==================== load_store_unit
### Placement view, load_store_unit

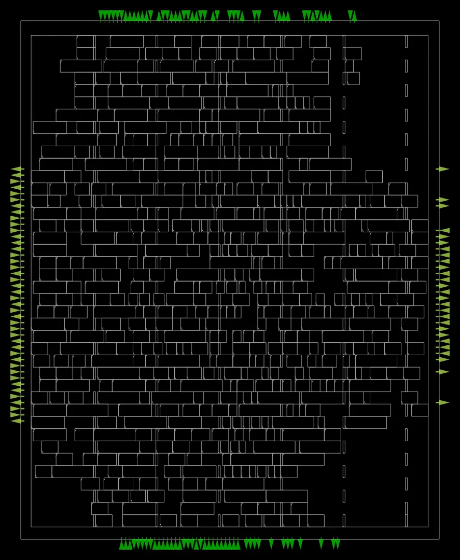
### Sizing map, load_store_unit

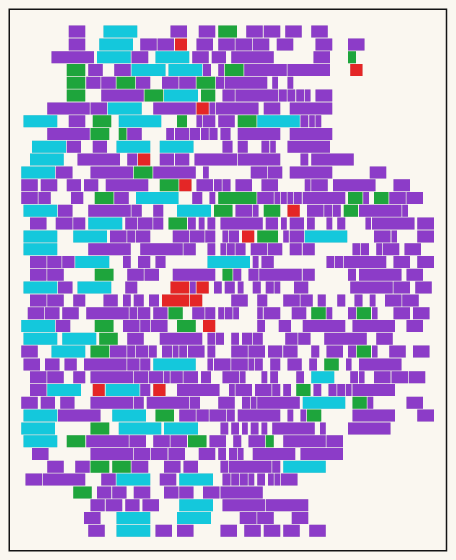
==> src/rtl/load_store_unit.sv <==
// load_store_unit
// Memory-stage front end for a 128x32 word-addressed data memory with a
// registered read port. Accepts byte-addressed byte/half/word loads and
// stores, rejects misaligned or reserved-size requests, performs sub-word
// stores as read-modify-write, and returns extended load data.
//
// Ports:
//   clk, rst_n        clock, asynchronous active-low reset
//   req_valid/ready   request handshake (ready only in IDLE)
//   req_we            1 = store, 0 = load
//   req_size          00 byte, 01 half, 10 word, 11 reserved
//   req_signed        loads: 1 = sign-extend, 0 = zero-extend
//   req_addr          byte address (little-endian lanes)
//   req_wdata         store data, right-aligned
//   ld_valid/ld_data  one-cycle pulse with the extended load result
//   err               one-cycle pulse for a rejected request
//   mem_*             data memory address/memWrite/memRead/writeData/readData
module load_store_unit #(
    parameter int ADDR_W = 9,
    parameter int DATA_W = 32
) (
    input  logic              clk,
    input  logic              rst_n,
    input  logic              req_valid,
    output logic              req_ready,
    input  logic              req_we,
    input  logic [1:0]        req_size,
    input  logic              req_signed,
    input  logic [ADDR_W-1:0] req_addr,
    input  logic [DATA_W-1:0] req_wdata,
    output logic              ld_valid,
    output logic [DATA_W-1:0] ld_data,
    output logic              err,
    output logic [ADDR_W-3:0] mem_address,
    output logic              mem_write,
    output logic              mem_read,
    output logic [DATA_W-1:0] mem_wdata,
    input  logic [DATA_W-1:0] mem_rdata
);

    localparam logic [1:0] SZ_BYTE = 2'b00;
    localparam logic [1:0] SZ_HALF = 2'b01;
    localparam logic [1:0] SZ_WORD = 2'b10;

    localparam logic [DATA_W-1:0] BYTE_MASK = DATA_W'(8'hFF);
    localparam logic [DATA_W-1:0] HALF_MASK = DATA_W'(16'hFFFF);

    typedef enum logic [1:0] {
        IDLE,
        LD_WAIT,
        RMW_MERGE
    } state_t;

    state_t state_q, state_d;

    // Request captured at acceptance; used by LD_WAIT and RMW_MERGE.
    logic [ADDR_W-3:0] sv_idx;
    logic [1:0]        sv_lane;
    logic [1:0]        sv_size;
    logic              sv_signed;
    logic [DATA_W-1:0] sv_wdata;

    logic              accept;
    logic              misaligned;
    logic [4:0]        shamt;
    logic [7:0]        ld_byte;
    logic [15:0]       ld_half;
    logic [DATA_W-1:0] lane_mask;
    logic [DATA_W-1:0] merge_mask;
    logic [DATA_W-1:0] merged;
    logic [DATA_W-1:0] load_ext;

    assign req_ready = (state_q == IDLE);
    assign accept    = req_valid && req_ready;

    always_comb begin
        case (req_size)
            SZ_BYTE: misaligned = 1'b0;
            SZ_HALF: misaligned = req_addr[0];
            SZ_WORD: misaligned = |req_addr[1:0];
            default: misaligned = 1'b1;
        endcase
    end

    // Lane offset in bits. An aligned half has lane bit 0 clear, so the same
    // shift serves byte and half lanes.
    assign shamt   = {sv_lane, 3'b000};
    assign ld_byte = 8'(mem_rdata >> shamt);
    assign ld_half = 16'(mem_rdata >> shamt);

    assign lane_mask  = (sv_size == SZ_BYTE) ? BYTE_MASK : HALF_MASK;
    assign merge_mask = lane_mask << shamt;
    assign merged     = (mem_rdata & ~merge_mask) | ((sv_wdata & lane_mask) << shamt);

    always_comb begin
        case (sv_size)
            SZ_BYTE: load_ext = sv_signed ? {{(DATA_W-8){ld_byte[7]}}, ld_byte}
                                          : {{(DATA_W-8){1'b0}}, ld_byte};
            SZ_HALF: load_ext = sv_signed ? {{(DATA_W-16){ld_half[15]}}, ld_half}
                                          : {{(DATA_W-16){1'b0}}, ld_half};
            default: load_ext = mem_rdata;
        endcase
    end

    // Next state and memory-side outputs.
    // NOTE: every output gets a default before the case so no path leaves a
    // variable unassigned; that is what keeps this block free of latches.
    always_comb begin
        state_d     = state_q;
        mem_read    = 1'b0;
        mem_write   = 1'b0;
        mem_address = '0;
        mem_wdata   = '0;
        case (state_q)
            IDLE: begin
                // rst_n gates the decode so a request held during reset
                // never reaches the memory.
                if (rst_n && accept && !misaligned) begin
                    mem_address = req_addr[ADDR_W-1:2];
                    if (req_we && req_size == SZ_WORD) begin
                        mem_write = 1'b1;
                        mem_wdata = req_wdata;
                    end else begin
                        // Loads and sub-word stores both start with a read.
                        mem_read = 1'b1;
                        state_d  = req_we ? RMW_MERGE : LD_WAIT;
                    end
                end
            end
            LD_WAIT: begin
                state_d = IDLE;
            end
            RMW_MERGE: begin
                mem_write   = 1'b1;
                mem_address = sv_idx;
                mem_wdata   = merged;
                state_d     = IDLE;
            end
            default: begin
                state_d = IDLE;
            end
        endcase
    end

    // NOTE: sequential state uses non-blocking assignments so every register
    // samples the pre-edge values regardless of statement order.
    always_ff @(posedge clk or negedge rst_n) begin
        if (!rst_n) begin
            state_q   <= IDLE;
            ld_valid  <= 1'b0;
            ld_data   <= '0;
            err       <= 1'b0;
            sv_idx    <= '0;
            sv_lane   <= '0;
            sv_size   <= '0;
            sv_signed <= 1'b0;
            sv_wdata  <= '0;
        end else begin
            state_q  <= state_d;
            ld_valid <= (state_q == LD_WAIT);
            err      <= accept && misaligned;
            if (state_q == LD_WAIT) begin
                ld_data <= load_ext;
            end
            if (accept && !misaligned) begin
                sv_idx    <= req_addr[ADDR_W-1:2];
                sv_lane   <= req_addr[1:0];
                sv_size   <= req_size;
                sv_signed <= req_signed;
                sv_wdata  <= req_wdata;
            end
        end
    end

endmodule

==> config.mk <==
export PLATFORM = sky130hd
export DESIGN_NAME = load_store_unit
export DESIGN_NICKNAME = d
export VERILOG_FILES = /design/src/rtl/load_store_unit.sv
export SDC_FILE = /design/constraint.sdc
export NUM_CORES = 1
export LEC_CHECK = 0
export CAP_MARGIN = 15
export CORE_ASPECT_RATIO = 1.25
export CORE_MARGIN = 2
export CORE_UTILIZATION = 40
export DETAILED_ROUTE_END_ITERATION = 6
export PLACE_DENSITY = 0.78
export SLEW_MARGIN = 20
export SYNTH_ARGS = -nofsm -noshare
export SYNTH_HDL_FRONTEND = slang
export SYNTH_SLANG_ARGS = --single-unit
==> constraint.sdc <==
create_clock -name clk -period 4.5 [get_ports clk]
set_clock_uncertainty 0.15 [all_clocks]
set_input_delay 0.9 -clock clk [delete_from_list [all_inputs] [get_ports clk]]
set_output_delay 0.9 -clock clk [all_outputs]
set_load 0.1 [all_outputs]
==> results.sh <==
# yosys + openroad results
export IMPL_ff2ff_path_depth=5
export IMPL_yosys_area_top_type="dfrtp_1"
export IMPL_synthCells=407
export IMPL_fp_util_pct=41.1
export IMPL_cp_top_family="buffers and inverters"
export IMPL_fin_crit_sh_pct=85.7
export IMPL_placed_cell_area_um2=5930
export IMPL_edf_count=0
export IMPL_mux_share_pct=12.9
export IMPL_clk_pin_slew_ns=0.05
export IMPL_maxPowerGroup="combinational logic"
export IMPL_cts_sinks=64
export IMPL_ff_count=64
export IMPL_outcome="completed"
export IMPL_critPathLaunchType="primary input"
export IMPL_seq_power_w=0.000851
export IMPL_endpoint="mem_wdata[4]"
export IMPL_fmax_mhz=259
export IMPL_yosysUniqueCellTypes=40
export IMPL_path_cells="clkdlybuf4s50_1 > nor3_1 > o21ai_2 > nor2_2 > buf_4 > o2bb2ai_1 > buf_12"
export IMPL_topCombFamilyByArea="AND-OR/OR-AND gates"
export IMPL_power_internal_w=0.00161
export IMPL_ant_nets=0
export IMPL_antenna_found_initial=0
export IMPL_logic_gates=299
About 'Placement view' of load_store_unit:
Filler cells: 765
flop share of the area: 25.8%

About 'Sizing map' of load_store_unit:
- x2: green (cells 48)
- x6 and larger: cyan (cells 50)
- x1 and smaller: purple (cells 441)
- x3 and x4: red (cells 14)
number of non-clock buffers: 163
Layout area overhead: 58.0%
fin area: 6200 µm²
Final WS setup: 0.643 ns


==================== alu_operand_fetch
`config.mk`:
```
export PLATFORM = sky130hd
export DESIGN_NAME = alu_operand_fetch
export DESIGN_NICKNAME = d
export VERILOG_FILES = /design/src/rtl/alu_operand_fetch.sv
export SDC_FILE = /design/constraint.sdc
export NUM_CORES = 1
export LEC_CHECK = 0
export CAP_MARGIN = 10
export CORE_MARGIN = 4
export CORE_UTILIZATION = 53
export DETAILED_ROUTE_END_ITERATION = 7
export PLACE_DENSITY = 0.77
export REMOVE_ABC_BUFFERS = 1
export SLEW_MARGIN = 20
export SYNTH_ARGS = -nofsm -noshare
export SYNTH_HDL_FRONTEND = slang
export SYNTH_SLANG_ARGS = --single-unit
```
`constraint.sdc`:
```
create_clock -name clk -period 2.2 [get_ports clk]
set_input_delay 0.22 -clock clk [delete_from_list [all_inputs] [get_ports clk]]
set_output_delay 0.22 -clock clk [all_outputs]
set_load 0.05 [all_outputs]
```
`src/rtl/alu_operand_fetch.sv`:
```
// ============================================================================
//  Module   : alu_operand_fetch
//  Purpose  : Issue stage ahead of the ALU. It decodes the instruction word, reads
//             operands with writeback bypass, blocks RAW/WAW hazards and holds a
//             one-entry valid/ready bundle.
//  Revision : 1.0  initial release
// ============================================================================
`default_nettype none

module alu_operand_fetch #(
  parameter int WIDTH    = 15,
  parameter int OP_WIDTH = 3,
  parameter int AW       = 3
) (
  input  logic                clk,
  input  logic                rst,
  input  logic                instr_valid,
  output logic                instr_ready,
  input  logic [15:0]         instr,
  input  logic                wb_en,
  input  logic [AW-1:0]       wb_addr,
  input  logic [WIDTH-1:0]    wb_data,
  output logic                ex_valid,
  input  logic                ex_ready,
  output logic [OP_WIDTH-1:0] ex_alu_op,
  output logic [WIDTH-1:0]    ex_op1,
  output logic [WIDTH-1:0]    ex_op2,
  output logic [AW-1:0]       ex_rd
);

  localparam int DEPTH = 1 << AW;

  logic [OP_WIDTH-1:0] op;
  logic [AW-1:0]       rd;
  logic [AW-1:0]       rs1;
  logic [AW-1:0]       rs2;
  logic                imm_sel;
  logic [WIDTH-1:0]    imm;
  logic                unused_low;

  assign op         = instr[15:13];
  assign rd         = instr[12:10];
  assign rs1        = instr[9:7];
  assign imm_sel    = instr[6];
  assign rs2        = instr[5:3];
  assign imm        = {{(WIDTH-6){1'b0}}, instr[5:0]};
  assign unused_low = ^instr[2:0];

  logic [WIDTH-1:0] regs [DEPTH];
  logic [DEPTH-1:0] pending;
  logic [DEPTH-1:0] pending_nxt;

  logic op_legal;
  logic wb_hit_rs1;
  logic wb_hit_rs2;
  logic hazard;
  logic accept;
  logic load;
  logic [WIDTH-1:0] rs1_val;
  logic [WIDTH-1:0] rs2_val;

  assign op_legal   = (op >= OP_WIDTH'(1)) && (op <= OP_WIDTH'(5));
  assign wb_hit_rs1 = wb_en && (wb_addr == rs1);
  assign wb_hit_rs2 = wb_en && (wb_addr == rs2);

  // pending[0] is never set, so r0 sources and r0 destinations never stall
  assign hazard = (pending[rs1] && !wb_hit_rs1)
               || (!imm_sel && pending[rs2] && !wb_hit_rs2)
               || ((rd != '0) && pending[rd]);

  assign instr_ready = !rst && !hazard && (!ex_valid || ex_ready);
  assign accept      = instr_valid && instr_ready;
  assign load        = accept && op_legal;

  always_comb begin
    rs1_val = regs[rs1];
    if (rs1 == '0)
      rs1_val = '0;
    else if (wb_hit_rs1)
      rs1_val = wb_data;
  end

  always_comb begin
    rs2_val = regs[rs2];
    if (imm_sel)
      rs2_val = imm;
    else if (rs2 == '0)
      rs2_val = '0;
    else if (wb_hit_rs2)
      rs2_val = wb_data;
  end

  always_ff @(posedge clk) begin
    if (rst) begin
      for (int i = 0; i < DEPTH; i++)
        regs[i] <= '0;
    end else if (wb_en && (wb_addr != '0)) begin
      regs[wb_addr] <= wb_data;
    end
  end

  // Set is applied after clear so a same-cycle set on the same register wins
  always_comb begin
    pending_nxt = pending;
    if (wb_en)
      pending_nxt[wb_addr] = 1'b0;
    if (load && (rd != '0))
      pending_nxt[rd] = 1'b1;
  end

  always_ff @(posedge clk) begin
    if (rst)
      pending <= '0;
    else
      pending <= pending_nxt;
  end

  always_ff @(posedge clk) begin
    if (rst) begin
      ex_valid  <= 1'b0;
      ex_alu_op <= '0;
      ex_op1    <= '0;
      ex_op2    <= '0;
      ex_rd     <= '0;
    end else if (load) begin
      ex_valid  <= 1'b1;
      ex_alu_op <= op;
      ex_op1    <= rs1_val;
      ex_op2    <= rs2_val;
      ex_rd     <= rd;
    end else if (ex_ready) begin
      ex_valid  <= 1'b0;
    end
  end

endmodule

`default_nettype wire

```
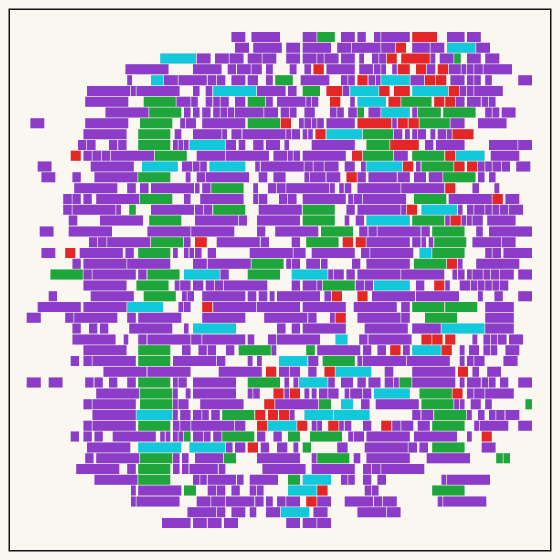
*Sizing map, alu_operand_fetch*
- x1 and smaller: purple (cells 658)
- x3 and x4: red (cells 70)
- x6 and larger: cyan (cells 40)
- x2: green (cells 85)
fin area: 10900 µm²
number of non-clock buffers: 147
Layout area overhead: 25.5%

==> results.sh <==
# yosys + openroad results
export IMPL_cts_resized=8
export IMPL_final_setup_viol_count=1
export IMPL_grtUsageTotal_pct=28.2
export IMPL_holdPathEnd="ex_alu_op[0]"
export IMPL_tritoncts="done"
export IMPL_ir_drop_mv=0.677
export IMPL_fp_util_pct=54.5
export IMPL_ys_area_um2=8680
export IMPL_yosys_warnings=0
export IMPL_clk_pin_slew_ns=0.06
export IMPL_sh_seq_area_pct=41.4
export IMPL_cts_sinks=165
export IMPL_fmax_mhz=416
export IMPL_finalNetCount=879
export IMPL_logic_area_um2=3970
export IMPL_powerComb_w=0.00127
export IMPL_place_hpwl_mm=16.5
export IMPL_combPwrFrac_pct=15.5
export IMPL_fin_crit_sh_pct=109
export IMPL_r2r_start="pending[2]"
export IMPL_compound_area_share_pct=9.60
export IMPL_dp_cells=1028
export IMPL_yosys_area_top_type="edfxtp_1"
export IMPL_lay_top_count="edfxtp_1"
export IMPL_final_nonclk_buf_share_pct=13.2
export IMPL_synth_yosys_seq_area_share_pct=51.9
export IMPL_gp_congestion=0.891
export IMPL_post_drt_wl_per_cell_um=23.8
export IMPL_yosysCellCount=721
export IMPL_dr_first_iter_drc_count=822
export IMPL_largest_register_ffs=120
export IMPL_fin_util_pct=68.3
export IMPL_busiest_layer="met2"
export IMPL_clock_latency_ns=0.43
export IMPL_edf_count=120
export IMPL_whs_ns=0.395
export IMPL_sh_comb_area_pct=36.4
export IMPL_r2r_setup_slack_ns=0
export IMPL_layout_top_cells="edfxtp_1 (120), and2_1 (105), clkdlybuf4s50_1 (71), mux4_2 (60), buf_4 (59)"
export IMPL_drt_total_wl_mm=25.4
export IMPL_top_regs="regs x120, ex_op1 x15, ex_op2 x15"
export IMPL_inverters=14
export IMPL_violations="setup timing"
export IMPL_critPathLaunchType="flip-flop"
export IMPL_seq_power_w=0.00362
export IMPL_crit_arrival_ns=2.18
export IMPL_outcome="finished, violations left"
export IMPL_core_area_um2=15900
export IMPL_setup_slack_ns=-0.204

==================== axi4_lite_reg_slave
### Cells coloured by class, axi4_lite_reg_slave

Fill, decap, tap and diode cells in grey.
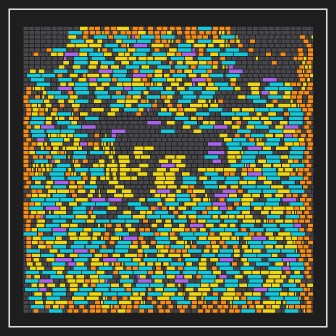
### Placement view, axi4_lite_reg_slave

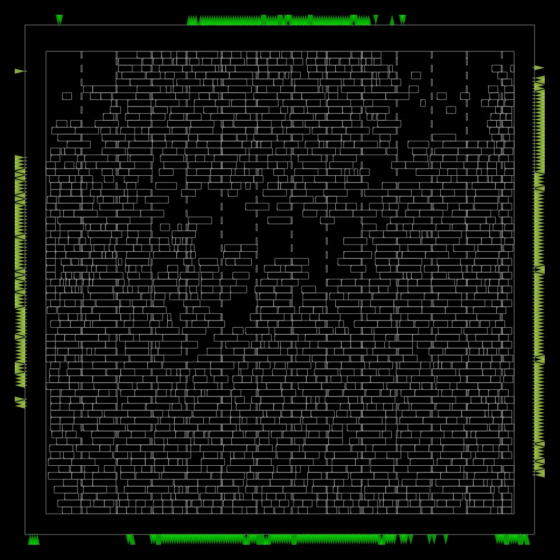
[config.mk]
export PLATFORM = sky130hd
export DESIGN_NAME = axi4_lite_reg_slave
export DESIGN_NICKNAME = d
export VERILOG_FILES = /design/src/rtl/axi4_lite_reg_slave.sv
export SDC_FILE = /design/constraint.sdc
export NUM_CORES = 1
export LEC_CHECK = 0
export CORE_MARGIN = 8
export CORE_UTILIZATION = 51
export DETAILED_ROUTE_END_ITERATION = 10
export PLACE_DENSITY = 0.81
export SLEW_MARGIN = 20
export SYNTH_ARGS = -nofsm -noshare
export SYNTH_HDL_FRONTEND = slang
export SYNTH_SLANG_ARGS = --single-unit
[constraint.sdc]
create_clock -name clk -period 13.8 [get_ports clk]
set_input_delay 2.07 -clock clk [delete_from_list [all_inputs] [get_ports clk]]
set_output_delay 2.07 -clock clk [all_outputs]
set_load 0.01 [all_outputs]
[src/rtl/axi4_lite_reg_slave.sv]
// axi4_lite_reg_slave: AXI4-Lite slave over a bank of 32-bit registers with byte strobes.
module axi4_lite_reg_slave #(
  parameter int          NUM_REGS  = 8,
  parameter logic [31:0] RESET_VAL = 32'h0
) (
  input  logic                     clk,
  input  logic                     rst,
  input  logic [31:0]              AWADDR,
  input  logic                     AWVALID,
  output logic                     AWREADY,
  input  logic [31:0]              WDATA,
  input  logic [3:0]               WSTRB,
  input  logic                     WVALID,
  output logic                     WREADY,
  output logic [1:0]               BRESP,
  output logic                     BVALID,
  input  logic                     BREADY,
  input  logic [31:0]              ARADDR,
  input  logic                     ARVALID,
  output logic                     ARREADY,
  output logic [31:0]              RDATA,
  output logic [1:0]               RRESP,
  output logic                     RVALID,
  input  logic                     RREADY,
  output logic [NUM_REGS*32-1:0]   regs_o
);
  localparam int IW = $clog2(NUM_REGS);
  logic [31:0] regs [NUM_REGS];
  logic        aw_held, w_held;
  logic [31:2] awaddr_q;
  logic [31:0] wdata_q;
  logic [3:0]  wstrb_q;
  logic        aw_hs, w_hs, ar_hs, commit, wr_ok, rd_ok;
  logic [31:2] wr_addr;
  logic [31:0] wr_data;
  logic [3:0]  wr_strb;
  logic        unused_addr_bits;
  assign AWREADY = !aw_held && !BVALID;
  assign WREADY  = !w_held && !BVALID;
  assign ARREADY = !RVALID;
  assign aw_hs   = AWVALID && AWREADY;
  assign w_hs    = WVALID && WREADY;
  assign ar_hs   = ARVALID && ARREADY;
  // The channel completing this cycle supplies its live value; the other comes from its capture.
  assign wr_addr = aw_held ? awaddr_q : AWADDR[31:2];
  assign wr_data = w_held ? wdata_q : WDATA;
  assign wr_strb = w_held ? wstrb_q : WSTRB;
  assign commit  = (aw_held || aw_hs) && (w_held || w_hs);
  assign wr_ok   = wr_addr < 30'(NUM_REGS);
  assign rd_ok   = ARADDR[31:2] < 30'(NUM_REGS);
  assign unused_addr_bits = ^{AWADDR[1:0], ARADDR[1:0]};
  always_ff @(posedge clk or posedge rst) begin
    if (rst) begin
      for (int i = 0; i < NUM_REGS; i++) regs[i] <= RESET_VAL;
      aw_held  <= 1'b0;
      w_held   <= 1'b0;
      awaddr_q <= '0;
      wdata_q  <= '0;
      wstrb_q  <= '0;
      BVALID   <= 1'b0;
      BRESP    <= 2'b00;
      RVALID   <= 1'b0;
      RDATA    <= '0;
      RRESP    <= 2'b00;
    end else begin
      if (aw_hs) awaddr_q <= AWADDR[31:2];
      if (w_hs) begin
        wdata_q <= WDATA;
        wstrb_q <= WSTRB;
      end
      aw_held <= !commit && (aw_held || aw_hs);
      w_held  <= !commit && (w_held || w_hs);
      if (commit && wr_ok)
        for (int b = 0; b < 4; b++)
          if (wr_strb[b]) regs[wr_addr[IW+1:2]][8*b +: 8] <= wr_data[8*b +: 8];
      if (commit) begin
        BVALID <= 1'b1;
        BRESP  <= wr_ok ? 2'b00 : 2'b10;
      end else if (BREADY) BVALID <= 1'b0;
      // Nonblocking read of regs returns the value before any same-edge write.
      if (ar_hs) begin
        RVALID <= 1'b1;
        RDATA  <= rd_ok ? regs[ARADDR[IW+1:2]] : 32'h0;
        RRESP  <= rd_ok ? 2'b00 : 2'b10;
      end else if (RREADY) RVALID <= 1'b0;
    end
  end
  for (genvar i = 0; i < NUM_REGS; i++) begin : g_out
    assign regs_o[32*i +: 32] = regs[i];
  end
endmodule

==> results.sh <==
# yosys + openroad results
export IMPL_outcome="completed"
export IMPL_ys_ff=360
export IMPL_skew_ns=0.0231
export IMPL_grt_use_met3_pct=5.87
export IMPL_clockBufferDepth=3
export IMPL_fin_tns_setup_ns=0
export IMPL_finalHoldViolCount=0
export IMPL_die_h_um=201
export IMPL_grt_pass1_vias=12100
export IMPL_wl_met3_mm=3.06
export IMPL_powerComb_w=0.000471
export IMPL_num_clock_buffers=59
export IMPL_layout_top_cells="clkdlybuf4s50_1 (394), dfrtp_1 (359), mux2_4 (232), mux2_2 (122), mux4_2 (64)"
export IMPL_crit_arrival_ns=4.97
export IMPL_power_internal_w=0.00202
export IMPL_maxUsedRoutingLayer="met5"
export IMPL_cts_htree_levels=2
export IMPL_grt_remaining_overflow=0
export IMPL_die_area_um2=40300
export IMPL_maxCapViolCount=0
export IMPL_dp_cells=1858
export IMPL_worstMarginPinSlew_ns=0.976
export IMPL_signal_buffers=409
export IMPL_powerClk_w=0.00106
export IMPL_setup_slack_ns=9.24
export IMPL_largest_register_ffs=256
export IMPL_yosysCellCount=1045
export IMPL_logic_gates=635
export IMPL_xor_area_share_pct=0
export IMPL_synthArstFlopShare_pct=100
export IMPL_fin_crit_sh_pct=33.0
export IMPL_wl_met2_mm=25.2
export IMPL_final_setup_viol_count=0
export IMPL_ctsHoldBuffers=0
export IMPL_cp_top_family="simple AND/OR/NAND/NOR gates"
export IMPL_synthCells=1045
export IMPL_post_drt_wl_per_cell_um=26.8
export IMPL_ys_sh_adder_pct=0
export IMPL_vias=11100
export IMPL_cp_max_fo=14
export IMPL_synth_yosys_seq_area_share_pct=51.7
export IMPL_slowest_stage="a211oi_2"
export IMPL_power_density_nw_per_um2=119
export IMPL_instances_no_fill=1930
export IMPL_ant_nets=0
export IMPL_p_seq_share_pct=44.4
export IMPL_antenna_found_initial=4
export IMPL_clockRootBuffer="clkbuf_16"
export IMPL_holdPathEnd="RDATA[6]"
export IMPL_r2r_start="aw_held"
export IMPL_die_width_um=201
export IMPL_synthToLayoutAreaGrowth_pct=32.9
export IMPL_netlist_area_um2=17400
export IMPL_p_clk_share_pct=38.5
export IMPL_drc_errors=0
export IMPL_grt_pass1_wl_mm=79.7
export IMPL_mux_share_pct=38.3
export IMPL_cp_startpoint="AWADDR[24]"
export IMPL_sh_comb_area_pct=35.2
export IMPL_hp_start="RDATA[6]"
export IMPL_final_nonclk_buf_share_pct=17.5
export IMPL_drt_total_wl_mm=51.8
export IMPL_compound_area_share_pct=2.59
export IMPL_firstDrtPassIters=4
export IMPL_logic_area_um2=8150
## Picture notes: 'Cells coloured by class' of axi4_lite_reg_slave
- registers: cyan (cells 360; share of their area 40%)
- remaining logic cells: yellow (cells 641; share of their area 36%)
- clock drivers and dummy loads: purple (cells 70; share of their area 5.9%)
- remaining buffers and delay cells: orange (cells 409; share of their area 18%)
fin area: 23100 µm²
Core ar.: 33600 µm²
utilization after layout: 68.8%

## Picture notes: 'Placement view' of axi4_lite_reg_slave
Filler cells: 2284
Flops: 360


==================== aes_core_sequencer
### Placement view, aes_core_sequencer

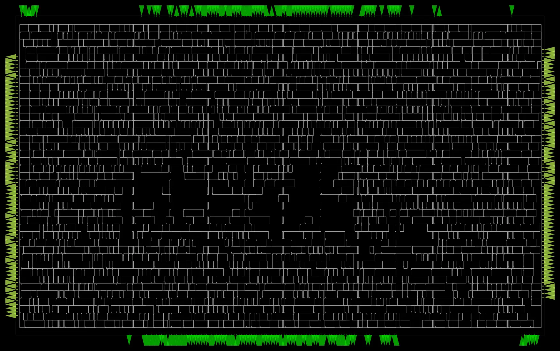
### Sizing map, aes_core_sequencer

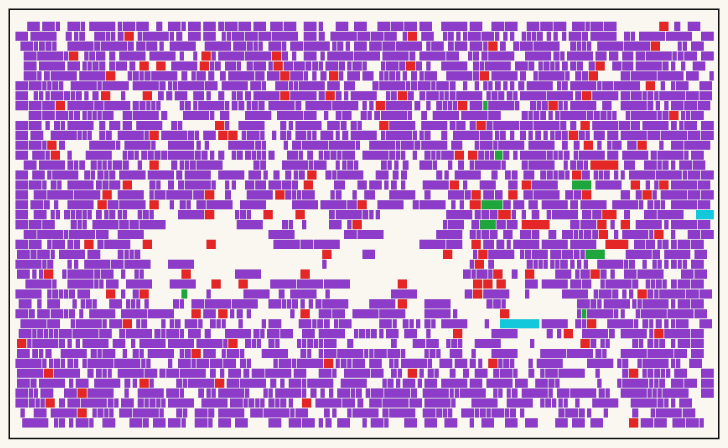
$ cat src/rtl/aes_core_sequencer.sv
// Block-level front end for the 32-bit word-serial AES core: takes one 128-bit block,
// runs clear / 4 loads / operate / 4 reads on the core and returns the 128-bit result.
module aes_core_sequencer #(
  parameter int GAP_CYCLES = 1
) (
  input  logic         clk,
  input  logic         rst,
  input  logic         start,
  output logic         ready,
  input  logic         mode,
  input  logic [0:127] data_in,
  output logic [0:127] result,
  output logic         result_valid,
  input  logic         result_ready,
  output logic         busy,
  output logic [0:31]  core_in,
  output logic [0:5]   core_ctrl,
  input  logic [0:31]  core_out
);

  typedef enum logic [2:0] {
    S_IDLE,
    S_CLEAR,
    S_LOAD,
    S_GAP,
    S_OP,
    S_READ,
    S_DONE
  } state_t;

  localparam logic [0:5] CMD_CLEAR   = 6'd0;
  localparam logic [0:5] CMD_LOAD    = 6'd1;
  localparam logic [0:5] CMD_ENCRYPT = 6'd2;
  localparam logic [0:5] CMD_DECRYPT = 6'd3;
  localparam logic [0:5] CMD_READ    = 6'd4;
  localparam logic [0:5] CMD_IDLE    = 6'd5;

  localparam bit         HAS_GAP  = (GAP_CYCLES != 0);
  localparam logic [3:0] GAP_LAST = HAS_GAP ? 4'(GAP_CYCLES - 1) : 4'd0;

  state_t       state, state_d;
  state_t       after_gap, after_gap_d;
  state_t       follow;
  logic [1:0]   word_idx, word_idx_d;
  logic [3:0]   gap_cnt, gap_cnt_d;
  logic [0:127] block_q;
  logic         mode_q;
  logic         accept;

  logic         ready_d, busy_d, valid_d;
  logic [0:5]   ctrl_d;
  logic [0:31]  core_in_d;
  logic [0:31]  load_word;

  assign accept = (state == S_IDLE) && start && ready;

  // State, counters, latched block and all registered outputs.
  always_ff @(posedge clk) begin
    if (rst) begin
      state        <= S_IDLE;
      after_gap    <= S_IDLE;
      word_idx     <= '0;
      gap_cnt      <= '0;
      block_q      <= '0;
      mode_q       <= 1'b0;
      ready        <= 1'b1;
      busy         <= 1'b0;
      result_valid <= 1'b0;
      result       <= '0;
      core_ctrl    <= CMD_IDLE;
      core_in      <= '0;
    end else begin
      state        <= state_d;
      after_gap    <= after_gap_d;
      word_idx     <= word_idx_d;
      gap_cnt      <= gap_cnt_d;
      ready        <= ready_d;
      busy         <= busy_d;
      result_valid <= valid_d;
      core_ctrl    <= ctrl_d;
      core_in      <= core_in_d;
      if (accept) begin
        block_q <= data_in;
        mode_q  <= mode;
      end
      if (state == S_READ) begin
        case (word_idx)
          2'd0: result[0:31]   <= core_out;
          2'd1: result[32:63]  <= core_out;
          2'd2: result[64:95]  <= core_out;
          2'd3: result[96:127] <= core_out;
        endcase
      end
    end
  end

  // Every command state is followed by a GAP (unless GAP_CYCLES is 0); after_gap
  // remembers where the sequence resumes once the gap expires.
  always_comb begin
    state_d     = state;
    after_gap_d = after_gap;
    word_idx_d  = word_idx;
    gap_cnt_d   = gap_cnt;
    follow      = S_IDLE;
    case (state)
      S_IDLE: begin
        if (accept) begin
          state_d    = S_CLEAR;
          word_idx_d = '0;
        end
      end
      S_CLEAR: state_d = S_LOAD;
      S_LOAD: begin
        follow     = (word_idx == 2'd3) ? S_OP : S_LOAD;
        word_idx_d = word_idx + 2'd1;
      end
      S_OP: follow = S_READ;
      S_READ: begin
        follow     = (word_idx == 2'd3) ? S_DONE : S_READ;
        word_idx_d = word_idx + 2'd1;
      end
      S_GAP: begin
        if (gap_cnt == GAP_LAST) state_d = after_gap;
        else                     gap_cnt_d = gap_cnt + 4'd1;
      end
      S_DONE: begin
        if (result_valid && result_ready) state_d = S_IDLE;
      end
      default: state_d = S_IDLE;
    endcase
    if (state == S_LOAD || state == S_OP || state == S_READ) begin
      if (HAS_GAP) begin
        state_d     = S_GAP;
        after_gap_d = follow;
        gap_cnt_d   = '0;
      end else begin
        state_d = follow;
      end
    end
    if (state_d == S_OP && state != S_OP) word_idx_d = '0;
  end

  // Outputs are decoded from the upcoming state so they register in step with it.
  always_comb begin
    ctrl_d    = CMD_IDLE;
    load_word = '0;
    case (word_idx_d)
      2'd0: load_word = block_q[0:31];
      2'd1: load_word = block_q[32:63];
      2'd2: load_word = block_q[64:95];
      2'd3: load_word = block_q[96:127];
    endcase
    core_in_d = (state_d == S_LOAD) ? load_word : core_in;
    case (state_d)
      S_CLEAR: ctrl_d = CMD_CLEAR;
      S_LOAD:  ctrl_d = CMD_LOAD;
      S_OP:    ctrl_d = mode_q ? CMD_DECRYPT : CMD_ENCRYPT;
      S_READ:  ctrl_d = CMD_READ;
      default: ctrl_d = CMD_IDLE;
    endcase
    ready_d = (state_d == S_IDLE);
    busy_d  = (state_d != S_IDLE);
    valid_d = (state_d == S_DONE);
  end

endmodule

$ cat config.mk
export PLATFORM = sky130hd
export DESIGN_NAME = aes_core_sequencer
export DESIGN_NICKNAME = d
export VERILOG_FILES = /design/src/rtl/aes_core_sequencer.sv
export SDC_FILE = /design/constraint.sdc
export NUM_CORES = 1
export LEC_CHECK = 0
export CAP_MARGIN = 20
export CORE_ASPECT_RATIO = 0.6
export CORE_UTILIZATION = 53
export CTS_BUF_LIST = sky130_fd_sc_hd__clkbuf_4
export CTS_CLUSTER_DIAMETER = 40
export DETAILED_ROUTE_END_ITERATION = 6
export PLACE_DENSITY = 0.89
export SLEW_MARGIN = 5
export SYNTH_ARGS = -nofsm -noshare
export SYNTH_HDL_FRONTEND = slang
export SYNTH_SLANG_ARGS = --single-unit
$ cat constraint.sdc
create_clock -name clk -period 4.15 [get_ports clk]
set_clock_uncertainty 0.2 [all_clocks]
set_input_delay 0.415 -clock clk [delete_from_list [all_inputs] [get_ports clk]]
set_output_delay 0.415 -clock clk [all_outputs]
set_load 0.05 [all_outputs]
==> results.sh <==
# yosys + openroad results
export IMPL_outcome="completed"
export IMPL_grtUsageTotal_pct=31.1
export IMPL_yosys_warnings=0
export IMPL_critPathLaunchType="flip-flop"
export IMPL_cts_resized=0
export IMPL_nWellTaps=279
export IMPL_dominant_cells="registers"
export IMPL_r2r_end="core_in[26]"
export IMPL_r2r_start="state[1]"
export IMPL_cts_setup_buffers=0
export IMPL_yosysUniqueCellTypes=48
export IMPL_synthArstFlopShare_pct=0
export IMPL_p_clk_share_pct=34.6
export IMPL_grt_pass1_wl_mm=57.3
export IMPL_grtUsageMet2_pct=49.2
export IMPL_p_seq_share_pct=48.0
export IMPL_firstDrtPassIters=5
export IMPL_fmax_mhz=288
export IMPL_crit_cells=6
export IMPL_sh_comb_area_pct=31.8
export IMPL_grt_max_degree=110
export IMPL_clk_pin_slew_ns=0.08
export IMPL_lay_top_count="nand2_1"
export IMPL_final_nonclk_buf_share_pct=21.7
export IMPL_core_area_um2=21400
export IMPL_rsz0062_at_grt="false"
export IMPL_holdPathEnd="block_q[14]"
export IMPL_seq_area_um2=6150
export IMPL_ios=334
export IMPL_endpoint="core_in[26]"
export IMPL_power_density_nw_per_um2=427
export IMPL_drt_total_wl_mm=36.2
export IMPL_dp_slack_ns=0.712
export IMPL_synth_top_area_share_pct=52.3
export IMPL_gp_congestion=0.847
export IMPL_finalHoldViolCount=0
export IMPL_slowest_stage="dfxtp_1"
export IMPL_cp_startpoint="state[1]"
export IMPL_r2r_setup_slack_ns=0.68
export IMPL_relSlewSlack_pct=30.7
export IMPL_top_regs="block_q x128, result x128, core_in x32"
export IMPL_topCombFamilyByArea="AND-OR/OR-AND gates"
export IMPL_clock_area_share_pct=5.42
export IMPL_clockRootBuffer="clkbuf_4"
export IMPL_dr_first_iter_drc_count=886
export IMPL_portBuffers=330
export IMPL_swShare_pct=29.6
## Picture notes: 'Placement view' of aes_core_sequencer
row count: 41
final cell count without fillers: 2126
Filler cells: 1579

## Picture notes: 'Sizing map' of aes_core_sequencer
- x3 and x4: red (cells 128)
- x6 and larger: cyan (cells 2)
- x1 and smaller: purple (cells 1708)
- x2: green (cells 8)
number of non-clock buffers: 349
Layout area overhead: 35.1%
fin area: 15900 µm²
Final WS setup: 0.679 ns


==================== scfifo_drain_buffer_flat
### Metal layers overlaid, scfifo_drain_buffer_flat

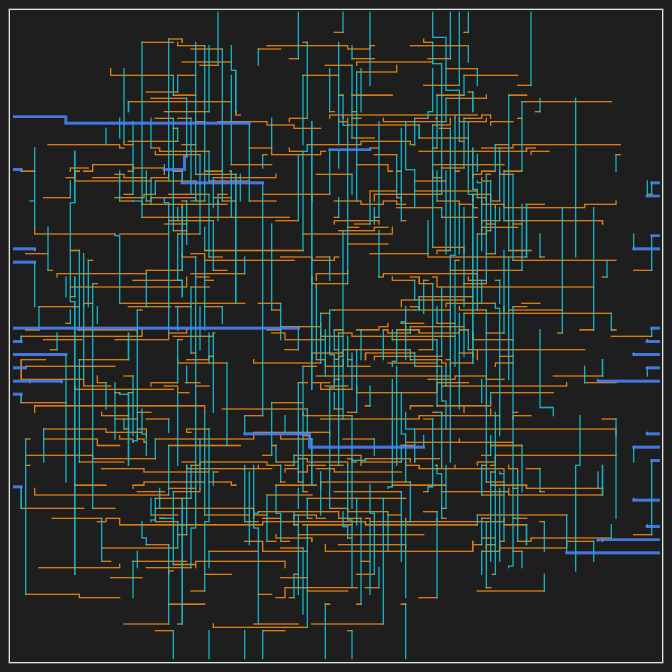
`config.mk`:
```
export PLATFORM = sky130hd
export DESIGN_NAME = scfifo_drain_buffer_flat
export DESIGN_NICKNAME = d
export VERILOG_FILES = /design/src/rtl/scfifo_drain_buffer_if.sv /design/src/rtl/scfifo_drain_buffer.sv /design/src/flat_wrapper.sv
export SDC_FILE = /design/constraint.sdc
export NUM_CORES = 1
export LEC_CHECK = 0
export CAP_MARGIN = 5
export CORE_MARGIN = 1
export CORE_UTILIZATION = 50
export CTS_CLUSTER_DIAMETER = 150
export DETAILED_ROUTE_END_ITERATION = 7
export GPL_TIMING_DRIVEN = 1
export PLACE_DENSITY = 0.77
export SKIP_CTS_REPAIR_TIMING = 1
export SLEW_MARGIN = 15
export SYNTH_ARGS = -nofsm -noshare
export SYNTH_HDL_FRONTEND = slang
export SYNTH_SLANG_ARGS = --single-unit
```
`constraint.sdc`:
```
create_clock -name clock -period 2.65 [get_ports clock]
set_clock_uncertainty 0.15 [all_clocks]
set_input_delay 0.53 -clock clock [delete_from_list [all_inputs] [get_ports clock]]
set_output_delay 0.53 -clock clock [all_outputs]
set_load 0.03 [all_outputs]
```
`src/rtl/scfifo_drain_buffer_if.sv`:
```
// FIFO-read and output-stream signals of the drain buffer, grouped for one-line hookup.
// Handshake: a word moves when out_valid & out_ready at a rising edge; out_data is stable while out_valid & ~out_ready.
interface scfifo_drain_buffer_if #(
  parameter int WIDTH = 1
);
  logic             fifo_empty;
  logic [WIDTH-1:0] fifo_q;
  logic             fifo_rdreq;
  logic             out_valid;
  logic [WIDTH-1:0] out_data;
  logic             out_ready;

  // master: the drain buffer itself; slave: the FIFO plus downstream consumer
  modport master (
    input  fifo_empty, fifo_q, out_ready,
    output fifo_rdreq, out_valid, out_data
  );
  modport slave (
    output fifo_empty, fifo_q, out_ready,
    input  fifo_rdreq, out_valid, out_data
  );
endinterface

```
`src/rtl/scfifo_drain_buffer.sv`:
```
// Drain stage for a one-cycle-latency single-clock FIFO: 3-entry skid buffer with registered
// valid/data outputs, a delivered-word counter and a synchronous flush.
module scfifo_drain_buffer #(
  parameter int WIDTH = 1,
  parameter int CNT_W = 32
) (
  input  logic                 clock,
  input  logic                 aclr_n,
  input  logic                 flush,
  scfifo_drain_buffer_if.master bus,
  output logic [1:0]           occupancy,
  output logic [CNT_W-1:0]     pop_count
);

  logic [WIDTH-1:0] store   [3];
  logic [WIDTH-1:0] store_n [3];
  logic [1:0]       rp, wp, occ;
  logic [1:0]       rp_n, wp_n, occ_n;
  logic             inflight;
  logic             valid_q;
  logic [WIDTH-1:0] data_q;
  logic [WIDTH-1:0] head_n;
  logic [2:0]       pending;
  logic             capture;
  logic             xfer;

  function automatic logic [1:0] ptr_inc(input logic [1:0] p);
    return (p == 2'd2) ? 2'd0 : p + 2'd1;
  endfunction

  // Reserve a slot for every word already requested, so the buffer can never overflow.
  assign pending         = {1'b0, occ} + {2'b00, inflight};
  assign bus.fifo_rdreq  = ~bus.fifo_empty & ~flush & aclr_n & (pending <= 3'd2);
  assign capture         = inflight & ~flush;
  assign xfer            = valid_q & bus.out_ready;

  always_comb begin
    store_n = store;
    if (capture) store_n[wp] = bus.fifo_q;

    rp_n = xfer    ? ptr_inc(rp) : rp;
    wp_n = capture ? ptr_inc(wp) : wp;
    unique case ({capture, xfer})
      2'b10:   occ_n = occ + 2'd1;
      2'b01:   occ_n = occ - 2'd1;
      default: occ_n = occ;
    endcase

    if (flush) begin
      rp_n  = 2'd0;
      wp_n  = 2'd0;
      occ_n = 2'd0;
    end

    // Next head is looked up after this cycle's write, so a capture into an empty buffer appears next cycle.
    head_n = store_n[rp_n];
  end

  always_ff @(posedge clock or negedge aclr_n) begin
    if (!aclr_n) begin
      for (int i = 0; i < 3; i++) store[i] <= '0;
      rp        <= 2'd0;
      wp        <= 2'd0;
      occ       <= 2'd0;
      inflight  <= 1'b0;
      valid_q   <= 1'b0;
      data_q    <= '0;
      pop_count <= '0;
    end else begin
      store    <= store_n;
      rp       <= rp_n;
      wp       <= wp_n;
      occ      <= occ_n;
      inflight <= bus.fifo_rdreq;
      valid_q  <= (occ_n != 2'd0);
      data_q   <= head_n;
      // A transfer in the flush cycle still counts; the counter wraps freely.
      if (xfer) pop_count <= pop_count + 1'b1;
    end
  end

  assign bus.out_valid = valid_q;
  assign bus.out_data  = data_q;
  assign occupancy     = occ;

endmodule

```
`src/flat_wrapper.sv`:
```
// flat-port wrapper written by rule: the top's interface ports become plain ports
module scfifo_drain_buffer_flat 
#(
  parameter int WIDTH = 1,
  parameter int CNT_W = 32
)
  (clock, aclr_n, flush, occupancy, pop_count, bus_fifo_empty, bus_fifo_q, bus_out_ready, bus_fifo_rdreq, bus_out_valid, bus_out_data);
  scfifo_drain_buffer_if #(.WIDTH(WIDTH)) bus_i ();
  input  logic clock;
  input  logic aclr_n;
  input  logic flush;
  output logic [1:0] occupancy;
  output logic [CNT_W-1:0] pop_count;
  input wire logic [$bits(bus_i.fifo_empty)-1:0] bus_fifo_empty;
  input wire logic [$bits(bus_i.fifo_q)-1:0] bus_fifo_q;
  input wire logic [$bits(bus_i.out_ready)-1:0] bus_out_ready;
  output wire logic [$bits(bus_i.fifo_rdreq)-1:0] bus_fifo_rdreq;
  output wire logic [$bits(bus_i.out_valid)-1:0] bus_out_valid;
  output wire logic [$bits(bus_i.out_data)-1:0] bus_out_data;
  assign bus_i.fifo_empty = bus_fifo_empty;
  assign bus_i.fifo_q = bus_fifo_q;
  assign bus_i.out_ready = bus_out_ready;
  assign bus_fifo_rdreq = bus_i.fifo_rdreq;
  assign bus_out_valid = bus_i.out_valid;
  assign bus_out_data = bus_i.out_data;
  scfifo_drain_buffer #(.WIDTH(WIDTH), .CNT_W(CNT_W)) u_core (.clock(clock), .aclr_n(aclr_n), .flush(flush), .bus(bus_i), .occupancy(occupancy), .pop_count(pop_count));
endmodule
```
==> results.sh <==
# yosys + openroad results
export IMPL_outcome="completed"
export IMPL_combPwrFrac_pct=16.1
export IMPL_logic_area_um2=983
export IMPL_tool_warnings=27
export IMPL_ff2ff_path_depth=5
export IMPL_ios=43
export IMPL_worstSetupPathType="flip-flop to output pin"
export IMPL_instances_no_fill=294
export IMPL_core_area_um2=4030
export IMPL_cp_end_kind="output pin"
export IMPL_fin_crit_sh_pct=92.0
export IMPL_cts_htree_levels=2
export IMPL_synthArstFlopShare_pct=100
export IMPL_hold_path_class="primary input to async pin"
export IMPL_maxCapViolCount=0
export IMPL_ant_nets=0
export IMPL_fp_util_pct=52.5
export IMPL_fp_nets=202
export IMPL_crit_arrival_ns=1.76
export IMPL_ys_ff=44
export IMPL_p_seq_share_pct=50.4
export IMPL_largest_register_ffs=32
export IMPL_r2r_start="u_core.pop_count[0]"
export IMPL_edf_count=0
Notes on 'Metal layers overlaid' of scfifo_drain_buffer_flat above:
- M2: cyan (wire length 2020 µm)
- M3: blue (wire length 149 µm)
- M1: orange (wire length 1980 µm)
GR Util All Layers: 20.9%
routed vias: 1580


==================== vga_rx_monitor_flat
### Metal layers overlaid, vga_rx_monitor_flat

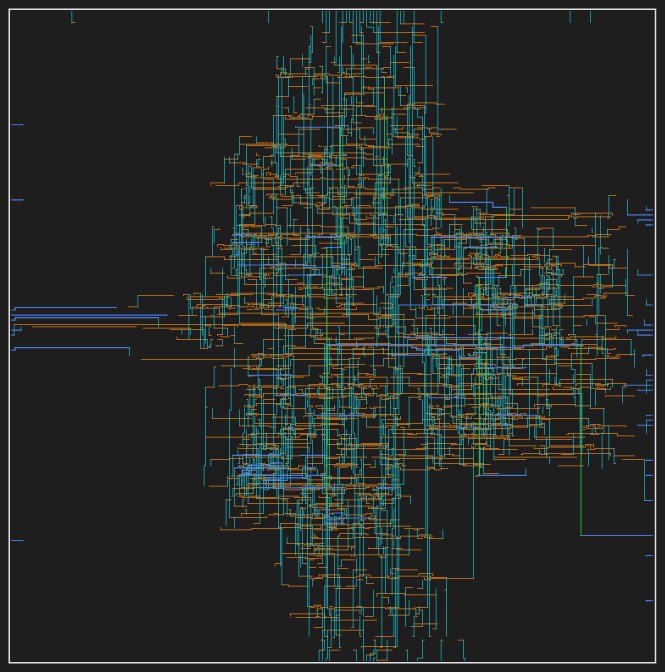
## config.mk

```make
export PLATFORM = sky130hd
export DESIGN_NAME = vga_rx_monitor_flat
export DESIGN_NICKNAME = d
export VERILOG_FILES = /design/src/rtl/vga_rx_monitor_if.sv /design/src/rtl/vga_rx_monitor.sv /design/src/flat_wrapper.sv
export SDC_FILE = /design/constraint.sdc
export NUM_CORES = 1
export LEC_CHECK = 0
export ABC_AREA = 1
export CAP_MARGIN = 10
export CORE_AREA = 2 2 173 175
export CTS_CLUSTER_DIAMETER = 150
export DETAILED_ROUTE_END_ITERATION = 6
export DIE_AREA = 0 0 175 177
export MAX_ROUTING_LAYER = met4
export SLEW_MARGIN = 25
export SYNTH_ARGS = -nofsm -noshare
export SYNTH_HDL_FRONTEND = slang
export SYNTH_SLANG_ARGS = --single-unit
export TNS_END_PERCENT = 1
```

## constraint.sdc

```tcl
create_clock -name CLOCK_50 -period 5.6 [get_ports CLOCK_50]
set_input_delay 1.12 -clock CLOCK_50 [delete_from_list [all_inputs] [get_ports CLOCK_50]]
set_output_delay 1.12 -clock CLOCK_50 [all_outputs]
set_load 0.05 [all_outputs]
```

## src/rtl/vga_rx_monitor_if.sv

```systemverilog
// VGA receive-side bundle: the sampled video signals plus the measured timing results.
interface vga_rx_monitor_if;
    logic        VGA_CLK;
    logic        VGA_HS;
    logic        VGA_VS;
    logic        VGA_BLANK_N;
    logic [7:0]  VGA_R;
    logic [7:0]  VGA_G;
    logic [7:0]  VGA_B;
    logic [11:0] H_TOTAL;
    logic [11:0] H_ACTIVE;
    logic [10:0] V_TOTAL;
    logic [10:0] V_ACTIVE;
    logic [15:0] FRAME_SUM;
    logic        FRAME_VALID;
    logic        LOCKED;
    logic        TIMING_ERR;

    modport master (
        output VGA_CLK, VGA_HS, VGA_VS, VGA_BLANK_N, VGA_R, VGA_G, VGA_B,
        input  H_TOTAL, H_ACTIVE, V_TOTAL, V_ACTIVE, FRAME_SUM, FRAME_VALID, LOCKED, TIMING_ERR
    );

    modport slave (
        input  VGA_CLK, VGA_HS, VGA_VS, VGA_BLANK_N, VGA_R, VGA_G, VGA_B,
        output H_TOTAL, H_ACTIVE, V_TOTAL, V_ACTIVE, FRAME_SUM, FRAME_VALID, LOCKED, TIMING_ERR
    );
endinterface

```

## src/rtl/vga_rx_monitor.sv

```systemverilog
// Measures VGA line/frame timing from a pixel clock sampled in the CLOCK_50 domain and checks lock.
// Define VGA_MON_CHECKSUM_EN to build the per-frame R+G+B checksum; otherwise FRAME_SUM is 0.
module vga_rx_monitor #(
    parameter int unsigned H_TOTAL_EXP  = 800,
    parameter int unsigned H_ACTIVE_EXP = 640,
    parameter int unsigned V_TOTAL_EXP  = 525,
    parameter int unsigned V_ACTIVE_EXP = 480
) (
    input logic             CLOCK_50,
    input logic             RESET,
    vga_rx_monitor_if.slave mon
);

    localparam int unsigned HW = 12;
    localparam int unsigned VW = 11;
    localparam logic [HW-1:0] H_MAX = {HW{1'b1}};
    localparam logic [VW-1:0] V_MAX = {VW{1'b1}};

    typedef enum logic {
        SEEK    = 1'b0,
        MEASURE = 1'b1
    } state_t;

    state_t state_q, state_d;

    logic          vga_clk_q, hs_q, vs_q;
    logic          strobe_c, hs_fall_c, vs_fall_c, measure_c;
    logic          frame_open_c, frame_close_c;
    logic          blank_n_c;

    logic [HW-1:0] pix_cnt_q, act_cnt_q, max_act_q, last_pix_q;
    logic [VW-1:0] line_cnt_q, act_line_q;
    logic [HW-1:0] pix_inc_c, act_inc_c, max_cl_c, last_pix_cl_c;
    logic [VW-1:0] line_cl_c, act_line_cl_c;

    logic [HW-1:0] h_total_q, h_active_q;
    logic [VW-1:0] v_total_q, v_active_q;
    logic          frame_valid_q, locked_q, timing_err_q, good_q;
    logic          sat_c, match_c;

    // Pixel strobe is the rising edge of VGA_CLK; syncs are compared strobe to strobe.
    assign strobe_c  = mon.VGA_CLK & ~vga_clk_q;
    assign hs_fall_c = strobe_c & hs_q & ~mon.VGA_HS;
    assign vs_fall_c = strobe_c & vs_q & ~mon.VGA_VS;
    assign blank_n_c = mon.VGA_BLANK_N;
    assign measure_c = strobe_c & (state_q == MEASURE);

    always_ff @(posedge CLOCK_50 or posedge RESET) begin
        if (RESET) begin
            vga_clk_q <= 1'b0;
            hs_q      <= 1'b0;
            vs_q      <= 1'b0;
        end else begin
            vga_clk_q <= mon.VGA_CLK;
            if (strobe_c) begin
                hs_q <= mon.VGA_HS;
                vs_q <= mon.VGA_VS;
            end
        end
    end

    always_ff @(posedge CLOCK_50 or posedge RESET) begin
        if (RESET) state_q <= SEEK;
        else       state_q <= state_d;
    end

    always_comb begin
        state_d       = state_q;
        frame_open_c  = 1'b0;
        frame_close_c = 1'b0;
        case (state_q)
            SEEK: begin
                if (vs_fall_c) begin
                    state_d      = MEASURE;
                    frame_open_c = 1'b1;
                end
            end
            MEASURE: begin
                if (vs_fall_c) frame_close_c = 1'b1;
            end
            default: state_d = SEEK;
        endcase
    end

    // Values as they stand once the current strobe's line close (if any) is applied.
    always_comb begin
        pix_inc_c     = (pix_cnt_q == H_MAX) ? pix_cnt_q : pix_cnt_q + HW'(1);
        act_inc_c     = (act_cnt_q == H_MAX) ? act_cnt_q : act_cnt_q + HW'(1);
        line_cl_c     = line_cnt_q;
        act_line_cl_c = act_line_q;
        max_cl_c      = max_act_q;
        last_pix_cl_c = last_pix_q;
        if (hs_fall_c) begin
            line_cl_c     = (line_cnt_q == V_MAX) ? line_cnt_q : line_cnt_q + VW'(1);
            last_pix_cl_c = pix_cnt_q;
            if (act_cnt_q != '0)
                act_line_cl_c = (act_line_q == V_MAX) ? act_line_q : act_line_q + VW'(1);
            if (act_cnt_q > max_act_q)
                max_cl_c = act_cnt_q;
        end
    end

    // The strobe carrying a sync fall is the first pixel of the new line/frame.
    always_ff @(posedge CLOCK_50 or posedge RESET) begin
        if (RESET) begin
            pix_cnt_q  <= '0;
            act_cnt_q  <= '0;
            max_act_q  <= '0;
            last_pix_q <= '0;
            line_cnt_q <= '0;
            act_line_q <= '0;
        end else if (frame_open_c) begin
            pix_cnt_q  <= HW'(1);
            act_cnt_q  <= HW'(blank_n_c);
            max_act_q  <= '0;
            last_pix_q <= '0;
            line_cnt_q <= '0;
            act_line_q <= '0;
        end else if (measure_c) begin
            if (hs_fall_c) begin
                pix_cnt_q <= HW'(1);
                act_cnt_q <= HW'(blank_n_c);
            end else begin
                pix_cnt_q <= pix_inc_c;
                if (blank_n_c) act_cnt_q <= act_inc_c;
            end
            last_pix_q <= last_pix_cl_c;
            if (frame_close_c) begin
                line_cnt_q <= '0;
                act_line_q <= '0;
                max_act_q  <= '0;
            end else begin
                line_cnt_q <= line_cl_c;
                act_line_q <= act_line_cl_c;
                max_act_q  <= max_cl_c;
            end
        end
    end

    assign sat_c   = (last_pix_cl_c == H_MAX) || (max_cl_c == H_MAX) ||
                     (line_cl_c == V_MAX) || (act_line_cl_c == V_MAX);
    assign match_c = !sat_c &&
                     (last_pix_cl_c == HW'(H_TOTAL_EXP))  &&
                     (max_cl_c      == HW'(H_ACTIVE_EXP)) &&
                     (line_cl_c     == VW'(V_TOTAL_EXP))  &&
                     (act_line_cl_c == VW'(V_ACTIVE_EXP));

    // Result latch and lock tracking; good_q remembers whether the previous frame matched.
    always_ff @(posedge CLOCK_50 or posedge RESET) begin
        if (RESET) begin
            h_total_q     <= '0;
            h_active_q    <= '0;
            v_total_q     <= '0;
            v_active_q    <= '0;
            frame_valid_q <= 1'b0;
            locked_q      <= 1'b0;
            timing_err_q  <= 1'b0;
            good_q        <= 1'b0;
        end else begin
            frame_valid_q <= frame_close_c;
            if (frame_close_c) begin
                h_total_q  <= last_pix_cl_c;
                h_active_q <= max_cl_c;
                v_total_q  <= line_cl_c;
                v_active_q <= act_line_cl_c;
                if (match_c) begin
                    locked_q <= good_q;
                    good_q   <= 1'b1;
                end else begin
                    locked_q <= 1'b0;
                    good_q   <= 1'b0;
                    if (locked_q) timing_err_q <= 1'b1;
                end
            end
        end
    end

`ifdef VGA_MON_CHECKSUM_EN
    logic [9:0]  pix_rgb_c;
    logic [15:0] sum_q, frame_sum_q;

    assign pix_rgb_c = 10'(mon.VGA_R) + 10'(mon.VGA_G) + 10'(mon.VGA_B);

    always_ff @(posedge CLOCK_50 or posedge RESET) begin
        if (RESET) begin
            sum_q       <= '0;
            frame_sum_q <= '0;
        end else begin
            if (frame_open_c || frame_close_c)
                sum_q <= blank_n_c ? 16'(pix_rgb_c) : '0;
            else if (measure_c && blank_n_c)
                sum_q <= sum_q + 16'(pix_rgb_c);
            if (frame_close_c) frame_sum_q <= sum_q;
        end
    end

    assign mon.FRAME_SUM = frame_sum_q;
`else
    logic unused_rgb;
    assign unused_rgb    = ^{mon.VGA_R, mon.VGA_G, mon.VGA_B};
    assign mon.FRAME_SUM = '0;
`endif

    assign mon.H_TOTAL     = h_total_q;
    assign mon.H_ACTIVE    = h_active_q;
    assign mon.V_TOTAL     = v_total_q;
    assign mon.V_ACTIVE    = v_active_q;
    assign mon.FRAME_VALID = frame_valid_q;
    assign mon.LOCKED      = locked_q;
    assign mon.TIMING_ERR  = timing_err_q;

endmodule
```

## src/flat_wrapper.sv

```systemverilog
// flat-port wrapper written by rule: the top's interface ports become plain ports
module vga_rx_monitor_flat 
#(
    parameter int unsigned H_TOTAL_EXP  = 800,
    parameter int unsigned H_ACTIVE_EXP = 640,
    parameter int unsigned V_TOTAL_EXP  = 525,
    parameter int unsigned V_ACTIVE_EXP = 480
)
  (CLOCK_50, RESET, mon_VGA_CLK, mon_VGA_HS, mon_VGA_VS, mon_VGA_BLANK_N, mon_VGA_R, mon_VGA_G, mon_VGA_B, mon_H_TOTAL, mon_H_ACTIVE, mon_V_TOTAL, mon_V_ACTIVE, mon_FRAME_SUM, mon_FRAME_VALID, mon_LOCKED, mon_TIMING_ERR);
  vga_rx_monitor_if mon_i ();
  input logic CLOCK_50;
  input logic RESET;
  input wire logic [$bits(mon_i.VGA_CLK)-1:0] mon_VGA_CLK;
  input wire logic [$bits(mon_i.VGA_HS)-1:0] mon_VGA_HS;
  input wire logic [$bits(mon_i.VGA_VS)-1:0] mon_VGA_VS;
  input wire logic [$bits(mon_i.VGA_BLANK_N)-1:0] mon_VGA_BLANK_N;
  input wire logic [$bits(mon_i.VGA_R)-1:0] mon_VGA_R;
  input wire logic [$bits(mon_i.VGA_G)-1:0] mon_VGA_G;
  input wire logic [$bits(mon_i.VGA_B)-1:0] mon_VGA_B;
  output wire logic [$bits(mon_i.H_TOTAL)-1:0] mon_H_TOTAL;
  output wire logic [$bits(mon_i.H_ACTIVE)-1:0] mon_H_ACTIVE;
  output wire logic [$bits(mon_i.V_TOTAL)-1:0] mon_V_TOTAL;
  output wire logic [$bits(mon_i.V_ACTIVE)-1:0] mon_V_ACTIVE;
  output wire logic [$bits(mon_i.FRAME_SUM)-1:0] mon_FRAME_SUM;
  output wire logic [$bits(mon_i.FRAME_VALID)-1:0] mon_FRAME_VALID;
  output wire logic [$bits(mon_i.LOCKED)-1:0] mon_LOCKED;
  output wire logic [$bits(mon_i.TIMING_ERR)-1:0] mon_TIMING_ERR;
  assign mon_i.VGA_CLK = mon_VGA_CLK;
  assign mon_i.VGA_HS = mon_VGA_HS;
  assign mon_i.VGA_VS = mon_VGA_VS;
  assign mon_i.VGA_BLANK_N = mon_VGA_BLANK_N;
  assign mon_i.VGA_R = mon_VGA_R;
  assign mon_i.VGA_G = mon_VGA_G;
  assign mon_i.VGA_B = mon_VGA_B;
  assign mon_H_TOTAL = mon_i.H_TOTAL;
  assign mon_H_ACTIVE = mon_i.H_ACTIVE;
  assign mon_V_TOTAL = mon_i.V_TOTAL;
  assign mon_V_ACTIVE = mon_i.V_ACTIVE;
  assign mon_FRAME_SUM = mon_i.FRAME_SUM;
  assign mon_FRAME_VALID = mon_i.FRAME_VALID;
  assign mon_LOCKED = mon_i.LOCKED;
  assign mon_TIMING_ERR = mon_i.TIMING_ERR;
  vga_rx_monitor #(.H_TOTAL_EXP(H_TOTAL_EXP), .H_ACTIVE_EXP(H_ACTIVE_EXP), .V_TOTAL_EXP(V_TOTAL_EXP), .V_ACTIVE_EXP(V_ACTIVE_EXP)) u_core (.CLOCK_50(CLOCK_50), .RESET(RESET), .mon(mon_i));
endmodule
```

==> results.sh <==
# yosys + openroad results
export IMPL_ys_top_cells_by_count="nand2_1 (242), dfrtp_1 (124), inv_1 (115)"
export IMPL_ff_count=124
export IMPL_drive_gt1_share_pct=6.24
export IMPL_maxCapViolCount=0
export IMPL_rsz0062_at_grt="false"
export IMPL_lay_top_count="nand2_1"
export IMPL_avgViaCountPerCell=4.30
export IMPL_grt_pass1_wl_mm=28.1
export IMPL_mux_share_pct=0
export IMPL_synthArstFlopShare_pct=100
export IMPL_tritoncts="done"
export IMPL_path_cells="clkdlybuf4s50_1 > nand3_1 > nor2_4 > buf_4 > o21ai_1 > inv_1 > nand2_1 > nand2_1 > o21ai_0 > nor2_1 > nand2_1 > nor2_1 > nand2_1 > nand2_1 > nand2_1"
export IMPL_edf_count=0
export IMPL_outcome="completed"
export IMPL_worstMarginPinSlew_ns=0.863
export IMPL_core_area_um2=29200
export IMPL_synth_yosys_seq_area_share_pct=46.8
export IMPL_fmax_mhz=274
export IMPL_gr_usage_met1_pct=14.6
export IMPL_fin_crit_sh_pct=65.2
export IMPL_cts_resized=0
export IMPL_endpoint="u_core.mon.TIMING_ERR"
export IMPL_seq_area_um2=3100
export IMPL_busiest_layer="met2"
export IMPL_r2r_start="u_core.act_cnt_q[7]"
export IMPL_swShare_pct=38.0
export IMPL_dp_slack_ns=1.48
export IMPL_clockRootBuffer="clkbuf_16"
About 'Metal layers overlaid' of vga_rx_monitor_flat:
- M2: cyan (wire length 7950 µm)
- M4: green (wire length 284 µm)
- M3: blue (wire length 818 µm)
- M1: orange (wire length 7630 µm)
Routed Wire Length: 16.7 mm
routed len/inst: 12.7 µm
GR Util All Layers: 11.7%
routed vias: 5675


==================== phy_tx_ctrl
<file path="config.mk">
export PLATFORM = sky130hd
export DESIGN_NAME = phy_tx_ctrl
export DESIGN_NICKNAME = d
export VERILOG_FILES = /design/src/rtl/phy_tx_ctrl.sv
export SDC_FILE = /design/constraint.sdc
export NUM_CORES = 1
export LEC_CHECK = 0
export CORE_AREA = 2 2 43 65
export DETAILED_ROUTE_END_ITERATION = 7
export DIE_AREA = 0 0 45 67
export REMOVE_ABC_BUFFERS = 1
export SLEW_MARGIN = 20
export SYNTH_ARGS = -nofsm -noshare
export SYNTH_HDL_FRONTEND = slang
export SYNTH_SLANG_ARGS = --single-unit
</file>
<file path="constraint.sdc">
create_clock -name clk_f -period 3.5 [get_ports clk_f]
set_clock_uncertainty 0.15 [all_clocks]
set_input_delay 0.35 -clock clk_f [delete_from_list [all_inputs] [get_ports clk_f]]
set_output_delay 0.35 -clock clk_f [all_outputs]
set_load 0.005 [all_outputs]
</file>
<file path="src/rtl/phy_tx_ctrl.sv">
// Link-state controller for the PHY transmit path: drives phy_tx idle and flags recirc leaks.
// Optional per-lane activity counters are built when LANE_CNT_EN is defined.
module phy_tx_ctrl #(
    parameter int UMB_W = 4,
    parameter int GUARD = 1
) (
    input  logic             clk_f,
    input  logic             reset,
    input  logic             init,
    input  logic [UMB_W-1:0] umbral_idle,
    input  logic             valid_0,
    input  logic             valid_1,
    input  logic             valid_2,
    input  logic             valid_3,
    input  logic             valid_r_0,
    input  logic             valid_r_1,
    input  logic             valid_r_2,
    input  logic             valid_r_3,
    output logic             idle,
    output logic [4:0]       state,
    output logic             error
`ifdef LANE_CNT_EN
    ,
    output logic [7:0]       cnt_0,
    output logic [7:0]       cnt_1,
    output logic [7:0]       cnt_2,
    output logic [7:0]       cnt_3
`endif
);

    localparam int GW = (GUARD > 0) ? $clog2(GUARD + 1) : 1;

    typedef enum logic [4:0] {
        ST_RESET  = 5'b00001,
        ST_INIT   = 5'b00010,
        ST_IDLE   = 5'b00100,
        ST_ACTIVE = 5'b01000,
        ST_ERROR  = 5'b10000
    } state_t;

    state_t           r_state;
    logic             r_idle;
    logic             r_error;
    logic [UMB_W-1:0] r_umbral;
    logic [UMB_W-1:0] r_quiet;
    logic [GW-1:0]    r_guard;

    logic [3:0]       w_valid;
    logic             w_any_v;
    logic             w_any_r;
    logic             w_leak;
    logic [UMB_W:0]   w_quiet_inc;
    logic             w_quiet_hit;
    logic [UMB_W-1:0] w_umb_load;

    assign w_valid     = {valid_3, valid_2, valid_1, valid_0};
    assign w_any_v     = |w_valid;
    assign w_any_r     = valid_r_0 | valid_r_1 | valid_r_2 | valid_r_3;
    assign w_leak      = (r_guard == '0) && w_any_r;
    assign w_quiet_inc = {1'b0, r_quiet} + {{UMB_W{1'b0}}, 1'b1};
    assign w_quiet_hit = (w_quiet_inc == {1'b0, r_umbral});
    // A zero threshold would never match quiet+1, so it is clamped to the minimum of 1.
    assign w_umb_load  = (umbral_idle == '0) ? UMB_W'(1) : umbral_idle;

    assign state = r_state;
    assign idle  = r_idle;
    assign error = r_error;

    always_ff @(posedge clk_f) begin
        if (reset) begin
            r_state  <= ST_RESET;
            r_idle   <= 1'b1;
            r_error  <= 1'b0;
            r_umbral <= '1;
            r_quiet  <= '0;
            r_guard  <= '0;
        end else begin
            case (r_state)
                ST_RESET: begin
                    r_state <= ST_INIT;
                    r_idle  <= 1'b1;
                end
                ST_INIT: begin
                    r_idle <= 1'b1;
                    if (init) begin
                        r_umbral <= w_umb_load;
                    end else begin
                        r_state <= ST_IDLE;
                    end
                end
                ST_IDLE: begin
                    if (init) begin
                        r_state <= ST_INIT;
                        r_idle  <= 1'b1;
                    end else if (w_any_v) begin
                        r_state <= ST_ACTIVE;
                        r_idle  <= 1'b0;
                        r_quiet <= '0;
                        r_guard <= GW'(GUARD);
                    end else begin
                        r_idle <= 1'b1;
                    end
                end
                ST_ACTIVE: begin
                    if (w_any_v) begin
                        r_quiet <= '0;
                    end else if (!(&r_quiet)) begin
                        r_quiet <= r_quiet + UMB_W'(1);
                    end
                    if (r_guard != '0) begin
                        r_guard <= r_guard - GW'(1);
                    end
                    // Leak detection wins over both abort and the quiet-timeout exit.
                    if (w_leak) begin
                        r_state <= ST_ERROR;
                        r_idle  <= 1'b1;
                        r_error <= 1'b1;
                    end else if (init) begin
                        r_state <= ST_INIT;
                        r_idle  <= 1'b1;
                    end else if (!w_any_v && w_quiet_hit) begin
                        r_state <= ST_IDLE;
                        r_idle  <= 1'b1;
                        r_quiet <= '0;
                    end
                end
                ST_ERROR: begin
                    r_idle  <= 1'b1;
                    r_error <= 1'b1;
                end
                default: begin
                    r_state <= ST_RESET;
                    r_idle  <= 1'b1;
                end
            endcase
        end
    end

`ifdef LANE_CNT_EN
    logic [7:0] r_cnt [4];
    logic       w_enter_init;

    assign w_enter_init = (r_state == ST_RESET)
                       || ((r_state == ST_IDLE) && init)
                       || ((r_state == ST_ACTIVE) && !w_leak && init);

    always_ff @(posedge clk_f) begin
        if (reset || w_enter_init) begin
            for (int i = 0; i < 4; i++) r_cnt[i] <= '0;
        end else if (r_state == ST_ACTIVE) begin
            for (int i = 0; i < 4; i++) begin
                if (w_valid[i] && (r_cnt[i] != 8'hFF)) r_cnt[i] <= r_cnt[i] + 8'd1;
            end
        end
    end

    assign cnt_0 = r_cnt[0];
    assign cnt_1 = r_cnt[1];
    assign cnt_2 = r_cnt[2];
    assign cnt_3 = r_cnt[3];
`endif

endmodule

</file>
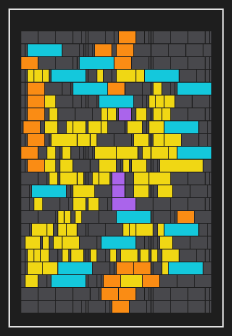
*Cells coloured by class, phy_tx_ctrl*
Fill, decap, tap and diode cells in grey.
- registers: cyan (cells 16; share of their area 28%)
- remaining buffers and delay cells: orange (cells 21; share of their area 18%)
- remaining logic cells: yellow (cells 88; share of their area 51%)
- clock drivers and dummy loads: purple (cells 4; share of their area 3.1%)
utilization after layout: 49.2%
Core ar.: 2420 µm²
row count: 22
fin area: 1190 µm²

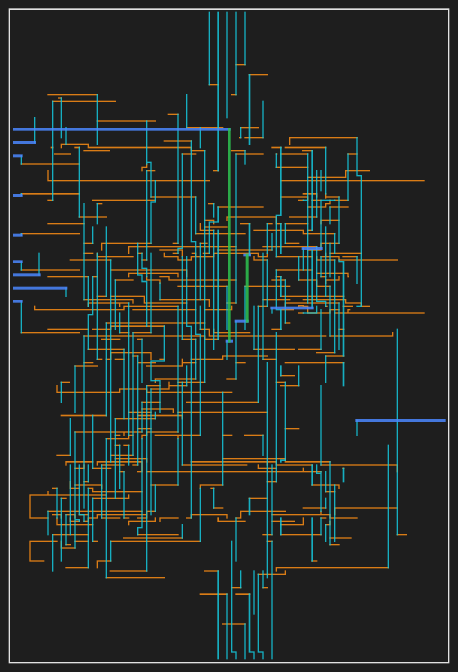
*Metal layers overlaid, phy_tx_ctrl*
- M3: blue (wire length 52.0 µm)
- M4: green (wire length 28.6 µm)
- M1: orange (wire length 958 µm)
- M2: cyan (wire length 1140 µm)
GR Util All Layers: 16.8%
routed vias: 875
routed len/inst: 14.3 µm
Routed Wire Length: 2.18 mm

==> results.sh <==
# yosys + openroad results
export IMPL_synth_most_common_cell="dfxtp_1"
export IMPL_period_needed_ns=2.02
export IMPL_ys_sh_simple_pct=27.7
export IMPL_critPathLaunchType="primary input"
export IMPL_cp_max_fo=6
export IMPL_gp_congestion=0.856
export IMPL_cp_end_kind="flip-flop"
export IMPL_synthToLayoutAreaGrowth_pct=25.1
export IMPL_drive_gt1_share_pct=10.9
export IMPL_num_clock_buffers=4
export IMPL_r2r_start="r_quiet[0]"
export IMPL_wl_met3_um=51
export IMPL_finalHoldViolCount=0
export IMPL_tool_warnings=25
export IMPL_synth_area_per_cell_um2=8.51
export IMPL_final_setup_viol_count=0
export IMPL_drc_errors=0
export IMPL_cp_startpoint="valid_r_1"
export IMPL_hold_path_depth=2
export IMPL_mux_share_pct=4.20
export IMPL_clockBufferDepth=2
export IMPL_place_hpwl_mm=1.69
export IMPL_grt_max_degree=13
export IMPL_rsz0062_at_grt="false"
export IMPL_netlist_area_um2=953
export IMPL_swShare_pct=26.6
export IMPL_clockRootBuffer="clkbuf_4"
export IMPL_p_clk_share_pct=29.1
export IMPL_compound_area_share_pct=20.9
export IMPL_grt_use_met3_pct=2.44
export IMPL_cts_buffers=3
export IMPL_nWellTaps=24
export IMPL_yosys_warnings=0
export IMPL_synthArstFlopShare_pct=0
export IMPL_outcome="completed"
export IMPL_max_stage_delay_ns=0.56
export IMPL_powerClk_w=0.000122
export IMPL_firstDrtPassIters=4
export IMPL_maxCapViolCount=0
export IMPL_ctsHoldBuffers=0
export IMPL_seq_area_um2=320
export IMPL_sh_seq_area_pct=26.9
export IMPL_inverters=3

==================== mem_stage
### Sizing map, mem_stage

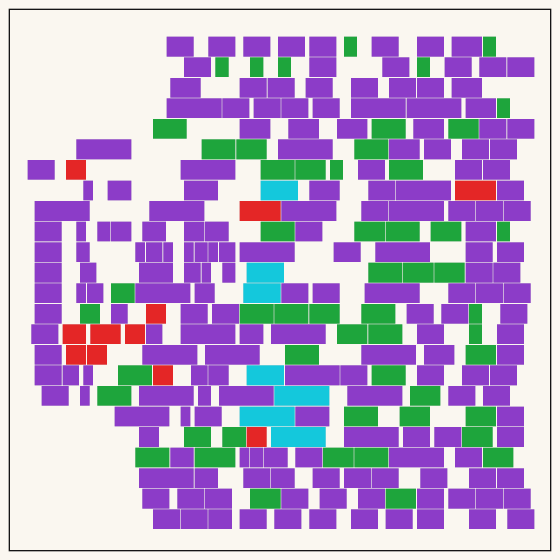
--- src/rtl/mem_stage_pkg.sv ---
// rtl/mem_stage_pkg.sv - shared constants, state enum and MEM/WB register type for the memory stage
package mem_stage_pkg;

  localparam int REG_W  = 4;
  localparam int DATA_W = 16;

  typedef enum logic {
    IDLE = 1'b0,
    WAIT = 1'b1
  } mem_state_e;

  typedef struct packed {
    logic              valid;
    logic              reg_write;
    logic [REG_W-1:0]  dst;
    logic [DATA_W-1:0] data;
  } mem_wb_t;

  localparam mem_wb_t MEM_WB_BUBBLE = '0;

endpackage

--- src/rtl/mem_wb_reg.sv ---
// rtl/mem_wb_reg.sv - memory/write-back pipeline register with bubble load
module mem_wb_reg
  import mem_stage_pkg::*;
(
  input  logic              clk,
  input  logic              rst,
  input  logic              bubble_i,
  input  logic              valid_i,
  input  logic              reg_write_i,
  input  logic [REG_W-1:0]  dst_i,
  input  logic [DATA_W-1:0] data_i,
  output logic              valid_o,
  output logic              reg_write_o,
  output logic [REG_W-1:0]  dst_o,
  output logic [DATA_W-1:0] data_o
);

  mem_wb_t wb_q;
  mem_wb_t wb_d;

  always_comb begin
    wb_d = MEM_WB_BUBBLE;
    if (!bubble_i) begin
      wb_d.valid     = valid_i;
      wb_d.reg_write = reg_write_i;
      wb_d.dst       = dst_i;
      wb_d.data      = data_i;
    end
  end

  always_ff @(posedge clk) begin
    if (rst) begin
      wb_q <= MEM_WB_BUBBLE;
    end else begin
      wb_q <= wb_d;
    end
  end

  assign valid_o     = wb_q.valid;
  assign reg_write_o = wb_q.reg_write;
  assign dst_o       = wb_q.dst;
  assign data_o      = wb_q.data;

endmodule

--- src/rtl/mem_stage.sv ---
// rtl/mem_stage.sv - pipeline memory stage: load/store handshake, stall, timeout, store-data forwarding
module mem_stage
  import mem_stage_pkg::*;
#(
  parameter int ACK_TIMEOUT = 15
) (
  input  logic              clk,
  input  logic              rst,
  input  logic              ex_valid,
  input  logic              ex_mem_read,
  input  logic              ex_mem_write,
  input  logic              ex_reg_write,
  input  logic [DATA_W-1:0] ex_alu_result,
  input  logic [DATA_W-1:0] ex_data,
  input  logic [REG_W-1:0]  ex_dst_reg,
  input  logic [REG_W-1:0]  ex_src_reg2,
  output logic              mem_req,
  output logic              mem_we,
  output logic [DATA_W-1:0] mem_addr,
  output logic [DATA_W-1:0] mem_wdata,
  input  logic [DATA_W-1:0] mem_rdata,
  input  logic              mem_ack,
  output logic              stall,
  output logic              wb_valid,
  output logic              wb_reg_write,
  output logic [REG_W-1:0]  wb_dst_reg,
  output logic [DATA_W-1:0] wb_data,
  output logic              err
);

  localparam int CNT_W = $clog2(ACK_TIMEOUT + 1);
  localparam logic [CNT_W-1:0] CNT_LAST = CNT_W'(ACK_TIMEOUT - 1);

  mem_state_e       state_q, state_d;
  logic [CNT_W-1:0] wait_cnt_q, wait_cnt_d;
  logic             err_q, err_d;

  logic              mem_op;
  logic              ack_ok;
  logic              timeout_hit;
  logic              fwd_hit;
  logic              is_load;
  logic              wb_bubble;
  logic              wb_reg_write_in;
  logic [DATA_W-1:0] wb_data_in;

  assign mem_op   = ex_valid & (ex_mem_read | ex_mem_write);
  assign mem_req  = mem_op & ~rst & ((state_q == IDLE) | (state_q == WAIT));
  assign mem_we   = ex_mem_write;
  assign mem_addr = ex_alu_result;

  // An ack only counts while a request is actually on the bus.
  assign ack_ok      = mem_req & mem_ack;
  assign timeout_hit = (state_q == WAIT) & (wait_cnt_q == CNT_LAST) & ~ack_ok;
  assign stall       = mem_req & ~mem_ack & ~timeout_hit;

  assign fwd_hit   = wb_reg_write & wb_valid & (wb_dst_reg == ex_src_reg2) & (ex_src_reg2 != '0);
  assign mem_wdata = fwd_hit ? wb_data : ex_data;

  // Read+write together is a store, so a store never produces a load result.
  assign is_load         = ex_mem_read & ~ex_mem_write;
  assign wb_reg_write_in = ex_reg_write & ex_valid & ~ex_mem_write;
  assign wb_data_in      = is_load ? mem_rdata : ex_alu_result;
  assign wb_bubble       = stall | timeout_hit;

  always_comb begin
    state_d    = state_q;
    wait_cnt_d = wait_cnt_q;
    err_d      = err_q;
    case (state_q)
      IDLE: begin
        if (mem_req && !mem_ack) begin
          state_d    = WAIT;
          wait_cnt_d = '0;
        end
      end
      WAIT: begin
        if (ack_ok) begin
          state_d = IDLE;
        end else if (timeout_hit) begin
          state_d = IDLE;
          err_d   = 1'b1;
        end else begin
          wait_cnt_d = wait_cnt_q + 1'b1;
        end
      end
      default: state_d = IDLE;
    endcase
  end

  always_ff @(posedge clk) begin
    if (rst) begin
      state_q    <= IDLE;
      wait_cnt_q <= '0;
      err_q      <= 1'b0;
    end else begin
      state_q    <= state_d;
      wait_cnt_q <= wait_cnt_d;
      err_q      <= err_d;
    end
  end

  assign err = err_q;

  mem_wb_reg u_mem_wb_reg (
    .clk         (clk),
    .rst         (rst),
    .bubble_i    (wb_bubble),
    .valid_i     (ex_valid),
    .reg_write_i (wb_reg_write_in),
    .dst_i       (ex_dst_reg),
    .data_i      (wb_data_in),
    .valid_o     (wb_valid),
    .reg_write_o (wb_reg_write),
    .dst_o       (wb_dst_reg),
    .data_o      (wb_data)
  );

endmodule

--- config.mk ---
export PLATFORM = sky130hd
export DESIGN_NAME = mem_stage
export DESIGN_NICKNAME = d
export VERILOG_FILES = /design/src/rtl/mem_stage_pkg.sv /design/src/rtl/mem_wb_reg.sv /design/src/rtl/mem_stage.sv
export SDC_FILE = /design/constraint.sdc
export NUM_CORES = 1
export LEC_CHECK = 0
export CAP_MARGIN = 30
export CORE_MARGIN = 2
export CORE_UTILIZATION = 37
export DETAILED_ROUTE_END_ITERATION = 8
export HOLD_SLACK_MARGIN = 0.02
export PLACE_DENSITY = 0.85
export SYNTH_ARGS = -nofsm -noshare
export SYNTH_HDL_FRONTEND = slang
export SYNTH_HIERARCHICAL = 1
export SYNTH_SLANG_ARGS = --single-unit
--- constraint.sdc ---
create_clock -name clk -period 2.8 [get_ports clk]
set_input_delay 0.56 -clock clk [delete_from_list [all_inputs] [get_ports clk]]
set_output_delay 0.56 -clock clk [all_outputs]
set_load 0.01 [all_outputs]
==> results.sh <==
# yosys + openroad results
export IMPL_nFillCells=393
export IMPL_ys_ff=28
export IMPL_ctsHoldBuffers=0
export IMPL_dr_first_iter_drc_count=56
export IMPL_rows=24
export IMPL_r2r_start="wait_cnt_q[1]"
export IMPL_fin_crit_sh_pct=95.8
export IMPL_maxCapViolCount=0
export IMPL_swShare_pct=24.1
export IMPL_grt_max_degree=29
export IMPL_drv_slew=0
export IMPL_area_leaders="dfxtp_1 (33%), nor3b_2 (15%), mux2_2 (12%)"
export IMPL_topCombFamilyByArea="simple AND/OR/NAND/NOR gates"
export IMPL_compound_area_share_pct=5.72
export IMPL_instances_no_fill=314
export IMPL_power_switching_w=0.000236
export IMPL_num_clock_buffers=4
export IMPL_logic_gates=98
export IMPL_drt_met1_wl_mm=1.87
export IMPL_cts_sinks=28
export IMPL_finalHoldViolCount=0
export IMPL_r2r_end="u_mem_wb_reg/dst_o[2]"
export IMPL_hp_start="err"
export IMPL_final_nonclk_buf_share_pct=43.6
export IMPL_holdPathEnd="err"
export IMPL_ios=121
export IMPL_relSlewSlack_pct=68.9
export IMPL_p_clk_share_pct=25.3
export IMPL_tool_warnings=27
export IMPL_synth_top_area_share_pct=33.3
export IMPL_fmax_mhz=373
export IMPL_post_drt_wl_per_cell_um=15.2
export IMPL_critPathBufInv=2
export IMPL_die_h_um=71.5
export IMPL_die_area_um2=5110
export IMPL_fp_nets=218
export IMPL_clock_latency_ns=0.27
export IMPL_lay_top_count="clkdlybuf4s50_1"
export IMPL_max_stage_delay_ns=0.48
export IMPL_mux_share_pct=21.4
export IMPL_whs_ns=0.494
export IMPL_ant_nets=0
export IMPL_cts_htree_levels=1
export IMPL_drive_gt1_share_pct=27.5
export IMPL_hold_path_depth=2
export IMPL_cp_end_kind="output pin"
export IMPL_ff_type="dfxtp_1"
export IMPL_logic_area_um2=937
export IMPL_synth_area_per_cell_um2=11.0
export IMPL_outcome="completed"
export IMPL_powerClk_w=0.000247
export IMPL_yosys_area_top_type="dfxtp_1"
export IMPL_grtUsageMet2_pct=34.7
export IMPL_layout_top_cells="clkdlybuf4s50_1 (100), dfxtp_1 (28), nor3b_2 (20), mux2_2 (18), mux2_1 (12)"
export IMPL_synthArstFlopShare_pct=0
export IMPL_path_common_cell="clkdlybuf4s50_1"
export IMPL_sh_comb_area_pct=32.5
export IMPL_slowest_stage="clkdlybuf4s50_1"
export IMPL_ir_drop_mv=0.178
export IMPL_rsz0062_at_grt="false"
export IMPL_maxUsedRoutingLayer="met4"
export IMPL_seq_area_um2=561
export IMPL_netlist_area_um2=1690
export IMPL_grt_remaining_overflow=0
export IMPL_cts_resized=52
export IMPL_yosys_warnings=6
export IMPL_fin_util_pct=65.8
export IMPL_grtUsageTotal_pct=18.8
## Picture notes: 'Sizing map' of mem_stage
- x1 and smaller: purple (cells 190)
- x3 and x4: red (cells 11)
- x6 and larger: cyan (cells 7)
- x2: green (cells 54)
Layout area overhead: 71.0%
fin area: 2880 µm²
number of non-clock buffers: 130
Final WS setup: 0.118 ns


==================== quiz_buzzer_arbiter
### Cells coloured by class, quiz_buzzer_arbiter

Fill, decap, tap and diode cells in grey.
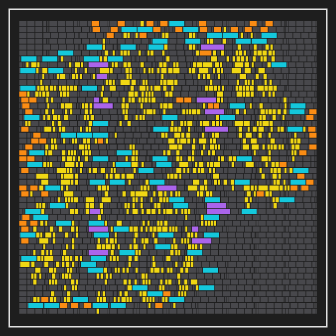
### src/rtl/quiz_buzzer_arbiter.sv
// quiz_buzzer_arbiter
//   N-player quiz buzzer arbiter. Arms a round, latches the first eligible player to buzz (lowest
//   index wins ties), times the answer window, applies the judge's verdict to per-player scores and
//   re-opens the round to the remaining players after a wrong or timed-out answer.
// Ports
//   i_clk, i_rst            clock, synchronous active-high reset
//   i_start                 pulse: arm a new round from IDLE
//   i_abort                 pulse: end the round now, no scoring
//   i_clear_scores          pulse: zero all scores
//   i_buzz[N_PLAYERS]       debounced player buttons (level)
//   i_judge_yes/i_judge_no  pulses: verdict on the current answer
//   o_state                 0 IDLE, 1 ARMED, 2 ANSWER
//   o_winner                one-hot answering player (0 if none)
//   o_locked_out            players excluded for the rest of the round
//   o_time_left             answer ticks remaining (0 outside ANSWER)
//   o_alarm_en              beeper enable
//   o_scores                player i score at [i*SCORE_W +: SCORE_W]
`timescale 1ns/1ps
module quiz_buzzer_arbiter #(
   parameter int unsigned N_PLAYERS    = 4,
   parameter int unsigned SCORE_W      = 8,
   parameter int unsigned TICK_DIV     = 50000000,
   parameter int unsigned ANSWER_TICKS = 8,
   parameter int unsigned ALARM_TICKS  = 2,
   parameter int unsigned PENALTY      = 1,
   parameter int unsigned FALSE_START  = 1
) (
   input  logic                           i_clk,
   input  logic                           i_rst,
   input  logic                           i_start,
   input  logic                           i_abort,
   input  logic                           i_clear_scores,
   input  logic [N_PLAYERS-1:0]           i_buzz,
   input  logic                           i_judge_yes,
   input  logic                           i_judge_no,
   output logic [1:0]                     o_state,
   output logic [N_PLAYERS-1:0]           o_winner,
   output logic [N_PLAYERS-1:0]           o_locked_out,
   output logic [7:0]                     o_time_left,
   output logic                           o_alarm_en,
   output logic [N_PLAYERS*SCORE_W-1:0]   o_scores
);

   localparam int unsigned TickW = (TICK_DIV > 1) ? $clog2(TICK_DIV) : 1;
   localparam logic [TickW-1:0]   TickLast  = TickW'(TICK_DIV - 1);
   localparam logic [7:0]         TicksInit = 8'(ANSWER_TICKS);
   localparam logic [7:0]         AlarmOff  = 8'(ANSWER_TICKS - ALARM_TICKS);
   localparam logic [SCORE_W-1:0] PenaltyS  = SCORE_W'(PENALTY);
   localparam logic [SCORE_W-1:0] OneS      = SCORE_W'(1);
   localparam logic [N_PLAYERS-1:0] OneP    = N_PLAYERS'(1);

   typedef enum logic [1:0] {StIdle = 2'd0, StArmed = 2'd1, StAnswer = 2'd2} state_e;

   state_e                              r_state, w_state_nxt;
   logic [N_PLAYERS-1:0]                r_buzz_q;
   logic [N_PLAYERS-1:0]                r_winner, w_winner_nxt;
   logic [N_PLAYERS-1:0]                r_locked_out, w_locked_out_nxt;
   // False starts recorded in IDLE; they survive the next start and are consumed by it.
   logic [N_PLAYERS-1:0]                r_false, w_false_nxt;
   logic [7:0]                          r_time_left, w_time_left_nxt;
   logic [TickW-1:0]                    r_tick, w_tick_nxt;
   logic                                r_alarm, w_alarm_nxt;
   logic [N_PLAYERS-1:0][SCORE_W-1:0]   r_scores, w_scores_nxt;

   logic [N_PLAYERS-1:0] w_press, w_eligible, w_pick, w_fs_press;
   logic                 w_wrap, w_timeout, w_judge_ok, w_judge_bad, w_right, w_wrong;
   logic                 w_all_locked;

   always_comb begin
      w_press     = i_buzz & ~r_buzz_q;
      w_fs_press  = (FALSE_START != 0) ? w_press : '0;
      w_eligible  = w_press & ~r_locked_out;
      // Isolate lowest set bit: fixed priority, lowest index wins.
      w_pick      = w_eligible & (~w_eligible + OneP);
      w_wrap      = (r_tick == TickLast);
      w_timeout   = w_wrap && (r_time_left == 8'd1);
      w_judge_ok  = i_judge_yes & ~i_judge_no;
      w_judge_bad = i_judge_no & ~i_judge_yes;
      w_right     = (r_state == StAnswer) && w_judge_ok;
      // A simultaneous yes+no is no verdict, so a coinciding timeout still applies.
      w_wrong     = (r_state == StAnswer) && !w_judge_ok && (w_judge_bad || w_timeout);
      w_all_locked = &(r_locked_out | r_winner);
   end

   // State register plus datapath registers.
   always_ff @(posedge i_clk) begin
      if (i_rst) begin
         r_state      <= StIdle;
         r_buzz_q     <= '0;
         r_winner     <= '0;
         r_locked_out <= '0;
         r_false      <= '0;
         r_time_left  <= '0;
         r_tick       <= '0;
         r_alarm      <= 1'b0;
         r_scores     <= '0;
      end else begin
         r_state      <= w_state_nxt;
         r_buzz_q     <= i_buzz;
         r_winner     <= w_winner_nxt;
         r_locked_out <= w_locked_out_nxt;
         r_false      <= w_false_nxt;
         r_time_left  <= w_time_left_nxt;
         r_tick       <= w_tick_nxt;
         r_alarm      <= w_alarm_nxt;
         r_scores     <= w_scores_nxt;
      end
   end

   // Next-state logic.
   always_comb begin
      w_state_nxt = r_state;
      if (i_abort) begin
         w_state_nxt = StIdle;
      end else begin
         unique case (r_state)
            StIdle:   if (i_start) w_state_nxt = StArmed;
            StArmed:  if (|w_eligible) w_state_nxt = StAnswer;
            StAnswer: begin
               if (w_right)      w_state_nxt = StIdle;
               else if (w_wrong) w_state_nxt = w_all_locked ? StIdle : StArmed;
            end
            default:  w_state_nxt = StIdle;
         endcase
      end
   end

   // Datapath next values.
   always_comb begin
      w_winner_nxt     = r_winner;
      w_locked_out_nxt = r_locked_out;
      w_false_nxt      = r_false;
      w_time_left_nxt  = r_time_left;
      w_tick_nxt       = r_tick;
      w_alarm_nxt      = r_alarm;
      if (i_abort) begin
         w_winner_nxt    = '0;
         w_time_left_nxt = '0;
         w_tick_nxt      = '0;
         w_alarm_nxt     = 1'b0;
      end else begin
         unique case (r_state)
            StIdle: begin
               if (i_start) begin
                  w_locked_out_nxt = r_false | w_fs_press;
                  w_false_nxt      = '0;
               end else begin
                  w_locked_out_nxt = r_locked_out | w_fs_press;
                  w_false_nxt      = r_false | w_fs_press;
               end
            end
            StArmed: begin
               if (|w_eligible) begin
                  w_winner_nxt    = w_pick;
                  w_time_left_nxt = TicksInit;
                  w_tick_nxt      = '0;
                  w_alarm_nxt     = (ALARM_TICKS != 0);
               end
            end
            StAnswer: begin
               if (w_right || w_wrong) begin
                  w_winner_nxt    = '0;
                  w_time_left_nxt = '0;
                  w_tick_nxt      = '0;
                  w_alarm_nxt     = 1'b0;
                  if (w_wrong) w_locked_out_nxt = r_locked_out | r_winner;
               end else if (w_wrap) begin
                  w_tick_nxt      = '0;
                  w_time_left_nxt = r_time_left - 8'd1;
                  if ((r_time_left - 8'd1) == AlarmOff) w_alarm_nxt = 1'b0;
               end else begin
                  w_tick_nxt = r_tick + TickW'(1);
               end
            end
            default: ;
         endcase
      end
   end

   // Scores: clear beats the verdict; abort suppresses scoring.
   always_comb begin
      for (int i = 0; i < N_PLAYERS; i++) begin
         w_scores_nxt[i] = r_scores[i];
         if (i_clear_scores) begin
            w_scores_nxt[i] = '0;
         end else if (!i_abort && r_winner[i]) begin
            if (w_right) begin
               if (r_scores[i] != '1) w_scores_nxt[i] = r_scores[i] + OneS;
            end else if (w_wrong) begin
               w_scores_nxt[i] = (r_scores[i] < PenaltyS) ? '0 : r_scores[i] - PenaltyS;
            end
         end
      end
   end

   // Outputs.
   always_comb begin
      o_state      = r_state;
      o_winner     = r_winner;
      o_locked_out = r_locked_out;
      o_time_left  = r_time_left;
      o_alarm_en   = r_alarm;
      o_scores     = r_scores;
   end

endmodule

### config.mk
export PLATFORM = sky130hd
export DESIGN_NAME = quiz_buzzer_arbiter
export DESIGN_NICKNAME = d
export VERILOG_FILES = /design/src/rtl/quiz_buzzer_arbiter.sv
export SDC_FILE = /design/constraint.sdc
export NUM_CORES = 1
export LEC_CHECK = 0
export ABC_AREA = 1
export CAP_MARGIN = 20
export CELL_PAD_IN_SITES_DETAIL_PLACEMENT = 0
export CELL_PAD_IN_SITES_GLOBAL_PLACEMENT = 1
export CORE_MARGIN = 4
export CORE_UTILIZATION = 30
export DETAILED_ROUTE_END_ITERATION = 7
export PLACE_DENSITY = 0.66
export SLEW_MARGIN = 20
export SYNTH_ARGS = -nofsm -noshare
export SYNTH_HDL_FRONTEND = slang
export SYNTH_SLANG_ARGS = --single-unit
### constraint.sdc
create_clock -name i_clk -period 5.2 [get_ports i_clk]
set_input_delay 1.3 -clock i_clk [delete_from_list [all_inputs] [get_ports i_clk]]
set_output_delay 1.3 -clock i_clk [all_outputs]
set_load 0.01 [all_outputs]
==> results.sh <==
# yosys + openroad results
export IMPL_clock_latency_ns=0.34
export IMPL_logic_gates=686
export IMPL_p_leak_nw=2.62
export IMPL_period_needed_ns=3.18
export IMPL_finalHoldViolCount=0
export IMPL_path_cells="clkdlybuf4s50_1 > nand3_1 > nand2_1 > inv_1 > nand2_1 > nand2_2 > inv_2 > nand2_2 > nand2_2 > inv_1 > nand2_1 > nor2_1"
export IMPL_die_h_um=146
export IMPL_yosysUniqueCellTypes=42
export IMPL_power_w=0.00162
export IMPL_whs_ns=0.478
export IMPL_post_drt_wl_per_cell_um=13.7
export IMPL_ios=62
export IMPL_compound_area_share_pct=12.9
export IMPL_place_hpwl_mm=12.2
export IMPL_yosys_warnings=0
export IMPL_rsz0062_at_grt="false"
export IMPL_outcome="completed"
export IMPL_synthToLayoutAreaGrowth_pct=20.4
export IMPL_grt_max_degree=31
export IMPL_r2r_end="o_scores[27]"
export IMPL_clockRootBuffer="clkbuf_16"
export IMPL_cts_resized=0
export IMPL_grtUsageTotal_pct=15.6
Notes on 'Cells coloured by class' of quiz_buzzer_arbiter above:
- registers: cyan (cells 85; share of their area 26%)
- clock drivers and dummy loads: purple (cells 16; share of their area 5.4%)
- remaining logic cells: yellow (cells 799; share of their area 59%)
- remaining buffers and delay cells: orange (cells 65; share of their area 9.8%)
flop share of the area: 24.6%
fin area: 6920 µm²


==================== cache_fill_fsm
### I/O nets highlighted, cache_fill_fsm

Bar = 20 µm.
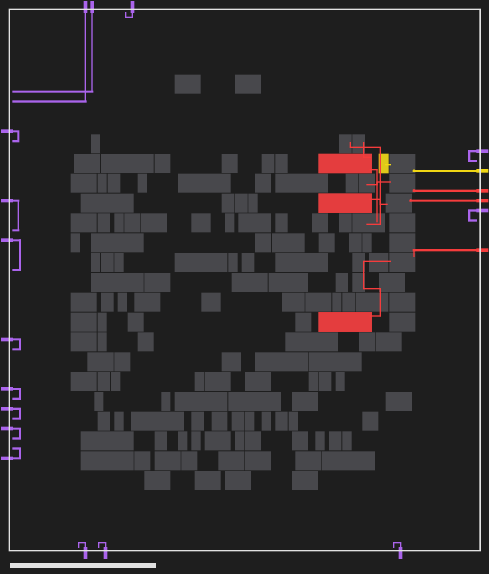
### Placement view, cache_fill_fsm

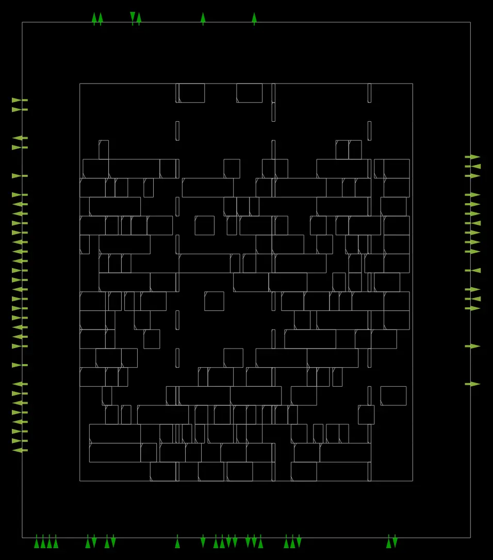
### Sizing map, cache_fill_fsm

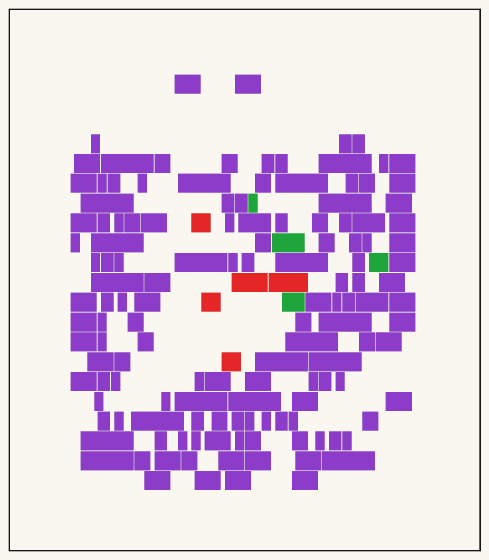
### config.mk
export PLATFORM = sky130hd
export DESIGN_NAME = cache_fill_fsm
export DESIGN_NICKNAME = d
export VERILOG_FILES = /design/src/rtl/cache_fill_fsm.sv
export SDC_FILE = /design/constraint.sdc
export NUM_CORES = 1
export LEC_CHECK = 0
export CORE_ASPECT_RATIO = 1.2
export CORE_MARGIN = 8
export CORE_UTILIZATION = 37
export CTS_CLUSTER_DIAMETER = 120
export DETAILED_ROUTE_END_ITERATION = 16
export PLACE_DENSITY = 0.95
export SLEW_MARGIN = 20
export SYNTH_ARGS = -nofsm -noshare
export SYNTH_HDL_FRONTEND = slang
export SYNTH_SLANG_ARGS = --single-unit
### constraint.sdc
create_clock -name clk -period 2.9 [get_ports clk]
set_input_delay 0.58 -clock clk [delete_from_list [all_inputs] [get_ports clk]]
set_output_delay 0.58 -clock clk [all_outputs]
set_load 0.02 [all_outputs]
### src/rtl/cache_fill_fsm.sv
// cache_fill_fsm
//   Services a cache miss by reading one block from a pipelined main memory,
//   one 16-bit word per request. Each returned word goes to the data array
//   in arrival order. The tag array is written on the last word.
// Ports
//   clk, rst           : clock; synchronous active-high reset
//   miss_detected      : miss request, sampled only while idle
//   miss_address       : byte address of the missing access
//   memory_data/_valid : memory read return (in request order)
//   fsm_busy           : fill in progress (pipeline stall)
//   mem_read_en        : memory read request this cycle
//   memory_address     : word-aligned byte address of the request (0 when idle)
//   write_data_array   : write cache_data into word data_array_word
//   data_array_word    : response index within the block
//   cache_data         : pass-through of memory_data
//   write_tag_array    : one-cycle tag/valid write for the latched block
module cache_fill_fsm #(
  parameter int BLOCK_WORDS = 8
) (
  input  logic                           clk,
  input  logic                           rst,
  input  logic                           miss_detected,
  input  logic [15:0]                    miss_address,
  input  logic [15:0]                    memory_data,
  input  logic                           memory_data_valid,
  output logic                           fsm_busy,
  output logic                           mem_read_en,
  output logic [15:0]                    memory_address,
  output logic                           write_data_array,
  output logic [$clog2(BLOCK_WORDS)-1:0] data_array_word,
  output logic [15:0]                    cache_data,
  output logic                           write_tag_array
);
  localparam int OFF_BITS = $clog2(BLOCK_WORDS);
  localparam int BLK_BITS = 15 - OFF_BITS;
  localparam logic [OFF_BITS:0]   REQ_END  = (OFF_BITS+1)'(BLOCK_WORDS);
  localparam logic [OFF_BITS-1:0] RSP_LAST = OFF_BITS'(BLOCK_WORDS - 1);

  typedef enum logic {IDLE = 1'b0, FILL = 1'b1} state_t;

  state_t              r_state;
  logic [BLK_BITS-1:0] r_blk_addr;
  logic [OFF_BITS:0]   r_req_cnt;  // extra bit marks "all requests issued"
  logic [OFF_BITS-1:0] r_rsp_cnt;

  logic w_fill, w_rd_en, w_rsp, w_last;

  // Byte-offset bits of the miss address select nothing inside a block fill.
  logic w_unused_addr_lsbs;
  assign w_unused_addr_lsbs = &{1'b0, miss_address[OFF_BITS:0]};

  assign w_fill  = (r_state == FILL);
  assign w_rd_en = w_fill && (r_req_cnt < REQ_END);
  assign w_rsp   = w_fill && memory_data_valid;  // valids outside a fill are stale
  assign w_last  = w_rsp && (r_rsp_cnt == RSP_LAST);

  always_ff @(posedge clk) begin
    if (rst) begin
      r_state    <= IDLE;
      r_blk_addr <= '0;
      r_req_cnt  <= '0;
      r_rsp_cnt  <= '0;
    end else begin
      case (r_state)
        IDLE: begin
          if (miss_detected) begin
            r_blk_addr <= miss_address[15:OFF_BITS+1];
            r_req_cnt  <= '0;
            r_rsp_cnt  <= '0;
            r_state    <= FILL;
          end
        end
        FILL: begin
          if (w_rd_en) r_req_cnt <= r_req_cnt + 1'b1;
          if (w_rsp)   r_rsp_cnt <= r_rsp_cnt + 1'b1;  // wraps to 0 on the last word
          if (w_last)  r_state   <= IDLE;
        end
        default: r_state <= IDLE;
      endcase
    end
  end

  assign fsm_busy         = w_fill;
  assign mem_read_en      = w_rd_en;
  assign memory_address   = w_rd_en ? {r_blk_addr, r_req_cnt[OFF_BITS-1:0], 1'b0} : 16'h0000;
  assign write_data_array = w_rsp;
  assign data_array_word  = r_rsp_cnt;
  assign cache_data       = memory_data;
  assign write_tag_array  = w_last;
endmodule

==> results.sh <==
# yosys + openroad results
export IMPL_outcome="completed"
export IMPL_antenna_found_initial=0
export IMPL_logic_area_um2=458
export IMPL_dr_first_iter_drc_count=46
export IMPL_hold_path_depth=2
export IMPL_cp_top_family="buffers and inverters"
export IMPL_dp_slack_ns=0.415
export IMPL_fin_crit_sh_pct=87.7
export IMPL_period_needed_ns=2.54
export IMPL_fin_util_pct=47.6
export IMPL_cp_end_kind="output pin"
export IMPL_r2r_start="fsm_busy"
export IMPL_yosysCellCount=129
export IMPL_drive_gt1_share_pct=6.21
export IMPL_die_h_um=74.1
export IMPL_inverters=2
export IMPL_finalHoldViolCount=0
export IMPL_fp_util_pct=38.1
export IMPL_sh_comb_area_pct=35.2
export IMPL_power_internal_w=0.000383
export IMPL_ctsHoldBuffers=0
export IMPL_dp_cells=176
export IMPL_grtUsageMet2_pct=16.6
export IMPL_r2r_end="data_array_word[2]"
export IMPL_synthCells=129
export IMPL_nWellTaps=34
Notes on 'I/O nets highlighted' of cache_fill_fsm above:
- `cache_data`: purple (direction output; end cells 0; buffers 0; wire 89.5 µm)
- `data_array_word`: red (direction output; end cells 3; buffers 3; wire 76.8 µm)
- `write_data_array`: yellow (direction output; end cells 1; buffers 1; wire 9.40 µm)
I/O pins: 75
I/O Buffers: 37

Notes on 'Placement view' of cache_fill_fsm above:
Filler cells: 279
row count: 21
flop share of the area: 30.8%
Flops: 20

Notes on 'Sizing map' of cache_fill_fsm above:
- x1 and smaller: purple (cells 136)
- x3 and x4: red (cells 5)
- x2: green (cells 4)
Layout area overhead: 25.0%
number of non-clock buffers: 37


==================== morse_tx_sequencer
### Cells coloured by class, morse_tx_sequencer

Fill, decap, tap and diode cells in grey.
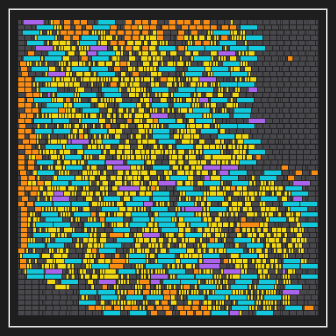
### Metal layers overlaid, morse_tx_sequencer

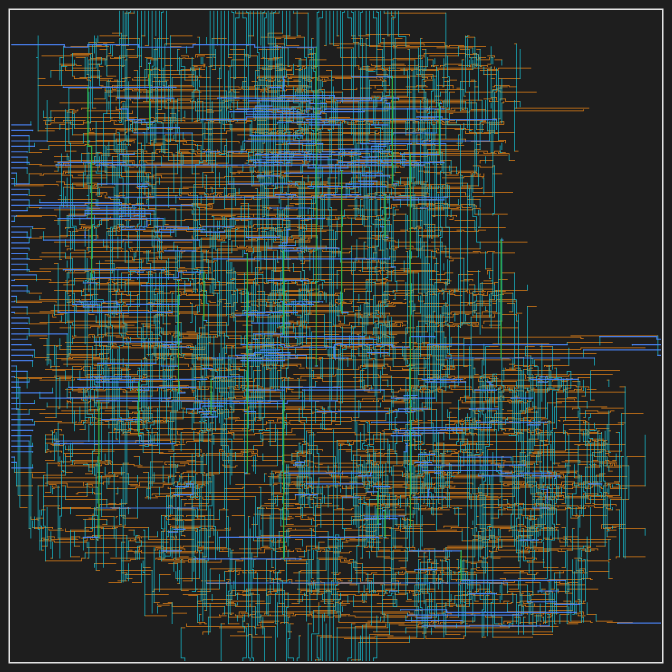
[src/rtl/morse_pkg.sv]
// ============================================================================
// Module      : morse_pkg
// Description : Shared definitions for the Morse transmit sequencer:
//               sequencer state encoding and parameter defaults.
//               UNIT_BCD_W may be predefined to widen the timing inputs;
//               the timing width default is four bits per BCD digit.
// Revision    : 1.0 - initial release
// ============================================================================
`default_nettype none

`ifndef UNIT_BCD_W
`define UNIT_BCD_W 6
`endif

package morse_pkg;

  localparam int MAX_ELEMS_DEF = 6;
  localparam int CNT_W_DEF     = `UNIT_BCD_W * 4;

  typedef enum logic [2:0] {
    IDLE     = 3'd0,
    MARK     = 3'd1,
    GAP      = 3'd2,
    CHAR_GAP = 3'd3,
    WORD_GAP = 3'd4
  } state_e;

endpackage

`default_nettype wire

[src/rtl/morse_unit_timer.sv]
// ============================================================================
// Module      : morse_unit_timer
// Description : Prescaler plus unit down-counter. A load pulse restarts both
//               counters; done is high during the final clock cycle of a
//               units*P cycle interval and stays high until the next load.
// Ports       : clk, rst_n    - clock, async active-low reset
//               load_i        - restart interval (same edge as state entry)
//               units_i       - interval length in units (must be >= 1)
//               p_i           - clk cycles per unit (must be >= 1)
//               done_o        - last cycle of the interval
// Revision    : 1.0 - initial release
// ============================================================================
`default_nettype none

module morse_unit_timer
  import morse_pkg::*;
#(
  parameter int CNT_W = CNT_W_DEF
) (
  input  logic             clk,
  input  logic             rst_n,
  input  logic             load_i,
  input  logic [CNT_W-1:0] units_i,
  input  logic [CNT_W-1:0] p_i,
  output logic             done_o
);

  localparam logic [CNT_W-1:0] ONE = CNT_W'(1);

  logic [CNT_W-1:0] p_q;
  logic [CNT_W-1:0] pcnt_q;
  logic [CNT_W-1:0] ucnt_q;

  // Both counters hold "remaining minus one", so done lands on the last cycle
  // and the owning state lasts exactly units*P cycles.
  assign done_o = (pcnt_q == '0) && (ucnt_q == '0);

  always_ff @(posedge clk or negedge rst_n) begin
    if (!rst_n) begin
      p_q    <= '0;
      pcnt_q <= '0;
      ucnt_q <= '0;
    end else if (load_i) begin
      p_q    <= p_i;
      pcnt_q <= p_i - ONE;
      ucnt_q <= units_i - ONE;
    end else if (pcnt_q != '0) begin
      pcnt_q <= pcnt_q - ONE;
    end else if (ucnt_q != '0) begin
      ucnt_q <= ucnt_q - ONE;
      pcnt_q <= p_q - ONE;
    end
  end

endmodule

`default_nettype wire

[src/rtl/morse_tx_sequencer.sv]
// ============================================================================
// Module      : morse_tx_sequencer
// Description : Keys one Morse symbol at a time. A symbol is a list of up to
//               MAX_ELEMS dit/dah marks, or a word space. Marks are separated
//               by pause gaps and the symbol ends with a character gap.
//               Build option MORSE_ABORT_EN adds an 'abort' input that returns
//               the sequencer to IDLE with the key released.
// Ports       : clk, rst_n              - clock, async active-low reset
//               dit/dah/pause/char/word_units - durations in units
//               pulses_per_unit        - clk cycles per unit
//               sym_valid/sym_ready    - symbol handshake
//               sym_pattern, sym_len   - elements (bit i, 1 = dah), count
//               sym_space              - word gap instead of marks
//               key_out                - registered key, high during marks
//               busy                   - not IDLE
//               abort (MORSE_ABORT_EN) - cancel the symbol in progress
// Revision    : 1.0 - initial release
// ============================================================================
`default_nettype none

module morse_tx_sequencer
  import morse_pkg::*;
#(
  parameter int MAX_ELEMS = MAX_ELEMS_DEF,
  parameter int CNT_W     = CNT_W_DEF
) (
  input  logic                 clk,
  input  logic                 rst_n,
  input  logic [CNT_W-1:0]     dit_units,
  input  logic [CNT_W-1:0]     dah_units,
  input  logic [CNT_W-1:0]     pause_units,
  input  logic [CNT_W-1:0]     char_units,
  input  logic [CNT_W-1:0]     word_units,
  input  logic [CNT_W-1:0]     pulses_per_unit,
  input  logic                 sym_valid,
  output logic                 sym_ready,
  input  logic [MAX_ELEMS-1:0] sym_pattern,
  input  logic [2:0]           sym_len,
`ifdef MORSE_ABORT_EN
  input  logic                 abort,
`endif
  input  logic                 sym_space,
  output logic                 key_out,
  output logic                 busy
);

  localparam logic [2:0] MAX_LEN = 3'(MAX_ELEMS);

  state_e               state_q;
  logic                 key_q;
  logic                 busy_q;
  logic                 ready_q;
  logic [MAX_ELEMS-1:0] pattern_q;
  logic [2:0]           len_q;
  logic [2:0]           elem_q;
  logic [CNT_W-1:0]     dit_q, dah_q, pause_q, char_q, word_q, ppu_q;

  logic                 w_accept;
  logic                 w_done;
  logic                 w_load;
  logic [CNT_W-1:0]     w_units;
  logic [CNT_W-1:0]     w_p;
  logic [2:0]           w_len;
  logic [2:0]           w_next_elem;
  logic                 w_more;
  logic                 w_next_bit;

  // A zero duration is taken as one unit.
  function automatic logic [CNT_W-1:0] min1(input logic [CNT_W-1:0] v);
    return (v == '0) ? CNT_W'(1) : v;
  endfunction

`ifdef MORSE_ABORT_EN
  assign w_accept = sym_valid & ready_q & ~abort;
`else
  assign w_accept = sym_valid & ready_q;
`endif

  assign w_len       = (sym_len > MAX_LEN) ? MAX_LEN : sym_len;
  assign w_next_elem = elem_q + 3'd1;
  assign w_more      = (w_next_elem < len_q);
  assign w_next_bit  = |(pattern_q & (MAX_ELEMS'(1) << w_next_elem));

  assign sym_ready = ready_q;
  assign busy      = busy_q;
  assign key_out   = key_q;

  // The timer is reloaded on the same edge that enters a timed state. At
  // accept the latched copies are not yet valid, so the live inputs are used.
  always_comb begin
    w_load  = 1'b0;
    w_units = '0;
    w_p     = ppu_q;
    if (w_accept) begin
      w_load = 1'b1;
      w_p    = min1(pulses_per_unit);
      if (sym_space)          w_units = min1(word_units);
      else if (w_len == 3'd0) w_units = min1(char_units);
      else                    w_units = sym_pattern[0] ? min1(dah_units) : min1(dit_units);
    end else if (w_done) begin
      case (state_q)
        MARK: begin
          w_load  = 1'b1;
          w_units = w_more ? pause_q : char_q;
        end
        GAP: begin
          w_load  = 1'b1;
          w_units = w_next_bit ? dah_q : dit_q;
        end
        default: ;
      endcase
    end
  end

  morse_unit_timer #(
    .CNT_W (CNT_W)
  ) u_timer (
    .clk     (clk),
    .rst_n   (rst_n),
    .load_i  (w_load),
    .units_i (w_units),
    .p_i     (w_p),
    .done_o  (w_done)
  );

  always_ff @(posedge clk or negedge rst_n) begin
    if (!rst_n) begin
      state_q   <= IDLE;
      key_q     <= 1'b0;
      busy_q    <= 1'b0;
      ready_q   <= 1'b0;
      pattern_q <= '0;
      len_q     <= '0;
      elem_q    <= '0;
      dit_q     <= '0;
      dah_q     <= '0;
      pause_q   <= '0;
      char_q    <= '0;
      word_q    <= '0;
      ppu_q     <= '0;
`ifdef MORSE_ABORT_EN
    end else if (abort) begin
      state_q <= IDLE;
      key_q   <= 1'b0;
      busy_q  <= 1'b0;
      ready_q <= 1'b1;
`endif
    end else begin
      case (state_q)
        IDLE: begin
          if (w_accept) begin
            pattern_q <= sym_pattern;
            len_q     <= w_len;
            elem_q    <= '0;
            dit_q     <= min1(dit_units);
            dah_q     <= min1(dah_units);
            pause_q   <= min1(pause_units);
            char_q    <= min1(char_units);
            word_q    <= min1(word_units);
            ppu_q     <= min1(pulses_per_unit);
            ready_q   <= 1'b0;
            busy_q    <= 1'b1;
            if (sym_space) begin
              state_q <= WORD_GAP;
            end else if (w_len == 3'd0) begin
              state_q <= CHAR_GAP;
            end else begin
              state_q <= MARK;
              key_q   <= 1'b1;
            end
          end else begin
            // Also raises ready on the first edge after reset release.
            ready_q <= 1'b1;
          end
        end
        MARK: begin
          if (w_done) begin
            key_q   <= 1'b0;
            state_q <= w_more ? GAP : CHAR_GAP;
          end
        end
        GAP: begin
          if (w_done) begin
            elem_q  <= w_next_elem;
            key_q   <= 1'b1;
            state_q <= MARK;
          end
        end
        CHAR_GAP, WORD_GAP: begin
          if (w_done) begin
            state_q <= IDLE;
            busy_q  <= 1'b0;
            ready_q <= 1'b1;
          end
        end
        default: begin
          state_q <= IDLE;
          key_q   <= 1'b0;
          busy_q  <= 1'b0;
        end
      endcase
    end
  end

endmodule

`default_nettype wire

[config.mk]
export PLATFORM = sky130hd
export DESIGN_NAME = morse_tx_sequencer
export DESIGN_NICKNAME = d
export VERILOG_FILES = /design/src/rtl/morse_pkg.sv /design/src/rtl/morse_unit_timer.sv /design/src/rtl/morse_tx_sequencer.sv
export SDC_FILE = /design/constraint.sdc
export NUM_CORES = 1
export LEC_CHECK = 0
export CAP_MARGIN = 30
export CORE_MARGIN = 4
export CORE_UTILIZATION = 51
export DETAILED_ROUTE_END_ITERATION = 6
export PLACE_DENSITY = 0.77
export SETUP_SLACK_MARGIN = 0.4
export SLEW_MARGIN = 15
export SYNTH_ARGS = -nofsm -noshare
export SYNTH_HDL_FRONTEND = slang
export SYNTH_HIERARCHICAL = 1
export SYNTH_SLANG_ARGS = --single-unit
[constraint.sdc]
create_clock -name clk -period 6.39 [get_ports clk]
set_input_delay 1.278 -clock clk [delete_from_list [all_inputs] [get_ports clk]]
set_output_delay 1.278 -clock clk [all_outputs]
set_load 0.01 [all_outputs]
==> results.sh <==
# yosys + openroad results
export IMPL_grt_use_met3_pct=3.65
export IMPL_fp_util_pct=51.9
export IMPL_instances_no_fill=1997
export IMPL_dp_slack_ns=1.02
export IMPL_antennaDiodeCount=0
export IMPL_hold_path_class="flip-flop to flip-flop"
export IMPL_logic_gates=1209
export IMPL_ff2ff_path_depth=15
export IMPL_antenna_found_initial=0
export IMPL_grt_pass1_vias=11100
export IMPL_firstDrtPassIters=6
export IMPL_swShare_pct=21.8
export IMPL_cp_top_family="AND-OR/OR-AND gates"
export IMPL_synthToLayoutAreaGrowth_pct=21.0
export IMPL_dr_first_iter_drc_count=1462
export IMPL_cts_sinks=210
export IMPL_tritoncts="done"
export IMPL_period_needed_ns=5.08
export IMPL_inverters=28
export IMPL_core_area_um2=24400
export IMPL_yosysCellCount=1540
export IMPL_wl_met3_mm=3.42
export IMPL_cp_max_fo=23
export IMPL_hold_path_depth=2
export IMPL_fp_nets=1706
export IMPL_power_w=0.00297
export IMPL_max_stage_delay_ns=0.91
export IMPL_clockRootBuffer="clkbuf_16"
export IMPL_nFillCells=2114
export IMPL_holdPathEnd="u_timer/p_q[15]"
export IMPL_xor_area_share_pct=3.59
export IMPL_yosys_warnings=6
export IMPL_clockBufferDepth=3
export IMPL_compound_area_share_pct=15.1
export IMPL_outcome="completed"
export IMPL_combPwrFrac_pct=7.2
export IMPL_drc_errors=0
Notes on 'Cells coloured by class' of morse_tx_sequencer above:
- remaining buffers and delay cells: orange (cells 185; share of their area 12%)
- registers: cyan (cells 210; share of their area 35%)
- clock drivers and dummy loads: purple (cells 41; share of their area 5.5%)
- remaining logic cells: yellow (cells 1237; share of their area 47%)
utilization after layout: 62.8%
fin area: 15300 µm²
flop share of the area: 34.3%

Notes on 'Metal layers overlaid' of morse_tx_sequencer above:
- M3: blue (wire length 3420 µm)
- M1: orange (wire length 17000 µm)
- M2: cyan (wire length 17100 µm)
- M4: green (wire length 595 µm)
routed vias: 12.1k
routed len/inst: 19.1 µm
GR Util All Layers: 27.4%
Routed Wire Length: 38.2 mm


==================== network_stream_bridge
### config.mk
export PLATFORM = sky130hd
export DESIGN_NAME = network_stream_bridge
export DESIGN_NICKNAME = d
export VERILOG_FILES = /design/src/rtl/network_stream_bridge.sv
export SDC_FILE = /design/constraint.sdc
export NUM_CORES = 1
export LEC_CHECK = 0
export ABC_AREA = 0
export CAP_MARGIN = 20
export CORE_ASPECT_RATIO = 2
export CORE_MARGIN = 2
export CORE_UTILIZATION = 30
export DETAILED_ROUTE_END_ITERATION = 10
export HOLD_SLACK_MARGIN = 0.02
export SLEW_MARGIN = 20
export SYNTH_ARGS = -nofsm -noshare
export SYNTH_HDL_FRONTEND = slang
export SYNTH_SLANG_ARGS = --single-unit
### constraint.sdc
create_clock -name CLK -period 1.9 [get_ports CLK]
set_input_delay 0.19 -clock CLK [delete_from_list [all_inputs] [get_ports CLK]]
set_output_delay 0.19 -clock CLK [all_outputs]
set_load 0.005 [all_outputs]
### src/rtl/network_stream_bridge.sv
// network_stream_bridge
//   Packs NUM_INPUTS stream samples into the network input vector, fires a
//   one-cycle input-valid, waits for the network result, then replays the
//   NUM_OUTPUTS result values on a valid/ready master stream (LSB slot first).
//
//   Ports
//     CLK, RSTN        clock (rising edge), async active-low reset
//     S_DATA/VALID/READY   sample slave stream
//     NET_VALUES_OUT   packed sample vector to network (held until next LOAD)
//     NET_VALID_OUT    one-cycle fire pulse
//     NET_VALUES_IN    network result vector
//     NET_VALID_IN     network result valid pulse (honoured only in WAIT)
//     M_DATA/VALID/READY/LAST  result master stream
//     BUSY             high in every state except LOAD
//     TIMEOUT_ERR      sticky WAIT watchdog flag
//
//   Optional: define NET_TIMEOUT_EN to build the WAIT watchdog
//   (TIMEOUT_CYCLES). Without it WAIT blocks forever and TIMEOUT_ERR is 0.
module network_stream_bridge #(
  parameter int NUM_INPUTS     = 9,
  parameter int NUM_OUTPUTS    = 3,
  parameter int WIDTH          = 8,
  parameter int TIMEOUT_CYCLES = 64
) (
  input  logic                         CLK,
  input  logic                         RSTN,
  input  logic [WIDTH-1:0]             S_DATA,
  input  logic                         S_VALID,
  output logic                         S_READY,
  output logic [NUM_INPUTS*WIDTH-1:0]  NET_VALUES_OUT,
  output logic                         NET_VALID_OUT,
  input  logic [NUM_OUTPUTS*WIDTH-1:0] NET_VALUES_IN,
  input  logic                         NET_VALID_IN,
  output logic [WIDTH-1:0]             M_DATA,
  output logic                         M_VALID,
  input  logic                         M_READY,
  output logic                         M_LAST,
  output logic                         BUSY,
  output logic                         TIMEOUT_ERR
);
  localparam int IW = (NUM_INPUTS  > 1) ? $clog2(NUM_INPUTS)  : 1;
  localparam int RW = (NUM_OUTPUTS > 1) ? $clog2(NUM_OUTPUTS) : 1;

  typedef enum logic [2:0] {ST_IDLE, ST_LOAD, ST_FIRE, ST_WAIT, ST_DRAIN} state_t;

  state_t                         state;
  logic [IW-1:0]                  idx;
  logic [RW-1:0]                  ridx;
  logic [NUM_OUTPUTS*WIDTH-1:0]   result;
  logic [RW-1:0]                  ridx_nxt;
  logic                           ridx_last;

  assign ridx_nxt  = ridx + RW'(1);
  assign ridx_last = (ridx == RW'(NUM_OUTPUTS-1));
  assign BUSY      = (state != ST_LOAD);

`ifdef NET_TIMEOUT_EN
  localparam int TW = $clog2(TIMEOUT_CYCLES);
  logic [TW-1:0] wcnt;
  logic          timeout_err;
  assign TIMEOUT_ERR = timeout_err;
`else
  assign TIMEOUT_ERR = 1'b0;
`endif

  always_ff @(posedge CLK or negedge RSTN) begin
    if (!RSTN) begin
      state          <= ST_IDLE;
      idx            <= '0;
      ridx           <= '0;
      result         <= '0;
      NET_VALUES_OUT <= '0;
      S_READY        <= 1'b0;
      NET_VALID_OUT  <= 1'b0;
      M_VALID        <= 1'b0;
      M_LAST         <= 1'b0;
      M_DATA         <= '0;
`ifdef NET_TIMEOUT_EN
      wcnt           <= '0;
      timeout_err    <= 1'b0;
`endif
    end else begin
      case (state)
        ST_IDLE: begin
          state   <= ST_LOAD;
          S_READY <= 1'b1;
        end
        ST_LOAD: begin
          if (S_VALID && S_READY) begin
            NET_VALUES_OUT[int'(idx)*WIDTH +: WIDTH] <= S_DATA;
            if (idx == IW'(NUM_INPUTS-1)) begin
              idx           <= '0;
              state         <= ST_FIRE;
              S_READY       <= 1'b0;
              NET_VALID_OUT <= 1'b1;
            end else begin
              idx <= idx + IW'(1);
            end
          end
        end
        ST_FIRE: begin
          NET_VALID_OUT <= 1'b0;
          state         <= ST_WAIT;
`ifdef NET_TIMEOUT_EN
          wcnt          <= '0;
`endif
        end
        ST_WAIT: begin
          // A result arriving on the watchdog limit cycle still wins.
          if (NET_VALID_IN) begin
            result  <= NET_VALUES_IN;
            ridx    <= '0;
            M_VALID <= 1'b1;
            M_DATA  <= NET_VALUES_IN[WIDTH-1:0];
            M_LAST  <= (NUM_OUTPUTS == 1);
            state   <= ST_DRAIN;
`ifdef NET_TIMEOUT_EN
            timeout_err <= 1'b0;
`endif
          end
`ifdef NET_TIMEOUT_EN
          else if (wcnt == TW'(TIMEOUT_CYCLES-1)) begin
            timeout_err <= 1'b1;
            state       <= ST_LOAD;
            S_READY     <= 1'b1;
          end else begin
            wcnt <= wcnt + TW'(1);
          end
`endif
        end
        ST_DRAIN: begin
          if (M_READY) begin
            if (ridx_last) begin
              ridx    <= '0;
              M_VALID <= 1'b0;
              M_LAST  <= 1'b0;
              S_READY <= 1'b1;
              state   <= ST_LOAD;
            end else begin
              ridx   <= ridx_nxt;
              M_DATA <= result[int'(ridx_nxt)*WIDTH +: WIDTH];
              M_LAST <= (ridx_nxt == RW'(NUM_OUTPUTS-1));
            end
          end
        end
        default: state <= ST_IDLE;
      endcase
    end
  end
endmodule

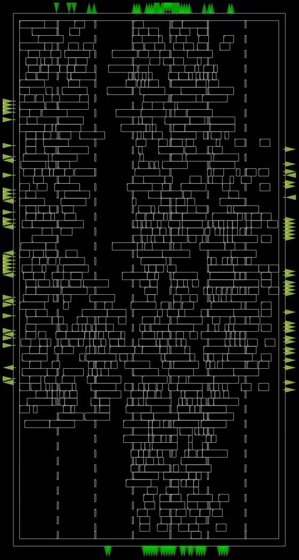
*Placement view, network_stream_bridge*
flop share of the area: 36.4%
row count: 70
final cell count without fillers: 894

==> results.sh <==
# yosys + openroad results
export IMPL_drive_gt1_share_pct=22.4
export IMPL_seq_area_um2=2900
export IMPL_fin_tns_setup_ns=0
export IMPL_placed_cell_area_um2=7220
export IMPL_logic_gates=330
export IMPL_r2r_setup_slack_ns=0.06
export IMPL_cts_htree_levels=4
export IMPL_r2r_start="idx[1]"
export IMPL_synth_area_per_cell_um2=10.7
export IMPL_synth_yosys_seq_area_share_pct=52.6
export IMPL_drv_slew=0
export IMPL_rsz0062_at_grt="true"
export IMPL_nWellTaps=216
export IMPL_ios=123
export IMPL_yosys_area_top_type="dfrtp_1"
export IMPL_whs_ns=0.282
export IMPL_synth_top_area_share_pct=52.6
export IMPL_drc_errors=0
export IMPL_p_seq_share_pct=30.8
export IMPL_maxCapViolCount=0
export IMPL_avgViaCountPerCell=5.01
export IMPL_ys_sh_simple_pct=12.6
export IMPL_ff_type="dfrtp_1"
export IMPL_grt_pass1_wl_mm=24.4
export IMPL_busiest_layer="met2"
export IMPL_p_leak_nw=3.68
export IMPL_ys_ff=116
export IMPL_mux_share_pct=11.3
export IMPL_synthCells=517
export IMPL_clk_pin_slew_ns=0.06
export IMPL_vias=4482
export IMPL_fp_util_pct=30.4
export IMPL_worstSetupPathType="flip-flop to flip-flop"
export IMPL_power_switching_w=0.00343
export IMPL_lay_top_count="clkdlybuf4s50_1"
export IMPL_r2r_end="NET_VALUES_OUT[64]"
export IMPL_die_h_um=196
export IMPL_logic_area_um2=2420
export IMPL_endpoint="NET_VALUES_OUT[64]"
export IMPL_edf_count=0
export IMPL_finalHoldViolCount=0
export IMPL_crit_cells=8
export IMPL_topCombFamilyByArea="AND-OR/OR-AND gates"
export IMPL_outcome="completed"
export IMPL_cts_sinks=116
export IMPL_ctsHoldBuffers=1
export IMPL_ir_drop_mv=0.776
export IMPL_yosysCellCount=517
export IMPL_final_setup_viol_count=0
export IMPL_crit_arrival_ns=2.16
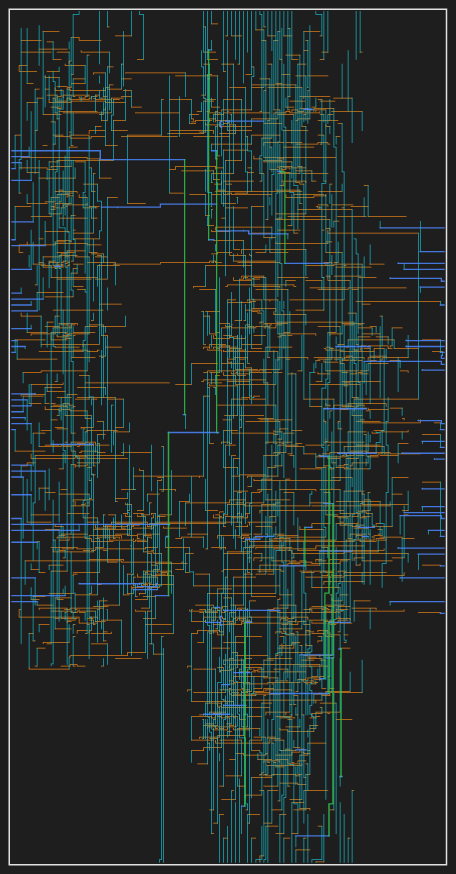
*Metal layers overlaid, network_stream_bridge*
- M2: cyan (wire length 8850 µm)
- M3: blue (wire length 682 µm)
- M4: green (wire length 451 µm)
- M1: orange (wire length 5190 µm)
Routed Wire Length: 15.2 mm
GR Util All Layers: 16.0%


==================== product_accumulator
### Metal layers overlaid, product_accumulator

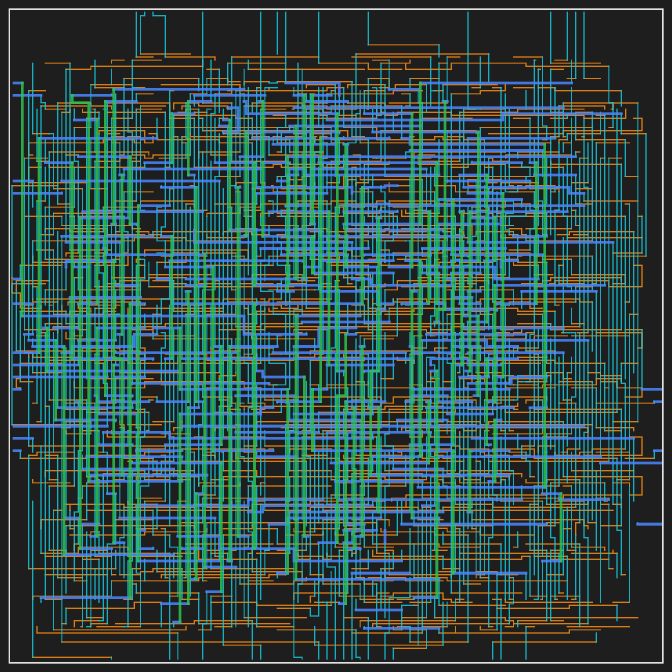
### Cells coloured by class, product_accumulator

Fill, decap, tap and diode cells in grey.
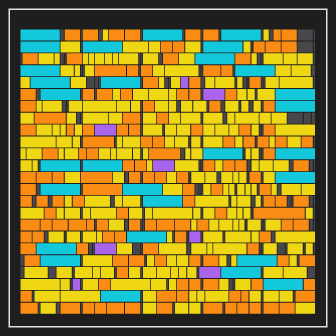
### Sizing map, product_accumulator

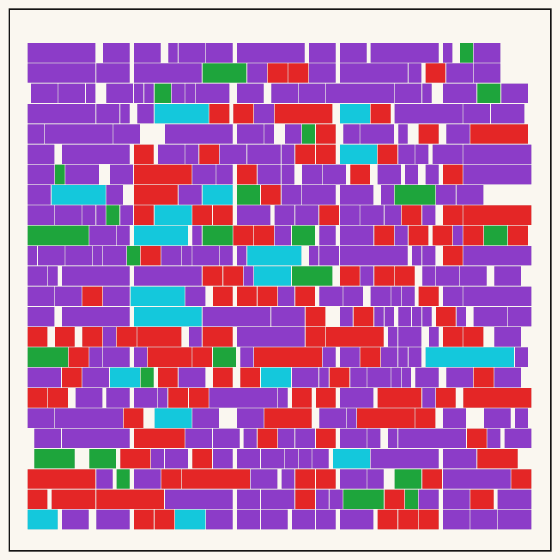
<file path="src/rtl/product_accumulator.sv">
// -----------------------------------------------------------------------------
// product_accumulator
//
// Signed saturating MAC back-end for the combinational Booth multiplier.
// Sums a frame of up to LEN signed 2*WIDTH-bit products into an ACC_WIDTH
// accumulator. Every step is clamped to the signed ACC_WIDTH range, so there
// is no wrap-around. The frame result is offered on a valid/ready port.
//
// Ports
//   clk         rising-edge clock
//   rst_n       asynchronous active-low reset
//   in_valid    in_product / in_last are valid
//   in_ready    block accepts a product this cycle (high in ACCUM)
//   in_product  signed product, 2*WIDTH bits
//   in_last     accepted product closes the frame early
//   out_valid   frame result available (high in HOLD)
//   out_ready   downstream takes the result
//   out_sum     signed saturated frame sum, ACC_WIDTH bits
//   out_count   number of products in the frame
//   out_sat     clamping happened at least once in the frame
// -----------------------------------------------------------------------------
module product_accumulator #(
  parameter int WIDTH     = 8,
  parameter int ACC_WIDTH = 24,   // must be >= 2*WIDTH
  parameter int LEN       = 4     // must be >= 1
) (
  input  logic                         clk,
  input  logic                         rst_n,
  input  logic                         in_valid,
  output logic                         in_ready,
  input  logic [2*WIDTH-1:0]           in_product,
  input  logic                         in_last,
  output logic                         out_valid,
  input  logic                         out_ready,
  output logic [ACC_WIDTH-1:0]         out_sum,
  output logic [$clog2(LEN+1)-1:0]     out_count,
  output logic                         out_sat
);

  localparam int PW  = 2 * WIDTH;
  localparam int CW  = $clog2(LEN + 1);
  localparam int EXT = ACC_WIDTH + 1 - PW;

  localparam logic [ACC_WIDTH-1:0] ACC_MAX = {1'b0, {(ACC_WIDTH-1){1'b1}}};
  localparam logic [ACC_WIDTH-1:0] ACC_MIN = {1'b1, {(ACC_WIDTH-1){1'b0}}};

  typedef enum logic {
    ACCUM = 1'b0,
    HOLD  = 1'b1
  } state_t;

  state_t                state_q, state_d;
  logic [ACC_WIDTH-1:0]  acc_q,   acc_d;
  logic [CW-1:0]         cnt_q,   cnt_d;
  logic                  sat_q,   sat_d;

  logic                  accept;
  logic [ACC_WIDTH:0]    sum_ext;
  logic                  overflow;
  logic [ACC_WIDTH-1:0]  clamped;
  logic [CW-1:0]         cnt_inc;
  logic                  last_beat;

  // Add in ACC_WIDTH+1 bits: two's-complement addition needs no signed
  // types once both operands are sign-extended by hand.
  assign sum_ext  = {acc_q[ACC_WIDTH-1], acc_q}
                  + {{EXT{in_product[PW-1]}}, in_product};
  // The extra top bit disagrees with the ACC_WIDTH sign bit only when the
  // true sum falls outside the representable range.
  assign overflow = sum_ext[ACC_WIDTH] ^ sum_ext[ACC_WIDTH-1];
  assign clamped  = overflow ? (sum_ext[ACC_WIDTH] ? ACC_MIN : ACC_MAX)
                             : sum_ext[ACC_WIDTH-1:0];

  assign accept    = in_valid && (state_q == ACCUM);
  // cnt_q < LEN while accumulating, so the increment cannot overflow CW bits.
  assign cnt_inc   = cnt_q + 1'b1;
  assign last_beat = (cnt_inc == CW'(LEN)) || in_last;

  always_comb begin
    // NOTE: every signal gets a default before the case so no path leaves
    // it unassigned; a missing default here would infer a latch.
    state_d = state_q;
    acc_d   = acc_q;
    cnt_d   = cnt_q;
    sat_d   = sat_q;
    case (state_q)
      ACCUM: begin
        if (accept) begin
          acc_d = clamped;
          cnt_d = cnt_inc;
          sat_d = sat_q | overflow;
          if (last_beat) state_d = HOLD;
        end
      end
      HOLD: begin
        // Result handed over: start the next frame from zero on this edge.
        if (out_ready) begin
          state_d = ACCUM;
          acc_d   = '0;
          cnt_d   = '0;
          sat_d   = 1'b0;
        end
      end
    endcase
  end

  // NOTE: state registers use non-blocking assignments so every flop samples
  // the pre-edge values, independent of process ordering.
  always_ff @(posedge clk or negedge rst_n) begin
    if (!rst_n) begin
      state_q <= ACCUM;
      acc_q   <= '0;
      cnt_q   <= '0;
      sat_q   <= 1'b0;
    end else begin
      state_q <= state_d;
      acc_q   <= acc_d;
      cnt_q   <= cnt_d;
      sat_q   <= sat_d;
    end
  end

  // Outputs come straight from registers, so they cannot glitch in HOLD.
  assign in_ready  = (state_q == ACCUM);
  assign out_valid = (state_q == HOLD);
  assign out_sum   = acc_q;
  assign out_count = cnt_q;
  assign out_sat   = sat_q;

endmodule

</file>
<file path="config.mk">
export PLATFORM = sky130hd
export DESIGN_NAME = product_accumulator
export DESIGN_NICKNAME = d
export VERILOG_FILES = /design/src/rtl/product_accumulator.sv
export SDC_FILE = /design/constraint.sdc
export NUM_CORES = 1
export LEC_CHECK = 0
export ABC_CLOCK_PERIOD_IN_PS = 3400
export CAP_MARGIN = 20
export CORE_MARGIN = 2
export CORE_UTILIZATION = 52
export CTS_CLUSTER_SIZE = 24
export DETAILED_ROUTE_END_ITERATION = 10
export HOLD_SLACK_MARGIN = 0.08
export PLACE_DENSITY = 0.81
export SLEW_MARGIN = 20
export SYNTH_ARGS = -nofsm -noshare
export SYNTH_HDL_FRONTEND = slang
export SYNTH_SLANG_ARGS = --single-unit
</file>
<file path="constraint.sdc">
create_clock -name clk -period 3.4 [get_ports clk]
set_input_delay 1.02 -clock clk [delete_from_list [all_inputs] [get_ports clk]]
set_output_delay 1.02 -clock clk [all_outputs]
set_load 0.05 [all_outputs]
</file>
==> results.sh <==
# yosys + openroad results
export IMPL_yosysCellCount=262
export IMPL_final_nonclk_buf_share_pct=32.7
export IMPL_final_setup_viol_count=24
export IMPL_dominant_cells="combinational gates"
export IMPL_drive_gt1_share_pct=37.3
export IMPL_hp_start="out_sum[21]"
export IMPL_violations="setup timing"
export IMPL_outcome="finished, violations left"
export IMPL_area_leaders="dfrtp_1 (30%), ha_1 (13%), a221o_1 (9.9%)"
export IMPL_clock_latency_ns=0.31
export IMPL_wl_met2_mm=5.95
export IMPL_drc_errors=0
export IMPL_drt_met1_wl_mm=4.59
export IMPL_drv_slew=0
export IMPL_setup_slack_ns=-0.214
export IMPL_rsz0062_at_grt="true"
Notes on 'Metal layers overlaid' of product_accumulator above:
- M3: blue (wire length 2030 µm)
- M2: cyan (wire length 5950 µm)
- M4: green (wire length 1540 µm)
- M1: orange (wire length 4590 µm)
GR Util All Layers: 45.5%
routed vias: 3535
routed len/inst: 30.6 µm
Routed Wire Length: 14.1 mm

Notes on 'Cells coloured by class' of product_accumulator above:
- remaining logic cells: yellow (cells 222; share of their area 47%)
- remaining buffers and delay cells: orange (cells 149; share of their area 33%)
- clock drivers and dummy loads: purple (cells 8; share of their area 2.1%)
- registers: cyan (cells 29; share of their area 18%)
Core ar.: 4410 µm²
utilization after layout: 94.0%
flop share of the area: 17.5%
row count: 24
fin area: 4150 µm²

Notes on 'Sizing map' of product_accumulator above:
- x3 and x4: red (cells 110)
- x1 and smaller: purple (cells 256)
- x6 and larger: cyan (cells 18)
- x2: green (cells 24)
number of non-clock buffers: 149
Final WS setup: -0.214 ns


==================== comet_ii_mem_sys
<file path="src/rtl/comet_ii_pkg.sv">
// Shared definitions for the COMET-II memory subsystem: boot states,
// IO register offsets and default bus widths.
package comet_ii_pkg;

  typedef enum logic {
    ST_HOLD = 1'b0,
    ST_RUN  = 1'b1
  } boot_state_e;

  localparam int IO_OFF_GPIO_IN  = 0;
  localparam int IO_OFF_GPIO_OUT = 1;

  localparam int DEFAULT_DATA_W = 16;
  localparam int DEFAULT_ADDR_W = 16;

endpackage

</file>
<file path="src/rtl/comet_ii_ce_gen.sv">
// CPU clock-enable generator: one-mclk ce pulse every DIV_N+1 mclk cycles.
// With DIV_N=0 the counter never advances and ce stays high after reset.
module comet_ii_ce_gen #(
  parameter int DIV_N = 1
) (
  input  logic mclk,
  input  logic rst,
  output logic ce
);

  localparam int CW = (DIV_N > 0) ? $clog2(DIV_N + 1) : 1;

  logic [CW-1:0] cnt_q, cnt_d;
  logic          ce_q, ce_d;

  // Count mclk cycles and flag the wrap cycle as the next ce pulse.
  always_comb begin
    ce_d  = (cnt_q == CW'(DIV_N));
    cnt_d = ce_d ? '0 : cnt_q + CW'(1);
  end

  // Divider state with synchronous reset.
  always_ff @(posedge mclk) begin
    if (rst) begin
      cnt_q <= '0;
      ce_q  <= 1'b0;
    end else begin
      cnt_q <= cnt_d;
      ce_q  <= ce_d;
    end
  end

  assign ce = ce_q;

endmodule

</file>
<file path="src/rtl/comet_ii_mem_sys.sv">
// COMET-II memory subsystem: ce divider, boot sequencer, word RAM and a
// two-register GPIO block behind one read port and one write port.
// Optional macro COMET_MEM_SYS_WRPROT_EN drops RAM writes below PROT_TOP.
module comet_ii_mem_sys
  import comet_ii_pkg::*;
#(
  parameter int          DATA_W      = DEFAULT_DATA_W,
  parameter int          ADDR_W      = DEFAULT_ADDR_W,
  parameter int          DEPTH       = 256,
  parameter int          DIV_N       = 1,
  parameter int          INIT_CYCLES = 4,
  parameter int unsigned IO_BASE     = 32'h0000_FF00,
  parameter int          N_GPIO      = 8,
  parameter int unsigned PROT_TOP    = 32'h0000_0050
) (
  input  logic              mclk,
  input  logic              rst,
  output logic              ce,
  output logic              cpu_init,
  input  logic              re,
  input  logic [ADDR_W-1:0] raddr,
  output logic [DATA_W-1:0] rdata,
  input  logic              we,
  input  logic [ADDR_W-1:0] waddr,
  input  logic [DATA_W-1:0] wdata,
  input  logic [N_GPIO-1:0] gpio_in,
  output logic [N_GPIO-1:0] gpio_out,
  output logic              bus_err
);

  localparam int RAM_AW = (DEPTH > 1) ? $clog2(DEPTH) : 1;
  localparam int ICW    = (INIT_CYCLES > 0) ? $clog2(INIT_CYCLES + 1) : 1;
  localparam logic [ADDR_W-1:0] GPIO_IN_ADDR  = ADDR_W'(IO_BASE + IO_OFF_GPIO_IN);
  localparam logic [ADDR_W-1:0] GPIO_OUT_ADDR = ADDR_W'(IO_BASE + IO_OFF_GPIO_OUT);

  boot_state_e       state_q, state_d;
  logic [ICW-1:0]    init_cnt_q, init_cnt_d;
  logic [DATA_W-1:0] rdata_q, rdata_d;
  logic [N_GPIO-1:0] gpio_out_q, gpio_out_d;
  logic              bus_err_q, bus_err_d;

  logic [DATA_W-1:0] mem [DEPTH];
  logic              acc;
  logic              rd_in_ram, wr_in_ram;
  logic              wr_prot;
  logic              ram_we;

  comet_ii_ce_gen #(.DIV_N(DIV_N)) u_ce_gen (
    .mclk (mclk),
    .rst  (rst),
    .ce   (ce)
  );

`ifdef COMET_MEM_SYS_WRPROT_EN
  assign wr_prot = ({1'b0, waddr} < (ADDR_W+1)'(PROT_TOP));
`else
  // PROT_TOP has no effect when write protection is not built in.
  assign wr_prot = 1'b0 & (PROT_TOP != 0);
`endif

  // Boot sequencing plus read/write decode; reads use pre-edge state so a
  // same-edge write to the same location is seen only by the next read.
  always_comb begin
    state_d    = state_q;
    init_cnt_d = init_cnt_q;
    rdata_d    = rdata_q;
    gpio_out_d = gpio_out_q;
    bus_err_d  = bus_err_q;
    ram_we     = 1'b0;

    acc       = ce && (state_q == ST_RUN);
    rd_in_ram = ({1'b0, raddr} < (ADDR_W+1)'(DEPTH));
    wr_in_ram = ({1'b0, waddr} < (ADDR_W+1)'(DEPTH));

    if (state_q == ST_HOLD && ce) begin
      if (init_cnt_q == ICW'(INIT_CYCLES - 1)) begin
        state_d = ST_RUN;
      end else begin
        init_cnt_d = init_cnt_q + ICW'(1);
      end
    end

    if (acc && re) begin
      if (rd_in_ram) begin
        rdata_d = mem[raddr[RAM_AW-1:0]];
      end else if (raddr == GPIO_IN_ADDR) begin
        rdata_d = DATA_W'(gpio_in);
      end else if (raddr == GPIO_OUT_ADDR) begin
        rdata_d = DATA_W'(gpio_out_q);
      end else begin
        rdata_d   = '0;
        bus_err_d = 1'b1;
      end
    end

    if (acc && we) begin
      if (wr_in_ram) begin
        if (wr_prot) begin
          bus_err_d = 1'b1;
        end else begin
          ram_we = !rst;
        end
      end else if (waddr == GPIO_OUT_ADDR) begin
        gpio_out_d = wdata[N_GPIO-1:0];
      end else begin
        bus_err_d = 1'b1;
      end
    end
  end

  // Control and output registers; reset wins over any same-edge access.
  always_ff @(posedge mclk) begin
    if (rst) begin
      state_q    <= ST_HOLD;
      init_cnt_q <= '0;
      rdata_q    <= '0;
      gpio_out_q <= '0;
      bus_err_q  <= 1'b0;
    end else begin
      state_q    <= state_d;
      init_cnt_q <= init_cnt_d;
      rdata_q    <= rdata_d;
      gpio_out_q <= gpio_out_d;
      bus_err_q  <= bus_err_d;
    end
  end

  // RAM array keeps its contents across reset.
  always_ff @(posedge mclk) begin
    if (ram_we) begin
      mem[waddr[RAM_AW-1:0]] <= wdata;
    end
  end

  assign cpu_init = (state_q == ST_HOLD);
  assign rdata    = rdata_q;
  assign gpio_out = gpio_out_q;
  assign bus_err  = bus_err_q;

endmodule

</file>
<file path="config.mk">
export PLATFORM = sky130hd
export DESIGN_NAME = comet_ii_mem_sys
export DESIGN_NICKNAME = d
export VERILOG_FILES = /design/src/rtl/comet_ii_pkg.sv /design/src/rtl/comet_ii_ce_gen.sv /design/src/rtl/comet_ii_mem_sys.sv
export SDC_FILE = /design/constraint.sdc
export NUM_CORES = 2
export LEC_CHECK = 0
export CAP_MARGIN = 20
export CORE_MARGIN = 4
export CORE_UTILIZATION = 60
export DETAILED_ROUTE_END_ITERATION = 10
export GPL_ROUTABILITY_DRIVEN = 0
export PLACE_DENSITY = 0.76
export SLEW_MARGIN = 5
export SYNTH_ARGS = -nofsm -noshare
export SYNTH_HDL_FRONTEND = slang
export SYNTH_SLANG_ARGS = --single-unit
</file>
<file path="constraint.sdc">
create_clock -name mclk -period 3.4 [get_ports mclk]
set_input_delay 0.34 -clock mclk [delete_from_list [all_inputs] [get_ports mclk]]
set_output_delay 0.34 -clock mclk [all_outputs]
set_load 0.05 [all_outputs]
</file>
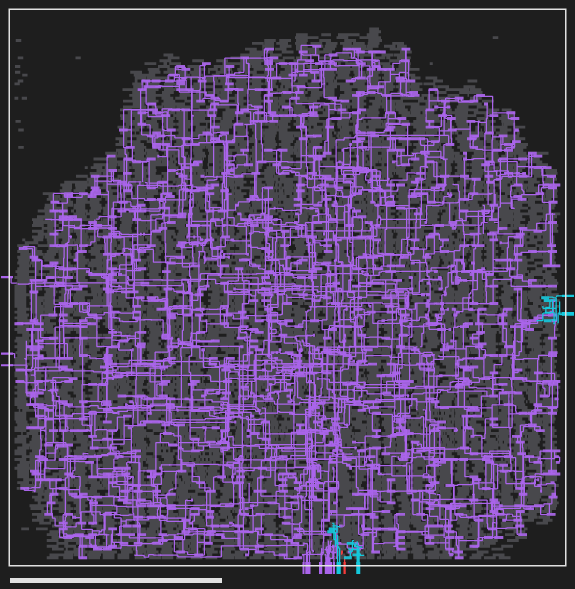
*I/O nets highlighted, comet_ii_mem_sys*
Bar = 200 µm.
- `raddr`: purple (direction input; end cells 1451; buffers 246; wire 50.7 mm)
- `cpu_init`: red (direction output; end cells 1; buffers 1; wire 11.2 µm)
- `gpio_out`: cyan (direction output; end cells 8; buffers 8; wire 367 µm)
I/O pins: 87
I/O Buffers: 86

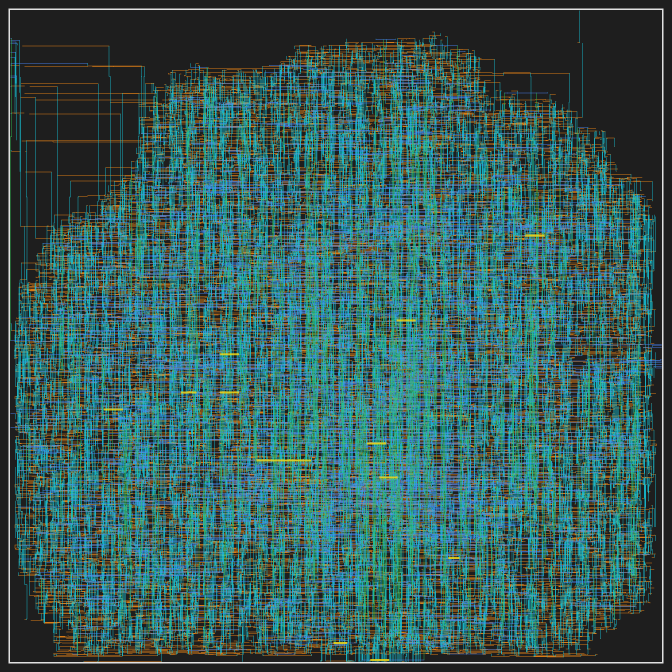
*Metal layers overlaid, comet_ii_mem_sys*
- M5: yellow (wire length 180 µm)
- M3: blue (wire length 64.4 mm)
- M4: green (wire length 30.3 mm)
- M1: orange (wire length 150 mm)
- M2: cyan (wire length 219 mm)
routed vias: 83.6k
routed len/inst: 39.3 µm
Routed Wire Length: 463 mm
GR Util All Layers: 34.4%

==> results.sh <==
# yosys + openroad results
export IMPL_die_h_um=522
export IMPL_critPathBufInv=1
export IMPL_cts_sinks=4127
export IMPL_cp_end_kind="flip-flop"
export IMPL_worstMarginPinSlew_ns=1.41
export IMPL_firstDrtPassIters=6
export IMPL_compound_area_share_pct=1.80
export IMPL_clock_area_share_pct=6.83
export IMPL_grtUsageMet2_pct=52.9
export IMPL_sh_comb_area_pct=17.9
export IMPL_nFillCells=14400
export IMPL_finalNetCount=7991
export IMPL_power_internal_w=0.0828
export IMPL_outcome="completed"
export IMPL_drv_slew=0
export IMPL_logic_area_um2=33200
export IMPL_grt_use_met3_pct=9.90
export IMPL_synthToLayoutAreaGrowth_pct=16.9
export IMPL_cts_resized=0
export IMPL_p_seq_share_pct=53.0
export IMPL_r2r_start="mem[70][5]"
export IMPL_lay_top_count="edfxtp_1"
export IMPL_rows=188
export IMPL_slowest_stage="a22oi_1"
export IMPL_dr_first_iter_drc_count=15000
export IMPL_relSlewSlack_pct=5.77
export IMPL_whs_ns=0.0343
export IMPL_place_hpwl_mm=269
export IMPL_layout_top_cells="edfxtp_1 (4096), mux4_2 (1086), buf_4 (584), clkbuf_16 (405), buf_12 (314)"
export IMPL_finalHoldViolCount=0
export IMPL_die_area_um2=273000
export IMPL_combPwrFrac_pct=5.6
export IMPL_p_leak_nw=59.4
export IMPL_fin_util_pct=70.6
export IMPL_drive_gt1_share_pct=32.2
export IMPL_nWellTaps=3515
export IMPL_path_cells="mux4_2 > mux4_2 > a22oi_1 > buf_4 > a31oi_1 > o31a_1"
export IMPL_dominant_cells="registers"
export IMPL_period_needed_ns=3.23
export IMPL_synth_yosys_seq_area_share_pct=77.9
export IMPL_antenna_found_initial=34
export IMPL_synth_most_common_cell="edfxtp_1"
export IMPL_r2r_setup_slack_ns=0.17
export IMPL_placed_cell_area_um2=173000
export IMPL_grt_pass1_vias=84900
export IMPL_yosys_warnings=0
export IMPL_ys_sh_simple_pct=1.58
export IMPL_fmax_mhz=309
export IMPL_synthArstFlopShare_pct=0
export IMPL_grt_max_degree=131
export IMPL_instances_no_fill=11800
export IMPL_power_density_nw_per_um2=568
export IMPL_grt_remaining_overflow=0
export IMPL_cp_top_family="AND-OR/OR-AND gates"
export IMPL_max_stage_delay_ns=0.59
export IMPL_path_common_cell="mux4_2"
export IMPL_dp_slack_ns=-0.521
export IMPL_busiest_layer="met2"
export IMPL_grt_pass1_wl_mm=655
export IMPL_area_leaders="edfxtp_1 (77%), mux4_2 (15%), mux2i_1 (1.9%)"
export IMPL_ys_ff=4127
export IMPL_cp_startpoint="mem[70][5]"

==================== mc_sequencer
===== src/rtl/mc_pkg.sv =====
// Shared opcode and FSM state definitions for the multicycle sequencer and datapath.
package mc_pkg;

    localparam logic [2:0] ST_FETCH  = 3'd0;
    localparam logic [2:0] ST_DECODE = 3'd1;
    localparam logic [2:0] ST_EXEC   = 3'd2;
    localparam logic [2:0] ST_MEM    = 3'd3;
    localparam logic [2:0] ST_WB     = 3'd4;
    localparam logic [2:0] ST_HALT   = 3'd5;

    localparam logic [5:0] OP_R    = 6'b000000;
    localparam logic [5:0] OP_ADDI = 6'b001000;
    localparam logic [5:0] OP_LW   = 6'b100011;
    localparam logic [5:0] OP_SW   = 6'b101011;
    localparam logic [5:0] OP_BEQ  = 6'b000100;
    localparam logic [5:0] OP_J    = 6'b000010;
    localparam logic [5:0] OP_HALT = 6'b111111;

    // Opcodes that need the EXEC stage; everything else is resolved in DECODE.
    function automatic logic needs_exec(input logic [5:0] op);
        return (op == OP_R) || (op == OP_ADDI) || (op == OP_LW) ||
               (op == OP_SW) || (op == OP_BEQ);
    endfunction

endpackage


===== src/rtl/mc_sequencer.sv =====
// Multicycle control FSM: fetches into ir, sequences DECODE/EXEC/MEM/WB and
// produces the PC write and memory/register strobes.
module mc_sequencer
    import mc_pkg::*;
#(
    parameter int PC_W = 11
) (
    input  logic            clk,
    input  logic            rst,
    input  logic [PC_W-1:0] pc,
    input  logic [31:0]     imem_rdata,
    input  logic            imem_ready,
    input  logic            dmem_ready,
    input  logic            alu_zero,
    output logic            pc_we,
    output logic [PC_W-1:0] pc_next,
    output logic [31:0]     ir,
    output logic            reg_we,
    output logic            dmem_re,
    output logic            dmem_we,
    output logic [2:0]      state,
    output logic            halted
);

    logic [2:0]      r_state;
    logic [31:0]     r_ir;
    logic [2:0]      w_state_next;
    logic            w_ir_load;
    logic            w_pc_we;
    logic [PC_W-1:0] w_pc_next;
    logic            w_reg_we;
    logic            w_dmem_re;
    logic            w_dmem_we;
    logic [5:0]      w_opcode;
    logic [31:0]     w_imm_sext;
    logic [PC_W-1:0] w_pc_inc;
    logic [PC_W-1:0] w_branch_target;

    assign w_opcode        = r_ir[31:26];
    assign w_imm_sext      = {{16{r_ir[15]}}, r_ir[15:0]};
    assign w_pc_inc        = pc + PC_W'(1);
    assign w_branch_target = pc + w_imm_sext[PC_W-1:0];

    always_comb begin
        w_state_next = r_state;
        w_ir_load    = 1'b0;
        w_pc_we      = 1'b0;
        w_pc_next    = pc;
        w_reg_we     = 1'b0;
        w_dmem_re    = 1'b0;
        w_dmem_we    = 1'b0;
        case (r_state)
            ST_FETCH: begin
                if (imem_ready) begin
                    w_ir_load    = 1'b1;
                    w_pc_we      = 1'b1;
                    w_pc_next    = w_pc_inc;
                    w_state_next = ST_DECODE;
                end
            end
            ST_DECODE: begin
                if (w_opcode == OP_J) begin
                    w_pc_we      = 1'b1;
                    w_pc_next    = r_ir[PC_W-1:0];
                    w_state_next = ST_FETCH;
                end else if (w_opcode == OP_HALT) begin
                    w_state_next = ST_HALT;
                end else if (needs_exec(w_opcode)) begin
                    w_state_next = ST_EXEC;
                end else begin
                    w_state_next = ST_FETCH;
                end
            end
            ST_EXEC: begin
                case (w_opcode)
                    OP_R, OP_ADDI: w_state_next = ST_WB;
                    OP_LW, OP_SW:  w_state_next = ST_MEM;
                    OP_BEQ: begin
                        w_pc_we      = alu_zero;
                        w_pc_next    = w_branch_target;
                        w_state_next = ST_FETCH;
                    end
                    default:       w_state_next = ST_FETCH;
                endcase
            end
            ST_MEM: begin
                // The access strobe is held every cycle until memory acknowledges.
                w_dmem_re = (w_opcode == OP_LW);
                w_dmem_we = (w_opcode == OP_SW);
                if (dmem_ready) begin
                    w_state_next = (w_opcode == OP_LW) ? ST_WB : ST_FETCH;
                end
            end
            ST_WB: begin
                w_reg_we     = 1'b1;
                w_state_next = ST_FETCH;
            end
            ST_HALT: begin
                w_state_next = ST_HALT;
            end
            default: begin
                w_state_next = ST_FETCH;
            end
        endcase

        // Reset wins over any ready input arriving in the same cycle.
        if (rst) begin
            w_state_next = ST_FETCH;
            w_ir_load    = 1'b0;
            w_pc_we      = 1'b0;
            w_reg_we     = 1'b0;
            w_dmem_re    = 1'b0;
            w_dmem_we    = 1'b0;
        end
    end

    always_ff @(posedge clk) begin
        if (rst) begin
            r_state <= ST_FETCH;
            r_ir    <= 32'd0;
        end else begin
            r_state <= w_state_next;
            if (w_ir_load) begin
                r_ir <= imem_rdata;
            end
        end
    end

    assign pc_we   = w_pc_we;
    assign pc_next = w_pc_next;
    assign ir      = r_ir;
    assign reg_we  = w_reg_we;
    assign dmem_re = w_dmem_re;
    assign dmem_we = w_dmem_we;
    assign state   = r_state;
    assign halted  = (r_state == ST_HALT);

endmodule


===== config.mk =====
export PLATFORM = sky130hd
export DESIGN_NAME = mc_sequencer
export DESIGN_NICKNAME = d
export VERILOG_FILES = /design/src/rtl/mc_pkg.sv /design/src/rtl/mc_sequencer.sv
export SDC_FILE = /design/constraint.sdc
export NUM_CORES = 1
export LEC_CHECK = 0
export ABC_CLOCK_PERIOD_IN_PS = 2100
export CAP_MARGIN = 20
export CELL_PAD_IN_SITES_DETAIL_PLACEMENT = 0
export CELL_PAD_IN_SITES_GLOBAL_PLACEMENT = 1
export CORE_ASPECT_RATIO = 0.8
export CORE_MARGIN = 2
export CORE_UTILIZATION = 28
export CTS_BUF_LIST = sky130_fd_sc_hd__clkbuf_8
export DETAILED_ROUTE_END_ITERATION = 12
export PLACE_DENSITY_LB_ADDON = 0.1
export REMOVE_ABC_BUFFERS = 1
export SYNTH_ARGS = -nofsm -noshare
export SYNTH_HDL_FRONTEND = slang
export SYNTH_SLANG_ARGS = --single-unit

===== constraint.sdc =====
create_clock -name clk -period 2.1 [get_ports clk]
set_clock_uncertainty 0.05 [all_clocks]
set_input_delay 0.21 -clock clk [delete_from_list [all_inputs] [get_ports clk]]
set_output_delay 0.21 -clock clk [all_outputs]
set_load 0.01 [all_outputs]

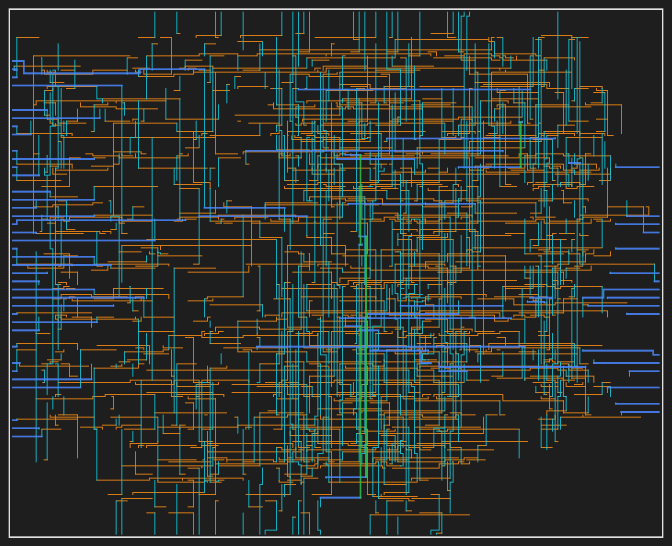
*Metal layers overlaid, mc_sequencer*
- M3: blue (wire length 835 µm)
- M2: cyan (wire length 4540 µm)
- M1: orange (wire length 4990 µm)
- M4: green (wire length 91.1 µm)
GR Util All Layers: 21.6%
routed vias: 3282
Routed Wire Length: 10.5 mm
routed len/inst: 15.9 µm

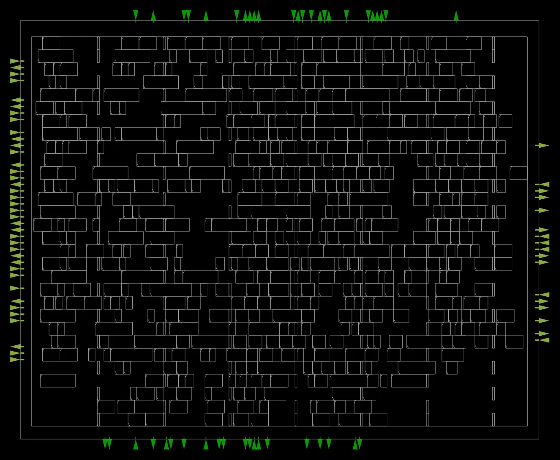
*Placement view, mc_sequencer*
row count: 30
utilization after layout: 55.5%
TAP cells: 112
final cell count without fillers: 657
flop share of the area: 15.5%

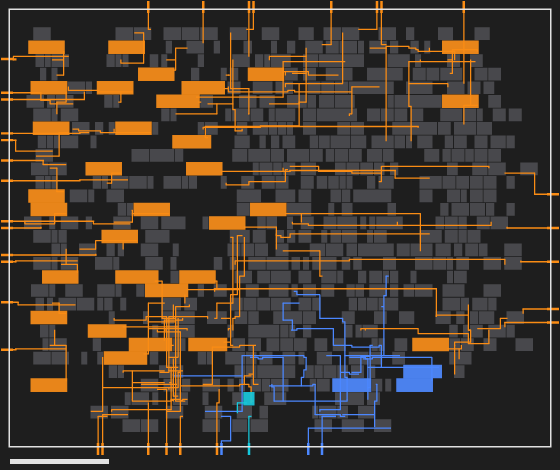
*I/O nets highlighted, mc_sequencer*
Bar = 20 µm.
- `state`: blue (direction output; end cells 3; buffers 7; wire 345 µm)
- `ir`: orange (direction output; end cells 32; buffers 50; wire 1710 µm)
- `dmem_re`: cyan (direction output; end cells 1; buffers 1; wire 9.90 µm)
I/O Buffers: 98
I/O pins: 99

==> results.sh <==
# yosys + openroad results
export IMPL_setup_slack_ns=-0.724
export IMPL_p_leak_nw=1.98
export IMPL_synth_most_common_cell="nand2_1"
export IMPL_critPathLaunchType="flip-flop"
export IMPL_final_cell_area_um2=4710
export IMPL_synthToLayoutAreaGrowth_pct=92.0
export IMPL_fp_util_pct=28.9
export IMPL_grtUsageMet2_pct=31.8
export IMPL_largest_register_ffs=32
export IMPL_busiest_layer="met2"
export IMPL_area_leaders="dfxtp_1 (29%), nand2_1 (13%), a21oi_1 (9.6%)"
export IMPL_yosysUniqueCellTypes=56
export IMPL_power_switching_w=0.000941
export IMPL_synthArstFlopShare_pct=0
export IMPL_p_clk_share_pct=21.3
export IMPL_tritoncts="done"
export IMPL_crit_cells=10
export IMPL_power_w=0.00260
export IMPL_cts_resized=87
export IMPL_drive_gt1_share_pct=34.5
export IMPL_netlist_area_um2=2450
export IMPL_ir_drop_mv=0.291
export IMPL_ff_count=35
export IMPL_placed_cell_area_um2=4170
export IMPL_r2r_setup_slack_ns=0.11
export IMPL_synth_yosys_seq_area_share_pct=28.6
export IMPL_cts_htree_levels=2
export IMPL_die_h_um=87.7
export IMPL_outcome="finished, violations left"
export IMPL_final_setup_viol_count=12
export IMPL_clock_latency_ns=0.28
export IMPL_ff_type="dfxtp_1"
export IMPL_violations="setup timing"
export IMPL_hold_path_class="primary input to flip-flop"
export IMPL_die_width_um=109
export IMPL_lay_top_count="buf_4"
export IMPL_ctsHoldBuffers=0
export IMPL_relSlewSlack_pct=73.6
export IMPL_signal_buffers=212
export IMPL_ys_sh_adder_pct=6.43
export IMPL_gr_usage_met1_pct=31.3

==================== scroll_sequencer
`config.mk`:
```
export PLATFORM = sky130hd
export DESIGN_NAME = scroll_sequencer
export DESIGN_NICKNAME = d
export VERILOG_FILES = /design/src/rtl/scroll_sequencer.sv
export SDC_FILE = /design/constraint.sdc
export NUM_CORES = 1
export LEC_CHECK = 0
export CAP_MARGIN = 20
export CORE_UTILIZATION = 35
export DETAILED_ROUTE_END_ITERATION = 12
export MAX_ROUTING_LAYER = met4
export SYNTH_ARGS = -nofsm -noshare
export SYNTH_HDL_FRONTEND = slang
export SYNTH_SLANG_ARGS = --single-unit
```
`constraint.sdc`:
```
create_clock -name CLOCK_50 -period 4.6 [get_ports CLOCK_50]
set_input_delay 0.69 -clock CLOCK_50 [delete_from_list [all_inputs] [get_ports CLOCK_50]]
set_output_delay 0.69 -clock CLOCK_50 [all_outputs]
set_load 0.01 [all_outputs]
```
`src/rtl/scroll_sequencer.sv`:
```
// Step/direction sequencer for the scrolling word display: IDLE/RUN/PAUSED FSM, step divider, wrap and bounce modes.
// Optional blinking blank while paused is enabled by defining SCROLL_BLINK_EN.
module scroll_sequencer #(
  parameter int TICK_DIV  = 50_000_000,
  parameter int N_POS     = 4,
  parameter int BLINK_DIV = 25_000_000
) (
  input  logic                       CLOCK_50,
  input  logic                       aclr,
  input  logic                       start,
  input  logic                       pause,
  input  logic                       stop,
  input  logic                       dir_req,
  input  logic                       bounce,
  output logic [$clog2(N_POS)-1:0]   step,
  output logic                       dir,
  output logic                       tick,
  output logic                       running,
  output logic                       blank
);

  localparam int W  = $clog2(N_POS);
  localparam int CW = $clog2(TICK_DIV);

  localparam logic [W-1:0]  STEP_MAX = W'(N_POS - 1);
  localparam logic [CW-1:0] CNT_MAX  = CW'(TICK_DIV - 1);

  typedef enum logic [1:0] {
    S_IDLE   = 2'd0,
    S_RUN    = 2'd1,
    S_PAUSED = 2'd2
  } state_t;

  state_t          state, state_n;
  logic [CW-1:0]   cnt, cnt_n;
  logic [W-1:0]    step_n;
  logic            dir_n;
  logic            tick_n;

  function automatic logic [W-1:0] wrap_next(input logic [W-1:0] s, input logic up);
    logic [W-1:0] ns;
    if (up) ns = (s == STEP_MAX) ? '0 : s + 1'b1;
    else    ns = (s == '0) ? STEP_MAX : s - 1'b1;
    return ns;
  endfunction

  // Returns {dir, step}; dir flips on arrival at either end so it shows the direction of the next move.
  function automatic logic [W:0] bounce_next(input logic [W-1:0] s, input logic d);
    logic [W-1:0] ns;
    logic         nd;
    if (d && s == STEP_MAX) begin
      ns = STEP_MAX - 1'b1;
      nd = 1'b0;
    end else if (!d && s == '0) begin
      ns = W'(1);
      nd = 1'b1;
    end else if (d) begin
      ns = s + 1'b1;
      nd = (ns != STEP_MAX);
    end else begin
      ns = s - 1'b1;
      nd = (ns == '0);
    end
    return {nd, ns};
  endfunction

  always_comb begin
    state_n = state;
    cnt_n   = cnt;
    step_n  = step;
    dir_n   = dir;
    tick_n  = 1'b0;
    case (state)
      S_IDLE: begin
        cnt_n  = '0;
        step_n = '0;
        dir_n  = dir_req;
        if (!stop && start) state_n = S_RUN;
      end
      S_RUN: begin
        if (stop) begin
          state_n = S_IDLE;
          cnt_n   = '0;
          step_n  = '0;
        end else if (pause) begin
          state_n = S_PAUSED;
        end else if (cnt == CNT_MAX) begin
          cnt_n  = '0;
          tick_n = 1'b1;
          if (bounce) begin
            {dir_n, step_n} = bounce_next(step, dir);
          end else begin
            dir_n  = dir_req;
            step_n = wrap_next(step, dir_req);
          end
        end else begin
          cnt_n = cnt + 1'b1;
        end
      end
      S_PAUSED: begin
        if (stop) begin
          state_n = S_IDLE;
          cnt_n   = '0;
          step_n  = '0;
        end else if (start) begin
          state_n = S_RUN;
        end
      end
      default: begin
        state_n = S_IDLE;
        cnt_n   = '0;
        step_n  = '0;
      end
    endcase
  end

  always_ff @(posedge CLOCK_50) begin
    if (!aclr) begin
      state   <= S_IDLE;
      cnt     <= '0;
      step    <= '0;
      dir     <= 1'b1;
      tick    <= 1'b0;
      running <= 1'b0;
    end else begin
      state   <= state_n;
      cnt     <= cnt_n;
      step    <= step_n;
      dir     <= dir_n;
      tick    <= tick_n;
      running <= (state_n == S_RUN);
    end
  end

`ifdef SCROLL_BLINK_EN
  localparam int BW = (BLINK_DIV > 1) ? $clog2(BLINK_DIV) : 1;
  localparam logic [BW-1:0] BCNT_MAX = BW'(BLINK_DIV - 1);

  logic [BW-1:0] bcnt;

  // Blink phase restarts on every entry to PAUSED and is cleared on any exit.
  always_ff @(posedge CLOCK_50) begin
    if (!aclr) begin
      bcnt  <= '0;
      blank <= 1'b0;
    end else if (state_n == S_PAUSED && state == S_PAUSED) begin
      if (bcnt == BCNT_MAX) begin
        bcnt  <= '0;
        blank <= ~blank;
      end else begin
        bcnt <= bcnt + 1'b1;
      end
    end else begin
      bcnt  <= '0;
      blank <= 1'b0;
    end
  end
`else
  // BLINK_DIV >= 1, so this is a constant 0.
  assign blank = (BLINK_DIV < 1);
`endif

endmodule

```
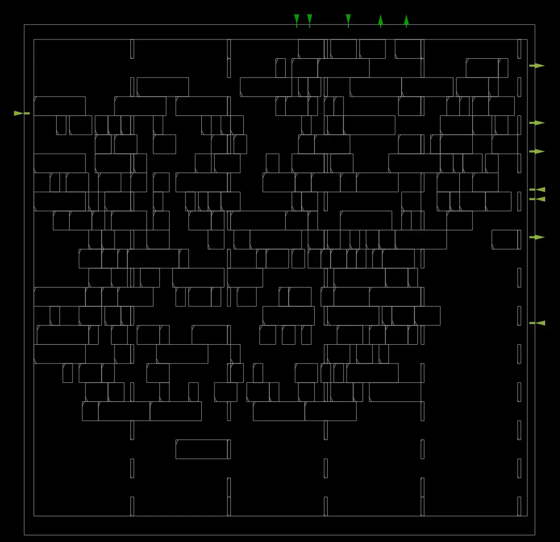
*Placement view, scroll_sequencer*
Filler cells: 489
final cell count without fillers: 282
flop share of the area: 33.2%
utilization after layout: 41.5%

==> results.sh <==
# yosys + openroad results
export IMPL_r2r_start="cnt[3]"
export IMPL_core_area_um2=4790
export IMPL_antennaDiodeCount=0
export IMPL_avgViaCountPerCell=4.94
export IMPL_compound_area_share_pct=7.76
export IMPL_area_leaders="dfxtp_1 (38%), xnor2_1 (6.5%), nor2_1 (6.4%)"
export IMPL_grt_remaining_overflow=0
export IMPL_holdPathEnd="cnt[1]"
export IMPL_ys_ff=33
export IMPL_lay_top_count="dfxtp_1"
export IMPL_maxCapViolCount=0
export IMPL_p_clk_share_pct=40.9
export IMPL_fp_util_pct=36.7
export IMPL_ctsHoldBuffers=0
export IMPL_seq_area_um2=661
export IMPL_power_internal_w=0.000418
export IMPL_cts_htree_levels=2
export IMPL_grtUsageTotal_pct=15.5
export IMPL_power_switching_w=0.000113
export IMPL_mux_share_pct=1.14
export IMPL_worstSetupPathType="flip-flop to flip-flop"
export IMPL_period_needed_ns=2.53
export IMPL_critPathLaunchType="flip-flop"
export IMPL_hold_path_class="flip-flop to flip-flop"
export IMPL_synth_most_common_cell="dfxtp_1"
export IMPL_seq_power_w=0.000290
export IMPL_synth_top_area_share_pct=37.6
export IMPL_yosys_warnings=0
export IMPL_outcome="completed"

==================== timer_bank
### Placement view, timer_bank

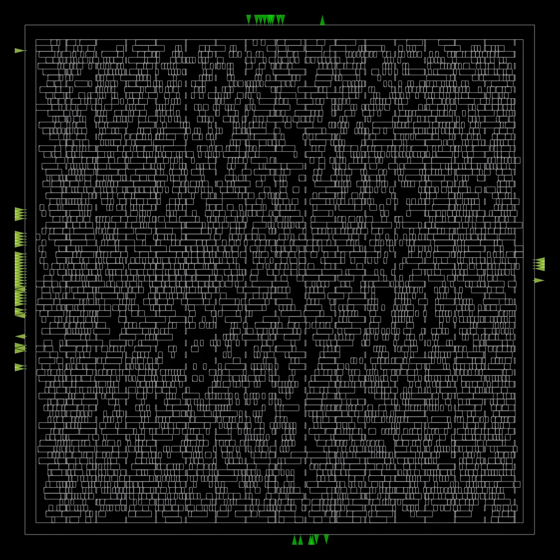
===== src/rtl/timer_bank.sv =====
// timer_bank: bank of independent down-counting timer channels.
// Each channel is an IDLE/READY/RUN state machine with a shared PERIOD input,
// per-channel periodic/one-shot mode, registered TICK pulse and BUSY flag.
// Optional feature macro: TIMER_BANK_PRESCALER_EN -- when defined, counters
// advance only on a shared free-running divider strobe (every CLOCK_SIGNALS
// CLK cycles); when undefined every CLK is a step and no divider exists.
module timer_bank #(
  parameter int          CHANNELS      = 4,
  parameter int          WIDTH         = 32,
  parameter logic [31:0] CLOCK_SIGNALS = 32'd10
) (
  input  logic                CLK,
  input  logic                RES,
  input  logic [CHANNELS-1:0] LOAD,
  input  logic [WIDTH-1:0]    PERIOD,
  input  logic [CHANNELS-1:0] MODE,
  input  logic [CHANNELS-1:0] START,
  input  logic [CHANNELS-1:0] STOP,
  output logic [CHANNELS-1:0] TICK,
  output logic [CHANNELS-1:0] BUSY
);

  typedef enum logic [1:0] {
    S_IDLE  = 2'd0,
    S_READY = 2'd1,
    S_RUN   = 2'd2
  } state_t;

  // Elaboration-time parameter range guard.
  if ((CHANNELS < 1) || (CHANNELS > 16) || (WIDTH < 2) || (WIDTH > 32) ||
      (CLOCK_SIGNALS < 32'd1)) begin : g_bad_param
    $error("timer_bank: parameter out of range");
  end

  // A zero period is never a valid load, so it is filtered once for all channels.
  logic             w_period_nz;
  logic [WIDTH-1:0] w_period_m1;
  logic             w_step;

  assign w_period_nz = (PERIOD != '0);
  assign w_period_m1 = PERIOD - WIDTH'(1);

`ifdef TIMER_BANK_PRESCALER_EN
  logic [31:0] r_div;
  logic        w_div_wrap;

  assign w_div_wrap = (r_div == (CLOCK_SIGNALS - 32'd1));
  assign w_step     = w_div_wrap;

  // Free-running step divider; only reset clears it so START does not realign it.
  always_ff @(posedge CLK) begin
    if (!RES) begin
      r_div <= 32'd0;
    end else if (w_div_wrap) begin
      r_div <= 32'd0;
    end else begin
      r_div <= r_div + 32'd1;
    end
  end
`else
  assign w_step = 1'b1;
`endif

  for (genvar i = 0; i < CHANNELS; i++) begin : g_ch
    state_t           r_state;
    logic [WIDTH-1:0] r_period;
    logic [WIDTH-1:0] r_cnt;
    logic             r_mode;
    logic             r_tick;
    logic             r_busy;
    logic             w_load_ok;
    logic             w_start_ok;

    assign w_load_ok  = LOAD[i] & w_period_nz;
    // STOP wins over START in the same cycle.
    assign w_start_ok = START[i] & ~STOP[i];
    assign TICK[i]    = r_tick;
    assign BUSY[i]    = r_busy;

    // Channel state machine: load/start/stop handling, countdown and expiry.
    // A load while running restarts the count and takes precedence over an
    // expiry in the same cycle, so no TICK is emitted on that edge.
    // BUSY stays high in the cycle of a one-shot TICK and drops one cycle later.
    always_ff @(posedge CLK) begin
      if (!RES) begin
        r_state  <= S_IDLE;
        r_period <= '0;
        r_cnt    <= '0;
        r_mode   <= 1'b0;
        r_tick   <= 1'b0;
        r_busy   <= 1'b0;
      end else begin
        r_tick <= 1'b0;
        if (w_load_ok) begin
          r_period <= PERIOD;
          r_mode   <= MODE[i];
        end else begin
          r_period <= r_period;
          r_mode   <= r_mode;
        end
        case (r_state)
          S_IDLE: begin
            if (w_load_ok && w_start_ok) begin
              r_state <= S_RUN;
              r_cnt   <= w_period_m1;
              r_busy  <= 1'b1;
            end else if (w_load_ok) begin
              r_state <= S_READY;
              r_busy  <= 1'b0;
            end else begin
              r_busy  <= 1'b0;
            end
          end
          S_READY: begin
            if (w_start_ok) begin
              r_state <= S_RUN;
              r_cnt   <= w_load_ok ? w_period_m1 : (r_period - WIDTH'(1));
              r_busy  <= 1'b1;
            end else begin
              r_busy  <= 1'b0;
            end
          end
          S_RUN: begin
            if (STOP[i]) begin
              r_state <= S_READY;
              r_cnt   <= '0;
              r_busy  <= 1'b0;
            end else if (w_load_ok) begin
              r_cnt   <= w_period_m1;
              r_busy  <= 1'b1;
            end else if (w_step) begin
              r_busy <= 1'b1;
              if (r_cnt == '0) begin
                r_tick <= 1'b1;
                if (r_mode) begin
                  r_cnt   <= r_period - WIDTH'(1);
                end else begin
                  r_state <= S_READY;
                end
              end else begin
                r_cnt <= r_cnt - WIDTH'(1);
              end
            end else begin
              r_busy <= 1'b1;
            end
          end
          default: begin
            r_state <= S_IDLE;
            r_cnt   <= '0;
            r_busy  <= 1'b0;
          end
        endcase
      end
    end
  end

endmodule


===== config.mk =====
export PLATFORM = sky130hd
export DESIGN_NAME = timer_bank
export DESIGN_NICKNAME = d
export VERILOG_FILES = /design/src/rtl/timer_bank.sv
export SDC_FILE = /design/constraint.sdc
export NUM_CORES = 1
export LEC_CHECK = 0
export ABC_AREA = 1
export CELL_PAD_IN_SITES_DETAIL_PLACEMENT = 0
export CELL_PAD_IN_SITES_GLOBAL_PLACEMENT = 1
export CORE_MARGIN = 5
export CORE_UTILIZATION = 40
export CTS_CLUSTER_SIZE = 40
export DETAILED_ROUTE_END_ITERATION = 16
export MAX_ROUTING_LAYER = met4
export PLACE_DENSITY_LB_ADDON = 0.1
export SLEW_MARGIN = 15
export SYNTH_ARGS = -nofsm -noshare
export SYNTH_HDL_FRONTEND = slang
export SYNTH_SLANG_ARGS = --single-unit

===== constraint.sdc =====
create_clock -name CLK -period 2.2 [get_ports CLK]
set_clock_uncertainty 0.15 [all_clocks]
set_input_delay 0.44 -clock CLK [delete_from_list [all_inputs] [get_ports CLK]]
set_output_delay 0.44 -clock CLK [all_outputs]
set_load 0.01 [all_outputs]

==> results.sh <==
# yosys + openroad results
export IMPL_p_leak_nw=14.2
export IMPL_grt_use_met3_pct=3.84
export IMPL_final_nonclk_buf_share_pct=20.3
export IMPL_relSlewSlack_pct=61.9
export IMPL_r2r_start="g_ch[2].r_cnt[1]"
export IMPL_setup_slack_ns=-0.0438
export IMPL_inverters=266
export IMPL_compound_area_share_pct=13.3
export IMPL_violations="setup timing"
export IMPL_seq_area_um2=5540
export IMPL_synth_top_area_share_pct=27.2
export IMPL_cp_startpoint="g_ch[2].r_cnt[1]"
export IMPL_logic_gates=2854
export IMPL_placed_cell_area_um2=25000
export IMPL_edf_count=0
export IMPL_hp_start="RES"
export IMPL_hold_path_depth=3
export IMPL_outcome="finished, violations left"
export IMPL_cts_buffers=38
export IMPL_max_stage_delay_ns=0.32
export IMPL_finalNetCount=4142
export IMPL_whs_ns=0.207
export IMPL_cp_top_family="simple AND/OR/NAND/NOR gates"
export IMPL_wl_met2_mm=42.5
export IMPL_fin_tns_setup_ns=-0.613
export IMPL_cp_required_ns=2.50
export IMPL_final_setup_viol_count=31
export IMPL_drt_total_wl_mm=93.9
export IMPL_power_internal_w=0.0202
export IMPL_r2r_setup_slack_ns=-0.04
export IMPL_signal_buffers=642
export IMPL_tool_warnings=35
export IMPL_post_drt_wl_per_cell_um=19.7
export IMPL_logic_area_um2=14500
export IMPL_top_regs="g_ch.r_cnt x128, g_ch.r_period x128, g_ch.r_state x8"
export IMPL_r2r_end="g_ch[2].r_cnt[25]"
export IMPL_worstMarginPinSlew_ns=0.572
export IMPL_clock_latency_ns=0.58
export IMPL_worstSetupPathType="flip-flop to flip-flop"
export IMPL_antenna_found_initial=0
export IMPL_seq_power_w=0.00678
export IMPL_drv_slew=0
export IMPL_antennaDiodeCount=0
export IMPL_clockRootBuffer="clkbuf_16"
export IMPL_cts_setup_buffers=36
export IMPL_die_h_um=235
export IMPL_layout_top_cells="nand2_1 (1173), buf_4 (490), nor2_1 (428), dfxtp_1 (265), inv_1 (241)"
export IMPL_dominant_cells="combinational gates"
export IMPL_netlist_area_um2=20300
export IMPL_ff2ff_path_depth=15
export IMPL_yosysUniqueCellTypes=38
export IMPL_lay_top_count="nand2_1"
export IMPL_grtUsageTotal_pct=31.7
export IMPL_die_width_um=235
export IMPL_drt_met1_wl_mm=41.5
export IMPL_synth_area_per_cell_um2=5.75
export IMPL_p_clk_share_pct=17.4
export IMPL_grt_remaining_overflow=0
export IMPL_synthArstFlopShare_pct=0
export IMPL_maxPowerGroup="combinational logic"
export IMPL_vias=25200
export IMPL_synth_most_common_cell="nand2_1"
export IMPL_wl_met3_mm=6.25
export IMPL_finalHoldViolCount=0
export IMPL_place_hpwl_mm=69.2
export IMPL_clock_area_share_pct=4.53
About 'Placement view' of timer_bank:
Filler cells: 5045
TAP cells: 672


==================== uart_word_assembler
### Sizing map, uart_word_assembler

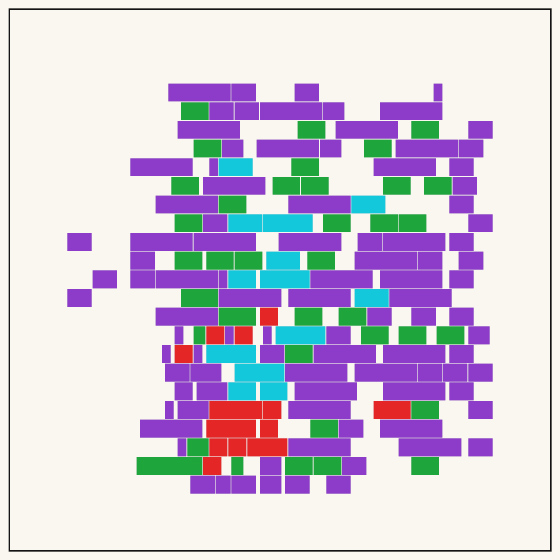
===== config.mk =====
export PLATFORM = sky130hd
export DESIGN_NAME = uart_word_assembler
export DESIGN_NICKNAME = d
export VERILOG_FILES = /design/src/rtl/uart_word_pkg.sv /design/src/rtl/uart_byte_timer.sv /design/src/rtl/uart_word_assembler.sv
export SDC_FILE = /design/constraint.sdc
export NUM_CORES = 1
export LEC_CHECK = 0
export CORE_MARGIN = 8
export CORE_UTILIZATION = 37
export DETAILED_ROUTE_END_ITERATION = 7
export GPL_ROUTABILITY_DRIVEN = 0
export HOLD_SLACK_MARGIN = 0.05
export PLACE_DENSITY = 0.75
export SLEW_MARGIN = 30
export SYNTH_ARGS = -nofsm -noshare
export SYNTH_HDL_FRONTEND = slang
export SYNTH_SLANG_ARGS = --single-unit

===== constraint.sdc =====
create_clock -name clk -period 1.45 [get_ports clk]
set_clock_uncertainty 0.2 [all_clocks]
set_input_delay 0.29 -clock clk [delete_from_list [all_inputs] [get_ports clk]]
set_output_delay 0.29 -clock clk [all_outputs]
set_load 0.01 [all_outputs]

===== src/rtl/uart_word_pkg.sv =====
// Shared constants and FSM state encoding for the UART word assembler.
package uart_word_pkg;

  localparam int unsigned NB_DATA_DEF    = 8;
  localparam int unsigned NB_WORD_DEF    = 32;
  localparam int unsigned NB_TIMEOUT_DEF = 16;

  typedef enum logic {
    ST_COLLECT = 1'b0,
    ST_OUTPUT  = 1'b1
  } state_t;

endpackage


===== src/rtl/uart_byte_timer.sv =====
// Inter-byte idle counter: counts enabled cycles, expires when the count equals a nonzero compare value.
module uart_byte_timer #(
  parameter int unsigned NB_TIMEOUT = 16
) (
  input  logic                  clk,
  input  logic                  i_rst,
  input  logic                  i_en,
  input  logic                  i_clr,
  input  logic [NB_TIMEOUT-1:0] i_cmp,
  output logic                  o_expire
);

  logic [NB_TIMEOUT-1:0] cnt;

  always_ff @(posedge clk or posedge i_rst) begin
    if (i_rst) begin
      cnt <= '0;
    end else if (i_clr) begin
      cnt <= '0;
    end else if (i_en) begin
      cnt <= cnt + NB_TIMEOUT'(1);
    end
  end

  assign o_expire = (i_cmp != '0) && (cnt == i_cmp);

endmodule


===== src/rtl/uart_word_assembler.sv =====
// Packs little-endian RX FIFO bytes into NB_WORD words with a valid/ready output.
// Define UART_WORD_TIMEOUT_EN to drop partial words after i_timeout_cmp idle cycles.
module uart_word_assembler
  import uart_word_pkg::*;
#(
  parameter int unsigned NB_DATA    = NB_DATA_DEF,
  parameter int unsigned NB_WORD    = NB_WORD_DEF,
  parameter int unsigned NB_TIMEOUT = NB_TIMEOUT_DEF
) (
  input  logic                  clk,
  input  logic                  i_rst,
  input  logic [NB_DATA-1:0]    i_rdata,
  input  logic                  i_rx_empty,
  output logic                  o_rd,
  output logic [NB_WORD-1:0]    o_word,
  output logic                  o_word_valid,
  input  logic                  i_word_ready,
  input  logic                  i_flush,
  input  logic [NB_TIMEOUT-1:0] i_timeout_cmp,
  output logic                  o_timeout
);

  localparam int unsigned NB_BYTES = NB_WORD / NB_DATA;
  localparam int unsigned NB_CNT   = (NB_BYTES > 1) ? $clog2(NB_BYTES) : 1;
  localparam logic [NB_CNT-1:0] LAST_SLOT = NB_CNT'(NB_BYTES - 1);

  state_t            state;
  logic [NB_CNT-1:0] byte_cnt;
  logic              pop;
  logic              timeout_hit;

  assign pop  = (state == ST_COLLECT) && !i_rx_empty && !i_flush && !i_rst;
  assign o_rd = pop;

`ifdef UART_WORD_TIMEOUT_EN
  logic expire;

  uart_byte_timer #(
    .NB_TIMEOUT(NB_TIMEOUT)
  ) u_timer (
    .clk      (clk),
    .i_rst    (i_rst),
    .i_en     ((state == ST_COLLECT) && (byte_cnt != '0) && !pop),
    .i_clr    (pop || i_flush || timeout_hit),
    .i_cmp    (i_timeout_cmp),
    .o_expire (expire)
  );

  // A pop or flush in the expiry cycle takes precedence over the drop.
  assign timeout_hit = expire && (state == ST_COLLECT) && (byte_cnt != '0)
                       && !pop && !i_flush;

  always_ff @(posedge clk or posedge i_rst) begin
    if (i_rst) begin
      o_timeout <= 1'b0;
    end else begin
      o_timeout <= timeout_hit;
    end
  end
`else
  logic unused_timeout_cmp;

  assign unused_timeout_cmp = ^i_timeout_cmp;
  assign timeout_hit        = 1'b0;
  assign o_timeout          = 1'b0;
`endif

  always_ff @(posedge clk or posedge i_rst) begin
    if (i_rst) begin
      state        <= ST_COLLECT;
      byte_cnt     <= '0;
      o_word       <= '0;
      o_word_valid <= 1'b0;
    end else if (i_flush) begin
      state        <= ST_COLLECT;
      byte_cnt     <= '0;
      o_word_valid <= 1'b0;
    end else begin
      case (state)
        ST_COLLECT: begin
          if (pop) begin
            for (int unsigned i = 0; i < NB_BYTES; i++) begin
              if (byte_cnt == NB_CNT'(i)) begin
                o_word[i*NB_DATA +: NB_DATA] <= i_rdata;
              end
            end
            if (byte_cnt == LAST_SLOT) begin
              byte_cnt     <= '0;
              state        <= ST_OUTPUT;
              o_word_valid <= 1'b1;
            end else begin
              byte_cnt <= byte_cnt + NB_CNT'(1);
            end
          end else if (timeout_hit) begin
            byte_cnt <= '0;
          end
        end
        ST_OUTPUT: begin
          if (i_word_ready) begin
            state        <= ST_COLLECT;
            o_word_valid <= 1'b0;
          end
        end
        default: state <= ST_COLLECT;
      endcase
    end
  end

endmodule


==> results.sh <==
# yosys + openroad results
export IMPL_setup_slack_ns=-0.120
export IMPL_inverters=3
export IMPL_topCombFamilyByArea="multiplexers"
export IMPL_violations="setup timing"
export IMPL_xor_area_share_pct=0
export IMPL_p_seq_share_pct=50.1
export IMPL_powerComb_w=0.000596
export IMPL_powerClk_w=0.000631
export IMPL_ctsHoldBuffers=0
export IMPL_grt_pass1_vias=1078
export IMPL_busiest_layer="met2"
export IMPL_drc_errors=0
export IMPL_maxUsedRoutingLayer="met4"
export IMPL_dr_first_iter_drc_count=51
export IMPL_drive_gt1_share_pct=39.6
export IMPL_final_setup_viol_count=35
export IMPL_outcome="finished, violations left"
export IMPL_dp_slack_ns=-0.675
export IMPL_r2r_end="byte_cnt[0]"
export IMPL_power_w=0.00246
export IMPL_cp_startpoint="state"
export IMPL_ios=64
Notes on 'Sizing map' of uart_word_assembler above:
- x3 and x4: red (cells 13)
- x6 and larger: cyan (cells 13)
- x1 and smaller: purple (cells 96)
- x2: green (cells 37)
Layout area overhead: 54.5%
Final WS setup: -0.120 ns
number of non-clock buffers: 59
fin area: 2240 µm²


==================== multicycle_main_control_flat
`src/rtl/multicycle_main_control_if.sv`:
```
// rtl/multicycle_main_control_if.sv - instruction/memory handshake and datapath-control bundle for the main control FSM
interface multicycle_main_control_if #(
    parameter int CNT_W = 16
);
    logic             i_start;
    logic [3:0]       i_opcode;
    logic             i_zero;
    logic             i_mem_ready;
    logic [1:0]       o_alu_op;
    logic [3:0]       o_alu_func;
    logic [1:0]       o_alu_src_b;
    logic             o_pc_write;
    logic             o_pc_src;
    logic             o_ir_write;
    logic             o_mem_read;
    logic             o_mem_write;
    logic             o_i_or_d;
    logic             o_reg_write;
    logic             o_mem_to_reg;
    logic             o_halted;
    logic             o_err;
    logic [CNT_W-1:0] o_retired;

    modport slave (
        input  i_start, i_opcode, i_zero, i_mem_ready,
        output o_alu_op, o_alu_func, o_alu_src_b, o_pc_write, o_pc_src,
               o_ir_write, o_mem_read, o_mem_write, o_i_or_d, o_reg_write,
               o_mem_to_reg, o_halted, o_err, o_retired
    );

    modport master (
        output i_start, i_opcode, i_zero, i_mem_ready,
        input  o_alu_op, o_alu_func, o_alu_src_b, o_pc_write, o_pc_src,
               o_ir_write, o_mem_read, o_mem_write, o_i_or_d, o_reg_write,
               o_mem_to_reg, o_halted, o_err, o_retired
    );
endinterface

```
`src/rtl/multicycle_main_control.sv`:
```
// rtl/multicycle_main_control.sv - multicycle datapath main control FSM with stall timeout, trap, halt and retire counter
module multicycle_main_control #(
    parameter int STALL_MAX = 15,
    parameter int CNT_W     = 16
) (
    input  logic                       i_clk,
    input  logic                       i_rst_n,
    multicycle_main_control_if.slave   bus
);
    typedef enum logic [3:0] {
        S_IDLE, S_FETCH, S_DECODE, S_ADDR, S_MEM_RD, S_MEM_WR, S_WB_MEM,
        S_EXEC_R, S_EXEC_I, S_WB_ALU, S_BRANCH, S_HALT, S_TRAP
    } state_t;

    localparam logic [7:0] STALL_LIM = 8'(STALL_MAX);

    state_t           r_state;
    state_t           w_next;
    logic [7:0]       r_stall;
    logic [CNT_W-1:0] r_retired;
    logic             w_stall_out;
    logic             w_mem_state;
    logic             w_retire;

    logic [1:0] r_alu_op;
    logic [3:0] r_alu_func;
    logic [1:0] r_alu_src_b;
    logic       r_pc_src;
    logic       r_mem_read;
    logic       r_mem_write;
    logic       r_i_or_d;
    logic       r_reg_write;
    logic       r_mem_to_reg;
    logic       r_halted;
    logic       r_err;
    logic       r_is_fetch;
    logic       r_is_branch;

    assign w_stall_out = (r_stall == STALL_LIM);
    assign w_mem_state = (r_state == S_FETCH) || (r_state == S_MEM_RD) || (r_state == S_MEM_WR);
    assign w_retire    = (w_next == S_FETCH) &&
                         ((r_state == S_MEM_WR) || (r_state == S_WB_MEM) ||
                          (r_state == S_WB_ALU) || (r_state == S_BRANCH));

    always_comb begin
        w_next = r_state;
        case (r_state)
            S_IDLE:   if (bus.i_start) w_next = S_FETCH;
            S_FETCH: begin
                // a completing memory cycle beats the timeout on the same cycle
                if (bus.i_mem_ready)  w_next = S_DECODE;
                else if (w_stall_out) w_next = S_TRAP;
            end
            S_DECODE: begin
                case (bus.i_opcode)
                    4'b0000, 4'b0001:                     w_next = S_ADDR;
                    4'b0010, 4'b0011, 4'b0100, 4'b0101,
                    4'b0110, 4'b0111, 4'b1000, 4'b1001:   w_next = S_EXEC_R;
                    4'b1010:                              w_next = S_BRANCH;
                    4'b1011:                              w_next = S_EXEC_I;
                    4'b1111:                              w_next = S_HALT;
                    default:                              w_next = S_TRAP;
                endcase
            end
            S_ADDR:   w_next = (bus.i_opcode == 4'b0000) ? S_MEM_RD : S_MEM_WR;
            S_MEM_RD: begin
                if (bus.i_mem_ready)  w_next = S_WB_MEM;
                else if (w_stall_out) w_next = S_TRAP;
            end
            S_MEM_WR: begin
                if (bus.i_mem_ready)  w_next = S_FETCH;
                else if (w_stall_out) w_next = S_TRAP;
            end
            S_WB_MEM: w_next = S_FETCH;
            S_EXEC_R: w_next = S_WB_ALU;
            S_EXEC_I: w_next = S_WB_ALU;
            S_WB_ALU: w_next = S_FETCH;
            S_BRANCH: w_next = S_FETCH;
            S_HALT:   w_next = S_HALT;
            S_TRAP:   w_next = S_TRAP;
            default:  w_next = S_IDLE;
        endcase
    end

    // Moore outputs are registered from the next state so they line up with r_state
    always_ff @(posedge i_clk or negedge i_rst_n) begin
        if (!i_rst_n) begin
            r_state      <= S_IDLE;
            r_stall      <= '0;
            r_retired    <= '0;
            r_alu_op     <= 2'b00;
            r_alu_func   <= 4'b0000;
            r_alu_src_b  <= 2'b00;
            r_pc_src     <= 1'b0;
            r_mem_read   <= 1'b0;
            r_mem_write  <= 1'b0;
            r_i_or_d     <= 1'b0;
            r_reg_write  <= 1'b0;
            r_mem_to_reg <= 1'b0;
            r_halted     <= 1'b0;
            r_err        <= 1'b0;
            r_is_fetch   <= 1'b0;
            r_is_branch  <= 1'b0;
        end else begin
            r_state <= w_next;

            if (w_next != r_state)
                r_stall <= '0;
            else if (w_mem_state && !bus.i_mem_ready && !w_stall_out)
                r_stall <= r_stall + 8'd1;

            if (w_retire)
                r_retired <= r_retired + CNT_W'(1);

            r_alu_op     <= 2'b00;
            r_alu_func   <= 4'b0000;
            r_alu_src_b  <= 2'b00;
            r_pc_src     <= 1'b0;
            r_mem_read   <= 1'b0;
            r_mem_write  <= 1'b0;
            r_i_or_d     <= 1'b0;
            r_reg_write  <= 1'b0;
            r_mem_to_reg <= 1'b0;
            r_halted     <= 1'b0;
            r_err        <= 1'b0;
            r_is_fetch   <= 1'b0;
            r_is_branch  <= 1'b0;

            case (w_next)
                S_FETCH: begin
                    r_mem_read  <= 1'b1;
                    r_alu_op    <= 2'b10;
                    r_alu_src_b <= 2'b01;
                    r_is_fetch  <= 1'b1;
                end
                S_DECODE, S_ADDR, S_EXEC_I: begin
                    r_alu_op    <= 2'b10;
                    r_alu_src_b <= 2'b10;
                end
                S_MEM_RD: begin
                    r_mem_read <= 1'b1;
                    r_i_or_d   <= 1'b1;
                end
                S_MEM_WR: begin
                    r_mem_write <= 1'b1;
                    r_i_or_d    <= 1'b1;
                end
                S_WB_MEM: begin
                    r_reg_write  <= 1'b1;
                    r_mem_to_reg <= 1'b1;
                end
                S_EXEC_R: r_alu_func <= bus.i_opcode;
                S_WB_ALU: r_reg_write <= 1'b1;
                S_BRANCH: begin
                    r_alu_op    <= 2'b01;
                    r_pc_src    <= 1'b1;
                    r_is_branch <= 1'b1;
                end
                S_HALT:  r_halted <= 1'b1;
                S_TRAP:  r_err    <= 1'b1;
                default: ;
            endcase
        end
    end

    // FETCH completion and the branch PC load follow their inputs within the cycle
    assign bus.o_pc_write   = (r_is_fetch & bus.i_mem_ready) | (r_is_branch & bus.i_zero);
    assign bus.o_ir_write   = r_is_fetch & bus.i_mem_ready;
    assign bus.o_alu_op     = r_alu_op;
    assign bus.o_alu_func   = r_alu_func;
    assign bus.o_alu_src_b  = r_alu_src_b;
    assign bus.o_pc_src     = r_pc_src;
    assign bus.o_mem_read   = r_mem_read;
    assign bus.o_mem_write  = r_mem_write;
    assign bus.o_i_or_d     = r_i_or_d;
    assign bus.o_reg_write  = r_reg_write;
    assign bus.o_mem_to_reg = r_mem_to_reg;
    assign bus.o_halted     = r_halted;
    assign bus.o_err        = r_err;
    assign bus.o_retired    = r_retired;
endmodule

```
`src/flat_wrapper.sv`:
```
// flat-port wrapper written by rule: the top's interface ports become plain ports
module multicycle_main_control_flat 
#(
    parameter int STALL_MAX = 15,
    parameter int CNT_W     = 16
)
  (i_clk, i_rst_n, bus_i_start, bus_i_opcode, bus_i_zero, bus_i_mem_ready, bus_o_alu_op, bus_o_alu_func, bus_o_alu_src_b, bus_o_pc_write, bus_o_pc_src, bus_o_ir_write, bus_o_mem_read, bus_o_mem_write, bus_o_i_or_d, bus_o_reg_write, bus_o_mem_to_reg, bus_o_halted, bus_o_err, bus_o_retired);
  multicycle_main_control_if #(.CNT_W(CNT_W)) bus_i ();
  input  logic i_clk;
  input  logic i_rst_n;
  input wire logic [$bits(bus_i.i_start)-1:0] bus_i_start;
  input wire logic [$bits(bus_i.i_opcode)-1:0] bus_i_opcode;
  input wire logic [$bits(bus_i.i_zero)-1:0] bus_i_zero;
  input wire logic [$bits(bus_i.i_mem_ready)-1:0] bus_i_mem_ready;
  output wire logic [$bits(bus_i.o_alu_op)-1:0] bus_o_alu_op;
  output wire logic [$bits(bus_i.o_alu_func)-1:0] bus_o_alu_func;
  output wire logic [$bits(bus_i.o_alu_src_b)-1:0] bus_o_alu_src_b;
  output wire logic [$bits(bus_i.o_pc_write)-1:0] bus_o_pc_write;
  output wire logic [$bits(bus_i.o_pc_src)-1:0] bus_o_pc_src;
  output wire logic [$bits(bus_i.o_ir_write)-1:0] bus_o_ir_write;
  output wire logic [$bits(bus_i.o_mem_read)-1:0] bus_o_mem_read;
  output wire logic [$bits(bus_i.o_mem_write)-1:0] bus_o_mem_write;
  output wire logic [$bits(bus_i.o_i_or_d)-1:0] bus_o_i_or_d;
  output wire logic [$bits(bus_i.o_reg_write)-1:0] bus_o_reg_write;
  output wire logic [$bits(bus_i.o_mem_to_reg)-1:0] bus_o_mem_to_reg;
  output wire logic [$bits(bus_i.o_halted)-1:0] bus_o_halted;
  output wire logic [$bits(bus_i.o_err)-1:0] bus_o_err;
  output wire logic [$bits(bus_i.o_retired)-1:0] bus_o_retired;
  assign bus_i.i_start = bus_i_start;
  assign bus_i.i_opcode = bus_i_opcode;
  assign bus_i.i_zero = bus_i_zero;
  assign bus_i.i_mem_ready = bus_i_mem_ready;
  assign bus_o_alu_op = bus_i.o_alu_op;
  assign bus_o_alu_func = bus_i.o_alu_func;
  assign bus_o_alu_src_b = bus_i.o_alu_src_b;
  assign bus_o_pc_write = bus_i.o_pc_write;
  assign bus_o_pc_src = bus_i.o_pc_src;
  assign bus_o_ir_write = bus_i.o_ir_write;
  assign bus_o_mem_read = bus_i.o_mem_read;
  assign bus_o_mem_write = bus_i.o_mem_write;
  assign bus_o_i_or_d = bus_i.o_i_or_d;
  assign bus_o_reg_write = bus_i.o_reg_write;
  assign bus_o_mem_to_reg = bus_i.o_mem_to_reg;
  assign bus_o_halted = bus_i.o_halted;
  assign bus_o_err = bus_i.o_err;
  assign bus_o_retired = bus_i.o_retired;
  multicycle_main_control #(.STALL_MAX(STALL_MAX), .CNT_W(CNT_W)) u_core (.i_clk(i_clk), .i_rst_n(i_rst_n), .bus(bus_i));
endmodule
```
`config.mk`:
```
export PLATFORM = sky130hd
export DESIGN_NAME = multicycle_main_control_flat
export DESIGN_NICKNAME = d
export VERILOG_FILES = /design/src/rtl/multicycle_main_control_if.sv /design/src/rtl/multicycle_main_control.sv /design/src/flat_wrapper.sv
export SDC_FILE = /design/constraint.sdc
export NUM_CORES = 1
export LEC_CHECK = 0
export CAP_MARGIN = 15
export CORE_UTILIZATION = 30
export DETAILED_ROUTE_END_ITERATION = 8
export PLACE_DENSITY_LB_ADDON = 0.05
export SYNTH_ARGS = -nofsm -noshare
export SYNTH_HDL_FRONTEND = slang
export SYNTH_SLANG_ARGS = --single-unit
```
`constraint.sdc`:
```
create_clock -name i_clk -period 5.84 [get_ports i_clk]
set_input_delay 1.168 -clock i_clk [delete_from_list [all_inputs] [get_ports i_clk]]
set_output_delay 1.168 -clock i_clk [all_outputs]
set_load 0.005 [all_outputs]
```
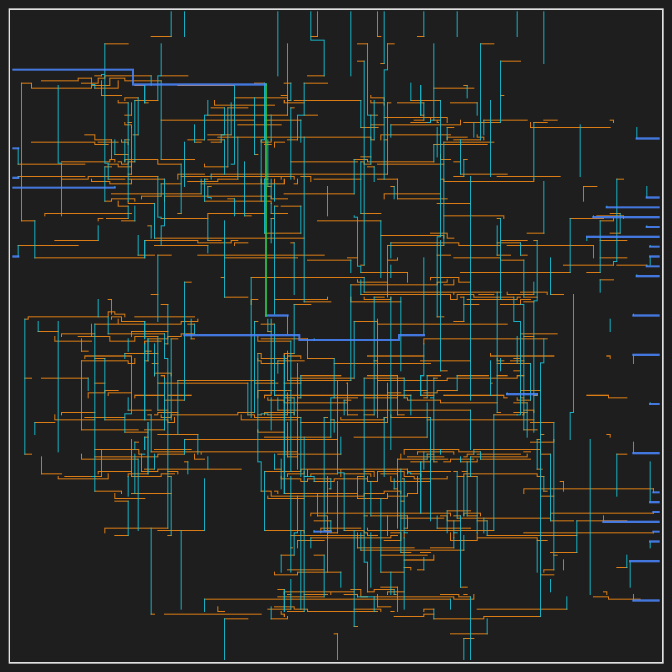
*Metal layers overlaid, multicycle_main_control_flat*
- M1: orange (wire length 2700 µm)
- M2: cyan (wire length 2230 µm)
- M4: green (wire length 32.0 µm)
- M3: blue (wire length 167 µm)
routed len/inst: 13.8 µm
Routed Wire Length: 5.13 mm

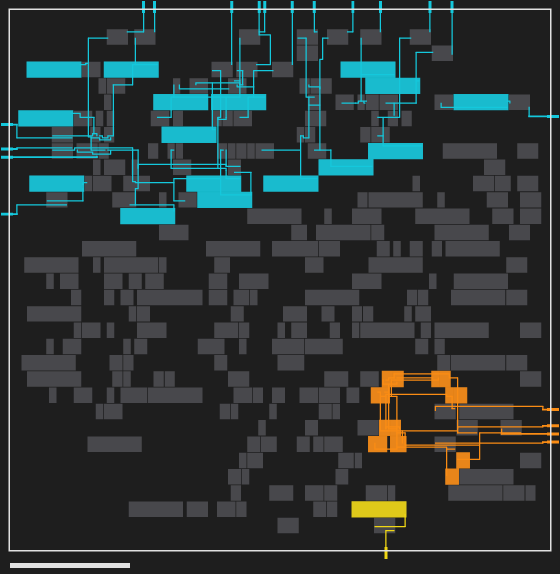
*I/O nets highlighted, multicycle_main_control_flat*
Bar = 20 µm.
- `bus_o_retired`: cyan (direction output; end cells 16; buffers 16; wire 584 µm)
- `bus_o_mem_to_reg`: yellow (direction output; end cells 1; buffers 1; wire 11.4 µm)
- `bus_i_opcode`: orange (direction input; end cells 13; buffers 4; wire 224 µm)
I/O Buffers: 42
I/O pins: 43

==> results.sh <==
# yosys + openroad results
export IMPL_r2r_end="u_core.bus.o_retired[8]"
export IMPL_seq_area_um2=1100
export IMPL_outcome="completed"
export IMPL_power_internal_w=0.000746
export IMPL_grt_pass1_vias=1791
export IMPL_ant_nets=0
export IMPL_fp_util_pct=31.7
export IMPL_ys_sh_adder_pct=1.07
export IMPL_gp_congestion=0.715
export IMPL_synth_top_area_share_pct=47.2
export IMPL_ff_type="dfrtp_1"
export IMPL_synth_area_per_cell_um2=9.97
export IMPL_p_leak_nw=1.24
export IMPL_worstSetupPathType="primary input to output pin"
export IMPL_power_density_nw_per_um2=418
export IMPL_r2r_setup_slack_ns=3.21
export IMPL_vias=1804
export IMPL_instances_no_fill=372
export IMPL_slowest_stage="clkdlybuf4s50_1"
export IMPL_final_nonclk_buf_share_pct=14.3
export IMPL_tool_warnings=26
export IMPL_drive_gt1_share_pct=8.79

==================== register_file_mp
### Cells coloured by class, register_file_mp

Fill, decap, tap and diode cells in grey.
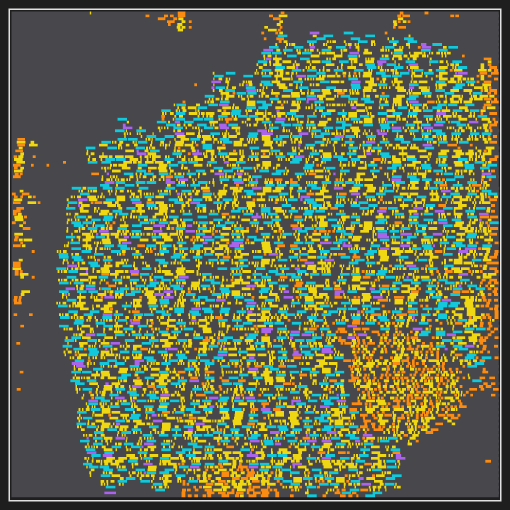
### I/O nets highlighted, register_file_mp

Bar = 100 µm.
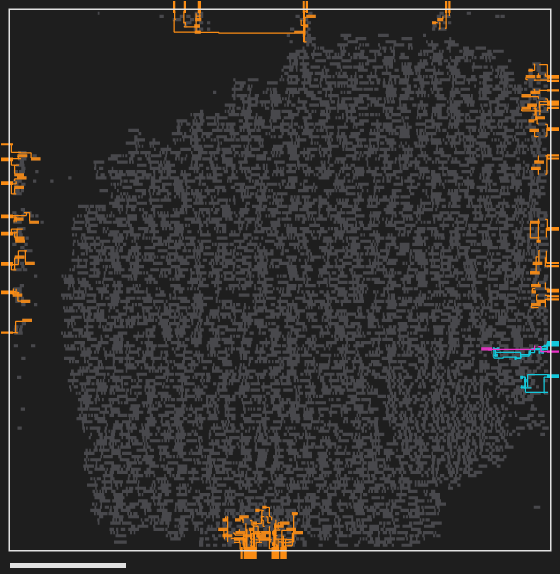
### Metal layers overlaid, register_file_mp

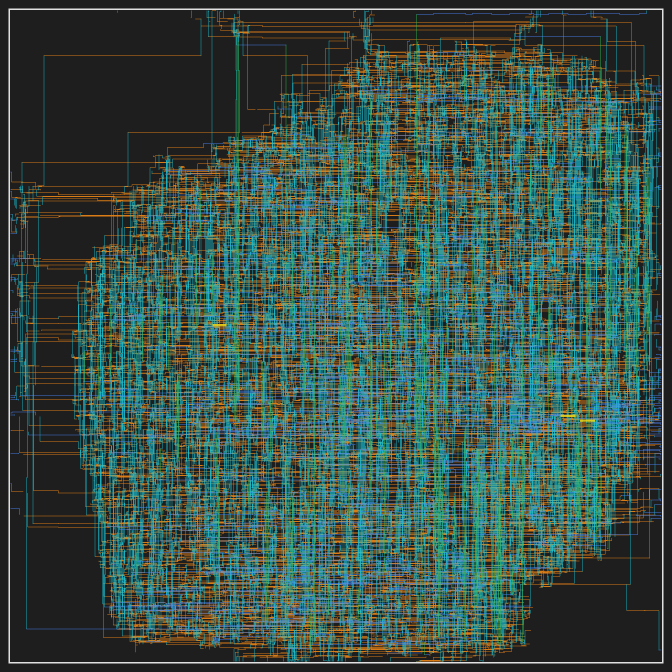
==> src/rtl/register_file_mp_pkg.sv <==
// register_file_mp_pkg: shared register-index types and zero-register helper
package register_file_mp_pkg;

    localparam int RF_DEPTH = 32;
    localparam int ZERO_IDX = 0;

    typedef logic [$clog2(RF_DEPTH)-1:0] regidx_t;

    // True when idx is the hard-wired zero register of a file built with zero_reg set
    function automatic logic zero_slot(input int idx, input int zero_reg);
        return zero_reg != 0 && idx == ZERO_IDX;
    endfunction

endpackage

==> src/rtl/rf_write_arbiter.sv <==
// rf_write_arbiter: per-index winning write port and same-index conflict detect
module rf_write_arbiter
    import register_file_mp_pkg::*;
#(
    parameter int DEPTH = 32,
    parameter int NWRITE = 2,
    parameter int ZERO_REG = 1,
    localparam int AW = $clog2(DEPTH),
    localparam int PW = NWRITE > 1 ? $clog2(NWRITE) : 1
) (
    input  logic [NWRITE-1:0]              wen,
    input  logic [NWRITE-1:0][AW-1:0]      wsel,
    output logic [DEPTH-1:0]               hit,
    output logic [DEPTH-1:0][PW-1:0]       win,
    output logic                           conflict
);

    // Scan ports in ascending order so the highest-numbered enabled port is left as winner
    always_comb begin
        hit = '0;
        win = '0;
        conflict = 1'b0;
        for (int i = 0; i < DEPTH; i++) begin
            for (int p = 0; p < NWRITE; p++) begin
                if (wen[p] && wsel[p] == AW'(i) && !zero_slot(i, ZERO_REG)) begin
                    conflict = conflict | hit[i];
                    hit[i] = 1'b1;
                    win[i] = PW'(p);
                end
            end
        end
    end

endmodule

==> src/rtl/register_file_mp.sv <==
// register_file_mp: multi-port register file with bypass, zero register and pending scoreboard
module register_file_mp
    import register_file_mp_pkg::*;
#(
    parameter int WIDTH = 32,
    parameter int DEPTH = 32,
    parameter int NREAD = 2,
    parameter int NWRITE = 2,
    parameter int BYPASS = 1,
    parameter int ZERO_REG = 1,
    localparam int AW = $clog2(DEPTH)
) (
    input  logic                            CLK,
    input  logic                            nRST,
    input  logic [NWRITE-1:0]               wen,
    input  logic [NWRITE-1:0][AW-1:0]       wsel,
    input  logic [NWRITE-1:0][WIDTH-1:0]    wdat,
    input  logic [NREAD-1:0][AW-1:0]        rsel,
    output logic [NREAD-1:0][WIDTH-1:0]     rdat,
    output logic [NREAD-1:0]                rpend,
    input  logic                            claim_en,
    input  logic [AW-1:0]                   claim_sel,
    output logic [DEPTH-1:0]                pending,
    output logic                            wconflict
);

    localparam int PW = NWRITE > 1 ? $clog2(NWRITE) : 1;

    logic [DEPTH-1:0][WIDTH-1:0] regs;
    logic [DEPTH-1:0]            hit;
    logic [DEPTH-1:0][PW-1:0]    win;
    logic                        conflict;

    rf_write_arbiter #(
        .DEPTH(DEPTH),
        .NWRITE(NWRITE),
        .ZERO_REG(ZERO_REG)
    ) u_arb (
        .wen(wen),
        .wsel(wsel),
        .hit(hit),
        .win(win),
        .conflict(conflict)
    );

    // Storage, scoreboard and conflict flag; a claim outranks a write to the same index
    always_ff @(posedge CLK or negedge nRST) begin
        if (!nRST) begin
            regs <= '0;
            pending <= '0;
            wconflict <= 1'b0;
        end else begin
            wconflict <= conflict;
            for (int i = 0; i < DEPTH; i++) begin
                if (hit[i]) regs[i] <= wdat[win[i]];
                pending[i] <= (claim_en && claim_sel == AW'(i) && !zero_slot(i, ZERO_REG)) | (pending[i] & ~hit[i]);
            end
        end
    end

    // Read ports: zero register first, then same-cycle bypass, then stored state
    always_comb begin
        rdat = '0;
        rpend = '0;
        for (int k = 0; k < NREAD; k++) begin
            rdat[k] = zero_slot(int'(rsel[k]), ZERO_REG) ? '0 :
                      (BYPASS != 0 && hit[rsel[k]]) ? wdat[win[rsel[k]]] : regs[rsel[k]];
            rpend[k] = pending[rsel[k]] & ~(BYPASS != 0 && hit[rsel[k]]);
        end
    end

endmodule

==> config.mk <==
export PLATFORM = sky130hd
export DESIGN_NAME = register_file_mp
export DESIGN_NICKNAME = d
export VERILOG_FILES = /design/src/rtl/register_file_mp_pkg.sv /design/src/rtl/rf_write_arbiter.sv /design/src/rtl/register_file_mp.sv
export SDC_FILE = /design/constraint.sdc
export NUM_CORES = 2
export LEC_CHECK = 0
export CAP_MARGIN = 10
export CELL_PAD_IN_SITES_DETAIL_PLACEMENT = 1
export CELL_PAD_IN_SITES_GLOBAL_PLACEMENT = 2
export CORE_MARGIN = 1
export CORE_UTILIZATION = 31
export CTS_CLUSTER_DIAMETER = 200
export DETAILED_ROUTE_END_ITERATION = 6
export PLACE_DENSITY = 0.69
export SKIP_CTS_REPAIR_TIMING = 1
export SYNTH_ARGS = -nofsm -noshare
export SYNTH_HDL_FRONTEND = slang
export SYNTH_SLANG_ARGS = --single-unit
==> constraint.sdc <==
create_clock -name CLK -period 4.9 [get_ports CLK]
set_input_delay 1.225 -clock CLK [delete_from_list [all_inputs] [get_ports CLK]]
set_output_delay 1.225 -clock CLK [all_outputs]
set_load 0.03 [all_outputs]
==> results.sh <==
# yosys + openroad results
export IMPL_outcome="finished, violations left"
export IMPL_violations="DRC, setup timing"
export IMPL_yosysUniqueCellTypes=79
export IMPL_inverters=11
export IMPL_path_cells="buf_8 > buf_8 > nand4b_1 > or2_4 > and2_4 > mux4_2 > o21bai_1 > and4_4 > buf_12 > buf_12 > clkbuf_16 > mux2i_4 > buf_12"
export IMPL_ff2ff_path_depth=2
export IMPL_tritoncts="done"
export IMPL_period_needed_ns=5.20
export IMPL_grt_pass1_wl_mm=455
export IMPL_synth_most_common_cell="nand2_1"
export IMPL_edf_count=0
export IMPL_r2r_start="regs[335]"
export IMPL_ys_area_um2=66100
export IMPL_r2r_end="regs[335]"
export IMPL_dp_slack_ns=-0.977
export IMPL_firstDrtPassIters=7
export IMPL_final_setup_viol_count=66
export IMPL_maxPowerGroup="sequential cells"
export IMPL_max_stage_delay_ns=0.45
export IMPL_setup_slack_ns=-0.303
export IMPL_powerComb_w=0.00979
export IMPL_drc_errors=37
export IMPL_synthToLayoutAreaGrowth_pct=22.9
export IMPL_drt_total_wl_mm=325
export IMPL_synth_top_area_share_pct=38.8
export IMPL_grt_max_degree=119
export IMPL_drt_met1_wl_mm=136
export IMPL_slowest_stage="mux4_2"
export IMPL_die_h_um=464
export IMPL_gr_usage_met1_pct=40.9
About 'Cells coloured by class' of register_file_mp:
- remaining buffers and delay cells: orange (cells 788; share of their area 11%)
- registers: cyan (cells 1024; share of their area 33%)
- remaining logic cells: yellow (cells 4478; share of their area 50%)
- clock drivers and dummy loads: purple (cells 236; share of their area 5.9%)
Core ar.: 212000 µm²
utilization after layout: 38.3%
row count: 169
fin area: 81200 µm²
flop share of the area: 31.5%

About 'I/O nets highlighted' of register_file_mp:
- `rdat`: orange (direction output; end cells 64; buffers 73; wire 1690 µm)
- `claim_sel`: cyan (direction input; end cells 11; buffers 5; wire 284 µm)
- `wconflict`: magenta (direction output; end cells 1; buffers 1; wire 59.7 µm)
I/O pins: 193
I/O Buffers: 191

About 'Metal layers overlaid' of register_file_mp:
- M1: orange (wire length 136 mm)
- M2: cyan (wire length 146 mm)
- M4: green (wire length 15100 µm)
- M3: blue (wire length 27.6 mm)
- M5: yellow (wire length 26.7 µm)
GR Util All Layers: 29.5%
routed len/inst: 34.7 µm
routed vias: 56.9k


==================== ps2_scan_receiver_flat
### I/O nets highlighted, ps2_scan_receiver_flat

Bar = 20 µm.
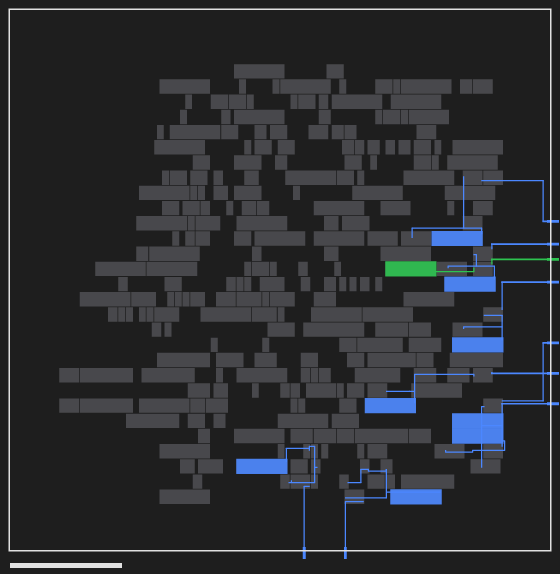
--- config.mk ---
export PLATFORM = sky130hd
export DESIGN_NAME = ps2_scan_receiver_flat
export DESIGN_NICKNAME = d
export VERILOG_FILES = /design/src/rtl/ps2_scan_receiver_if.sv /design/src/rtl/ps2_scan_receiver.sv /design/src/flat_wrapper.sv
export SDC_FILE = /design/constraint.sdc
export NUM_CORES = 1
export LEC_CHECK = 0
export CORE_MARGIN = 8
export CORE_UTILIZATION = 40
export DETAILED_ROUTE_END_ITERATION = 8
export GPL_TIMING_DRIVEN = 0
export PLACE_DENSITY = 0.57
export SLEW_MARGIN = 30
export SYNTH_ARGS = -nofsm -noshare
export SYNTH_HDL_FRONTEND = slang
export SYNTH_SLANG_ARGS = --single-unit
--- constraint.sdc ---
create_clock -name clk -period 2.54 [get_ports clk]
set_input_delay 0.508 -clock clk [delete_from_list [all_inputs] [get_ports clk]]
set_output_delay 0.508 -clock clk [all_outputs]
set_load 0.01 [all_outputs]
--- src/rtl/ps2_scan_receiver_if.sv ---
// PS/2 receive-side bundle: raw connector lines in, decoded scan-code events out.
// The slave modport is the receiver; the master side drives the lines and consumes events.
interface ps2_scan_receiver_if;
    logic       ps2_clk;
    logic       ps2_data;
    logic [7:0] code;
    logic       extended;
    logic       released;
    logic       code_valid;
    logic       frame_error;

    modport slave (
        input  ps2_clk,
        input  ps2_data,
        output code,
        output extended,
        output released,
        output code_valid,
        output frame_error
    );

    modport master (
        output ps2_clk,
        output ps2_data,
        input  code,
        input  extended,
        input  released,
        input  code_valid,
        input  frame_error
    );
endinterface

--- src/rtl/ps2_scan_receiver.sv ---
// PS/2 device-to-host frame receiver: synchronizes and filters the lines, checks framing,
// folds 0xE0/0xF0 prefixes into flags and strobes one scan code per key event.
module ps2_scan_receiver #(
    parameter int FILTER_LEN     = 4,
    parameter int TIMEOUT_CYCLES = 100000
) (
    input  logic                  clk,
    input  logic                  rst,
    ps2_scan_receiver_if.slave    bus
);
    localparam int FCW = $clog2(FILTER_LEN + 1);
    localparam int TCW = $clog2(TIMEOUT_CYCLES + 1);

    typedef enum logic [1:0] {
        IDLE,
        DATA,
        PARITY,
        STOP
    } state_t;

    // Bit 0 carries ps2_clk, bit 1 carries ps2_data.
    logic [1:0]     sync1_reg;
    logic [1:0]     sync2_reg;
    logic           clk_s;
    logic           data_s;

    logic           filt_reg;
    logic           filt_next;
    logic [FCW-1:0] filt_cnt_reg;
    logic [FCW-1:0] filt_cnt_next;
    logic           sample_pt;

    state_t         state_reg;
    state_t         state_next;
    logic [2:0]     bit_cnt_reg;
    logic [2:0]     bit_cnt_next;
    logic [7:0]     shift_reg;
    logic [7:0]     shift_next;
    logic           parity_reg;
    logic           parity_next;
    logic [TCW-1:0] timeout_reg;
    logic [TCW-1:0] timeout_next;
    logic           ext_pending_reg;
    logic           ext_pending_next;
    logic           brk_pending_reg;
    logic           brk_pending_next;

    logic [7:0]     code_reg;
    logic [7:0]     code_next;
    logic           extended_reg;
    logic           extended_next;
    logic           released_reg;
    logic           released_next;
    logic           code_valid_reg;
    logic           code_valid_next;
    logic           frame_error_reg;
    logic           frame_error_next;

    logic           parity_ok;

    always_ff @(posedge clk or posedge rst) begin
        if (rst) begin
            sync1_reg <= 2'b11;
            sync2_reg <= 2'b11;
        end else begin
            sync1_reg <= {bus.ps2_data, bus.ps2_clk};
            sync2_reg <= sync1_reg;
        end
    end

    assign clk_s  = sync2_reg[0];
    assign data_s = sync2_reg[1];

    // Level flips on the FILTER_LEN-th consecutive differing sample; any agreeing sample restarts the run.
    always_comb begin
        filt_next     = filt_reg;
        filt_cnt_next = '0;
        if (clk_s != filt_reg) begin
            if (filt_cnt_reg == FCW'(FILTER_LEN - 1)) begin
                filt_next = clk_s;
            end else begin
                filt_cnt_next = filt_cnt_reg + 1'b1;
            end
        end
    end

    assign sample_pt = filt_reg & ~filt_next;

    always_ff @(posedge clk or posedge rst) begin
        if (rst) begin
            filt_reg     <= 1'b1;
            filt_cnt_reg <= '0;
        end else begin
            filt_reg     <= filt_next;
            filt_cnt_reg <= filt_cnt_next;
        end
    end

    // Odd parity over data + parity bit.
    assign parity_ok = ^{shift_reg, parity_reg};

    always_comb begin
        state_next       = state_reg;
        bit_cnt_next     = bit_cnt_reg;
        shift_next       = shift_reg;
        parity_next      = parity_reg;
        timeout_next     = timeout_reg;
        ext_pending_next = ext_pending_reg;
        brk_pending_next = brk_pending_reg;
        code_next        = code_reg;
        extended_next    = extended_reg;
        released_next    = released_reg;
        code_valid_next  = 1'b0;
        frame_error_next = 1'b0;

        if (sample_pt) begin
            timeout_next = '0;
            unique case (state_reg)
                IDLE: begin
                    if (!data_s) begin
                        state_next   = DATA;
                        bit_cnt_next = 3'd0;
                    end
                end
                DATA: begin
                    shift_next = {data_s, shift_reg[7:1]};
                    if (bit_cnt_reg == 3'd7) begin
                        state_next = PARITY;
                    end else begin
                        bit_cnt_next = bit_cnt_reg + 3'd1;
                    end
                end
                PARITY: begin
                    parity_next = data_s;
                    state_next  = STOP;
                end
                STOP: begin
                    state_next = IDLE;
                    if (parity_ok && data_s) begin
                        if (shift_reg == 8'hE0) begin
                            ext_pending_next = 1'b1;
                        end else if (shift_reg == 8'hF0) begin
                            brk_pending_next = 1'b1;
                        end else begin
                            code_next        = shift_reg;
                            extended_next    = ext_pending_reg;
                            released_next    = brk_pending_reg;
                            code_valid_next  = 1'b1;
                            ext_pending_next = 1'b0;
                            brk_pending_next = 1'b0;
                        end
                    end else begin
                        frame_error_next = 1'b1;
                    end
                end
                default: state_next = IDLE;
            endcase
        end else if (state_reg != IDLE) begin
            if (timeout_reg == TCW'(TIMEOUT_CYCLES - 1)) begin
                frame_error_next = 1'b1;
                state_next       = IDLE;
                timeout_next     = '0;
            end else begin
                timeout_next = timeout_reg + 1'b1;
            end
        end

        // A bad or aborted frame may have swallowed the byte a prefix was waiting for.
        if (frame_error_next) begin
            ext_pending_next = 1'b0;
            brk_pending_next = 1'b0;
        end
    end

    always_ff @(posedge clk or posedge rst) begin
        if (rst) begin
            state_reg       <= IDLE;
            bit_cnt_reg     <= '0;
            shift_reg       <= '0;
            parity_reg      <= 1'b0;
            timeout_reg     <= '0;
            ext_pending_reg <= 1'b0;
            brk_pending_reg <= 1'b0;
            code_reg        <= '0;
            extended_reg    <= 1'b0;
            released_reg    <= 1'b0;
            code_valid_reg  <= 1'b0;
            frame_error_reg <= 1'b0;
        end else begin
            state_reg       <= state_next;
            bit_cnt_reg     <= bit_cnt_next;
            shift_reg       <= shift_next;
            parity_reg      <= parity_next;
            timeout_reg     <= timeout_next;
            ext_pending_reg <= ext_pending_next;
            brk_pending_reg <= brk_pending_next;
            code_reg        <= code_next;
            extended_reg    <= extended_next;
            released_reg    <= released_next;
            code_valid_reg  <= code_valid_next;
            frame_error_reg <= frame_error_next;
        end
    end

    assign bus.code        = code_reg;
    assign bus.extended    = extended_reg;
    assign bus.released    = released_reg;
    assign bus.code_valid  = code_valid_reg;
    assign bus.frame_error = frame_error_reg;
endmodule
--- src/flat_wrapper.sv ---
// flat-port wrapper written by rule: the top's interface ports become plain ports
module ps2_scan_receiver_flat 
#(
    parameter int FILTER_LEN     = 4,
    parameter int TIMEOUT_CYCLES = 100000
)
  (clk, rst, bus_ps2_clk, bus_ps2_data, bus_code, bus_extended, bus_released, bus_code_valid, bus_frame_error);
  ps2_scan_receiver_if bus_i ();
  input  logic clk;
  input  logic rst;
  input wire logic [$bits(bus_i.ps2_clk)-1:0] bus_ps2_clk;
  input wire logic [$bits(bus_i.ps2_data)-1:0] bus_ps2_data;
  output wire logic [$bits(bus_i.code)-1:0] bus_code;
  output wire logic [$bits(bus_i.extended)-1:0] bus_extended;
  output wire logic [$bits(bus_i.released)-1:0] bus_released;
  output wire logic [$bits(bus_i.code_valid)-1:0] bus_code_valid;
  output wire logic [$bits(bus_i.frame_error)-1:0] bus_frame_error;
  assign bus_i.ps2_clk = bus_ps2_clk;
  assign bus_i.ps2_data = bus_ps2_data;
  assign bus_code = bus_i.code;
  assign bus_extended = bus_i.extended;
  assign bus_released = bus_i.released;
  assign bus_code_valid = bus_i.code_valid;
  assign bus_frame_error = bus_i.frame_error;
  ps2_scan_receiver #(.FILTER_LEN(FILTER_LEN), .TIMEOUT_CYCLES(TIMEOUT_CYCLES)) u_core (.clk(clk), .rst(rst), .bus(bus_i));
endmodule
==> results.sh <==
# yosys + openroad results
export IMPL_yosysUniqueCellTypes=42
export IMPL_drc_errors=0
export IMPL_drv_slew=0
export IMPL_die_area_um2=9340
export IMPL_placed_cell_area_um2=2870
export IMPL_cp_required_ns=2.73
export IMPL_antennaDiodeCount=0
export IMPL_logic_gates=161
export IMPL_sh_seq_area_pct=44.3
export IMPL_crit_cells=6
export IMPL_endpoint="u_core.bus.code[6]"
export IMPL_antenna_found_initial=0
export IMPL_busiest_layer="met2"
export IMPL_ant_nets=0
export IMPL_worstSetupPathType="flip-flop to flip-flop"
export IMPL_ff2ff_path_depth=6
export IMPL_setup_slack_ns=0.0987
export IMPL_maxUsedRoutingLayer="met4"
export IMPL_drt_total_wl_mm=4.51
export IMPL_dp_slack_ns=0.00905
export IMPL_yosysCellCount=227
export IMPL_dr_first_iter_drc_count=35
export IMPL_num_clock_buffers=7
export IMPL_grt_pass1_vias=1658
export IMPL_cp_startpoint="u_core.shift_reg[5]"
export IMPL_largest_register_ffs=17
export IMPL_instances_no_fill=328
export IMPL_cts_htree_levels=2
export IMPL_tritoncts="done"
export IMPL_die_width_um=96.7
export IMPL_layout_top_cells="dfrtp_1 (46), nor2_1 (22), nand2_1 (21), clkdlybuf4s50_1 (15), xor2_1 (12)"
export IMPL_finalNetCount=262
export IMPL_mux_share_pct=8.46
export IMPL_grtUsageTotal_pct=10.3
export IMPL_power_w=0.00189
export IMPL_edf_count=0
export IMPL_cp_end_kind="flip-flop"
export IMPL_combPwrFrac_pct=16.7
export IMPL_grt_max_degree=40
export IMPL_fp_nets=239
export IMPL_r2r_setup_slack_ns=0.1
export IMPL_hold_path_depth=0
export IMPL_inverters=7
export IMPL_seq_power_w=0.000986
export IMPL_cts_sinks=53
export IMPL_p_seq_share_pct=52.2
export IMPL_fp_util_pct=41.2
export IMPL_holdPathEnd="u_core.sync2_reg[1]"
export IMPL_nWellTaps=77
export IMPL_hp_start="u_core.sync1_reg[1]"
export IMPL_yosys_area_top_type="dfrtp_1"
export IMPL_r2r_end="u_core.bus.code[6]"
export IMPL_ys_sh_adder_pct=3.85
export IMPL_cts_buffers=5
export IMPL_synth_area_per_cell_um2=11.5
export IMPL_fmax_mhz=410
export IMPL_firstDrtPassIters=4
export IMPL_power_density_nw_per_um2=627
export IMPL_path_cells="xor2_2 > xnor3_2 > mux2_4 > or3_4 > a2bb2oi_4 > mux2_4"
export IMPL_critPathLaunchType="flip-flop"
export IMPL_outcome="completed"
export IMPL_worstMarginPinSlew_ns=0.589
export IMPL_fin_tns_setup_ns=0
export IMPL_place_hpwl_mm=3.25
export IMPL_finalHoldViolCount=0
export IMPL_path_common_cell="mux2_4"
export IMPL_final_nonclk_buf_share_pct=6.40
export IMPL_post_drt_wl_per_cell_um=13.7
export IMPL_drt_met1_wl_mm=2.27
export IMPL_maxCapViolCount=0
Notes on 'I/O nets highlighted' of ps2_scan_receiver_flat above:
- `bus_code`: blue (direction output; end cells 8; buffers 8; wire 265 µm)
- `bus_frame_error`: green (direction output; end cells 1; buffers 1; wire 18.3 µm)
I/O Buffers: 15
I/O pins: 16


==================== game_clock_ctrl
--- src/rtl/game_clock_ctrl.sv ---
// game_clock_ctrl: run/pause/over sequencer with game-time, length, digit-scan and blink generation
module game_clock_ctrl #(
  parameter int unsigned CLK_HZ      = 100000000,
  parameter int unsigned SCAN_DIV    = 100000,
  parameter int unsigned MAX_SECONDS = 5999,
  parameter int unsigned INIT_LENGTH = 3,
  parameter int unsigned MAX_LENGTH  = 99
) (
  input  logic        clk,
  input  logic        rst_n,
  input  logic        start,
  input  logic        pause,
  input  logic        game_over,
  input  logic        grow,
  output logic [15:0] seconds,
  output logic [12:0] length,
  output logic        scan_en,
  output logic        display_blank,
  output logic [1:0]  state
);
  localparam int PW = $clog2(CLK_HZ);
  localparam int SW = $clog2(SCAN_DIV);
  localparam int BW = $clog2(CLK_HZ / 2);
  typedef enum logic [1:0] {IDLE = 2'd0, RUN = 2'd1, PAUSE = 2'd2, OVER = 2'd3} state_t;
  state_t state_q, state_d;
  logic [PW-1:0] presc_q, presc_d;
  logic [SW-1:0] scan_q, scan_d;
  logic [BW-1:0] blink_q, blink_d;
  logic [15:0] seconds_q, seconds_d;
  logic [12:0] length_q, length_d;
  logic scan_en_q, scan_en_d, blank_q, blank_d;
  logic go, launch, counting, tick, grow_ok, scan_wrap, blinking, blink_wrap;
  always_comb begin
    go         = game_over && (state_q == RUN || state_q == PAUSE);
    launch     = start && (state_q == IDLE || state_q == OVER);
    state_d    = go ? OVER :
                 launch ? RUN :
                 (pause && state_q == RUN) ? PAUSE :
                 (pause && state_q == PAUSE) ? RUN : state_q;
    // the prescaler only advances on cycles that both start and stay in RUN
    counting   = state_q == RUN && state_d == RUN;
    tick       = counting && presc_q == PW'(CLK_HZ - 1);
    presc_d    = launch ? '0 : counting ? (tick ? '0 : presc_q + 1'b1) : presc_q;
    seconds_d  = launch ? 16'd0 :
                 (tick && seconds_q < 16'(MAX_SECONDS)) ? seconds_q + 16'd1 : seconds_q;
    grow_ok    = grow && state_q == RUN && !game_over;
    length_d   = launch ? 13'(INIT_LENGTH) :
                 (grow_ok && length_q < 13'(MAX_LENGTH)) ? length_q + 13'd1 : length_q;
    scan_wrap  = scan_q == SW'(SCAN_DIV - 1);
    scan_d     = scan_wrap ? '0 : scan_q + 1'b1;
    scan_en_d  = scan_wrap;
    blinking   = state_q == OVER && state_d == OVER;
    blink_wrap = blink_q == BW'(CLK_HZ / 2 - 1);
    blink_d    = (blinking && !blink_wrap) ? blink_q + 1'b1 : '0;
    blank_d    = blinking && (blink_wrap ? !blank_q : blank_q);
  end
  always_ff @(posedge clk or negedge rst_n) begin
    if (!rst_n) begin
      state_q   <= IDLE;
      presc_q   <= '0;
      scan_q    <= '0;
      blink_q   <= '0;
      seconds_q <= '0;
      length_q  <= 13'(INIT_LENGTH);
      scan_en_q <= 1'b0;
      blank_q   <= 1'b0;
    end else begin
      state_q   <= state_d;
      presc_q   <= presc_d;
      scan_q    <= scan_d;
      blink_q   <= blink_d;
      seconds_q <= seconds_d;
      length_q  <= length_d;
      scan_en_q <= scan_en_d;
      blank_q   <= blank_d;
    end
  end
  assign seconds       = seconds_q;
  assign length        = length_q;
  assign scan_en       = scan_en_q;
  assign display_blank = blank_q;
  assign state         = state_q;
endmodule

--- config.mk ---
export PLATFORM = sky130hd
export DESIGN_NAME = game_clock_ctrl
export DESIGN_NICKNAME = d
export VERILOG_FILES = /design/src/rtl/game_clock_ctrl.sv
export SDC_FILE = /design/constraint.sdc
export NUM_CORES = 1
export LEC_CHECK = 0
export ABC_AREA = 1
export CAP_MARGIN = 25
export CORE_UTILIZATION = 60
export CTS_CLUSTER_DIAMETER = 60
export DETAILED_ROUTE_END_ITERATION = 8
export PLACE_DENSITY = 0.81
export SYNTH_ARGS = -nofsm -noshare
export SYNTH_HDL_FRONTEND = slang
export SYNTH_SLANG_ARGS = --single-unit
--- constraint.sdc ---
create_clock -name clk -period 2.19 [get_ports clk]
set_input_delay 0.219 -clock clk [delete_from_list [all_inputs] [get_ports clk]]
set_output_delay 0.219 -clock clk [all_outputs]
set_load 0.01 [all_outputs]
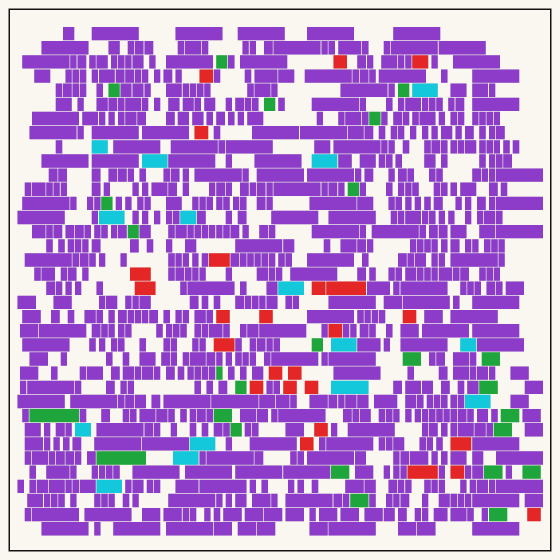
*Sizing map, game_clock_ctrl*
- x2: green (cells 25)
- x3 and x4: red (cells 25)
- x6 and larger: cyan (cells 15)
- x1 and smaller: purple (cells 853)
Layout area overhead: 12.4%
Final WS setup: 0.162 ns
number of non-clock buffers: 53
fin area: 7000 µm²

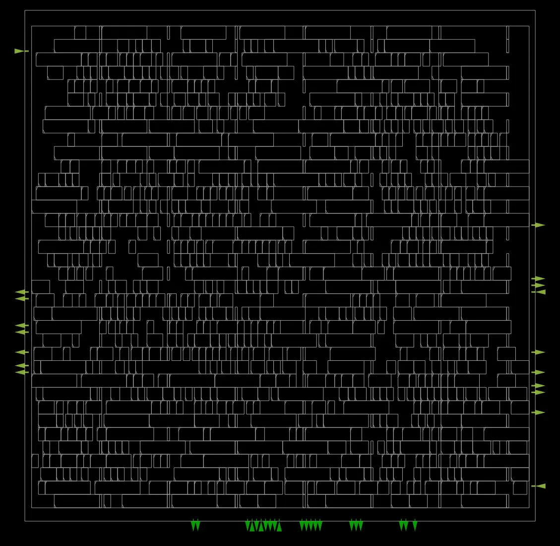
*Placement view, game_clock_ctrl*
Core ar.: 9910 µm²
Flops: 103
Filler cells: 832
utilization after layout: 70.6%

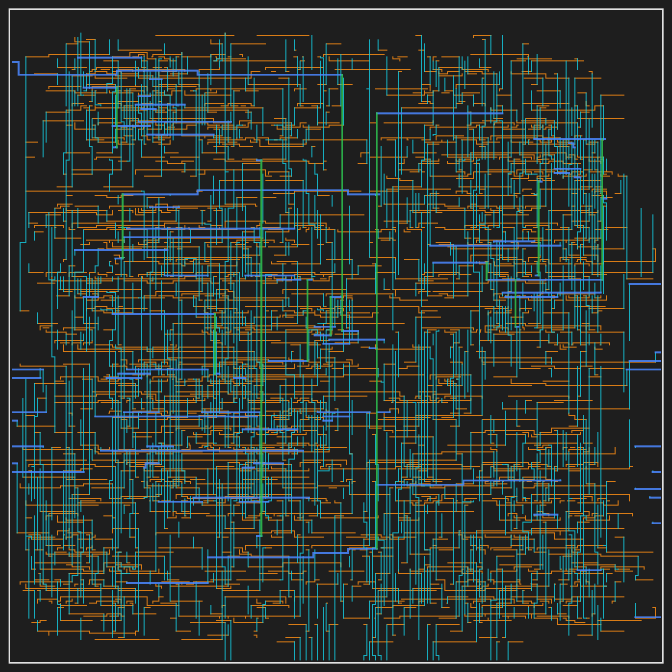
*Metal layers overlaid, game_clock_ctrl*
- M3: blue (wire length 724 µm)
- M1: orange (wire length 6410 µm)
- M4: green (wire length 266 µm)
- M2: cyan (wire length 6760 µm)
routed len/inst: 13.5 µm
Routed Wire Length: 14.2 mm
routed vias: 5640
GR Util All Layers: 27.9%

==> results.sh <==
# yosys + openroad results
export IMPL_synth_yosys_seq_area_share_pct=41.5
export IMPL_hold_path_class="primary input to async pin"
export IMPL_ctsHoldBuffers=1
export IMPL_cts_resized=0
export IMPL_clockBufferDepth=2
export IMPL_power_w=0.00454
export IMPL_cp_max_fo=14
export IMPL_lay_top_count="nand2_1"
export IMPL_drc_errors=0
export IMPL_cp_end_kind="flip-flop"
export IMPL_synthArstFlopShare_pct=100
export IMPL_inverters=114
export IMPL_r2r_end="seconds[13]"
export IMPL_avgViaCountPerCell=5.37
export IMPL_r2r_start="state[1]"
export IMPL_p_leak_nw=3.18
export IMPL_yosys_warnings=0
export IMPL_final_nonclk_buf_share_pct=7.05
export IMPL_powerComb_w=0.00126
export IMPL_fin_crit_sh_pct=92.6
export IMPL_ys_sh_adder_pct=1.41
export IMPL_ys_ff=103
export IMPL_grt_remaining_overflow=0
export IMPL_power_internal_w=0.00286
export IMPL_die_h_um=104
export IMPL_cts_sinks=103
export IMPL_outcome="completed"
export IMPL_period_needed_ns=2.03
export IMPL_grt_use_met3_pct=5.54

==================== pipe_ctrl
--- src/rtl/pipe_ctrl_pkg.sv ---
// Shared types and constants for the pipeline controller: FSM state encoding
// and the bundle of enable/clear controls driven to PC and pipeline registers.
package pipe_ctrl_pkg;

   localparam int unsigned MULDIV_LAT_DEFAULT = 4;
   localparam int unsigned CNT_W              = 4;

   typedef enum logic [1:0] {
      ST_RUN    = 2'd0,
      ST_MULDIV = 2'd1,
      ST_HALT   = 2'd2
   } state_e;

   typedef struct packed {
      logic pc_en;
      logic ifid_en;
      logic ifid_clr;
      logic idex_en;
      logic idex_clr;
      logic exmem_en;
      logic exmem_clr;
      logic memwb_en;
   } ctrl_t;

   // Free-flowing pipeline: everything advances, nothing is flushed.
   localparam ctrl_t CTRL_DEFAULT = '{pc_en: 1'b1, ifid_en: 1'b1, ifid_clr: 1'b0,
                                      idex_en: 1'b1, idex_clr: 1'b0, exmem_en: 1'b1,
                                      exmem_clr: 1'b0, memwb_en: 1'b1};

   // Mul/div in EX: front end frozen, a bubble flows into MEM behind it.
   localparam ctrl_t CTRL_FREEZE  = '{pc_en: 1'b0, ifid_en: 1'b0, ifid_clr: 1'b0,
                                      idex_en: 1'b0, idex_clr: 1'b0, exmem_en: 1'b1,
                                      exmem_clr: 1'b1, memwb_en: 1'b1};

   localparam ctrl_t CTRL_HOLD    = '0;

endpackage

--- src/rtl/hazard_detect.sv ---
// Load-use hazard compare: a load in EX whose destination feeds a source of
// the instruction in ID. Register $0 never creates a dependency.
module hazard_detect
(
   input  logic [4:0] id_rs_i,
   input  logic [4:0] id_rt_i,
   input  logic       id_use_rs_i,
   input  logic       id_use_rt_i,
   input  logic       ex_mem_to_reg_i,
   input  logic       ex_reg_write_i,
   input  logic [4:0] ex_wb_reg_i,
   output logic       load_use_o
);

   logic rs_match;
   logic rt_match;

   assign rs_match   = id_use_rs_i && (id_rs_i == ex_wb_reg_i);
   assign rt_match   = id_use_rt_i && (id_rt_i == ex_wb_reg_i);
   assign load_use_o = ex_mem_to_reg_i && ex_reg_write_i && (ex_wb_reg_i != 5'd0)
                       && (rs_match || rt_match);

endmodule

--- src/rtl/pipe_ctrl.sv ---
// Pipeline stall/flush controller: load-use bubbles, branch flushes, multi-cycle
// mul/div freeze and syscall halt, plus a saturating stall-cycle counter.
module pipe_ctrl
   import pipe_ctrl_pkg::*;
#(
   parameter int unsigned MULDIV_LAT = MULDIV_LAT_DEFAULT
)
(
   input  logic        clk,
   input  logic        rst,
   input  logic [4:0]  ID_rs,
   input  logic [4:0]  ID_rt,
   input  logic        ID_UseRs,
   input  logic        ID_UseRt,
   input  logic        EX_MemtoReg,
   input  logic        EX_RegWrite,
   input  logic [4:0]  EX_WbRegNum,
   input  logic        EX_BranchTaken,
   input  logic        EX_MulDiv,
   input  logic        EX_SYSCALL,
   input  logic        go,
   output logic        PC_EN,
   output logic        IFID_EN,
   output logic        IFID_CLR,
   output logic        IDEX_EN,
   output logic        IDEX_CLR,
   output logic        EXMEM_EN,
   output logic        EXMEM_CLR,
   output logic        MEMWB_EN,
   output logic        halted,
   output logic [15:0] stall_cnt
);

   localparam logic [CNT_W-1:0] CNT_LOAD = CNT_W'(MULDIV_LAT - 2);

   state_e             state_q, state_d;
   logic [CNT_W-1:0]   cnt_q, cnt_d;
   logic               serviced_q, serviced_d;
   logic [15:0]        stall_cnt_q;
   ctrl_t              ctrl;
   logic               load_use;

   hazard_detect u_hazard_detect (
      .id_rs_i         (ID_rs),
      .id_rt_i         (ID_rt),
      .id_use_rs_i     (ID_UseRs),
      .id_use_rt_i     (ID_UseRt),
      .ex_mem_to_reg_i (EX_MemtoReg),
      .ex_reg_write_i  (EX_RegWrite),
      .ex_wb_reg_i     (EX_WbRegNum),
      .load_use_o      (load_use)
   );

   // The entry cycle plus every MULDIV cycle (count LAT-2 down to 0) is frozen,
   // giving MULDIV_LAT frozen cycles; the mul/div then leaves EX in the first
   // RUN cycle, where the serviced flag stops it from re-triggering.
   always_comb begin
      // NOTE: every signal gets a default first so no path leaves it unassigned (no latch).
      ctrl       = CTRL_DEFAULT;
      state_d    = state_q;
      cnt_d      = cnt_q;
      serviced_d = serviced_q;

      unique case (state_q)
         ST_RUN: begin
            if (EX_SYSCALL) begin
               ctrl    = CTRL_HOLD;
               state_d = ST_HALT;
            end else if (EX_MulDiv && !serviced_q) begin
               ctrl       = CTRL_FREEZE;
               state_d    = ST_MULDIV;
               cnt_d      = CNT_LOAD;
               serviced_d = 1'b1;
            end else if (EX_BranchTaken) begin
               ctrl.ifid_clr = 1'b1;
               ctrl.idex_clr = 1'b1;
            end else if (load_use) begin
               ctrl.pc_en    = 1'b0;
               ctrl.ifid_en  = 1'b0;
               ctrl.idex_clr = 1'b1;
            end
            if (ctrl.idex_en) begin
               serviced_d = 1'b0;
            end
         end
         ST_MULDIV: begin
            ctrl = CTRL_FREEZE;
            if (cnt_q == '0) begin
               state_d = ST_RUN;
            end else begin
               cnt_d = cnt_q - CNT_W'(1);
            end
         end
         ST_HALT: begin
            if (go) begin
               state_d = ST_RUN;
            end else begin
               ctrl = CTRL_HOLD;
            end
         end
         default: begin
            state_d = ST_RUN;
         end
      endcase
   end

   always_ff @(posedge clk or posedge rst) begin
      if (rst) begin
         state_q     <= ST_RUN;
         cnt_q       <= '0;
         serviced_q  <= 1'b0;
         stall_cnt_q <= '0;
      end else begin
         // NOTE: sequential state uses non-blocking assignment so all registers update together.
         state_q    <= state_d;
         cnt_q      <= cnt_d;
         serviced_q <= serviced_d;
         if (!ctrl.pc_en && (stall_cnt_q != 16'hFFFF)) begin
            stall_cnt_q <= stall_cnt_q + 16'd1;
         end
      end
   end

   assign PC_EN     = ctrl.pc_en;
   assign IFID_EN   = ctrl.ifid_en;
   assign IFID_CLR  = ctrl.ifid_clr;
   assign IDEX_EN   = ctrl.idex_en;
   assign IDEX_CLR  = ctrl.idex_clr;
   assign EXMEM_EN  = ctrl.exmem_en;
   assign EXMEM_CLR = ctrl.exmem_clr;
   assign MEMWB_EN  = ctrl.memwb_en;
   assign halted    = (state_q == ST_HALT);
   assign stall_cnt = stall_cnt_q;

endmodule

--- config.mk ---
export PLATFORM = sky130hd
export DESIGN_NAME = pipe_ctrl
export DESIGN_NICKNAME = d
export VERILOG_FILES = /design/src/rtl/pipe_ctrl_pkg.sv /design/src/rtl/hazard_detect.sv /design/src/rtl/pipe_ctrl.sv
export SDC_FILE = /design/constraint.sdc
export NUM_CORES = 1
export LEC_CHECK = 0
export ABC_CLOCK_PERIOD_IN_PS = 4000
export CORE_MARGIN = 5
export CORE_UTILIZATION = 30
export CTS_BUF_LIST = sky130_fd_sc_hd__clkbuf_16
export DETAILED_ROUTE_END_ITERATION = 10
export GPL_ROUTABILITY_DRIVEN = 0
export PLACE_DENSITY = 0.63
export SLEW_MARGIN = 20
export SYNTH_ARGS = -nofsm -noshare
export SYNTH_HDL_FRONTEND = slang
export SYNTH_SLANG_ARGS = --single-unit
--- constraint.sdc ---
create_clock -name clk -period 4 [get_ports clk]
set_clock_uncertainty 0.2 [all_clocks]
set_input_delay 1 -clock clk [delete_from_list [all_inputs] [get_ports clk]]
set_output_delay 1 -clock clk [all_outputs]
set_load 0.005 [all_outputs]
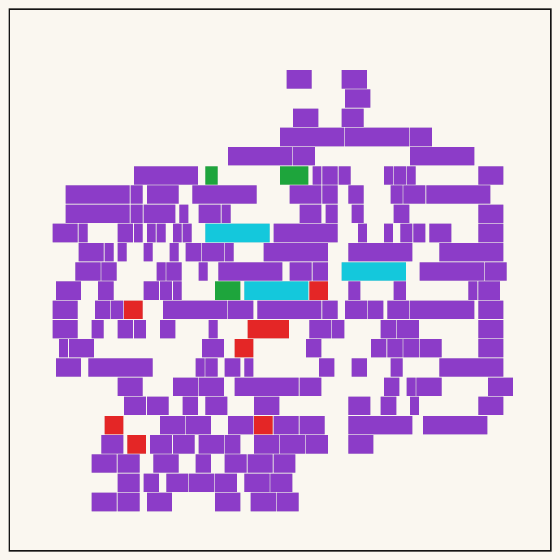
*Sizing map, pipe_ctrl*
- x2: green (cells 3)
- x6 and larger: cyan (cells 3)
- x3 and x4: red (cells 7)
- x1 and smaller: purple (cells 181)
fin area: 1970 µm²
Final WS setup: 0.164 ns
number of non-clock buffers: 55
Layout area overhead: 48.7%

==> results.sh <==
# yosys + openroad results
export IMPL_ant_nets=0
export IMPL_fp_util_pct=30.6
export IMPL_p_seq_share_pct=36.4
export IMPL_clk_pin_slew_ns=0.06
export IMPL_sh_comb_area_pct=34.6
export IMPL_maxPowerGroup="combinational logic"
export IMPL_clock_latency_ns=0.26
export IMPL_mux_share_pct=1.61
export IMPL_p_clk_share_pct=21.9
export IMPL_outcome="completed"
export IMPL_cp_top_family="buffers and inverters"
export IMPL_r2r_setup_slack_ns=1.64
export IMPL_cp_end_kind="output pin"
export IMPL_topCombFamilyByArea="simple AND/OR/NAND/NOR gates"
export IMPL_grt_pass1_wl_mm=5.37
export IMPL_hp_start="stall_cnt[6]"
export IMPL_maxUsedRoutingLayer="met4"
export IMPL_ys_sh_simple_pct=24.5
export IMPL_edf_count=0
export IMPL_power_internal_w=0.000671
export IMPL_ys_area_um2=1330
export IMPL_synth_top_area_share_pct=43.4
export IMPL_tool_warnings=27
export IMPL_grt_use_met3_pct=2.36
export IMPL_grt_remaining_overflow=0
export IMPL_synth_yosys_seq_area_share_pct=43.4
export IMPL_period_needed_ns=3.84
export IMPL_ys_sh_adder_pct=2.83
export IMPL_place_hpwl_mm=2.36
export IMPL_logic_gates=101
export IMPL_synthCells=139
export IMPL_critPathLaunchType="primary input"
export IMPL_cp_max_fo=2
export IMPL_powerClk_w=0.000218
export IMPL_antennaDiodeCount=0
export IMPL_whs_ns=0.288
export IMPL_relSlewSlack_pct=40.7
export IMPL_finalNetCount=223
export IMPL_grt_pass1_vias=1162
export IMPL_seq_area_um2=576
export IMPL_powerComb_w=0.000414
export IMPL_drt_met1_wl_mm=1.33
export IMPL_fp_nets=167
export IMPL_instances_no_fill=246
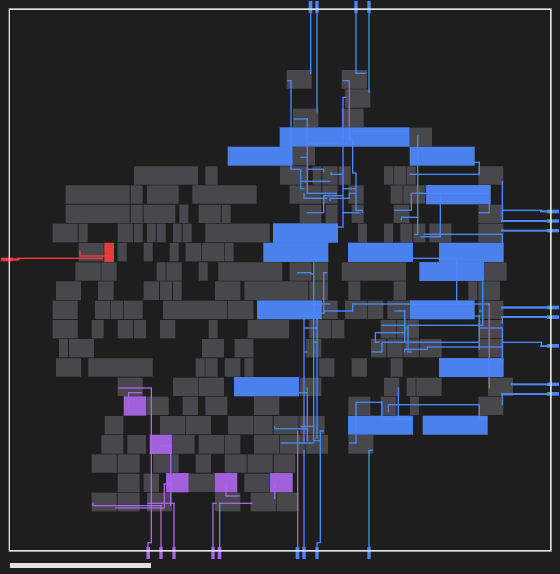
*I/O nets highlighted, pipe_ctrl*
Bar = 20 µm.
- `EXMEM_CLR`: red (direction output; end cells 1; buffers 1; wire 17.6 µm)
- `stall_cnt`: blue (direction output; end cells 16; buffers 16; wire 625 µm)
- `ID_rs`: purple (direction input; end cells 5; buffers 5; wire 102 µm)
I/O Buffers: 49
I/O pins: 50


==================== fill_trigger_scheduler
===== config.mk =====
export PLATFORM = sky130hd
export DESIGN_NAME = fill_trigger_scheduler
export DESIGN_NICKNAME = d
export VERILOG_FILES = /design/src/rtl/wfd_fill_pkg.sv /design/src/rtl/fill_word_fifo.sv /design/src/rtl/fill_trigger_scheduler.sv
export SDC_FILE = /design/constraint.sdc
export NUM_CORES = 1
export LEC_CHECK = 0
export CAP_MARGIN = 40
export CORE_ASPECT_RATIO = 0.75
export CORE_MARGIN = 10
export CORE_UTILIZATION = 63
export DETAILED_ROUTE_END_ITERATION = 10
export GPL_TIMING_DRIVEN = 1
export HOLD_SLACK_MARGIN = 0.06
export PLACE_DENSITY = 0.81
export SLEW_MARGIN = 40
export SYNTH_ARGS = -nofsm -noshare
export SYNTH_HDL_FRONTEND = slang
export SYNTH_SLANG_ARGS = --single-unit
export TNS_END_PERCENT = 5

===== constraint.sdc =====
create_clock -name clk_in -period 9.1 [get_ports clk_in]
set_input_delay 1.82 -clock clk_in [delete_from_list [all_inputs] [get_ports clk_in]]
set_output_delay 1.82 -clock clk_in [all_outputs]
set_load 0.005 [all_outputs]

===== src/rtl/wfd_fill_pkg.sv =====
`default_nettype none
// +----------------------------------------------------------------------+
// | Package : wfd_fill_pkg                                               |
// | Brief   : Shared widths, FSM state encoding and fill-word helpers    |
// |           for the waveform-digitizer fill trigger scheduler.         |
// | Rev     : 1.0  initial release                                       |
// +----------------------------------------------------------------------+
package wfd_fill_pkg;

  localparam int TRIG_NUM_W  = 24;
  localparam int FILL_TYPE_W = 4;
  localparam int FILL_WORD_W = FILL_TYPE_W + TRIG_NUM_W;

  // Scheduler states, two-bit encoding
  typedef enum logic [1:0] {
    IDLE    = 2'd0,
    ARMED   = 2'd1,
    ACQUIRE = 2'd2,
    STORE   = 2'd3
  } fill_state_t;

  // Fill word layout: fill type in the top nibble, trigger number below
  function automatic logic [FILL_WORD_W-1:0] pack_fill_word(
    input logic [FILL_TYPE_W-1:0] ftype,
    input logic [TRIG_NUM_W-1:0]  tnum
  );
    return {ftype, tnum};
  endfunction

  function automatic logic [FILL_TYPE_W-1:0] unpack_fill_type(
    input logic [FILL_WORD_W-1:0] word
  );
    return word[FILL_WORD_W-1 -: FILL_TYPE_W];
  endfunction

  function automatic logic [TRIG_NUM_W-1:0] unpack_trig_num(
    input logic [FILL_WORD_W-1:0] word
  );
    return word[TRIG_NUM_W-1:0];
  endfunction

endpackage : wfd_fill_pkg
`default_nettype wire


===== src/rtl/fill_word_fifo.sv =====
`default_nettype none
// +----------------------------------------------------------------------+
// | Module  : fill_word_fifo                                             |
// | Brief   : Synchronous FIFO with a registered read port and           |
// |           full/empty/count status derived from a registered count.   |
// | Rev     : 1.0  initial release                                       |
// +----------------------------------------------------------------------+
module fill_word_fifo #(
  parameter int WIDTH = 28,
  parameter int DEPTH = 8   // power of two, at least 2
) (
  input  logic                       clk_in,
  input  logic                       rst_n,
  input  logic                       wr_en,
  input  logic [WIDTH-1:0]           wr_data,
  input  logic                       rd_en,
  output logic [WIDTH-1:0]           rd_data,
  output logic                       full,
  output logic                       empty,
  output logic [$clog2(DEPTH):0]     count
);

  localparam int PTR_W = $clog2(DEPTH);
  localparam int CNT_W = PTR_W + 1;

  localparam logic [PTR_W-1:0] c_ptr_one   = 1;
  localparam logic [CNT_W-1:0] c_cnt_one   = 1;
  localparam logic [CNT_W-1:0] c_cnt_depth = CNT_W'(DEPTH);

  logic [WIDTH-1:0] r_mem [DEPTH];
  logic [PTR_W-1:0] r_wr_ptr;
  logic [PTR_W-1:0] r_rd_ptr;
  logic [CNT_W-1:0] r_count;
  logic [WIDTH-1:0] r_rd_data;

  logic w_do_wr;
  logic w_do_rd;

  // Status comes from the registered count only, so a pop frees space
  // for a write on the following edge, never the same one.
  assign full    = (r_count == c_cnt_depth);
  assign empty   = (r_count == '0);
  assign count   = r_count;
  assign rd_data = r_rd_data;

  // Requests against a full/empty FIFO are dropped here.
  assign w_do_wr = wr_en & ~full;
  assign w_do_rd = rd_en & ~empty;

  // Storage array: no reset needed, contents are qualified by the count
  always_ff @(posedge clk_in) begin
    if (w_do_wr) begin
      r_mem[r_wr_ptr] <= wr_data;
    end
  end

  // Pointers, occupancy count and the registered read word
  always_ff @(posedge clk_in or negedge rst_n) begin
    if (!rst_n) begin
      r_wr_ptr  <= '0;
      r_rd_ptr  <= '0;
      r_count   <= '0;
      r_rd_data <= '0;
    end else begin
      if (w_do_wr) begin
        r_wr_ptr <= r_wr_ptr + c_ptr_one;
      end
      if (w_do_rd) begin
        r_rd_ptr  <= r_rd_ptr + c_ptr_one;
        r_rd_data <= r_mem[r_rd_ptr];
      end
      case ({w_do_wr, w_do_rd})
        2'b10:   r_count <= r_count + c_cnt_one;
        2'b01:   r_count <= r_count - c_cnt_one;
        default: r_count <= r_count;
      endcase
    end
  end

endmodule : fill_word_fifo
`default_nettype wire


===== src/rtl/fill_trigger_scheduler.sv =====
`default_nettype none
// +----------------------------------------------------------------------+
// | Module  : fill_trigger_scheduler                                     |
// | Brief   : Arms the digitizer channels, accepts one trigger per armed |
// |           window, waits for every enabled channel to finish and      |
// |           queues a {fill_type, trig_num} word for the readout path.  |
// | Rev     : 1.0  initial release                                       |
// +----------------------------------------------------------------------+
module fill_trigger_scheduler #(
  parameter int NUM_CHAN    = 5,
  parameter int FIFO_DEPTH  = 8,
  parameter int TRIG_NUM_W  = 24,
  parameter int FILL_TYPE_W = 4
) (
  input  logic                              clk_in,
  input  logic                              rst_n,
  input  logic                              trigger,
  input  logic [FILL_TYPE_W-1:0]            fill_type,
  input  logic [NUM_CHAN-1:0]               chan_enable,
  input  logic [NUM_CHAN-1:0]               chan_done,
  output logic [NUM_CHAN-1:0]               chan_armed,
  input  logic                              fifo_read_en,
  output logic [FILL_TYPE_W+TRIG_NUM_W-1:0] fifo_data,
  output logic                              fifo_empty,
  output logic                              pause,
  output logic [TRIG_NUM_W-1:0]             trig_num,
  output logic                              trig_lost
);

  import wfd_fill_pkg::*;

  localparam int WORD_W = FILL_TYPE_W + TRIG_NUM_W;
  localparam int CNT_W  = $clog2(FIFO_DEPTH) + 1;

  localparam logic [NUM_CHAN-1:0]   c_all_chan   = '1;
  localparam logic [TRIG_NUM_W-1:0] c_trig_one   = 1;
  localparam logic [CNT_W-1:0]      c_fifo_depth = CNT_W'(FIFO_DEPTH);

  fill_state_t             r_state;
  logic [NUM_CHAN-1:0]     r_done_mask;
  logic [NUM_CHAN-1:0]     r_chan_enable;
  logic [FILL_TYPE_W-1:0]  r_fill_type;
  logic [TRIG_NUM_W-1:0]   r_trig_latched;
  logic [TRIG_NUM_W-1:0]   r_trig_num;
  logic [NUM_CHAN-1:0]     r_chan_armed;
  logic                    r_pause;
  logic                    r_trig_lost;

  logic [NUM_CHAN-1:0]     w_done_next;
  logic                    w_all_done;
  logic                    w_fifo_wr;
  logic                    w_fifo_full;
  logic                    w_fifo_empty;
  logic [CNT_W-1:0]        w_fifo_count;
  logic [WORD_W-1:0]       w_fill_word;
  logic [WORD_W-1:0]       w_fifo_rd_data;

  // Disabled channels were preset in the mask at trigger time; only
  // enabled channels may contribute new done bits.
  assign w_done_next = r_done_mask | (chan_done & r_chan_enable);
  // Includes this cycle's done pulses so a final pulse is not missed.
  assign w_all_done  = &w_done_next;

  assign w_fill_word = {r_fill_type, r_trig_latched};
  assign w_fifo_wr   = (r_state == STORE) && !w_fifo_full;

  assign chan_armed  = r_chan_armed;
  assign pause       = r_pause;
  assign trig_num    = r_trig_num;
  assign trig_lost   = r_trig_lost;
  assign fifo_data   = w_fifo_rd_data;
  assign fifo_empty  = w_fifo_empty;

  // Acquisition sequencer with registered arm/pause outputs, trigger
  // counter and sticky lost-trigger flag
  always_ff @(posedge clk_in or negedge rst_n) begin
    if (!rst_n) begin
      r_state        <= IDLE;
      r_done_mask    <= '0;
      r_chan_enable  <= '0;
      r_fill_type    <= '0;
      r_trig_latched <= '0;
      r_trig_num     <= '0;
      r_chan_armed   <= '0;
      r_pause        <= 1'b0;
      r_trig_lost    <= 1'b0;
    end else begin
      if (trigger && (r_state != ARMED)) begin
        r_trig_lost <= 1'b1;
      end
      case (r_state)
        IDLE: begin
          r_chan_armed <= c_all_chan;
          r_state      <= ARMED;
        end
        ARMED: begin
          if (trigger) begin
            r_fill_type    <= fill_type;
            r_chan_enable  <= chan_enable;
            r_trig_latched <= r_trig_num;
            r_done_mask    <= ~chan_enable;
            r_chan_armed   <= '0;
            r_pause        <= 1'b1;
            r_state        <= ACQUIRE;
          end
        end
        ACQUIRE: begin
          r_done_mask <= w_done_next;
          if (w_all_done) begin
            r_pause <= 1'b0;
            r_state <= STORE;
          end
        end
        STORE: begin
          // Wait here with the channels disarmed until a pop frees space
          if (!w_fifo_full) begin
            r_trig_num   <= r_trig_num + c_trig_one;
            r_chan_armed <= c_all_chan;
            r_state      <= ARMED;
          end
        end
        default: begin
          r_state <= IDLE;
        end
      endcase
    end
  end

  fill_word_fifo #(
    .WIDTH (WORD_W),
    .DEPTH (FIFO_DEPTH)
  ) u_fill_word_fifo (
    .clk_in  (clk_in),
    .rst_n   (rst_n),
    .wr_en   (w_fifo_wr),
    .wr_data (w_fill_word),
    .rd_en   (fifo_read_en),
    .rd_data (w_fifo_rd_data),
    .full    (w_fifo_full),
    .empty   (w_fifo_empty),
    .count   (w_fifo_count)
  );

  // The full flag and the occupancy count must always agree
  a_full_matches_count : assert property (
    @(posedge clk_in) disable iff (!rst_n)
      w_fifo_full == (w_fifo_count == c_fifo_depth)
  );

endmodule : fill_trigger_scheduler
`default_nettype wire

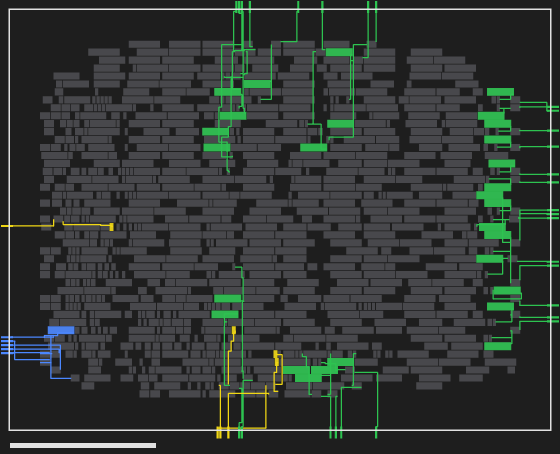
*I/O nets highlighted, fill_trigger_scheduler*
Bar = 50 µm.
- `fill_type`: yellow (direction input; end cells 4; buffers 4; wire 156 µm)
- `fifo_data`: green (direction output; end cells 28; buffers 28; wire 963 µm)
- `chan_armed`: blue (direction output; end cells 1; buffers 5; wire 131 µm)
I/O Buffers: 77
I/O pins: 78

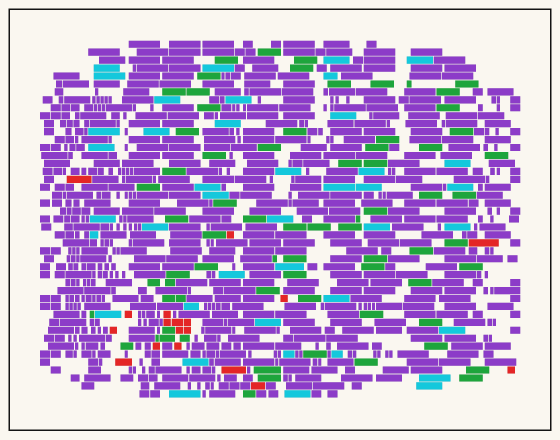
*Sizing map, fill_trigger_scheduler*
- x6 and larger: cyan (cells 41)
- x3 and x4: red (cells 18)
- x2: green (cells 71)
- x1 and smaller: purple (cells 750)
Final WS setup: 5.31 ns
fin area: 14900 µm²
number of non-clock buffers: 92

==> results.sh <==
# yosys + openroad results
export IMPL_post_drt_wl_per_cell_um=22.9
export IMPL_endpoint="u_fill_word_fifo.count[3]"
export IMPL_worstMarginPinSlew_ns=0.732
export IMPL_clock_latency_ns=0.54
export IMPL_final_setup_viol_count=0
export IMPL_sh_comb_area_pct=22.1
export IMPL_swShare_pct=29.2
export IMPL_netlist_area_um2=12800
export IMPL_finalNetCount=887
export IMPL_r2r_start="u_fill_word_fifo.count[0]"
export IMPL_yosys_warnings=0
export IMPL_dominant_cells="registers"
export IMPL_logic_gates=397
export IMPL_die_h_um=144
export IMPL_clock_area_share_pct=6.66
export IMPL_grt_max_degree=79
export IMPL_ff_type="edfxtp_1"
export IMPL_seq_power_w=0.00216
export IMPL_drt_met1_wl_mm=10.7
export IMPL_dp_cells=1085
export IMPL_yosysCellCount=773
export IMPL_gr_usage_met1_pct=28.0
export IMPL_die_width_um=185
export IMPL_fp_util_pct=63.7
export IMPL_inverters=9
export IMPL_finalHoldViolCount=0
export IMPL_ys_sh_simple_pct=7.35
export IMPL_instances_no_fill=1138
export IMPL_placed_cell_area_um2=13900
export IMPL_power_switching_w=0.00136
export IMPL_maxCapViolCount=0
export IMPL_critPathBufInv=2
export IMPL_outcome="completed"

==================== display_scan_controller
`src/rtl/display_scan_controller.sv`:
```
// Four-slot seven-segment scan controller: blank/drive timing per slot, active-low anode select,
// and a per-frame coherent snapshot of the four displayed operands.
module display_scan_controller #(
    parameter int unsigned BLANK_CYCLES = 1000,
    parameter int unsigned DRIVE_CYCLES = 99000,
    parameter int unsigned CNT_W        = 17
) (
    input  logic       clk,
    input  logic       reset,
    input  logic       enable,
    input  logic [3:0] digit_en,
    input  logic [3:0] A,
    input  logic [3:0] B,
    input  logic [3:0] AplusB,
    input  logic [3:0] AminusB,
    output logic [3:0] anode,
    output logic [3:0] A_q,
    output logic [3:0] B_q,
    output logic [3:0] AplusB_q,
    output logic [3:0] AminusB_q,
    output logic [1:0] slot,
    output logic       frame_done
);

    localparam logic [1:0] S_IDLE  = 2'd0;
    localparam logic [1:0] S_BLANK = 2'd1;
    localparam logic [1:0] S_DRIVE = 2'd2;

    localparam logic [CNT_W-1:0] BLANK_LAST = CNT_W'((BLANK_CYCLES > 0) ? BLANK_CYCLES - 1 : 0);
    localparam logic [CNT_W-1:0] DRIVE_LAST = CNT_W'(DRIVE_CYCLES - 1);
    // With no blanking a slot goes straight from one drive phase into the next.
    localparam logic [1:0] S_SLOT_START = (BLANK_CYCLES == 0) ? S_DRIVE : S_BLANK;

    logic [1:0]       r_state;
    logic [CNT_W-1:0] r_cnt;
    logic [1:0]       r_slot;
    logic [3:0]       r_anode;
    logic             r_frame_done;
    logic [3:0]       r_a_q;
    logic [3:0]       r_b_q;
    logic [3:0]       r_sum_q;
    logic [3:0]       r_diff_q;

    logic [1:0]       w_state_nxt;
    logic [CNT_W-1:0] w_cnt_nxt;
    logic [1:0]       w_slot_nxt;
    logic             w_wrap;
    logic             w_load;
    logic [3:0]       w_anode_nxt;

    always_comb begin
        w_state_nxt = r_state;
        w_cnt_nxt   = r_cnt + 1'b1;
        w_slot_nxt  = r_slot;
        w_wrap      = 1'b0;
        w_load      = 1'b0;
        if (!enable) begin
            w_state_nxt = S_IDLE;
            w_cnt_nxt   = '0;
            w_slot_nxt  = '0;
        end else begin
            case (r_state)
                S_IDLE: begin
                    w_state_nxt = S_SLOT_START;
                    w_cnt_nxt   = '0;
                    w_slot_nxt  = '0;
                    w_load      = 1'b1;
                end
                S_BLANK: begin
                    if (r_cnt == BLANK_LAST) begin
                        w_state_nxt = S_DRIVE;
                        w_cnt_nxt   = '0;
                    end
                end
                S_DRIVE: begin
                    if (r_cnt == DRIVE_LAST) begin
                        w_state_nxt = S_SLOT_START;
                        w_cnt_nxt   = '0;
                        w_slot_nxt  = r_slot + 2'd1;
                        w_wrap      = (r_slot == 2'd3);
                        w_load      = (r_slot == 2'd3);
                    end
                end
                default: begin
                    w_state_nxt = S_IDLE;
                    w_cnt_nxt   = '0;
                    w_slot_nxt  = '0;
                end
            endcase
        end
    end

    // Anode is decoded from the next state so the registered output lines up with the phase.
    always_comb begin
        w_anode_nxt = '1;
        if (w_state_nxt == S_DRIVE && digit_en[w_slot_nxt]) begin
            case (w_slot_nxt)
                2'd0:    w_anode_nxt = 4'b1110;
                2'd1:    w_anode_nxt = 4'b1101;
                2'd2:    w_anode_nxt = 4'b1011;
                default: w_anode_nxt = 4'b0111;
            endcase
        end
    end

    always_ff @(posedge clk) begin
        if (reset) begin
            r_state      <= S_IDLE;
            r_cnt        <= '0;
            r_slot       <= '0;
            r_anode      <= '1;
            r_frame_done <= 1'b0;
            r_a_q        <= '0;
            r_b_q        <= '0;
            r_sum_q      <= '0;
            r_diff_q     <= '0;
        end else begin
            r_state      <= w_state_nxt;
            r_cnt        <= w_cnt_nxt;
            r_slot       <= w_slot_nxt;
            r_anode      <= w_anode_nxt;
            r_frame_done <= w_wrap;
            if (w_load) begin
                r_a_q    <= A;
                r_b_q    <= B;
                r_sum_q  <= AplusB;
                r_diff_q <= AminusB;
            end
        end
    end

    assign anode      = r_anode;
    assign slot       = r_slot;
    assign frame_done = r_frame_done;
    assign A_q        = r_a_q;
    assign B_q        = r_b_q;
    assign AplusB_q   = r_sum_q;
    assign AminusB_q  = r_diff_q;

endmodule

```
`config.mk`:
```
export PLATFORM = sky130hd
export DESIGN_NAME = display_scan_controller
export DESIGN_NICKNAME = d
export VERILOG_FILES = /design/src/rtl/display_scan_controller.sv
export SDC_FILE = /design/constraint.sdc
export NUM_CORES = 1
export LEC_CHECK = 0
export CAP_MARGIN = 10
export CORE_MARGIN = 10
export CORE_UTILIZATION = 40
export CTS_BUF_LIST = sky130_fd_sc_hd__clkbuf_8
export CTS_CLUSTER_DIAMETER = 50
export DETAILED_ROUTE_END_ITERATION = 10
export PLACE_DENSITY = 0.62
export SLEW_MARGIN = 25
export SYNTH_ARGS = -nofsm -noshare
export SYNTH_HDL_FRONTEND = slang
export SYNTH_SLANG_ARGS = --single-unit
```
`constraint.sdc`:
```
create_clock -name clk -period 2.7 [get_ports clk]
set_input_delay 0.54 -clock clk [delete_from_list [all_inputs] [get_ports clk]]
set_output_delay 0.54 -clock clk [all_outputs]
set_load 0.1 [all_outputs]
```
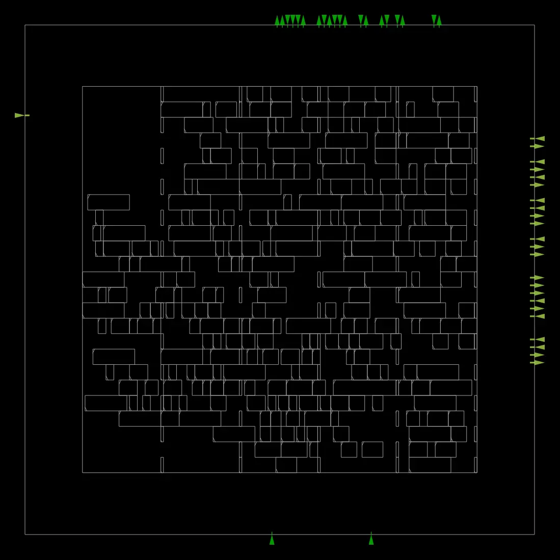
*Placement view, display_scan_controller*
TAP cells: 67
flop share of the area: 33.6%
utilization after layout: 53.0%
Flops: 42

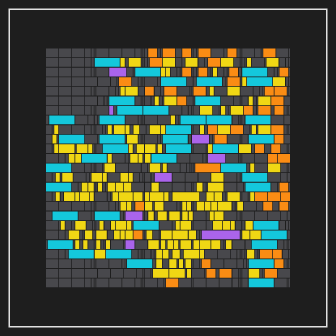
*Cells coloured by class, display_scan_controller*
Fill, decap, tap and diode cells in grey.
- clock drivers and dummy loads: purple (cells 8; share of their area 4.6%)
- remaining logic cells: yellow (cells 160; share of their area 42%)
- remaining buffers and delay cells: orange (cells 50; share of their area 18%)
- registers: cyan (cells 42; share of their area 35%)
row count: 25
fin area: 2500 µm²

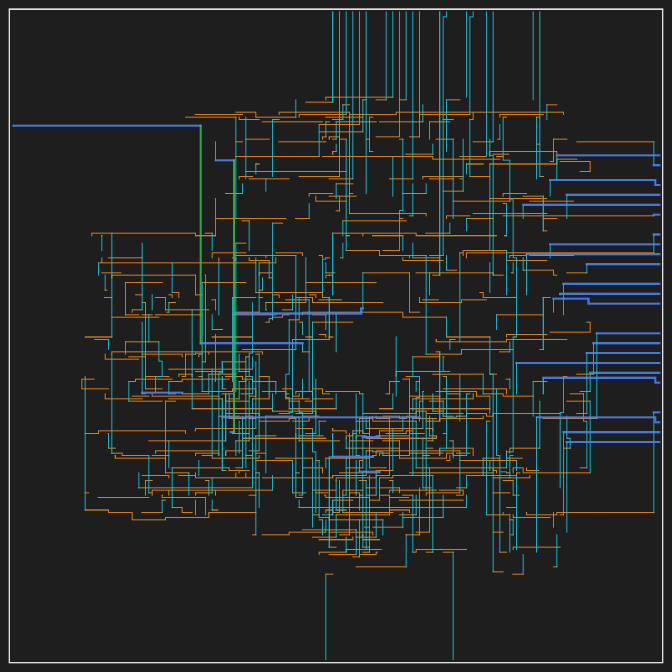
*Metal layers overlaid, display_scan_controller*
- M2: cyan (wire length 2060 µm)
- M1: orange (wire length 2060 µm)
- M3: blue (wire length 370 µm)
- M4: green (wire length 67.3 µm)
Routed Wire Length: 4.56 mm
GR Util All Layers: 11.3%
routed len/inst: 13.9 µm
routed vias: 1571

==> results.sh <==
# yosys + openroad results
export IMPL_cts_resized=0
export IMPL_crit_arrival_ns=2.61
export IMPL_logic_area_um2=1010
export IMPL_setup_slack_ns=0.256
export IMPL_die_h_um=89.7
export IMPL_dominant_cells="combinational gates"
export IMPL_max_stage_delay_ns=0.60
export IMPL_maxUsedRoutingLayer="met4"
export IMPL_power_w=0.00136
export IMPL_dp_slack_ns=0.267
export IMPL_grt_use_met3_pct=3.34
export IMPL_r2r_end="anode[3]"
export IMPL_drv_slew=0
export IMPL_num_clock_buffers=5
export IMPL_placed_cell_area_um2=2390
export IMPL_synthArstFlopShare_pct=0
export IMPL_r2r_start="r_cnt[3]"
export IMPL_outcome="completed"
export IMPL_synthCells=211
export IMPL_ir_drop_mv=0.237
export IMPL_clock_area_share_pct=4.40
export IMPL_ctsHoldBuffers=0
export IMPL_topCombFamilyByArea="simple AND/OR/NAND/NOR gates"
export IMPL_antennaDiodeCount=0
export IMPL_clock_latency_ns=0.29
export IMPL_drc_errors=0
export IMPL_firstDrtPassIters=4
export IMPL_signal_buffers=50
export IMPL_busiest_layer="met2"


==> gallery <==
Metal layers overlaid.
panel A
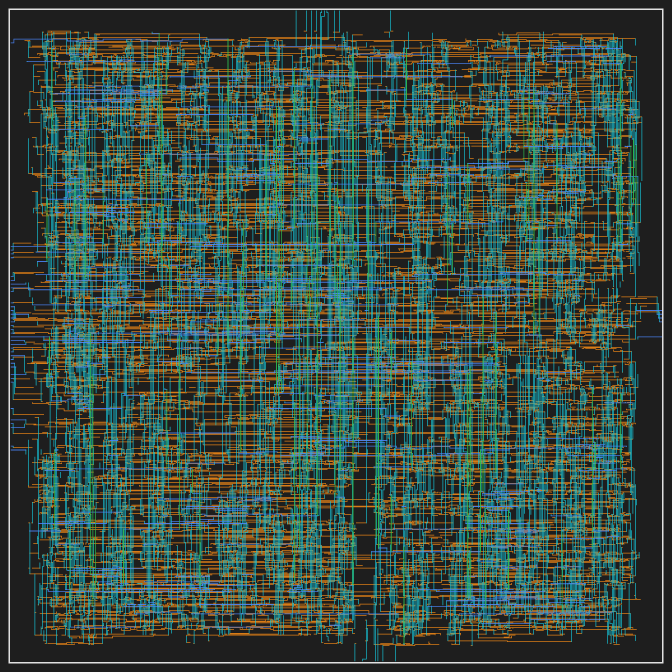
panel B
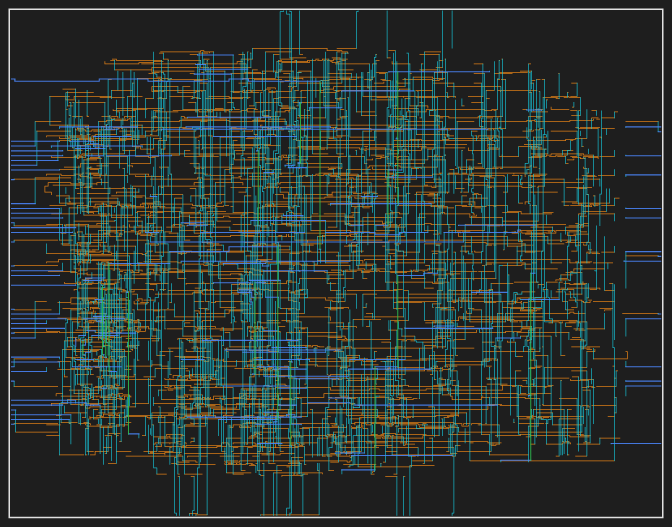
panel C
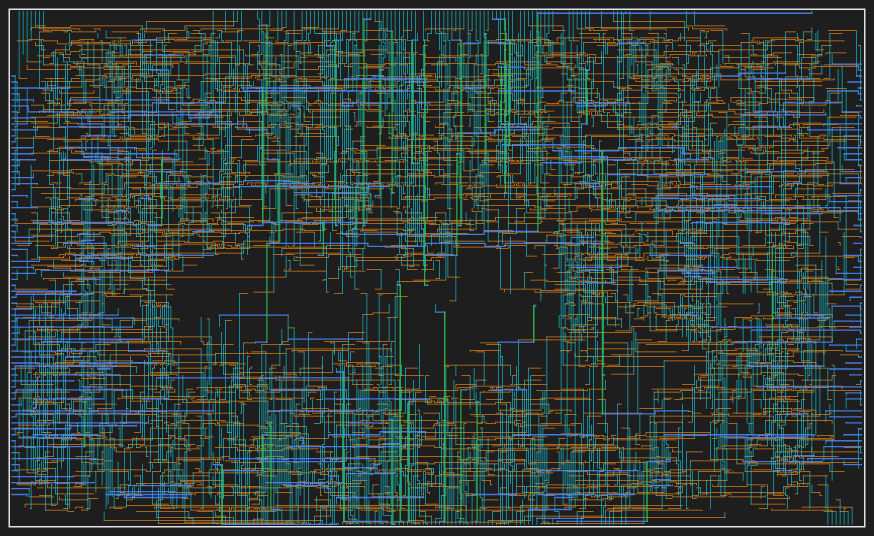
panel D
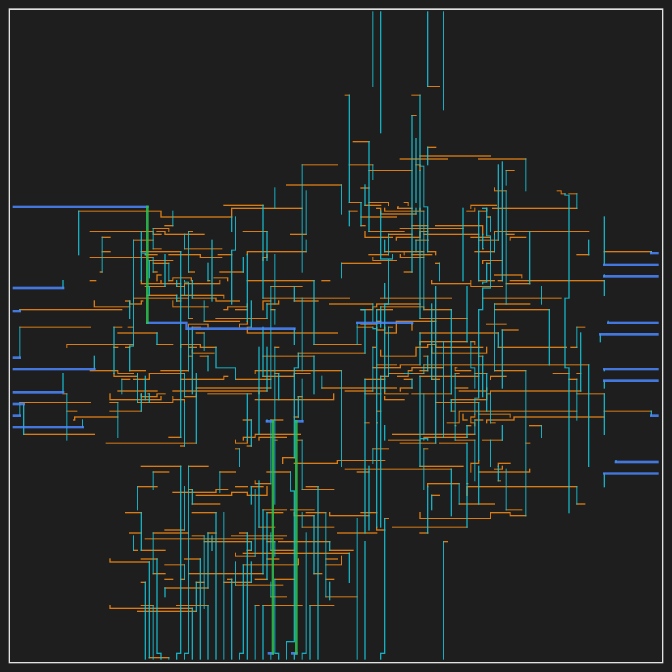
panel E
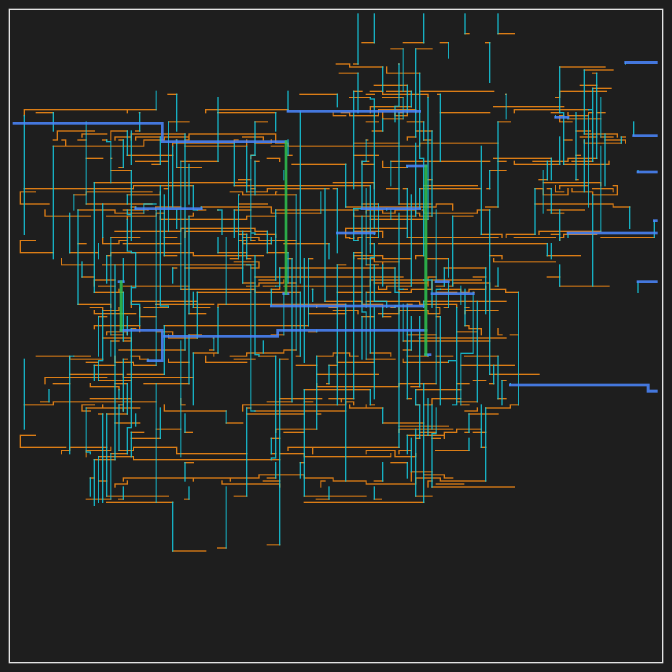
panel F
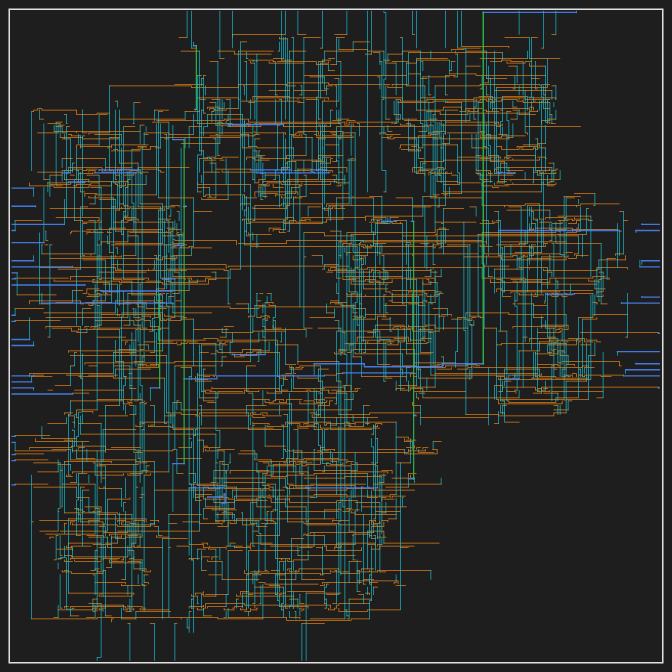
For timer_bank, see panel A.
For aes_core_sequencer, see panel C.
For scroll_sequencer, see panel E.
For quiz_buzzer_arbiter, see panel F.
For fill_trigger_scheduler, see panel B.
For pipe_ctrl, see panel D.

Key to panel A:
- M4: green (wire length 3630 µm)
- M2: cyan (wire length 42.5 mm)
- M3: blue (wire length 6250 µm)
- M1: orange (wire length 41.5 mm)

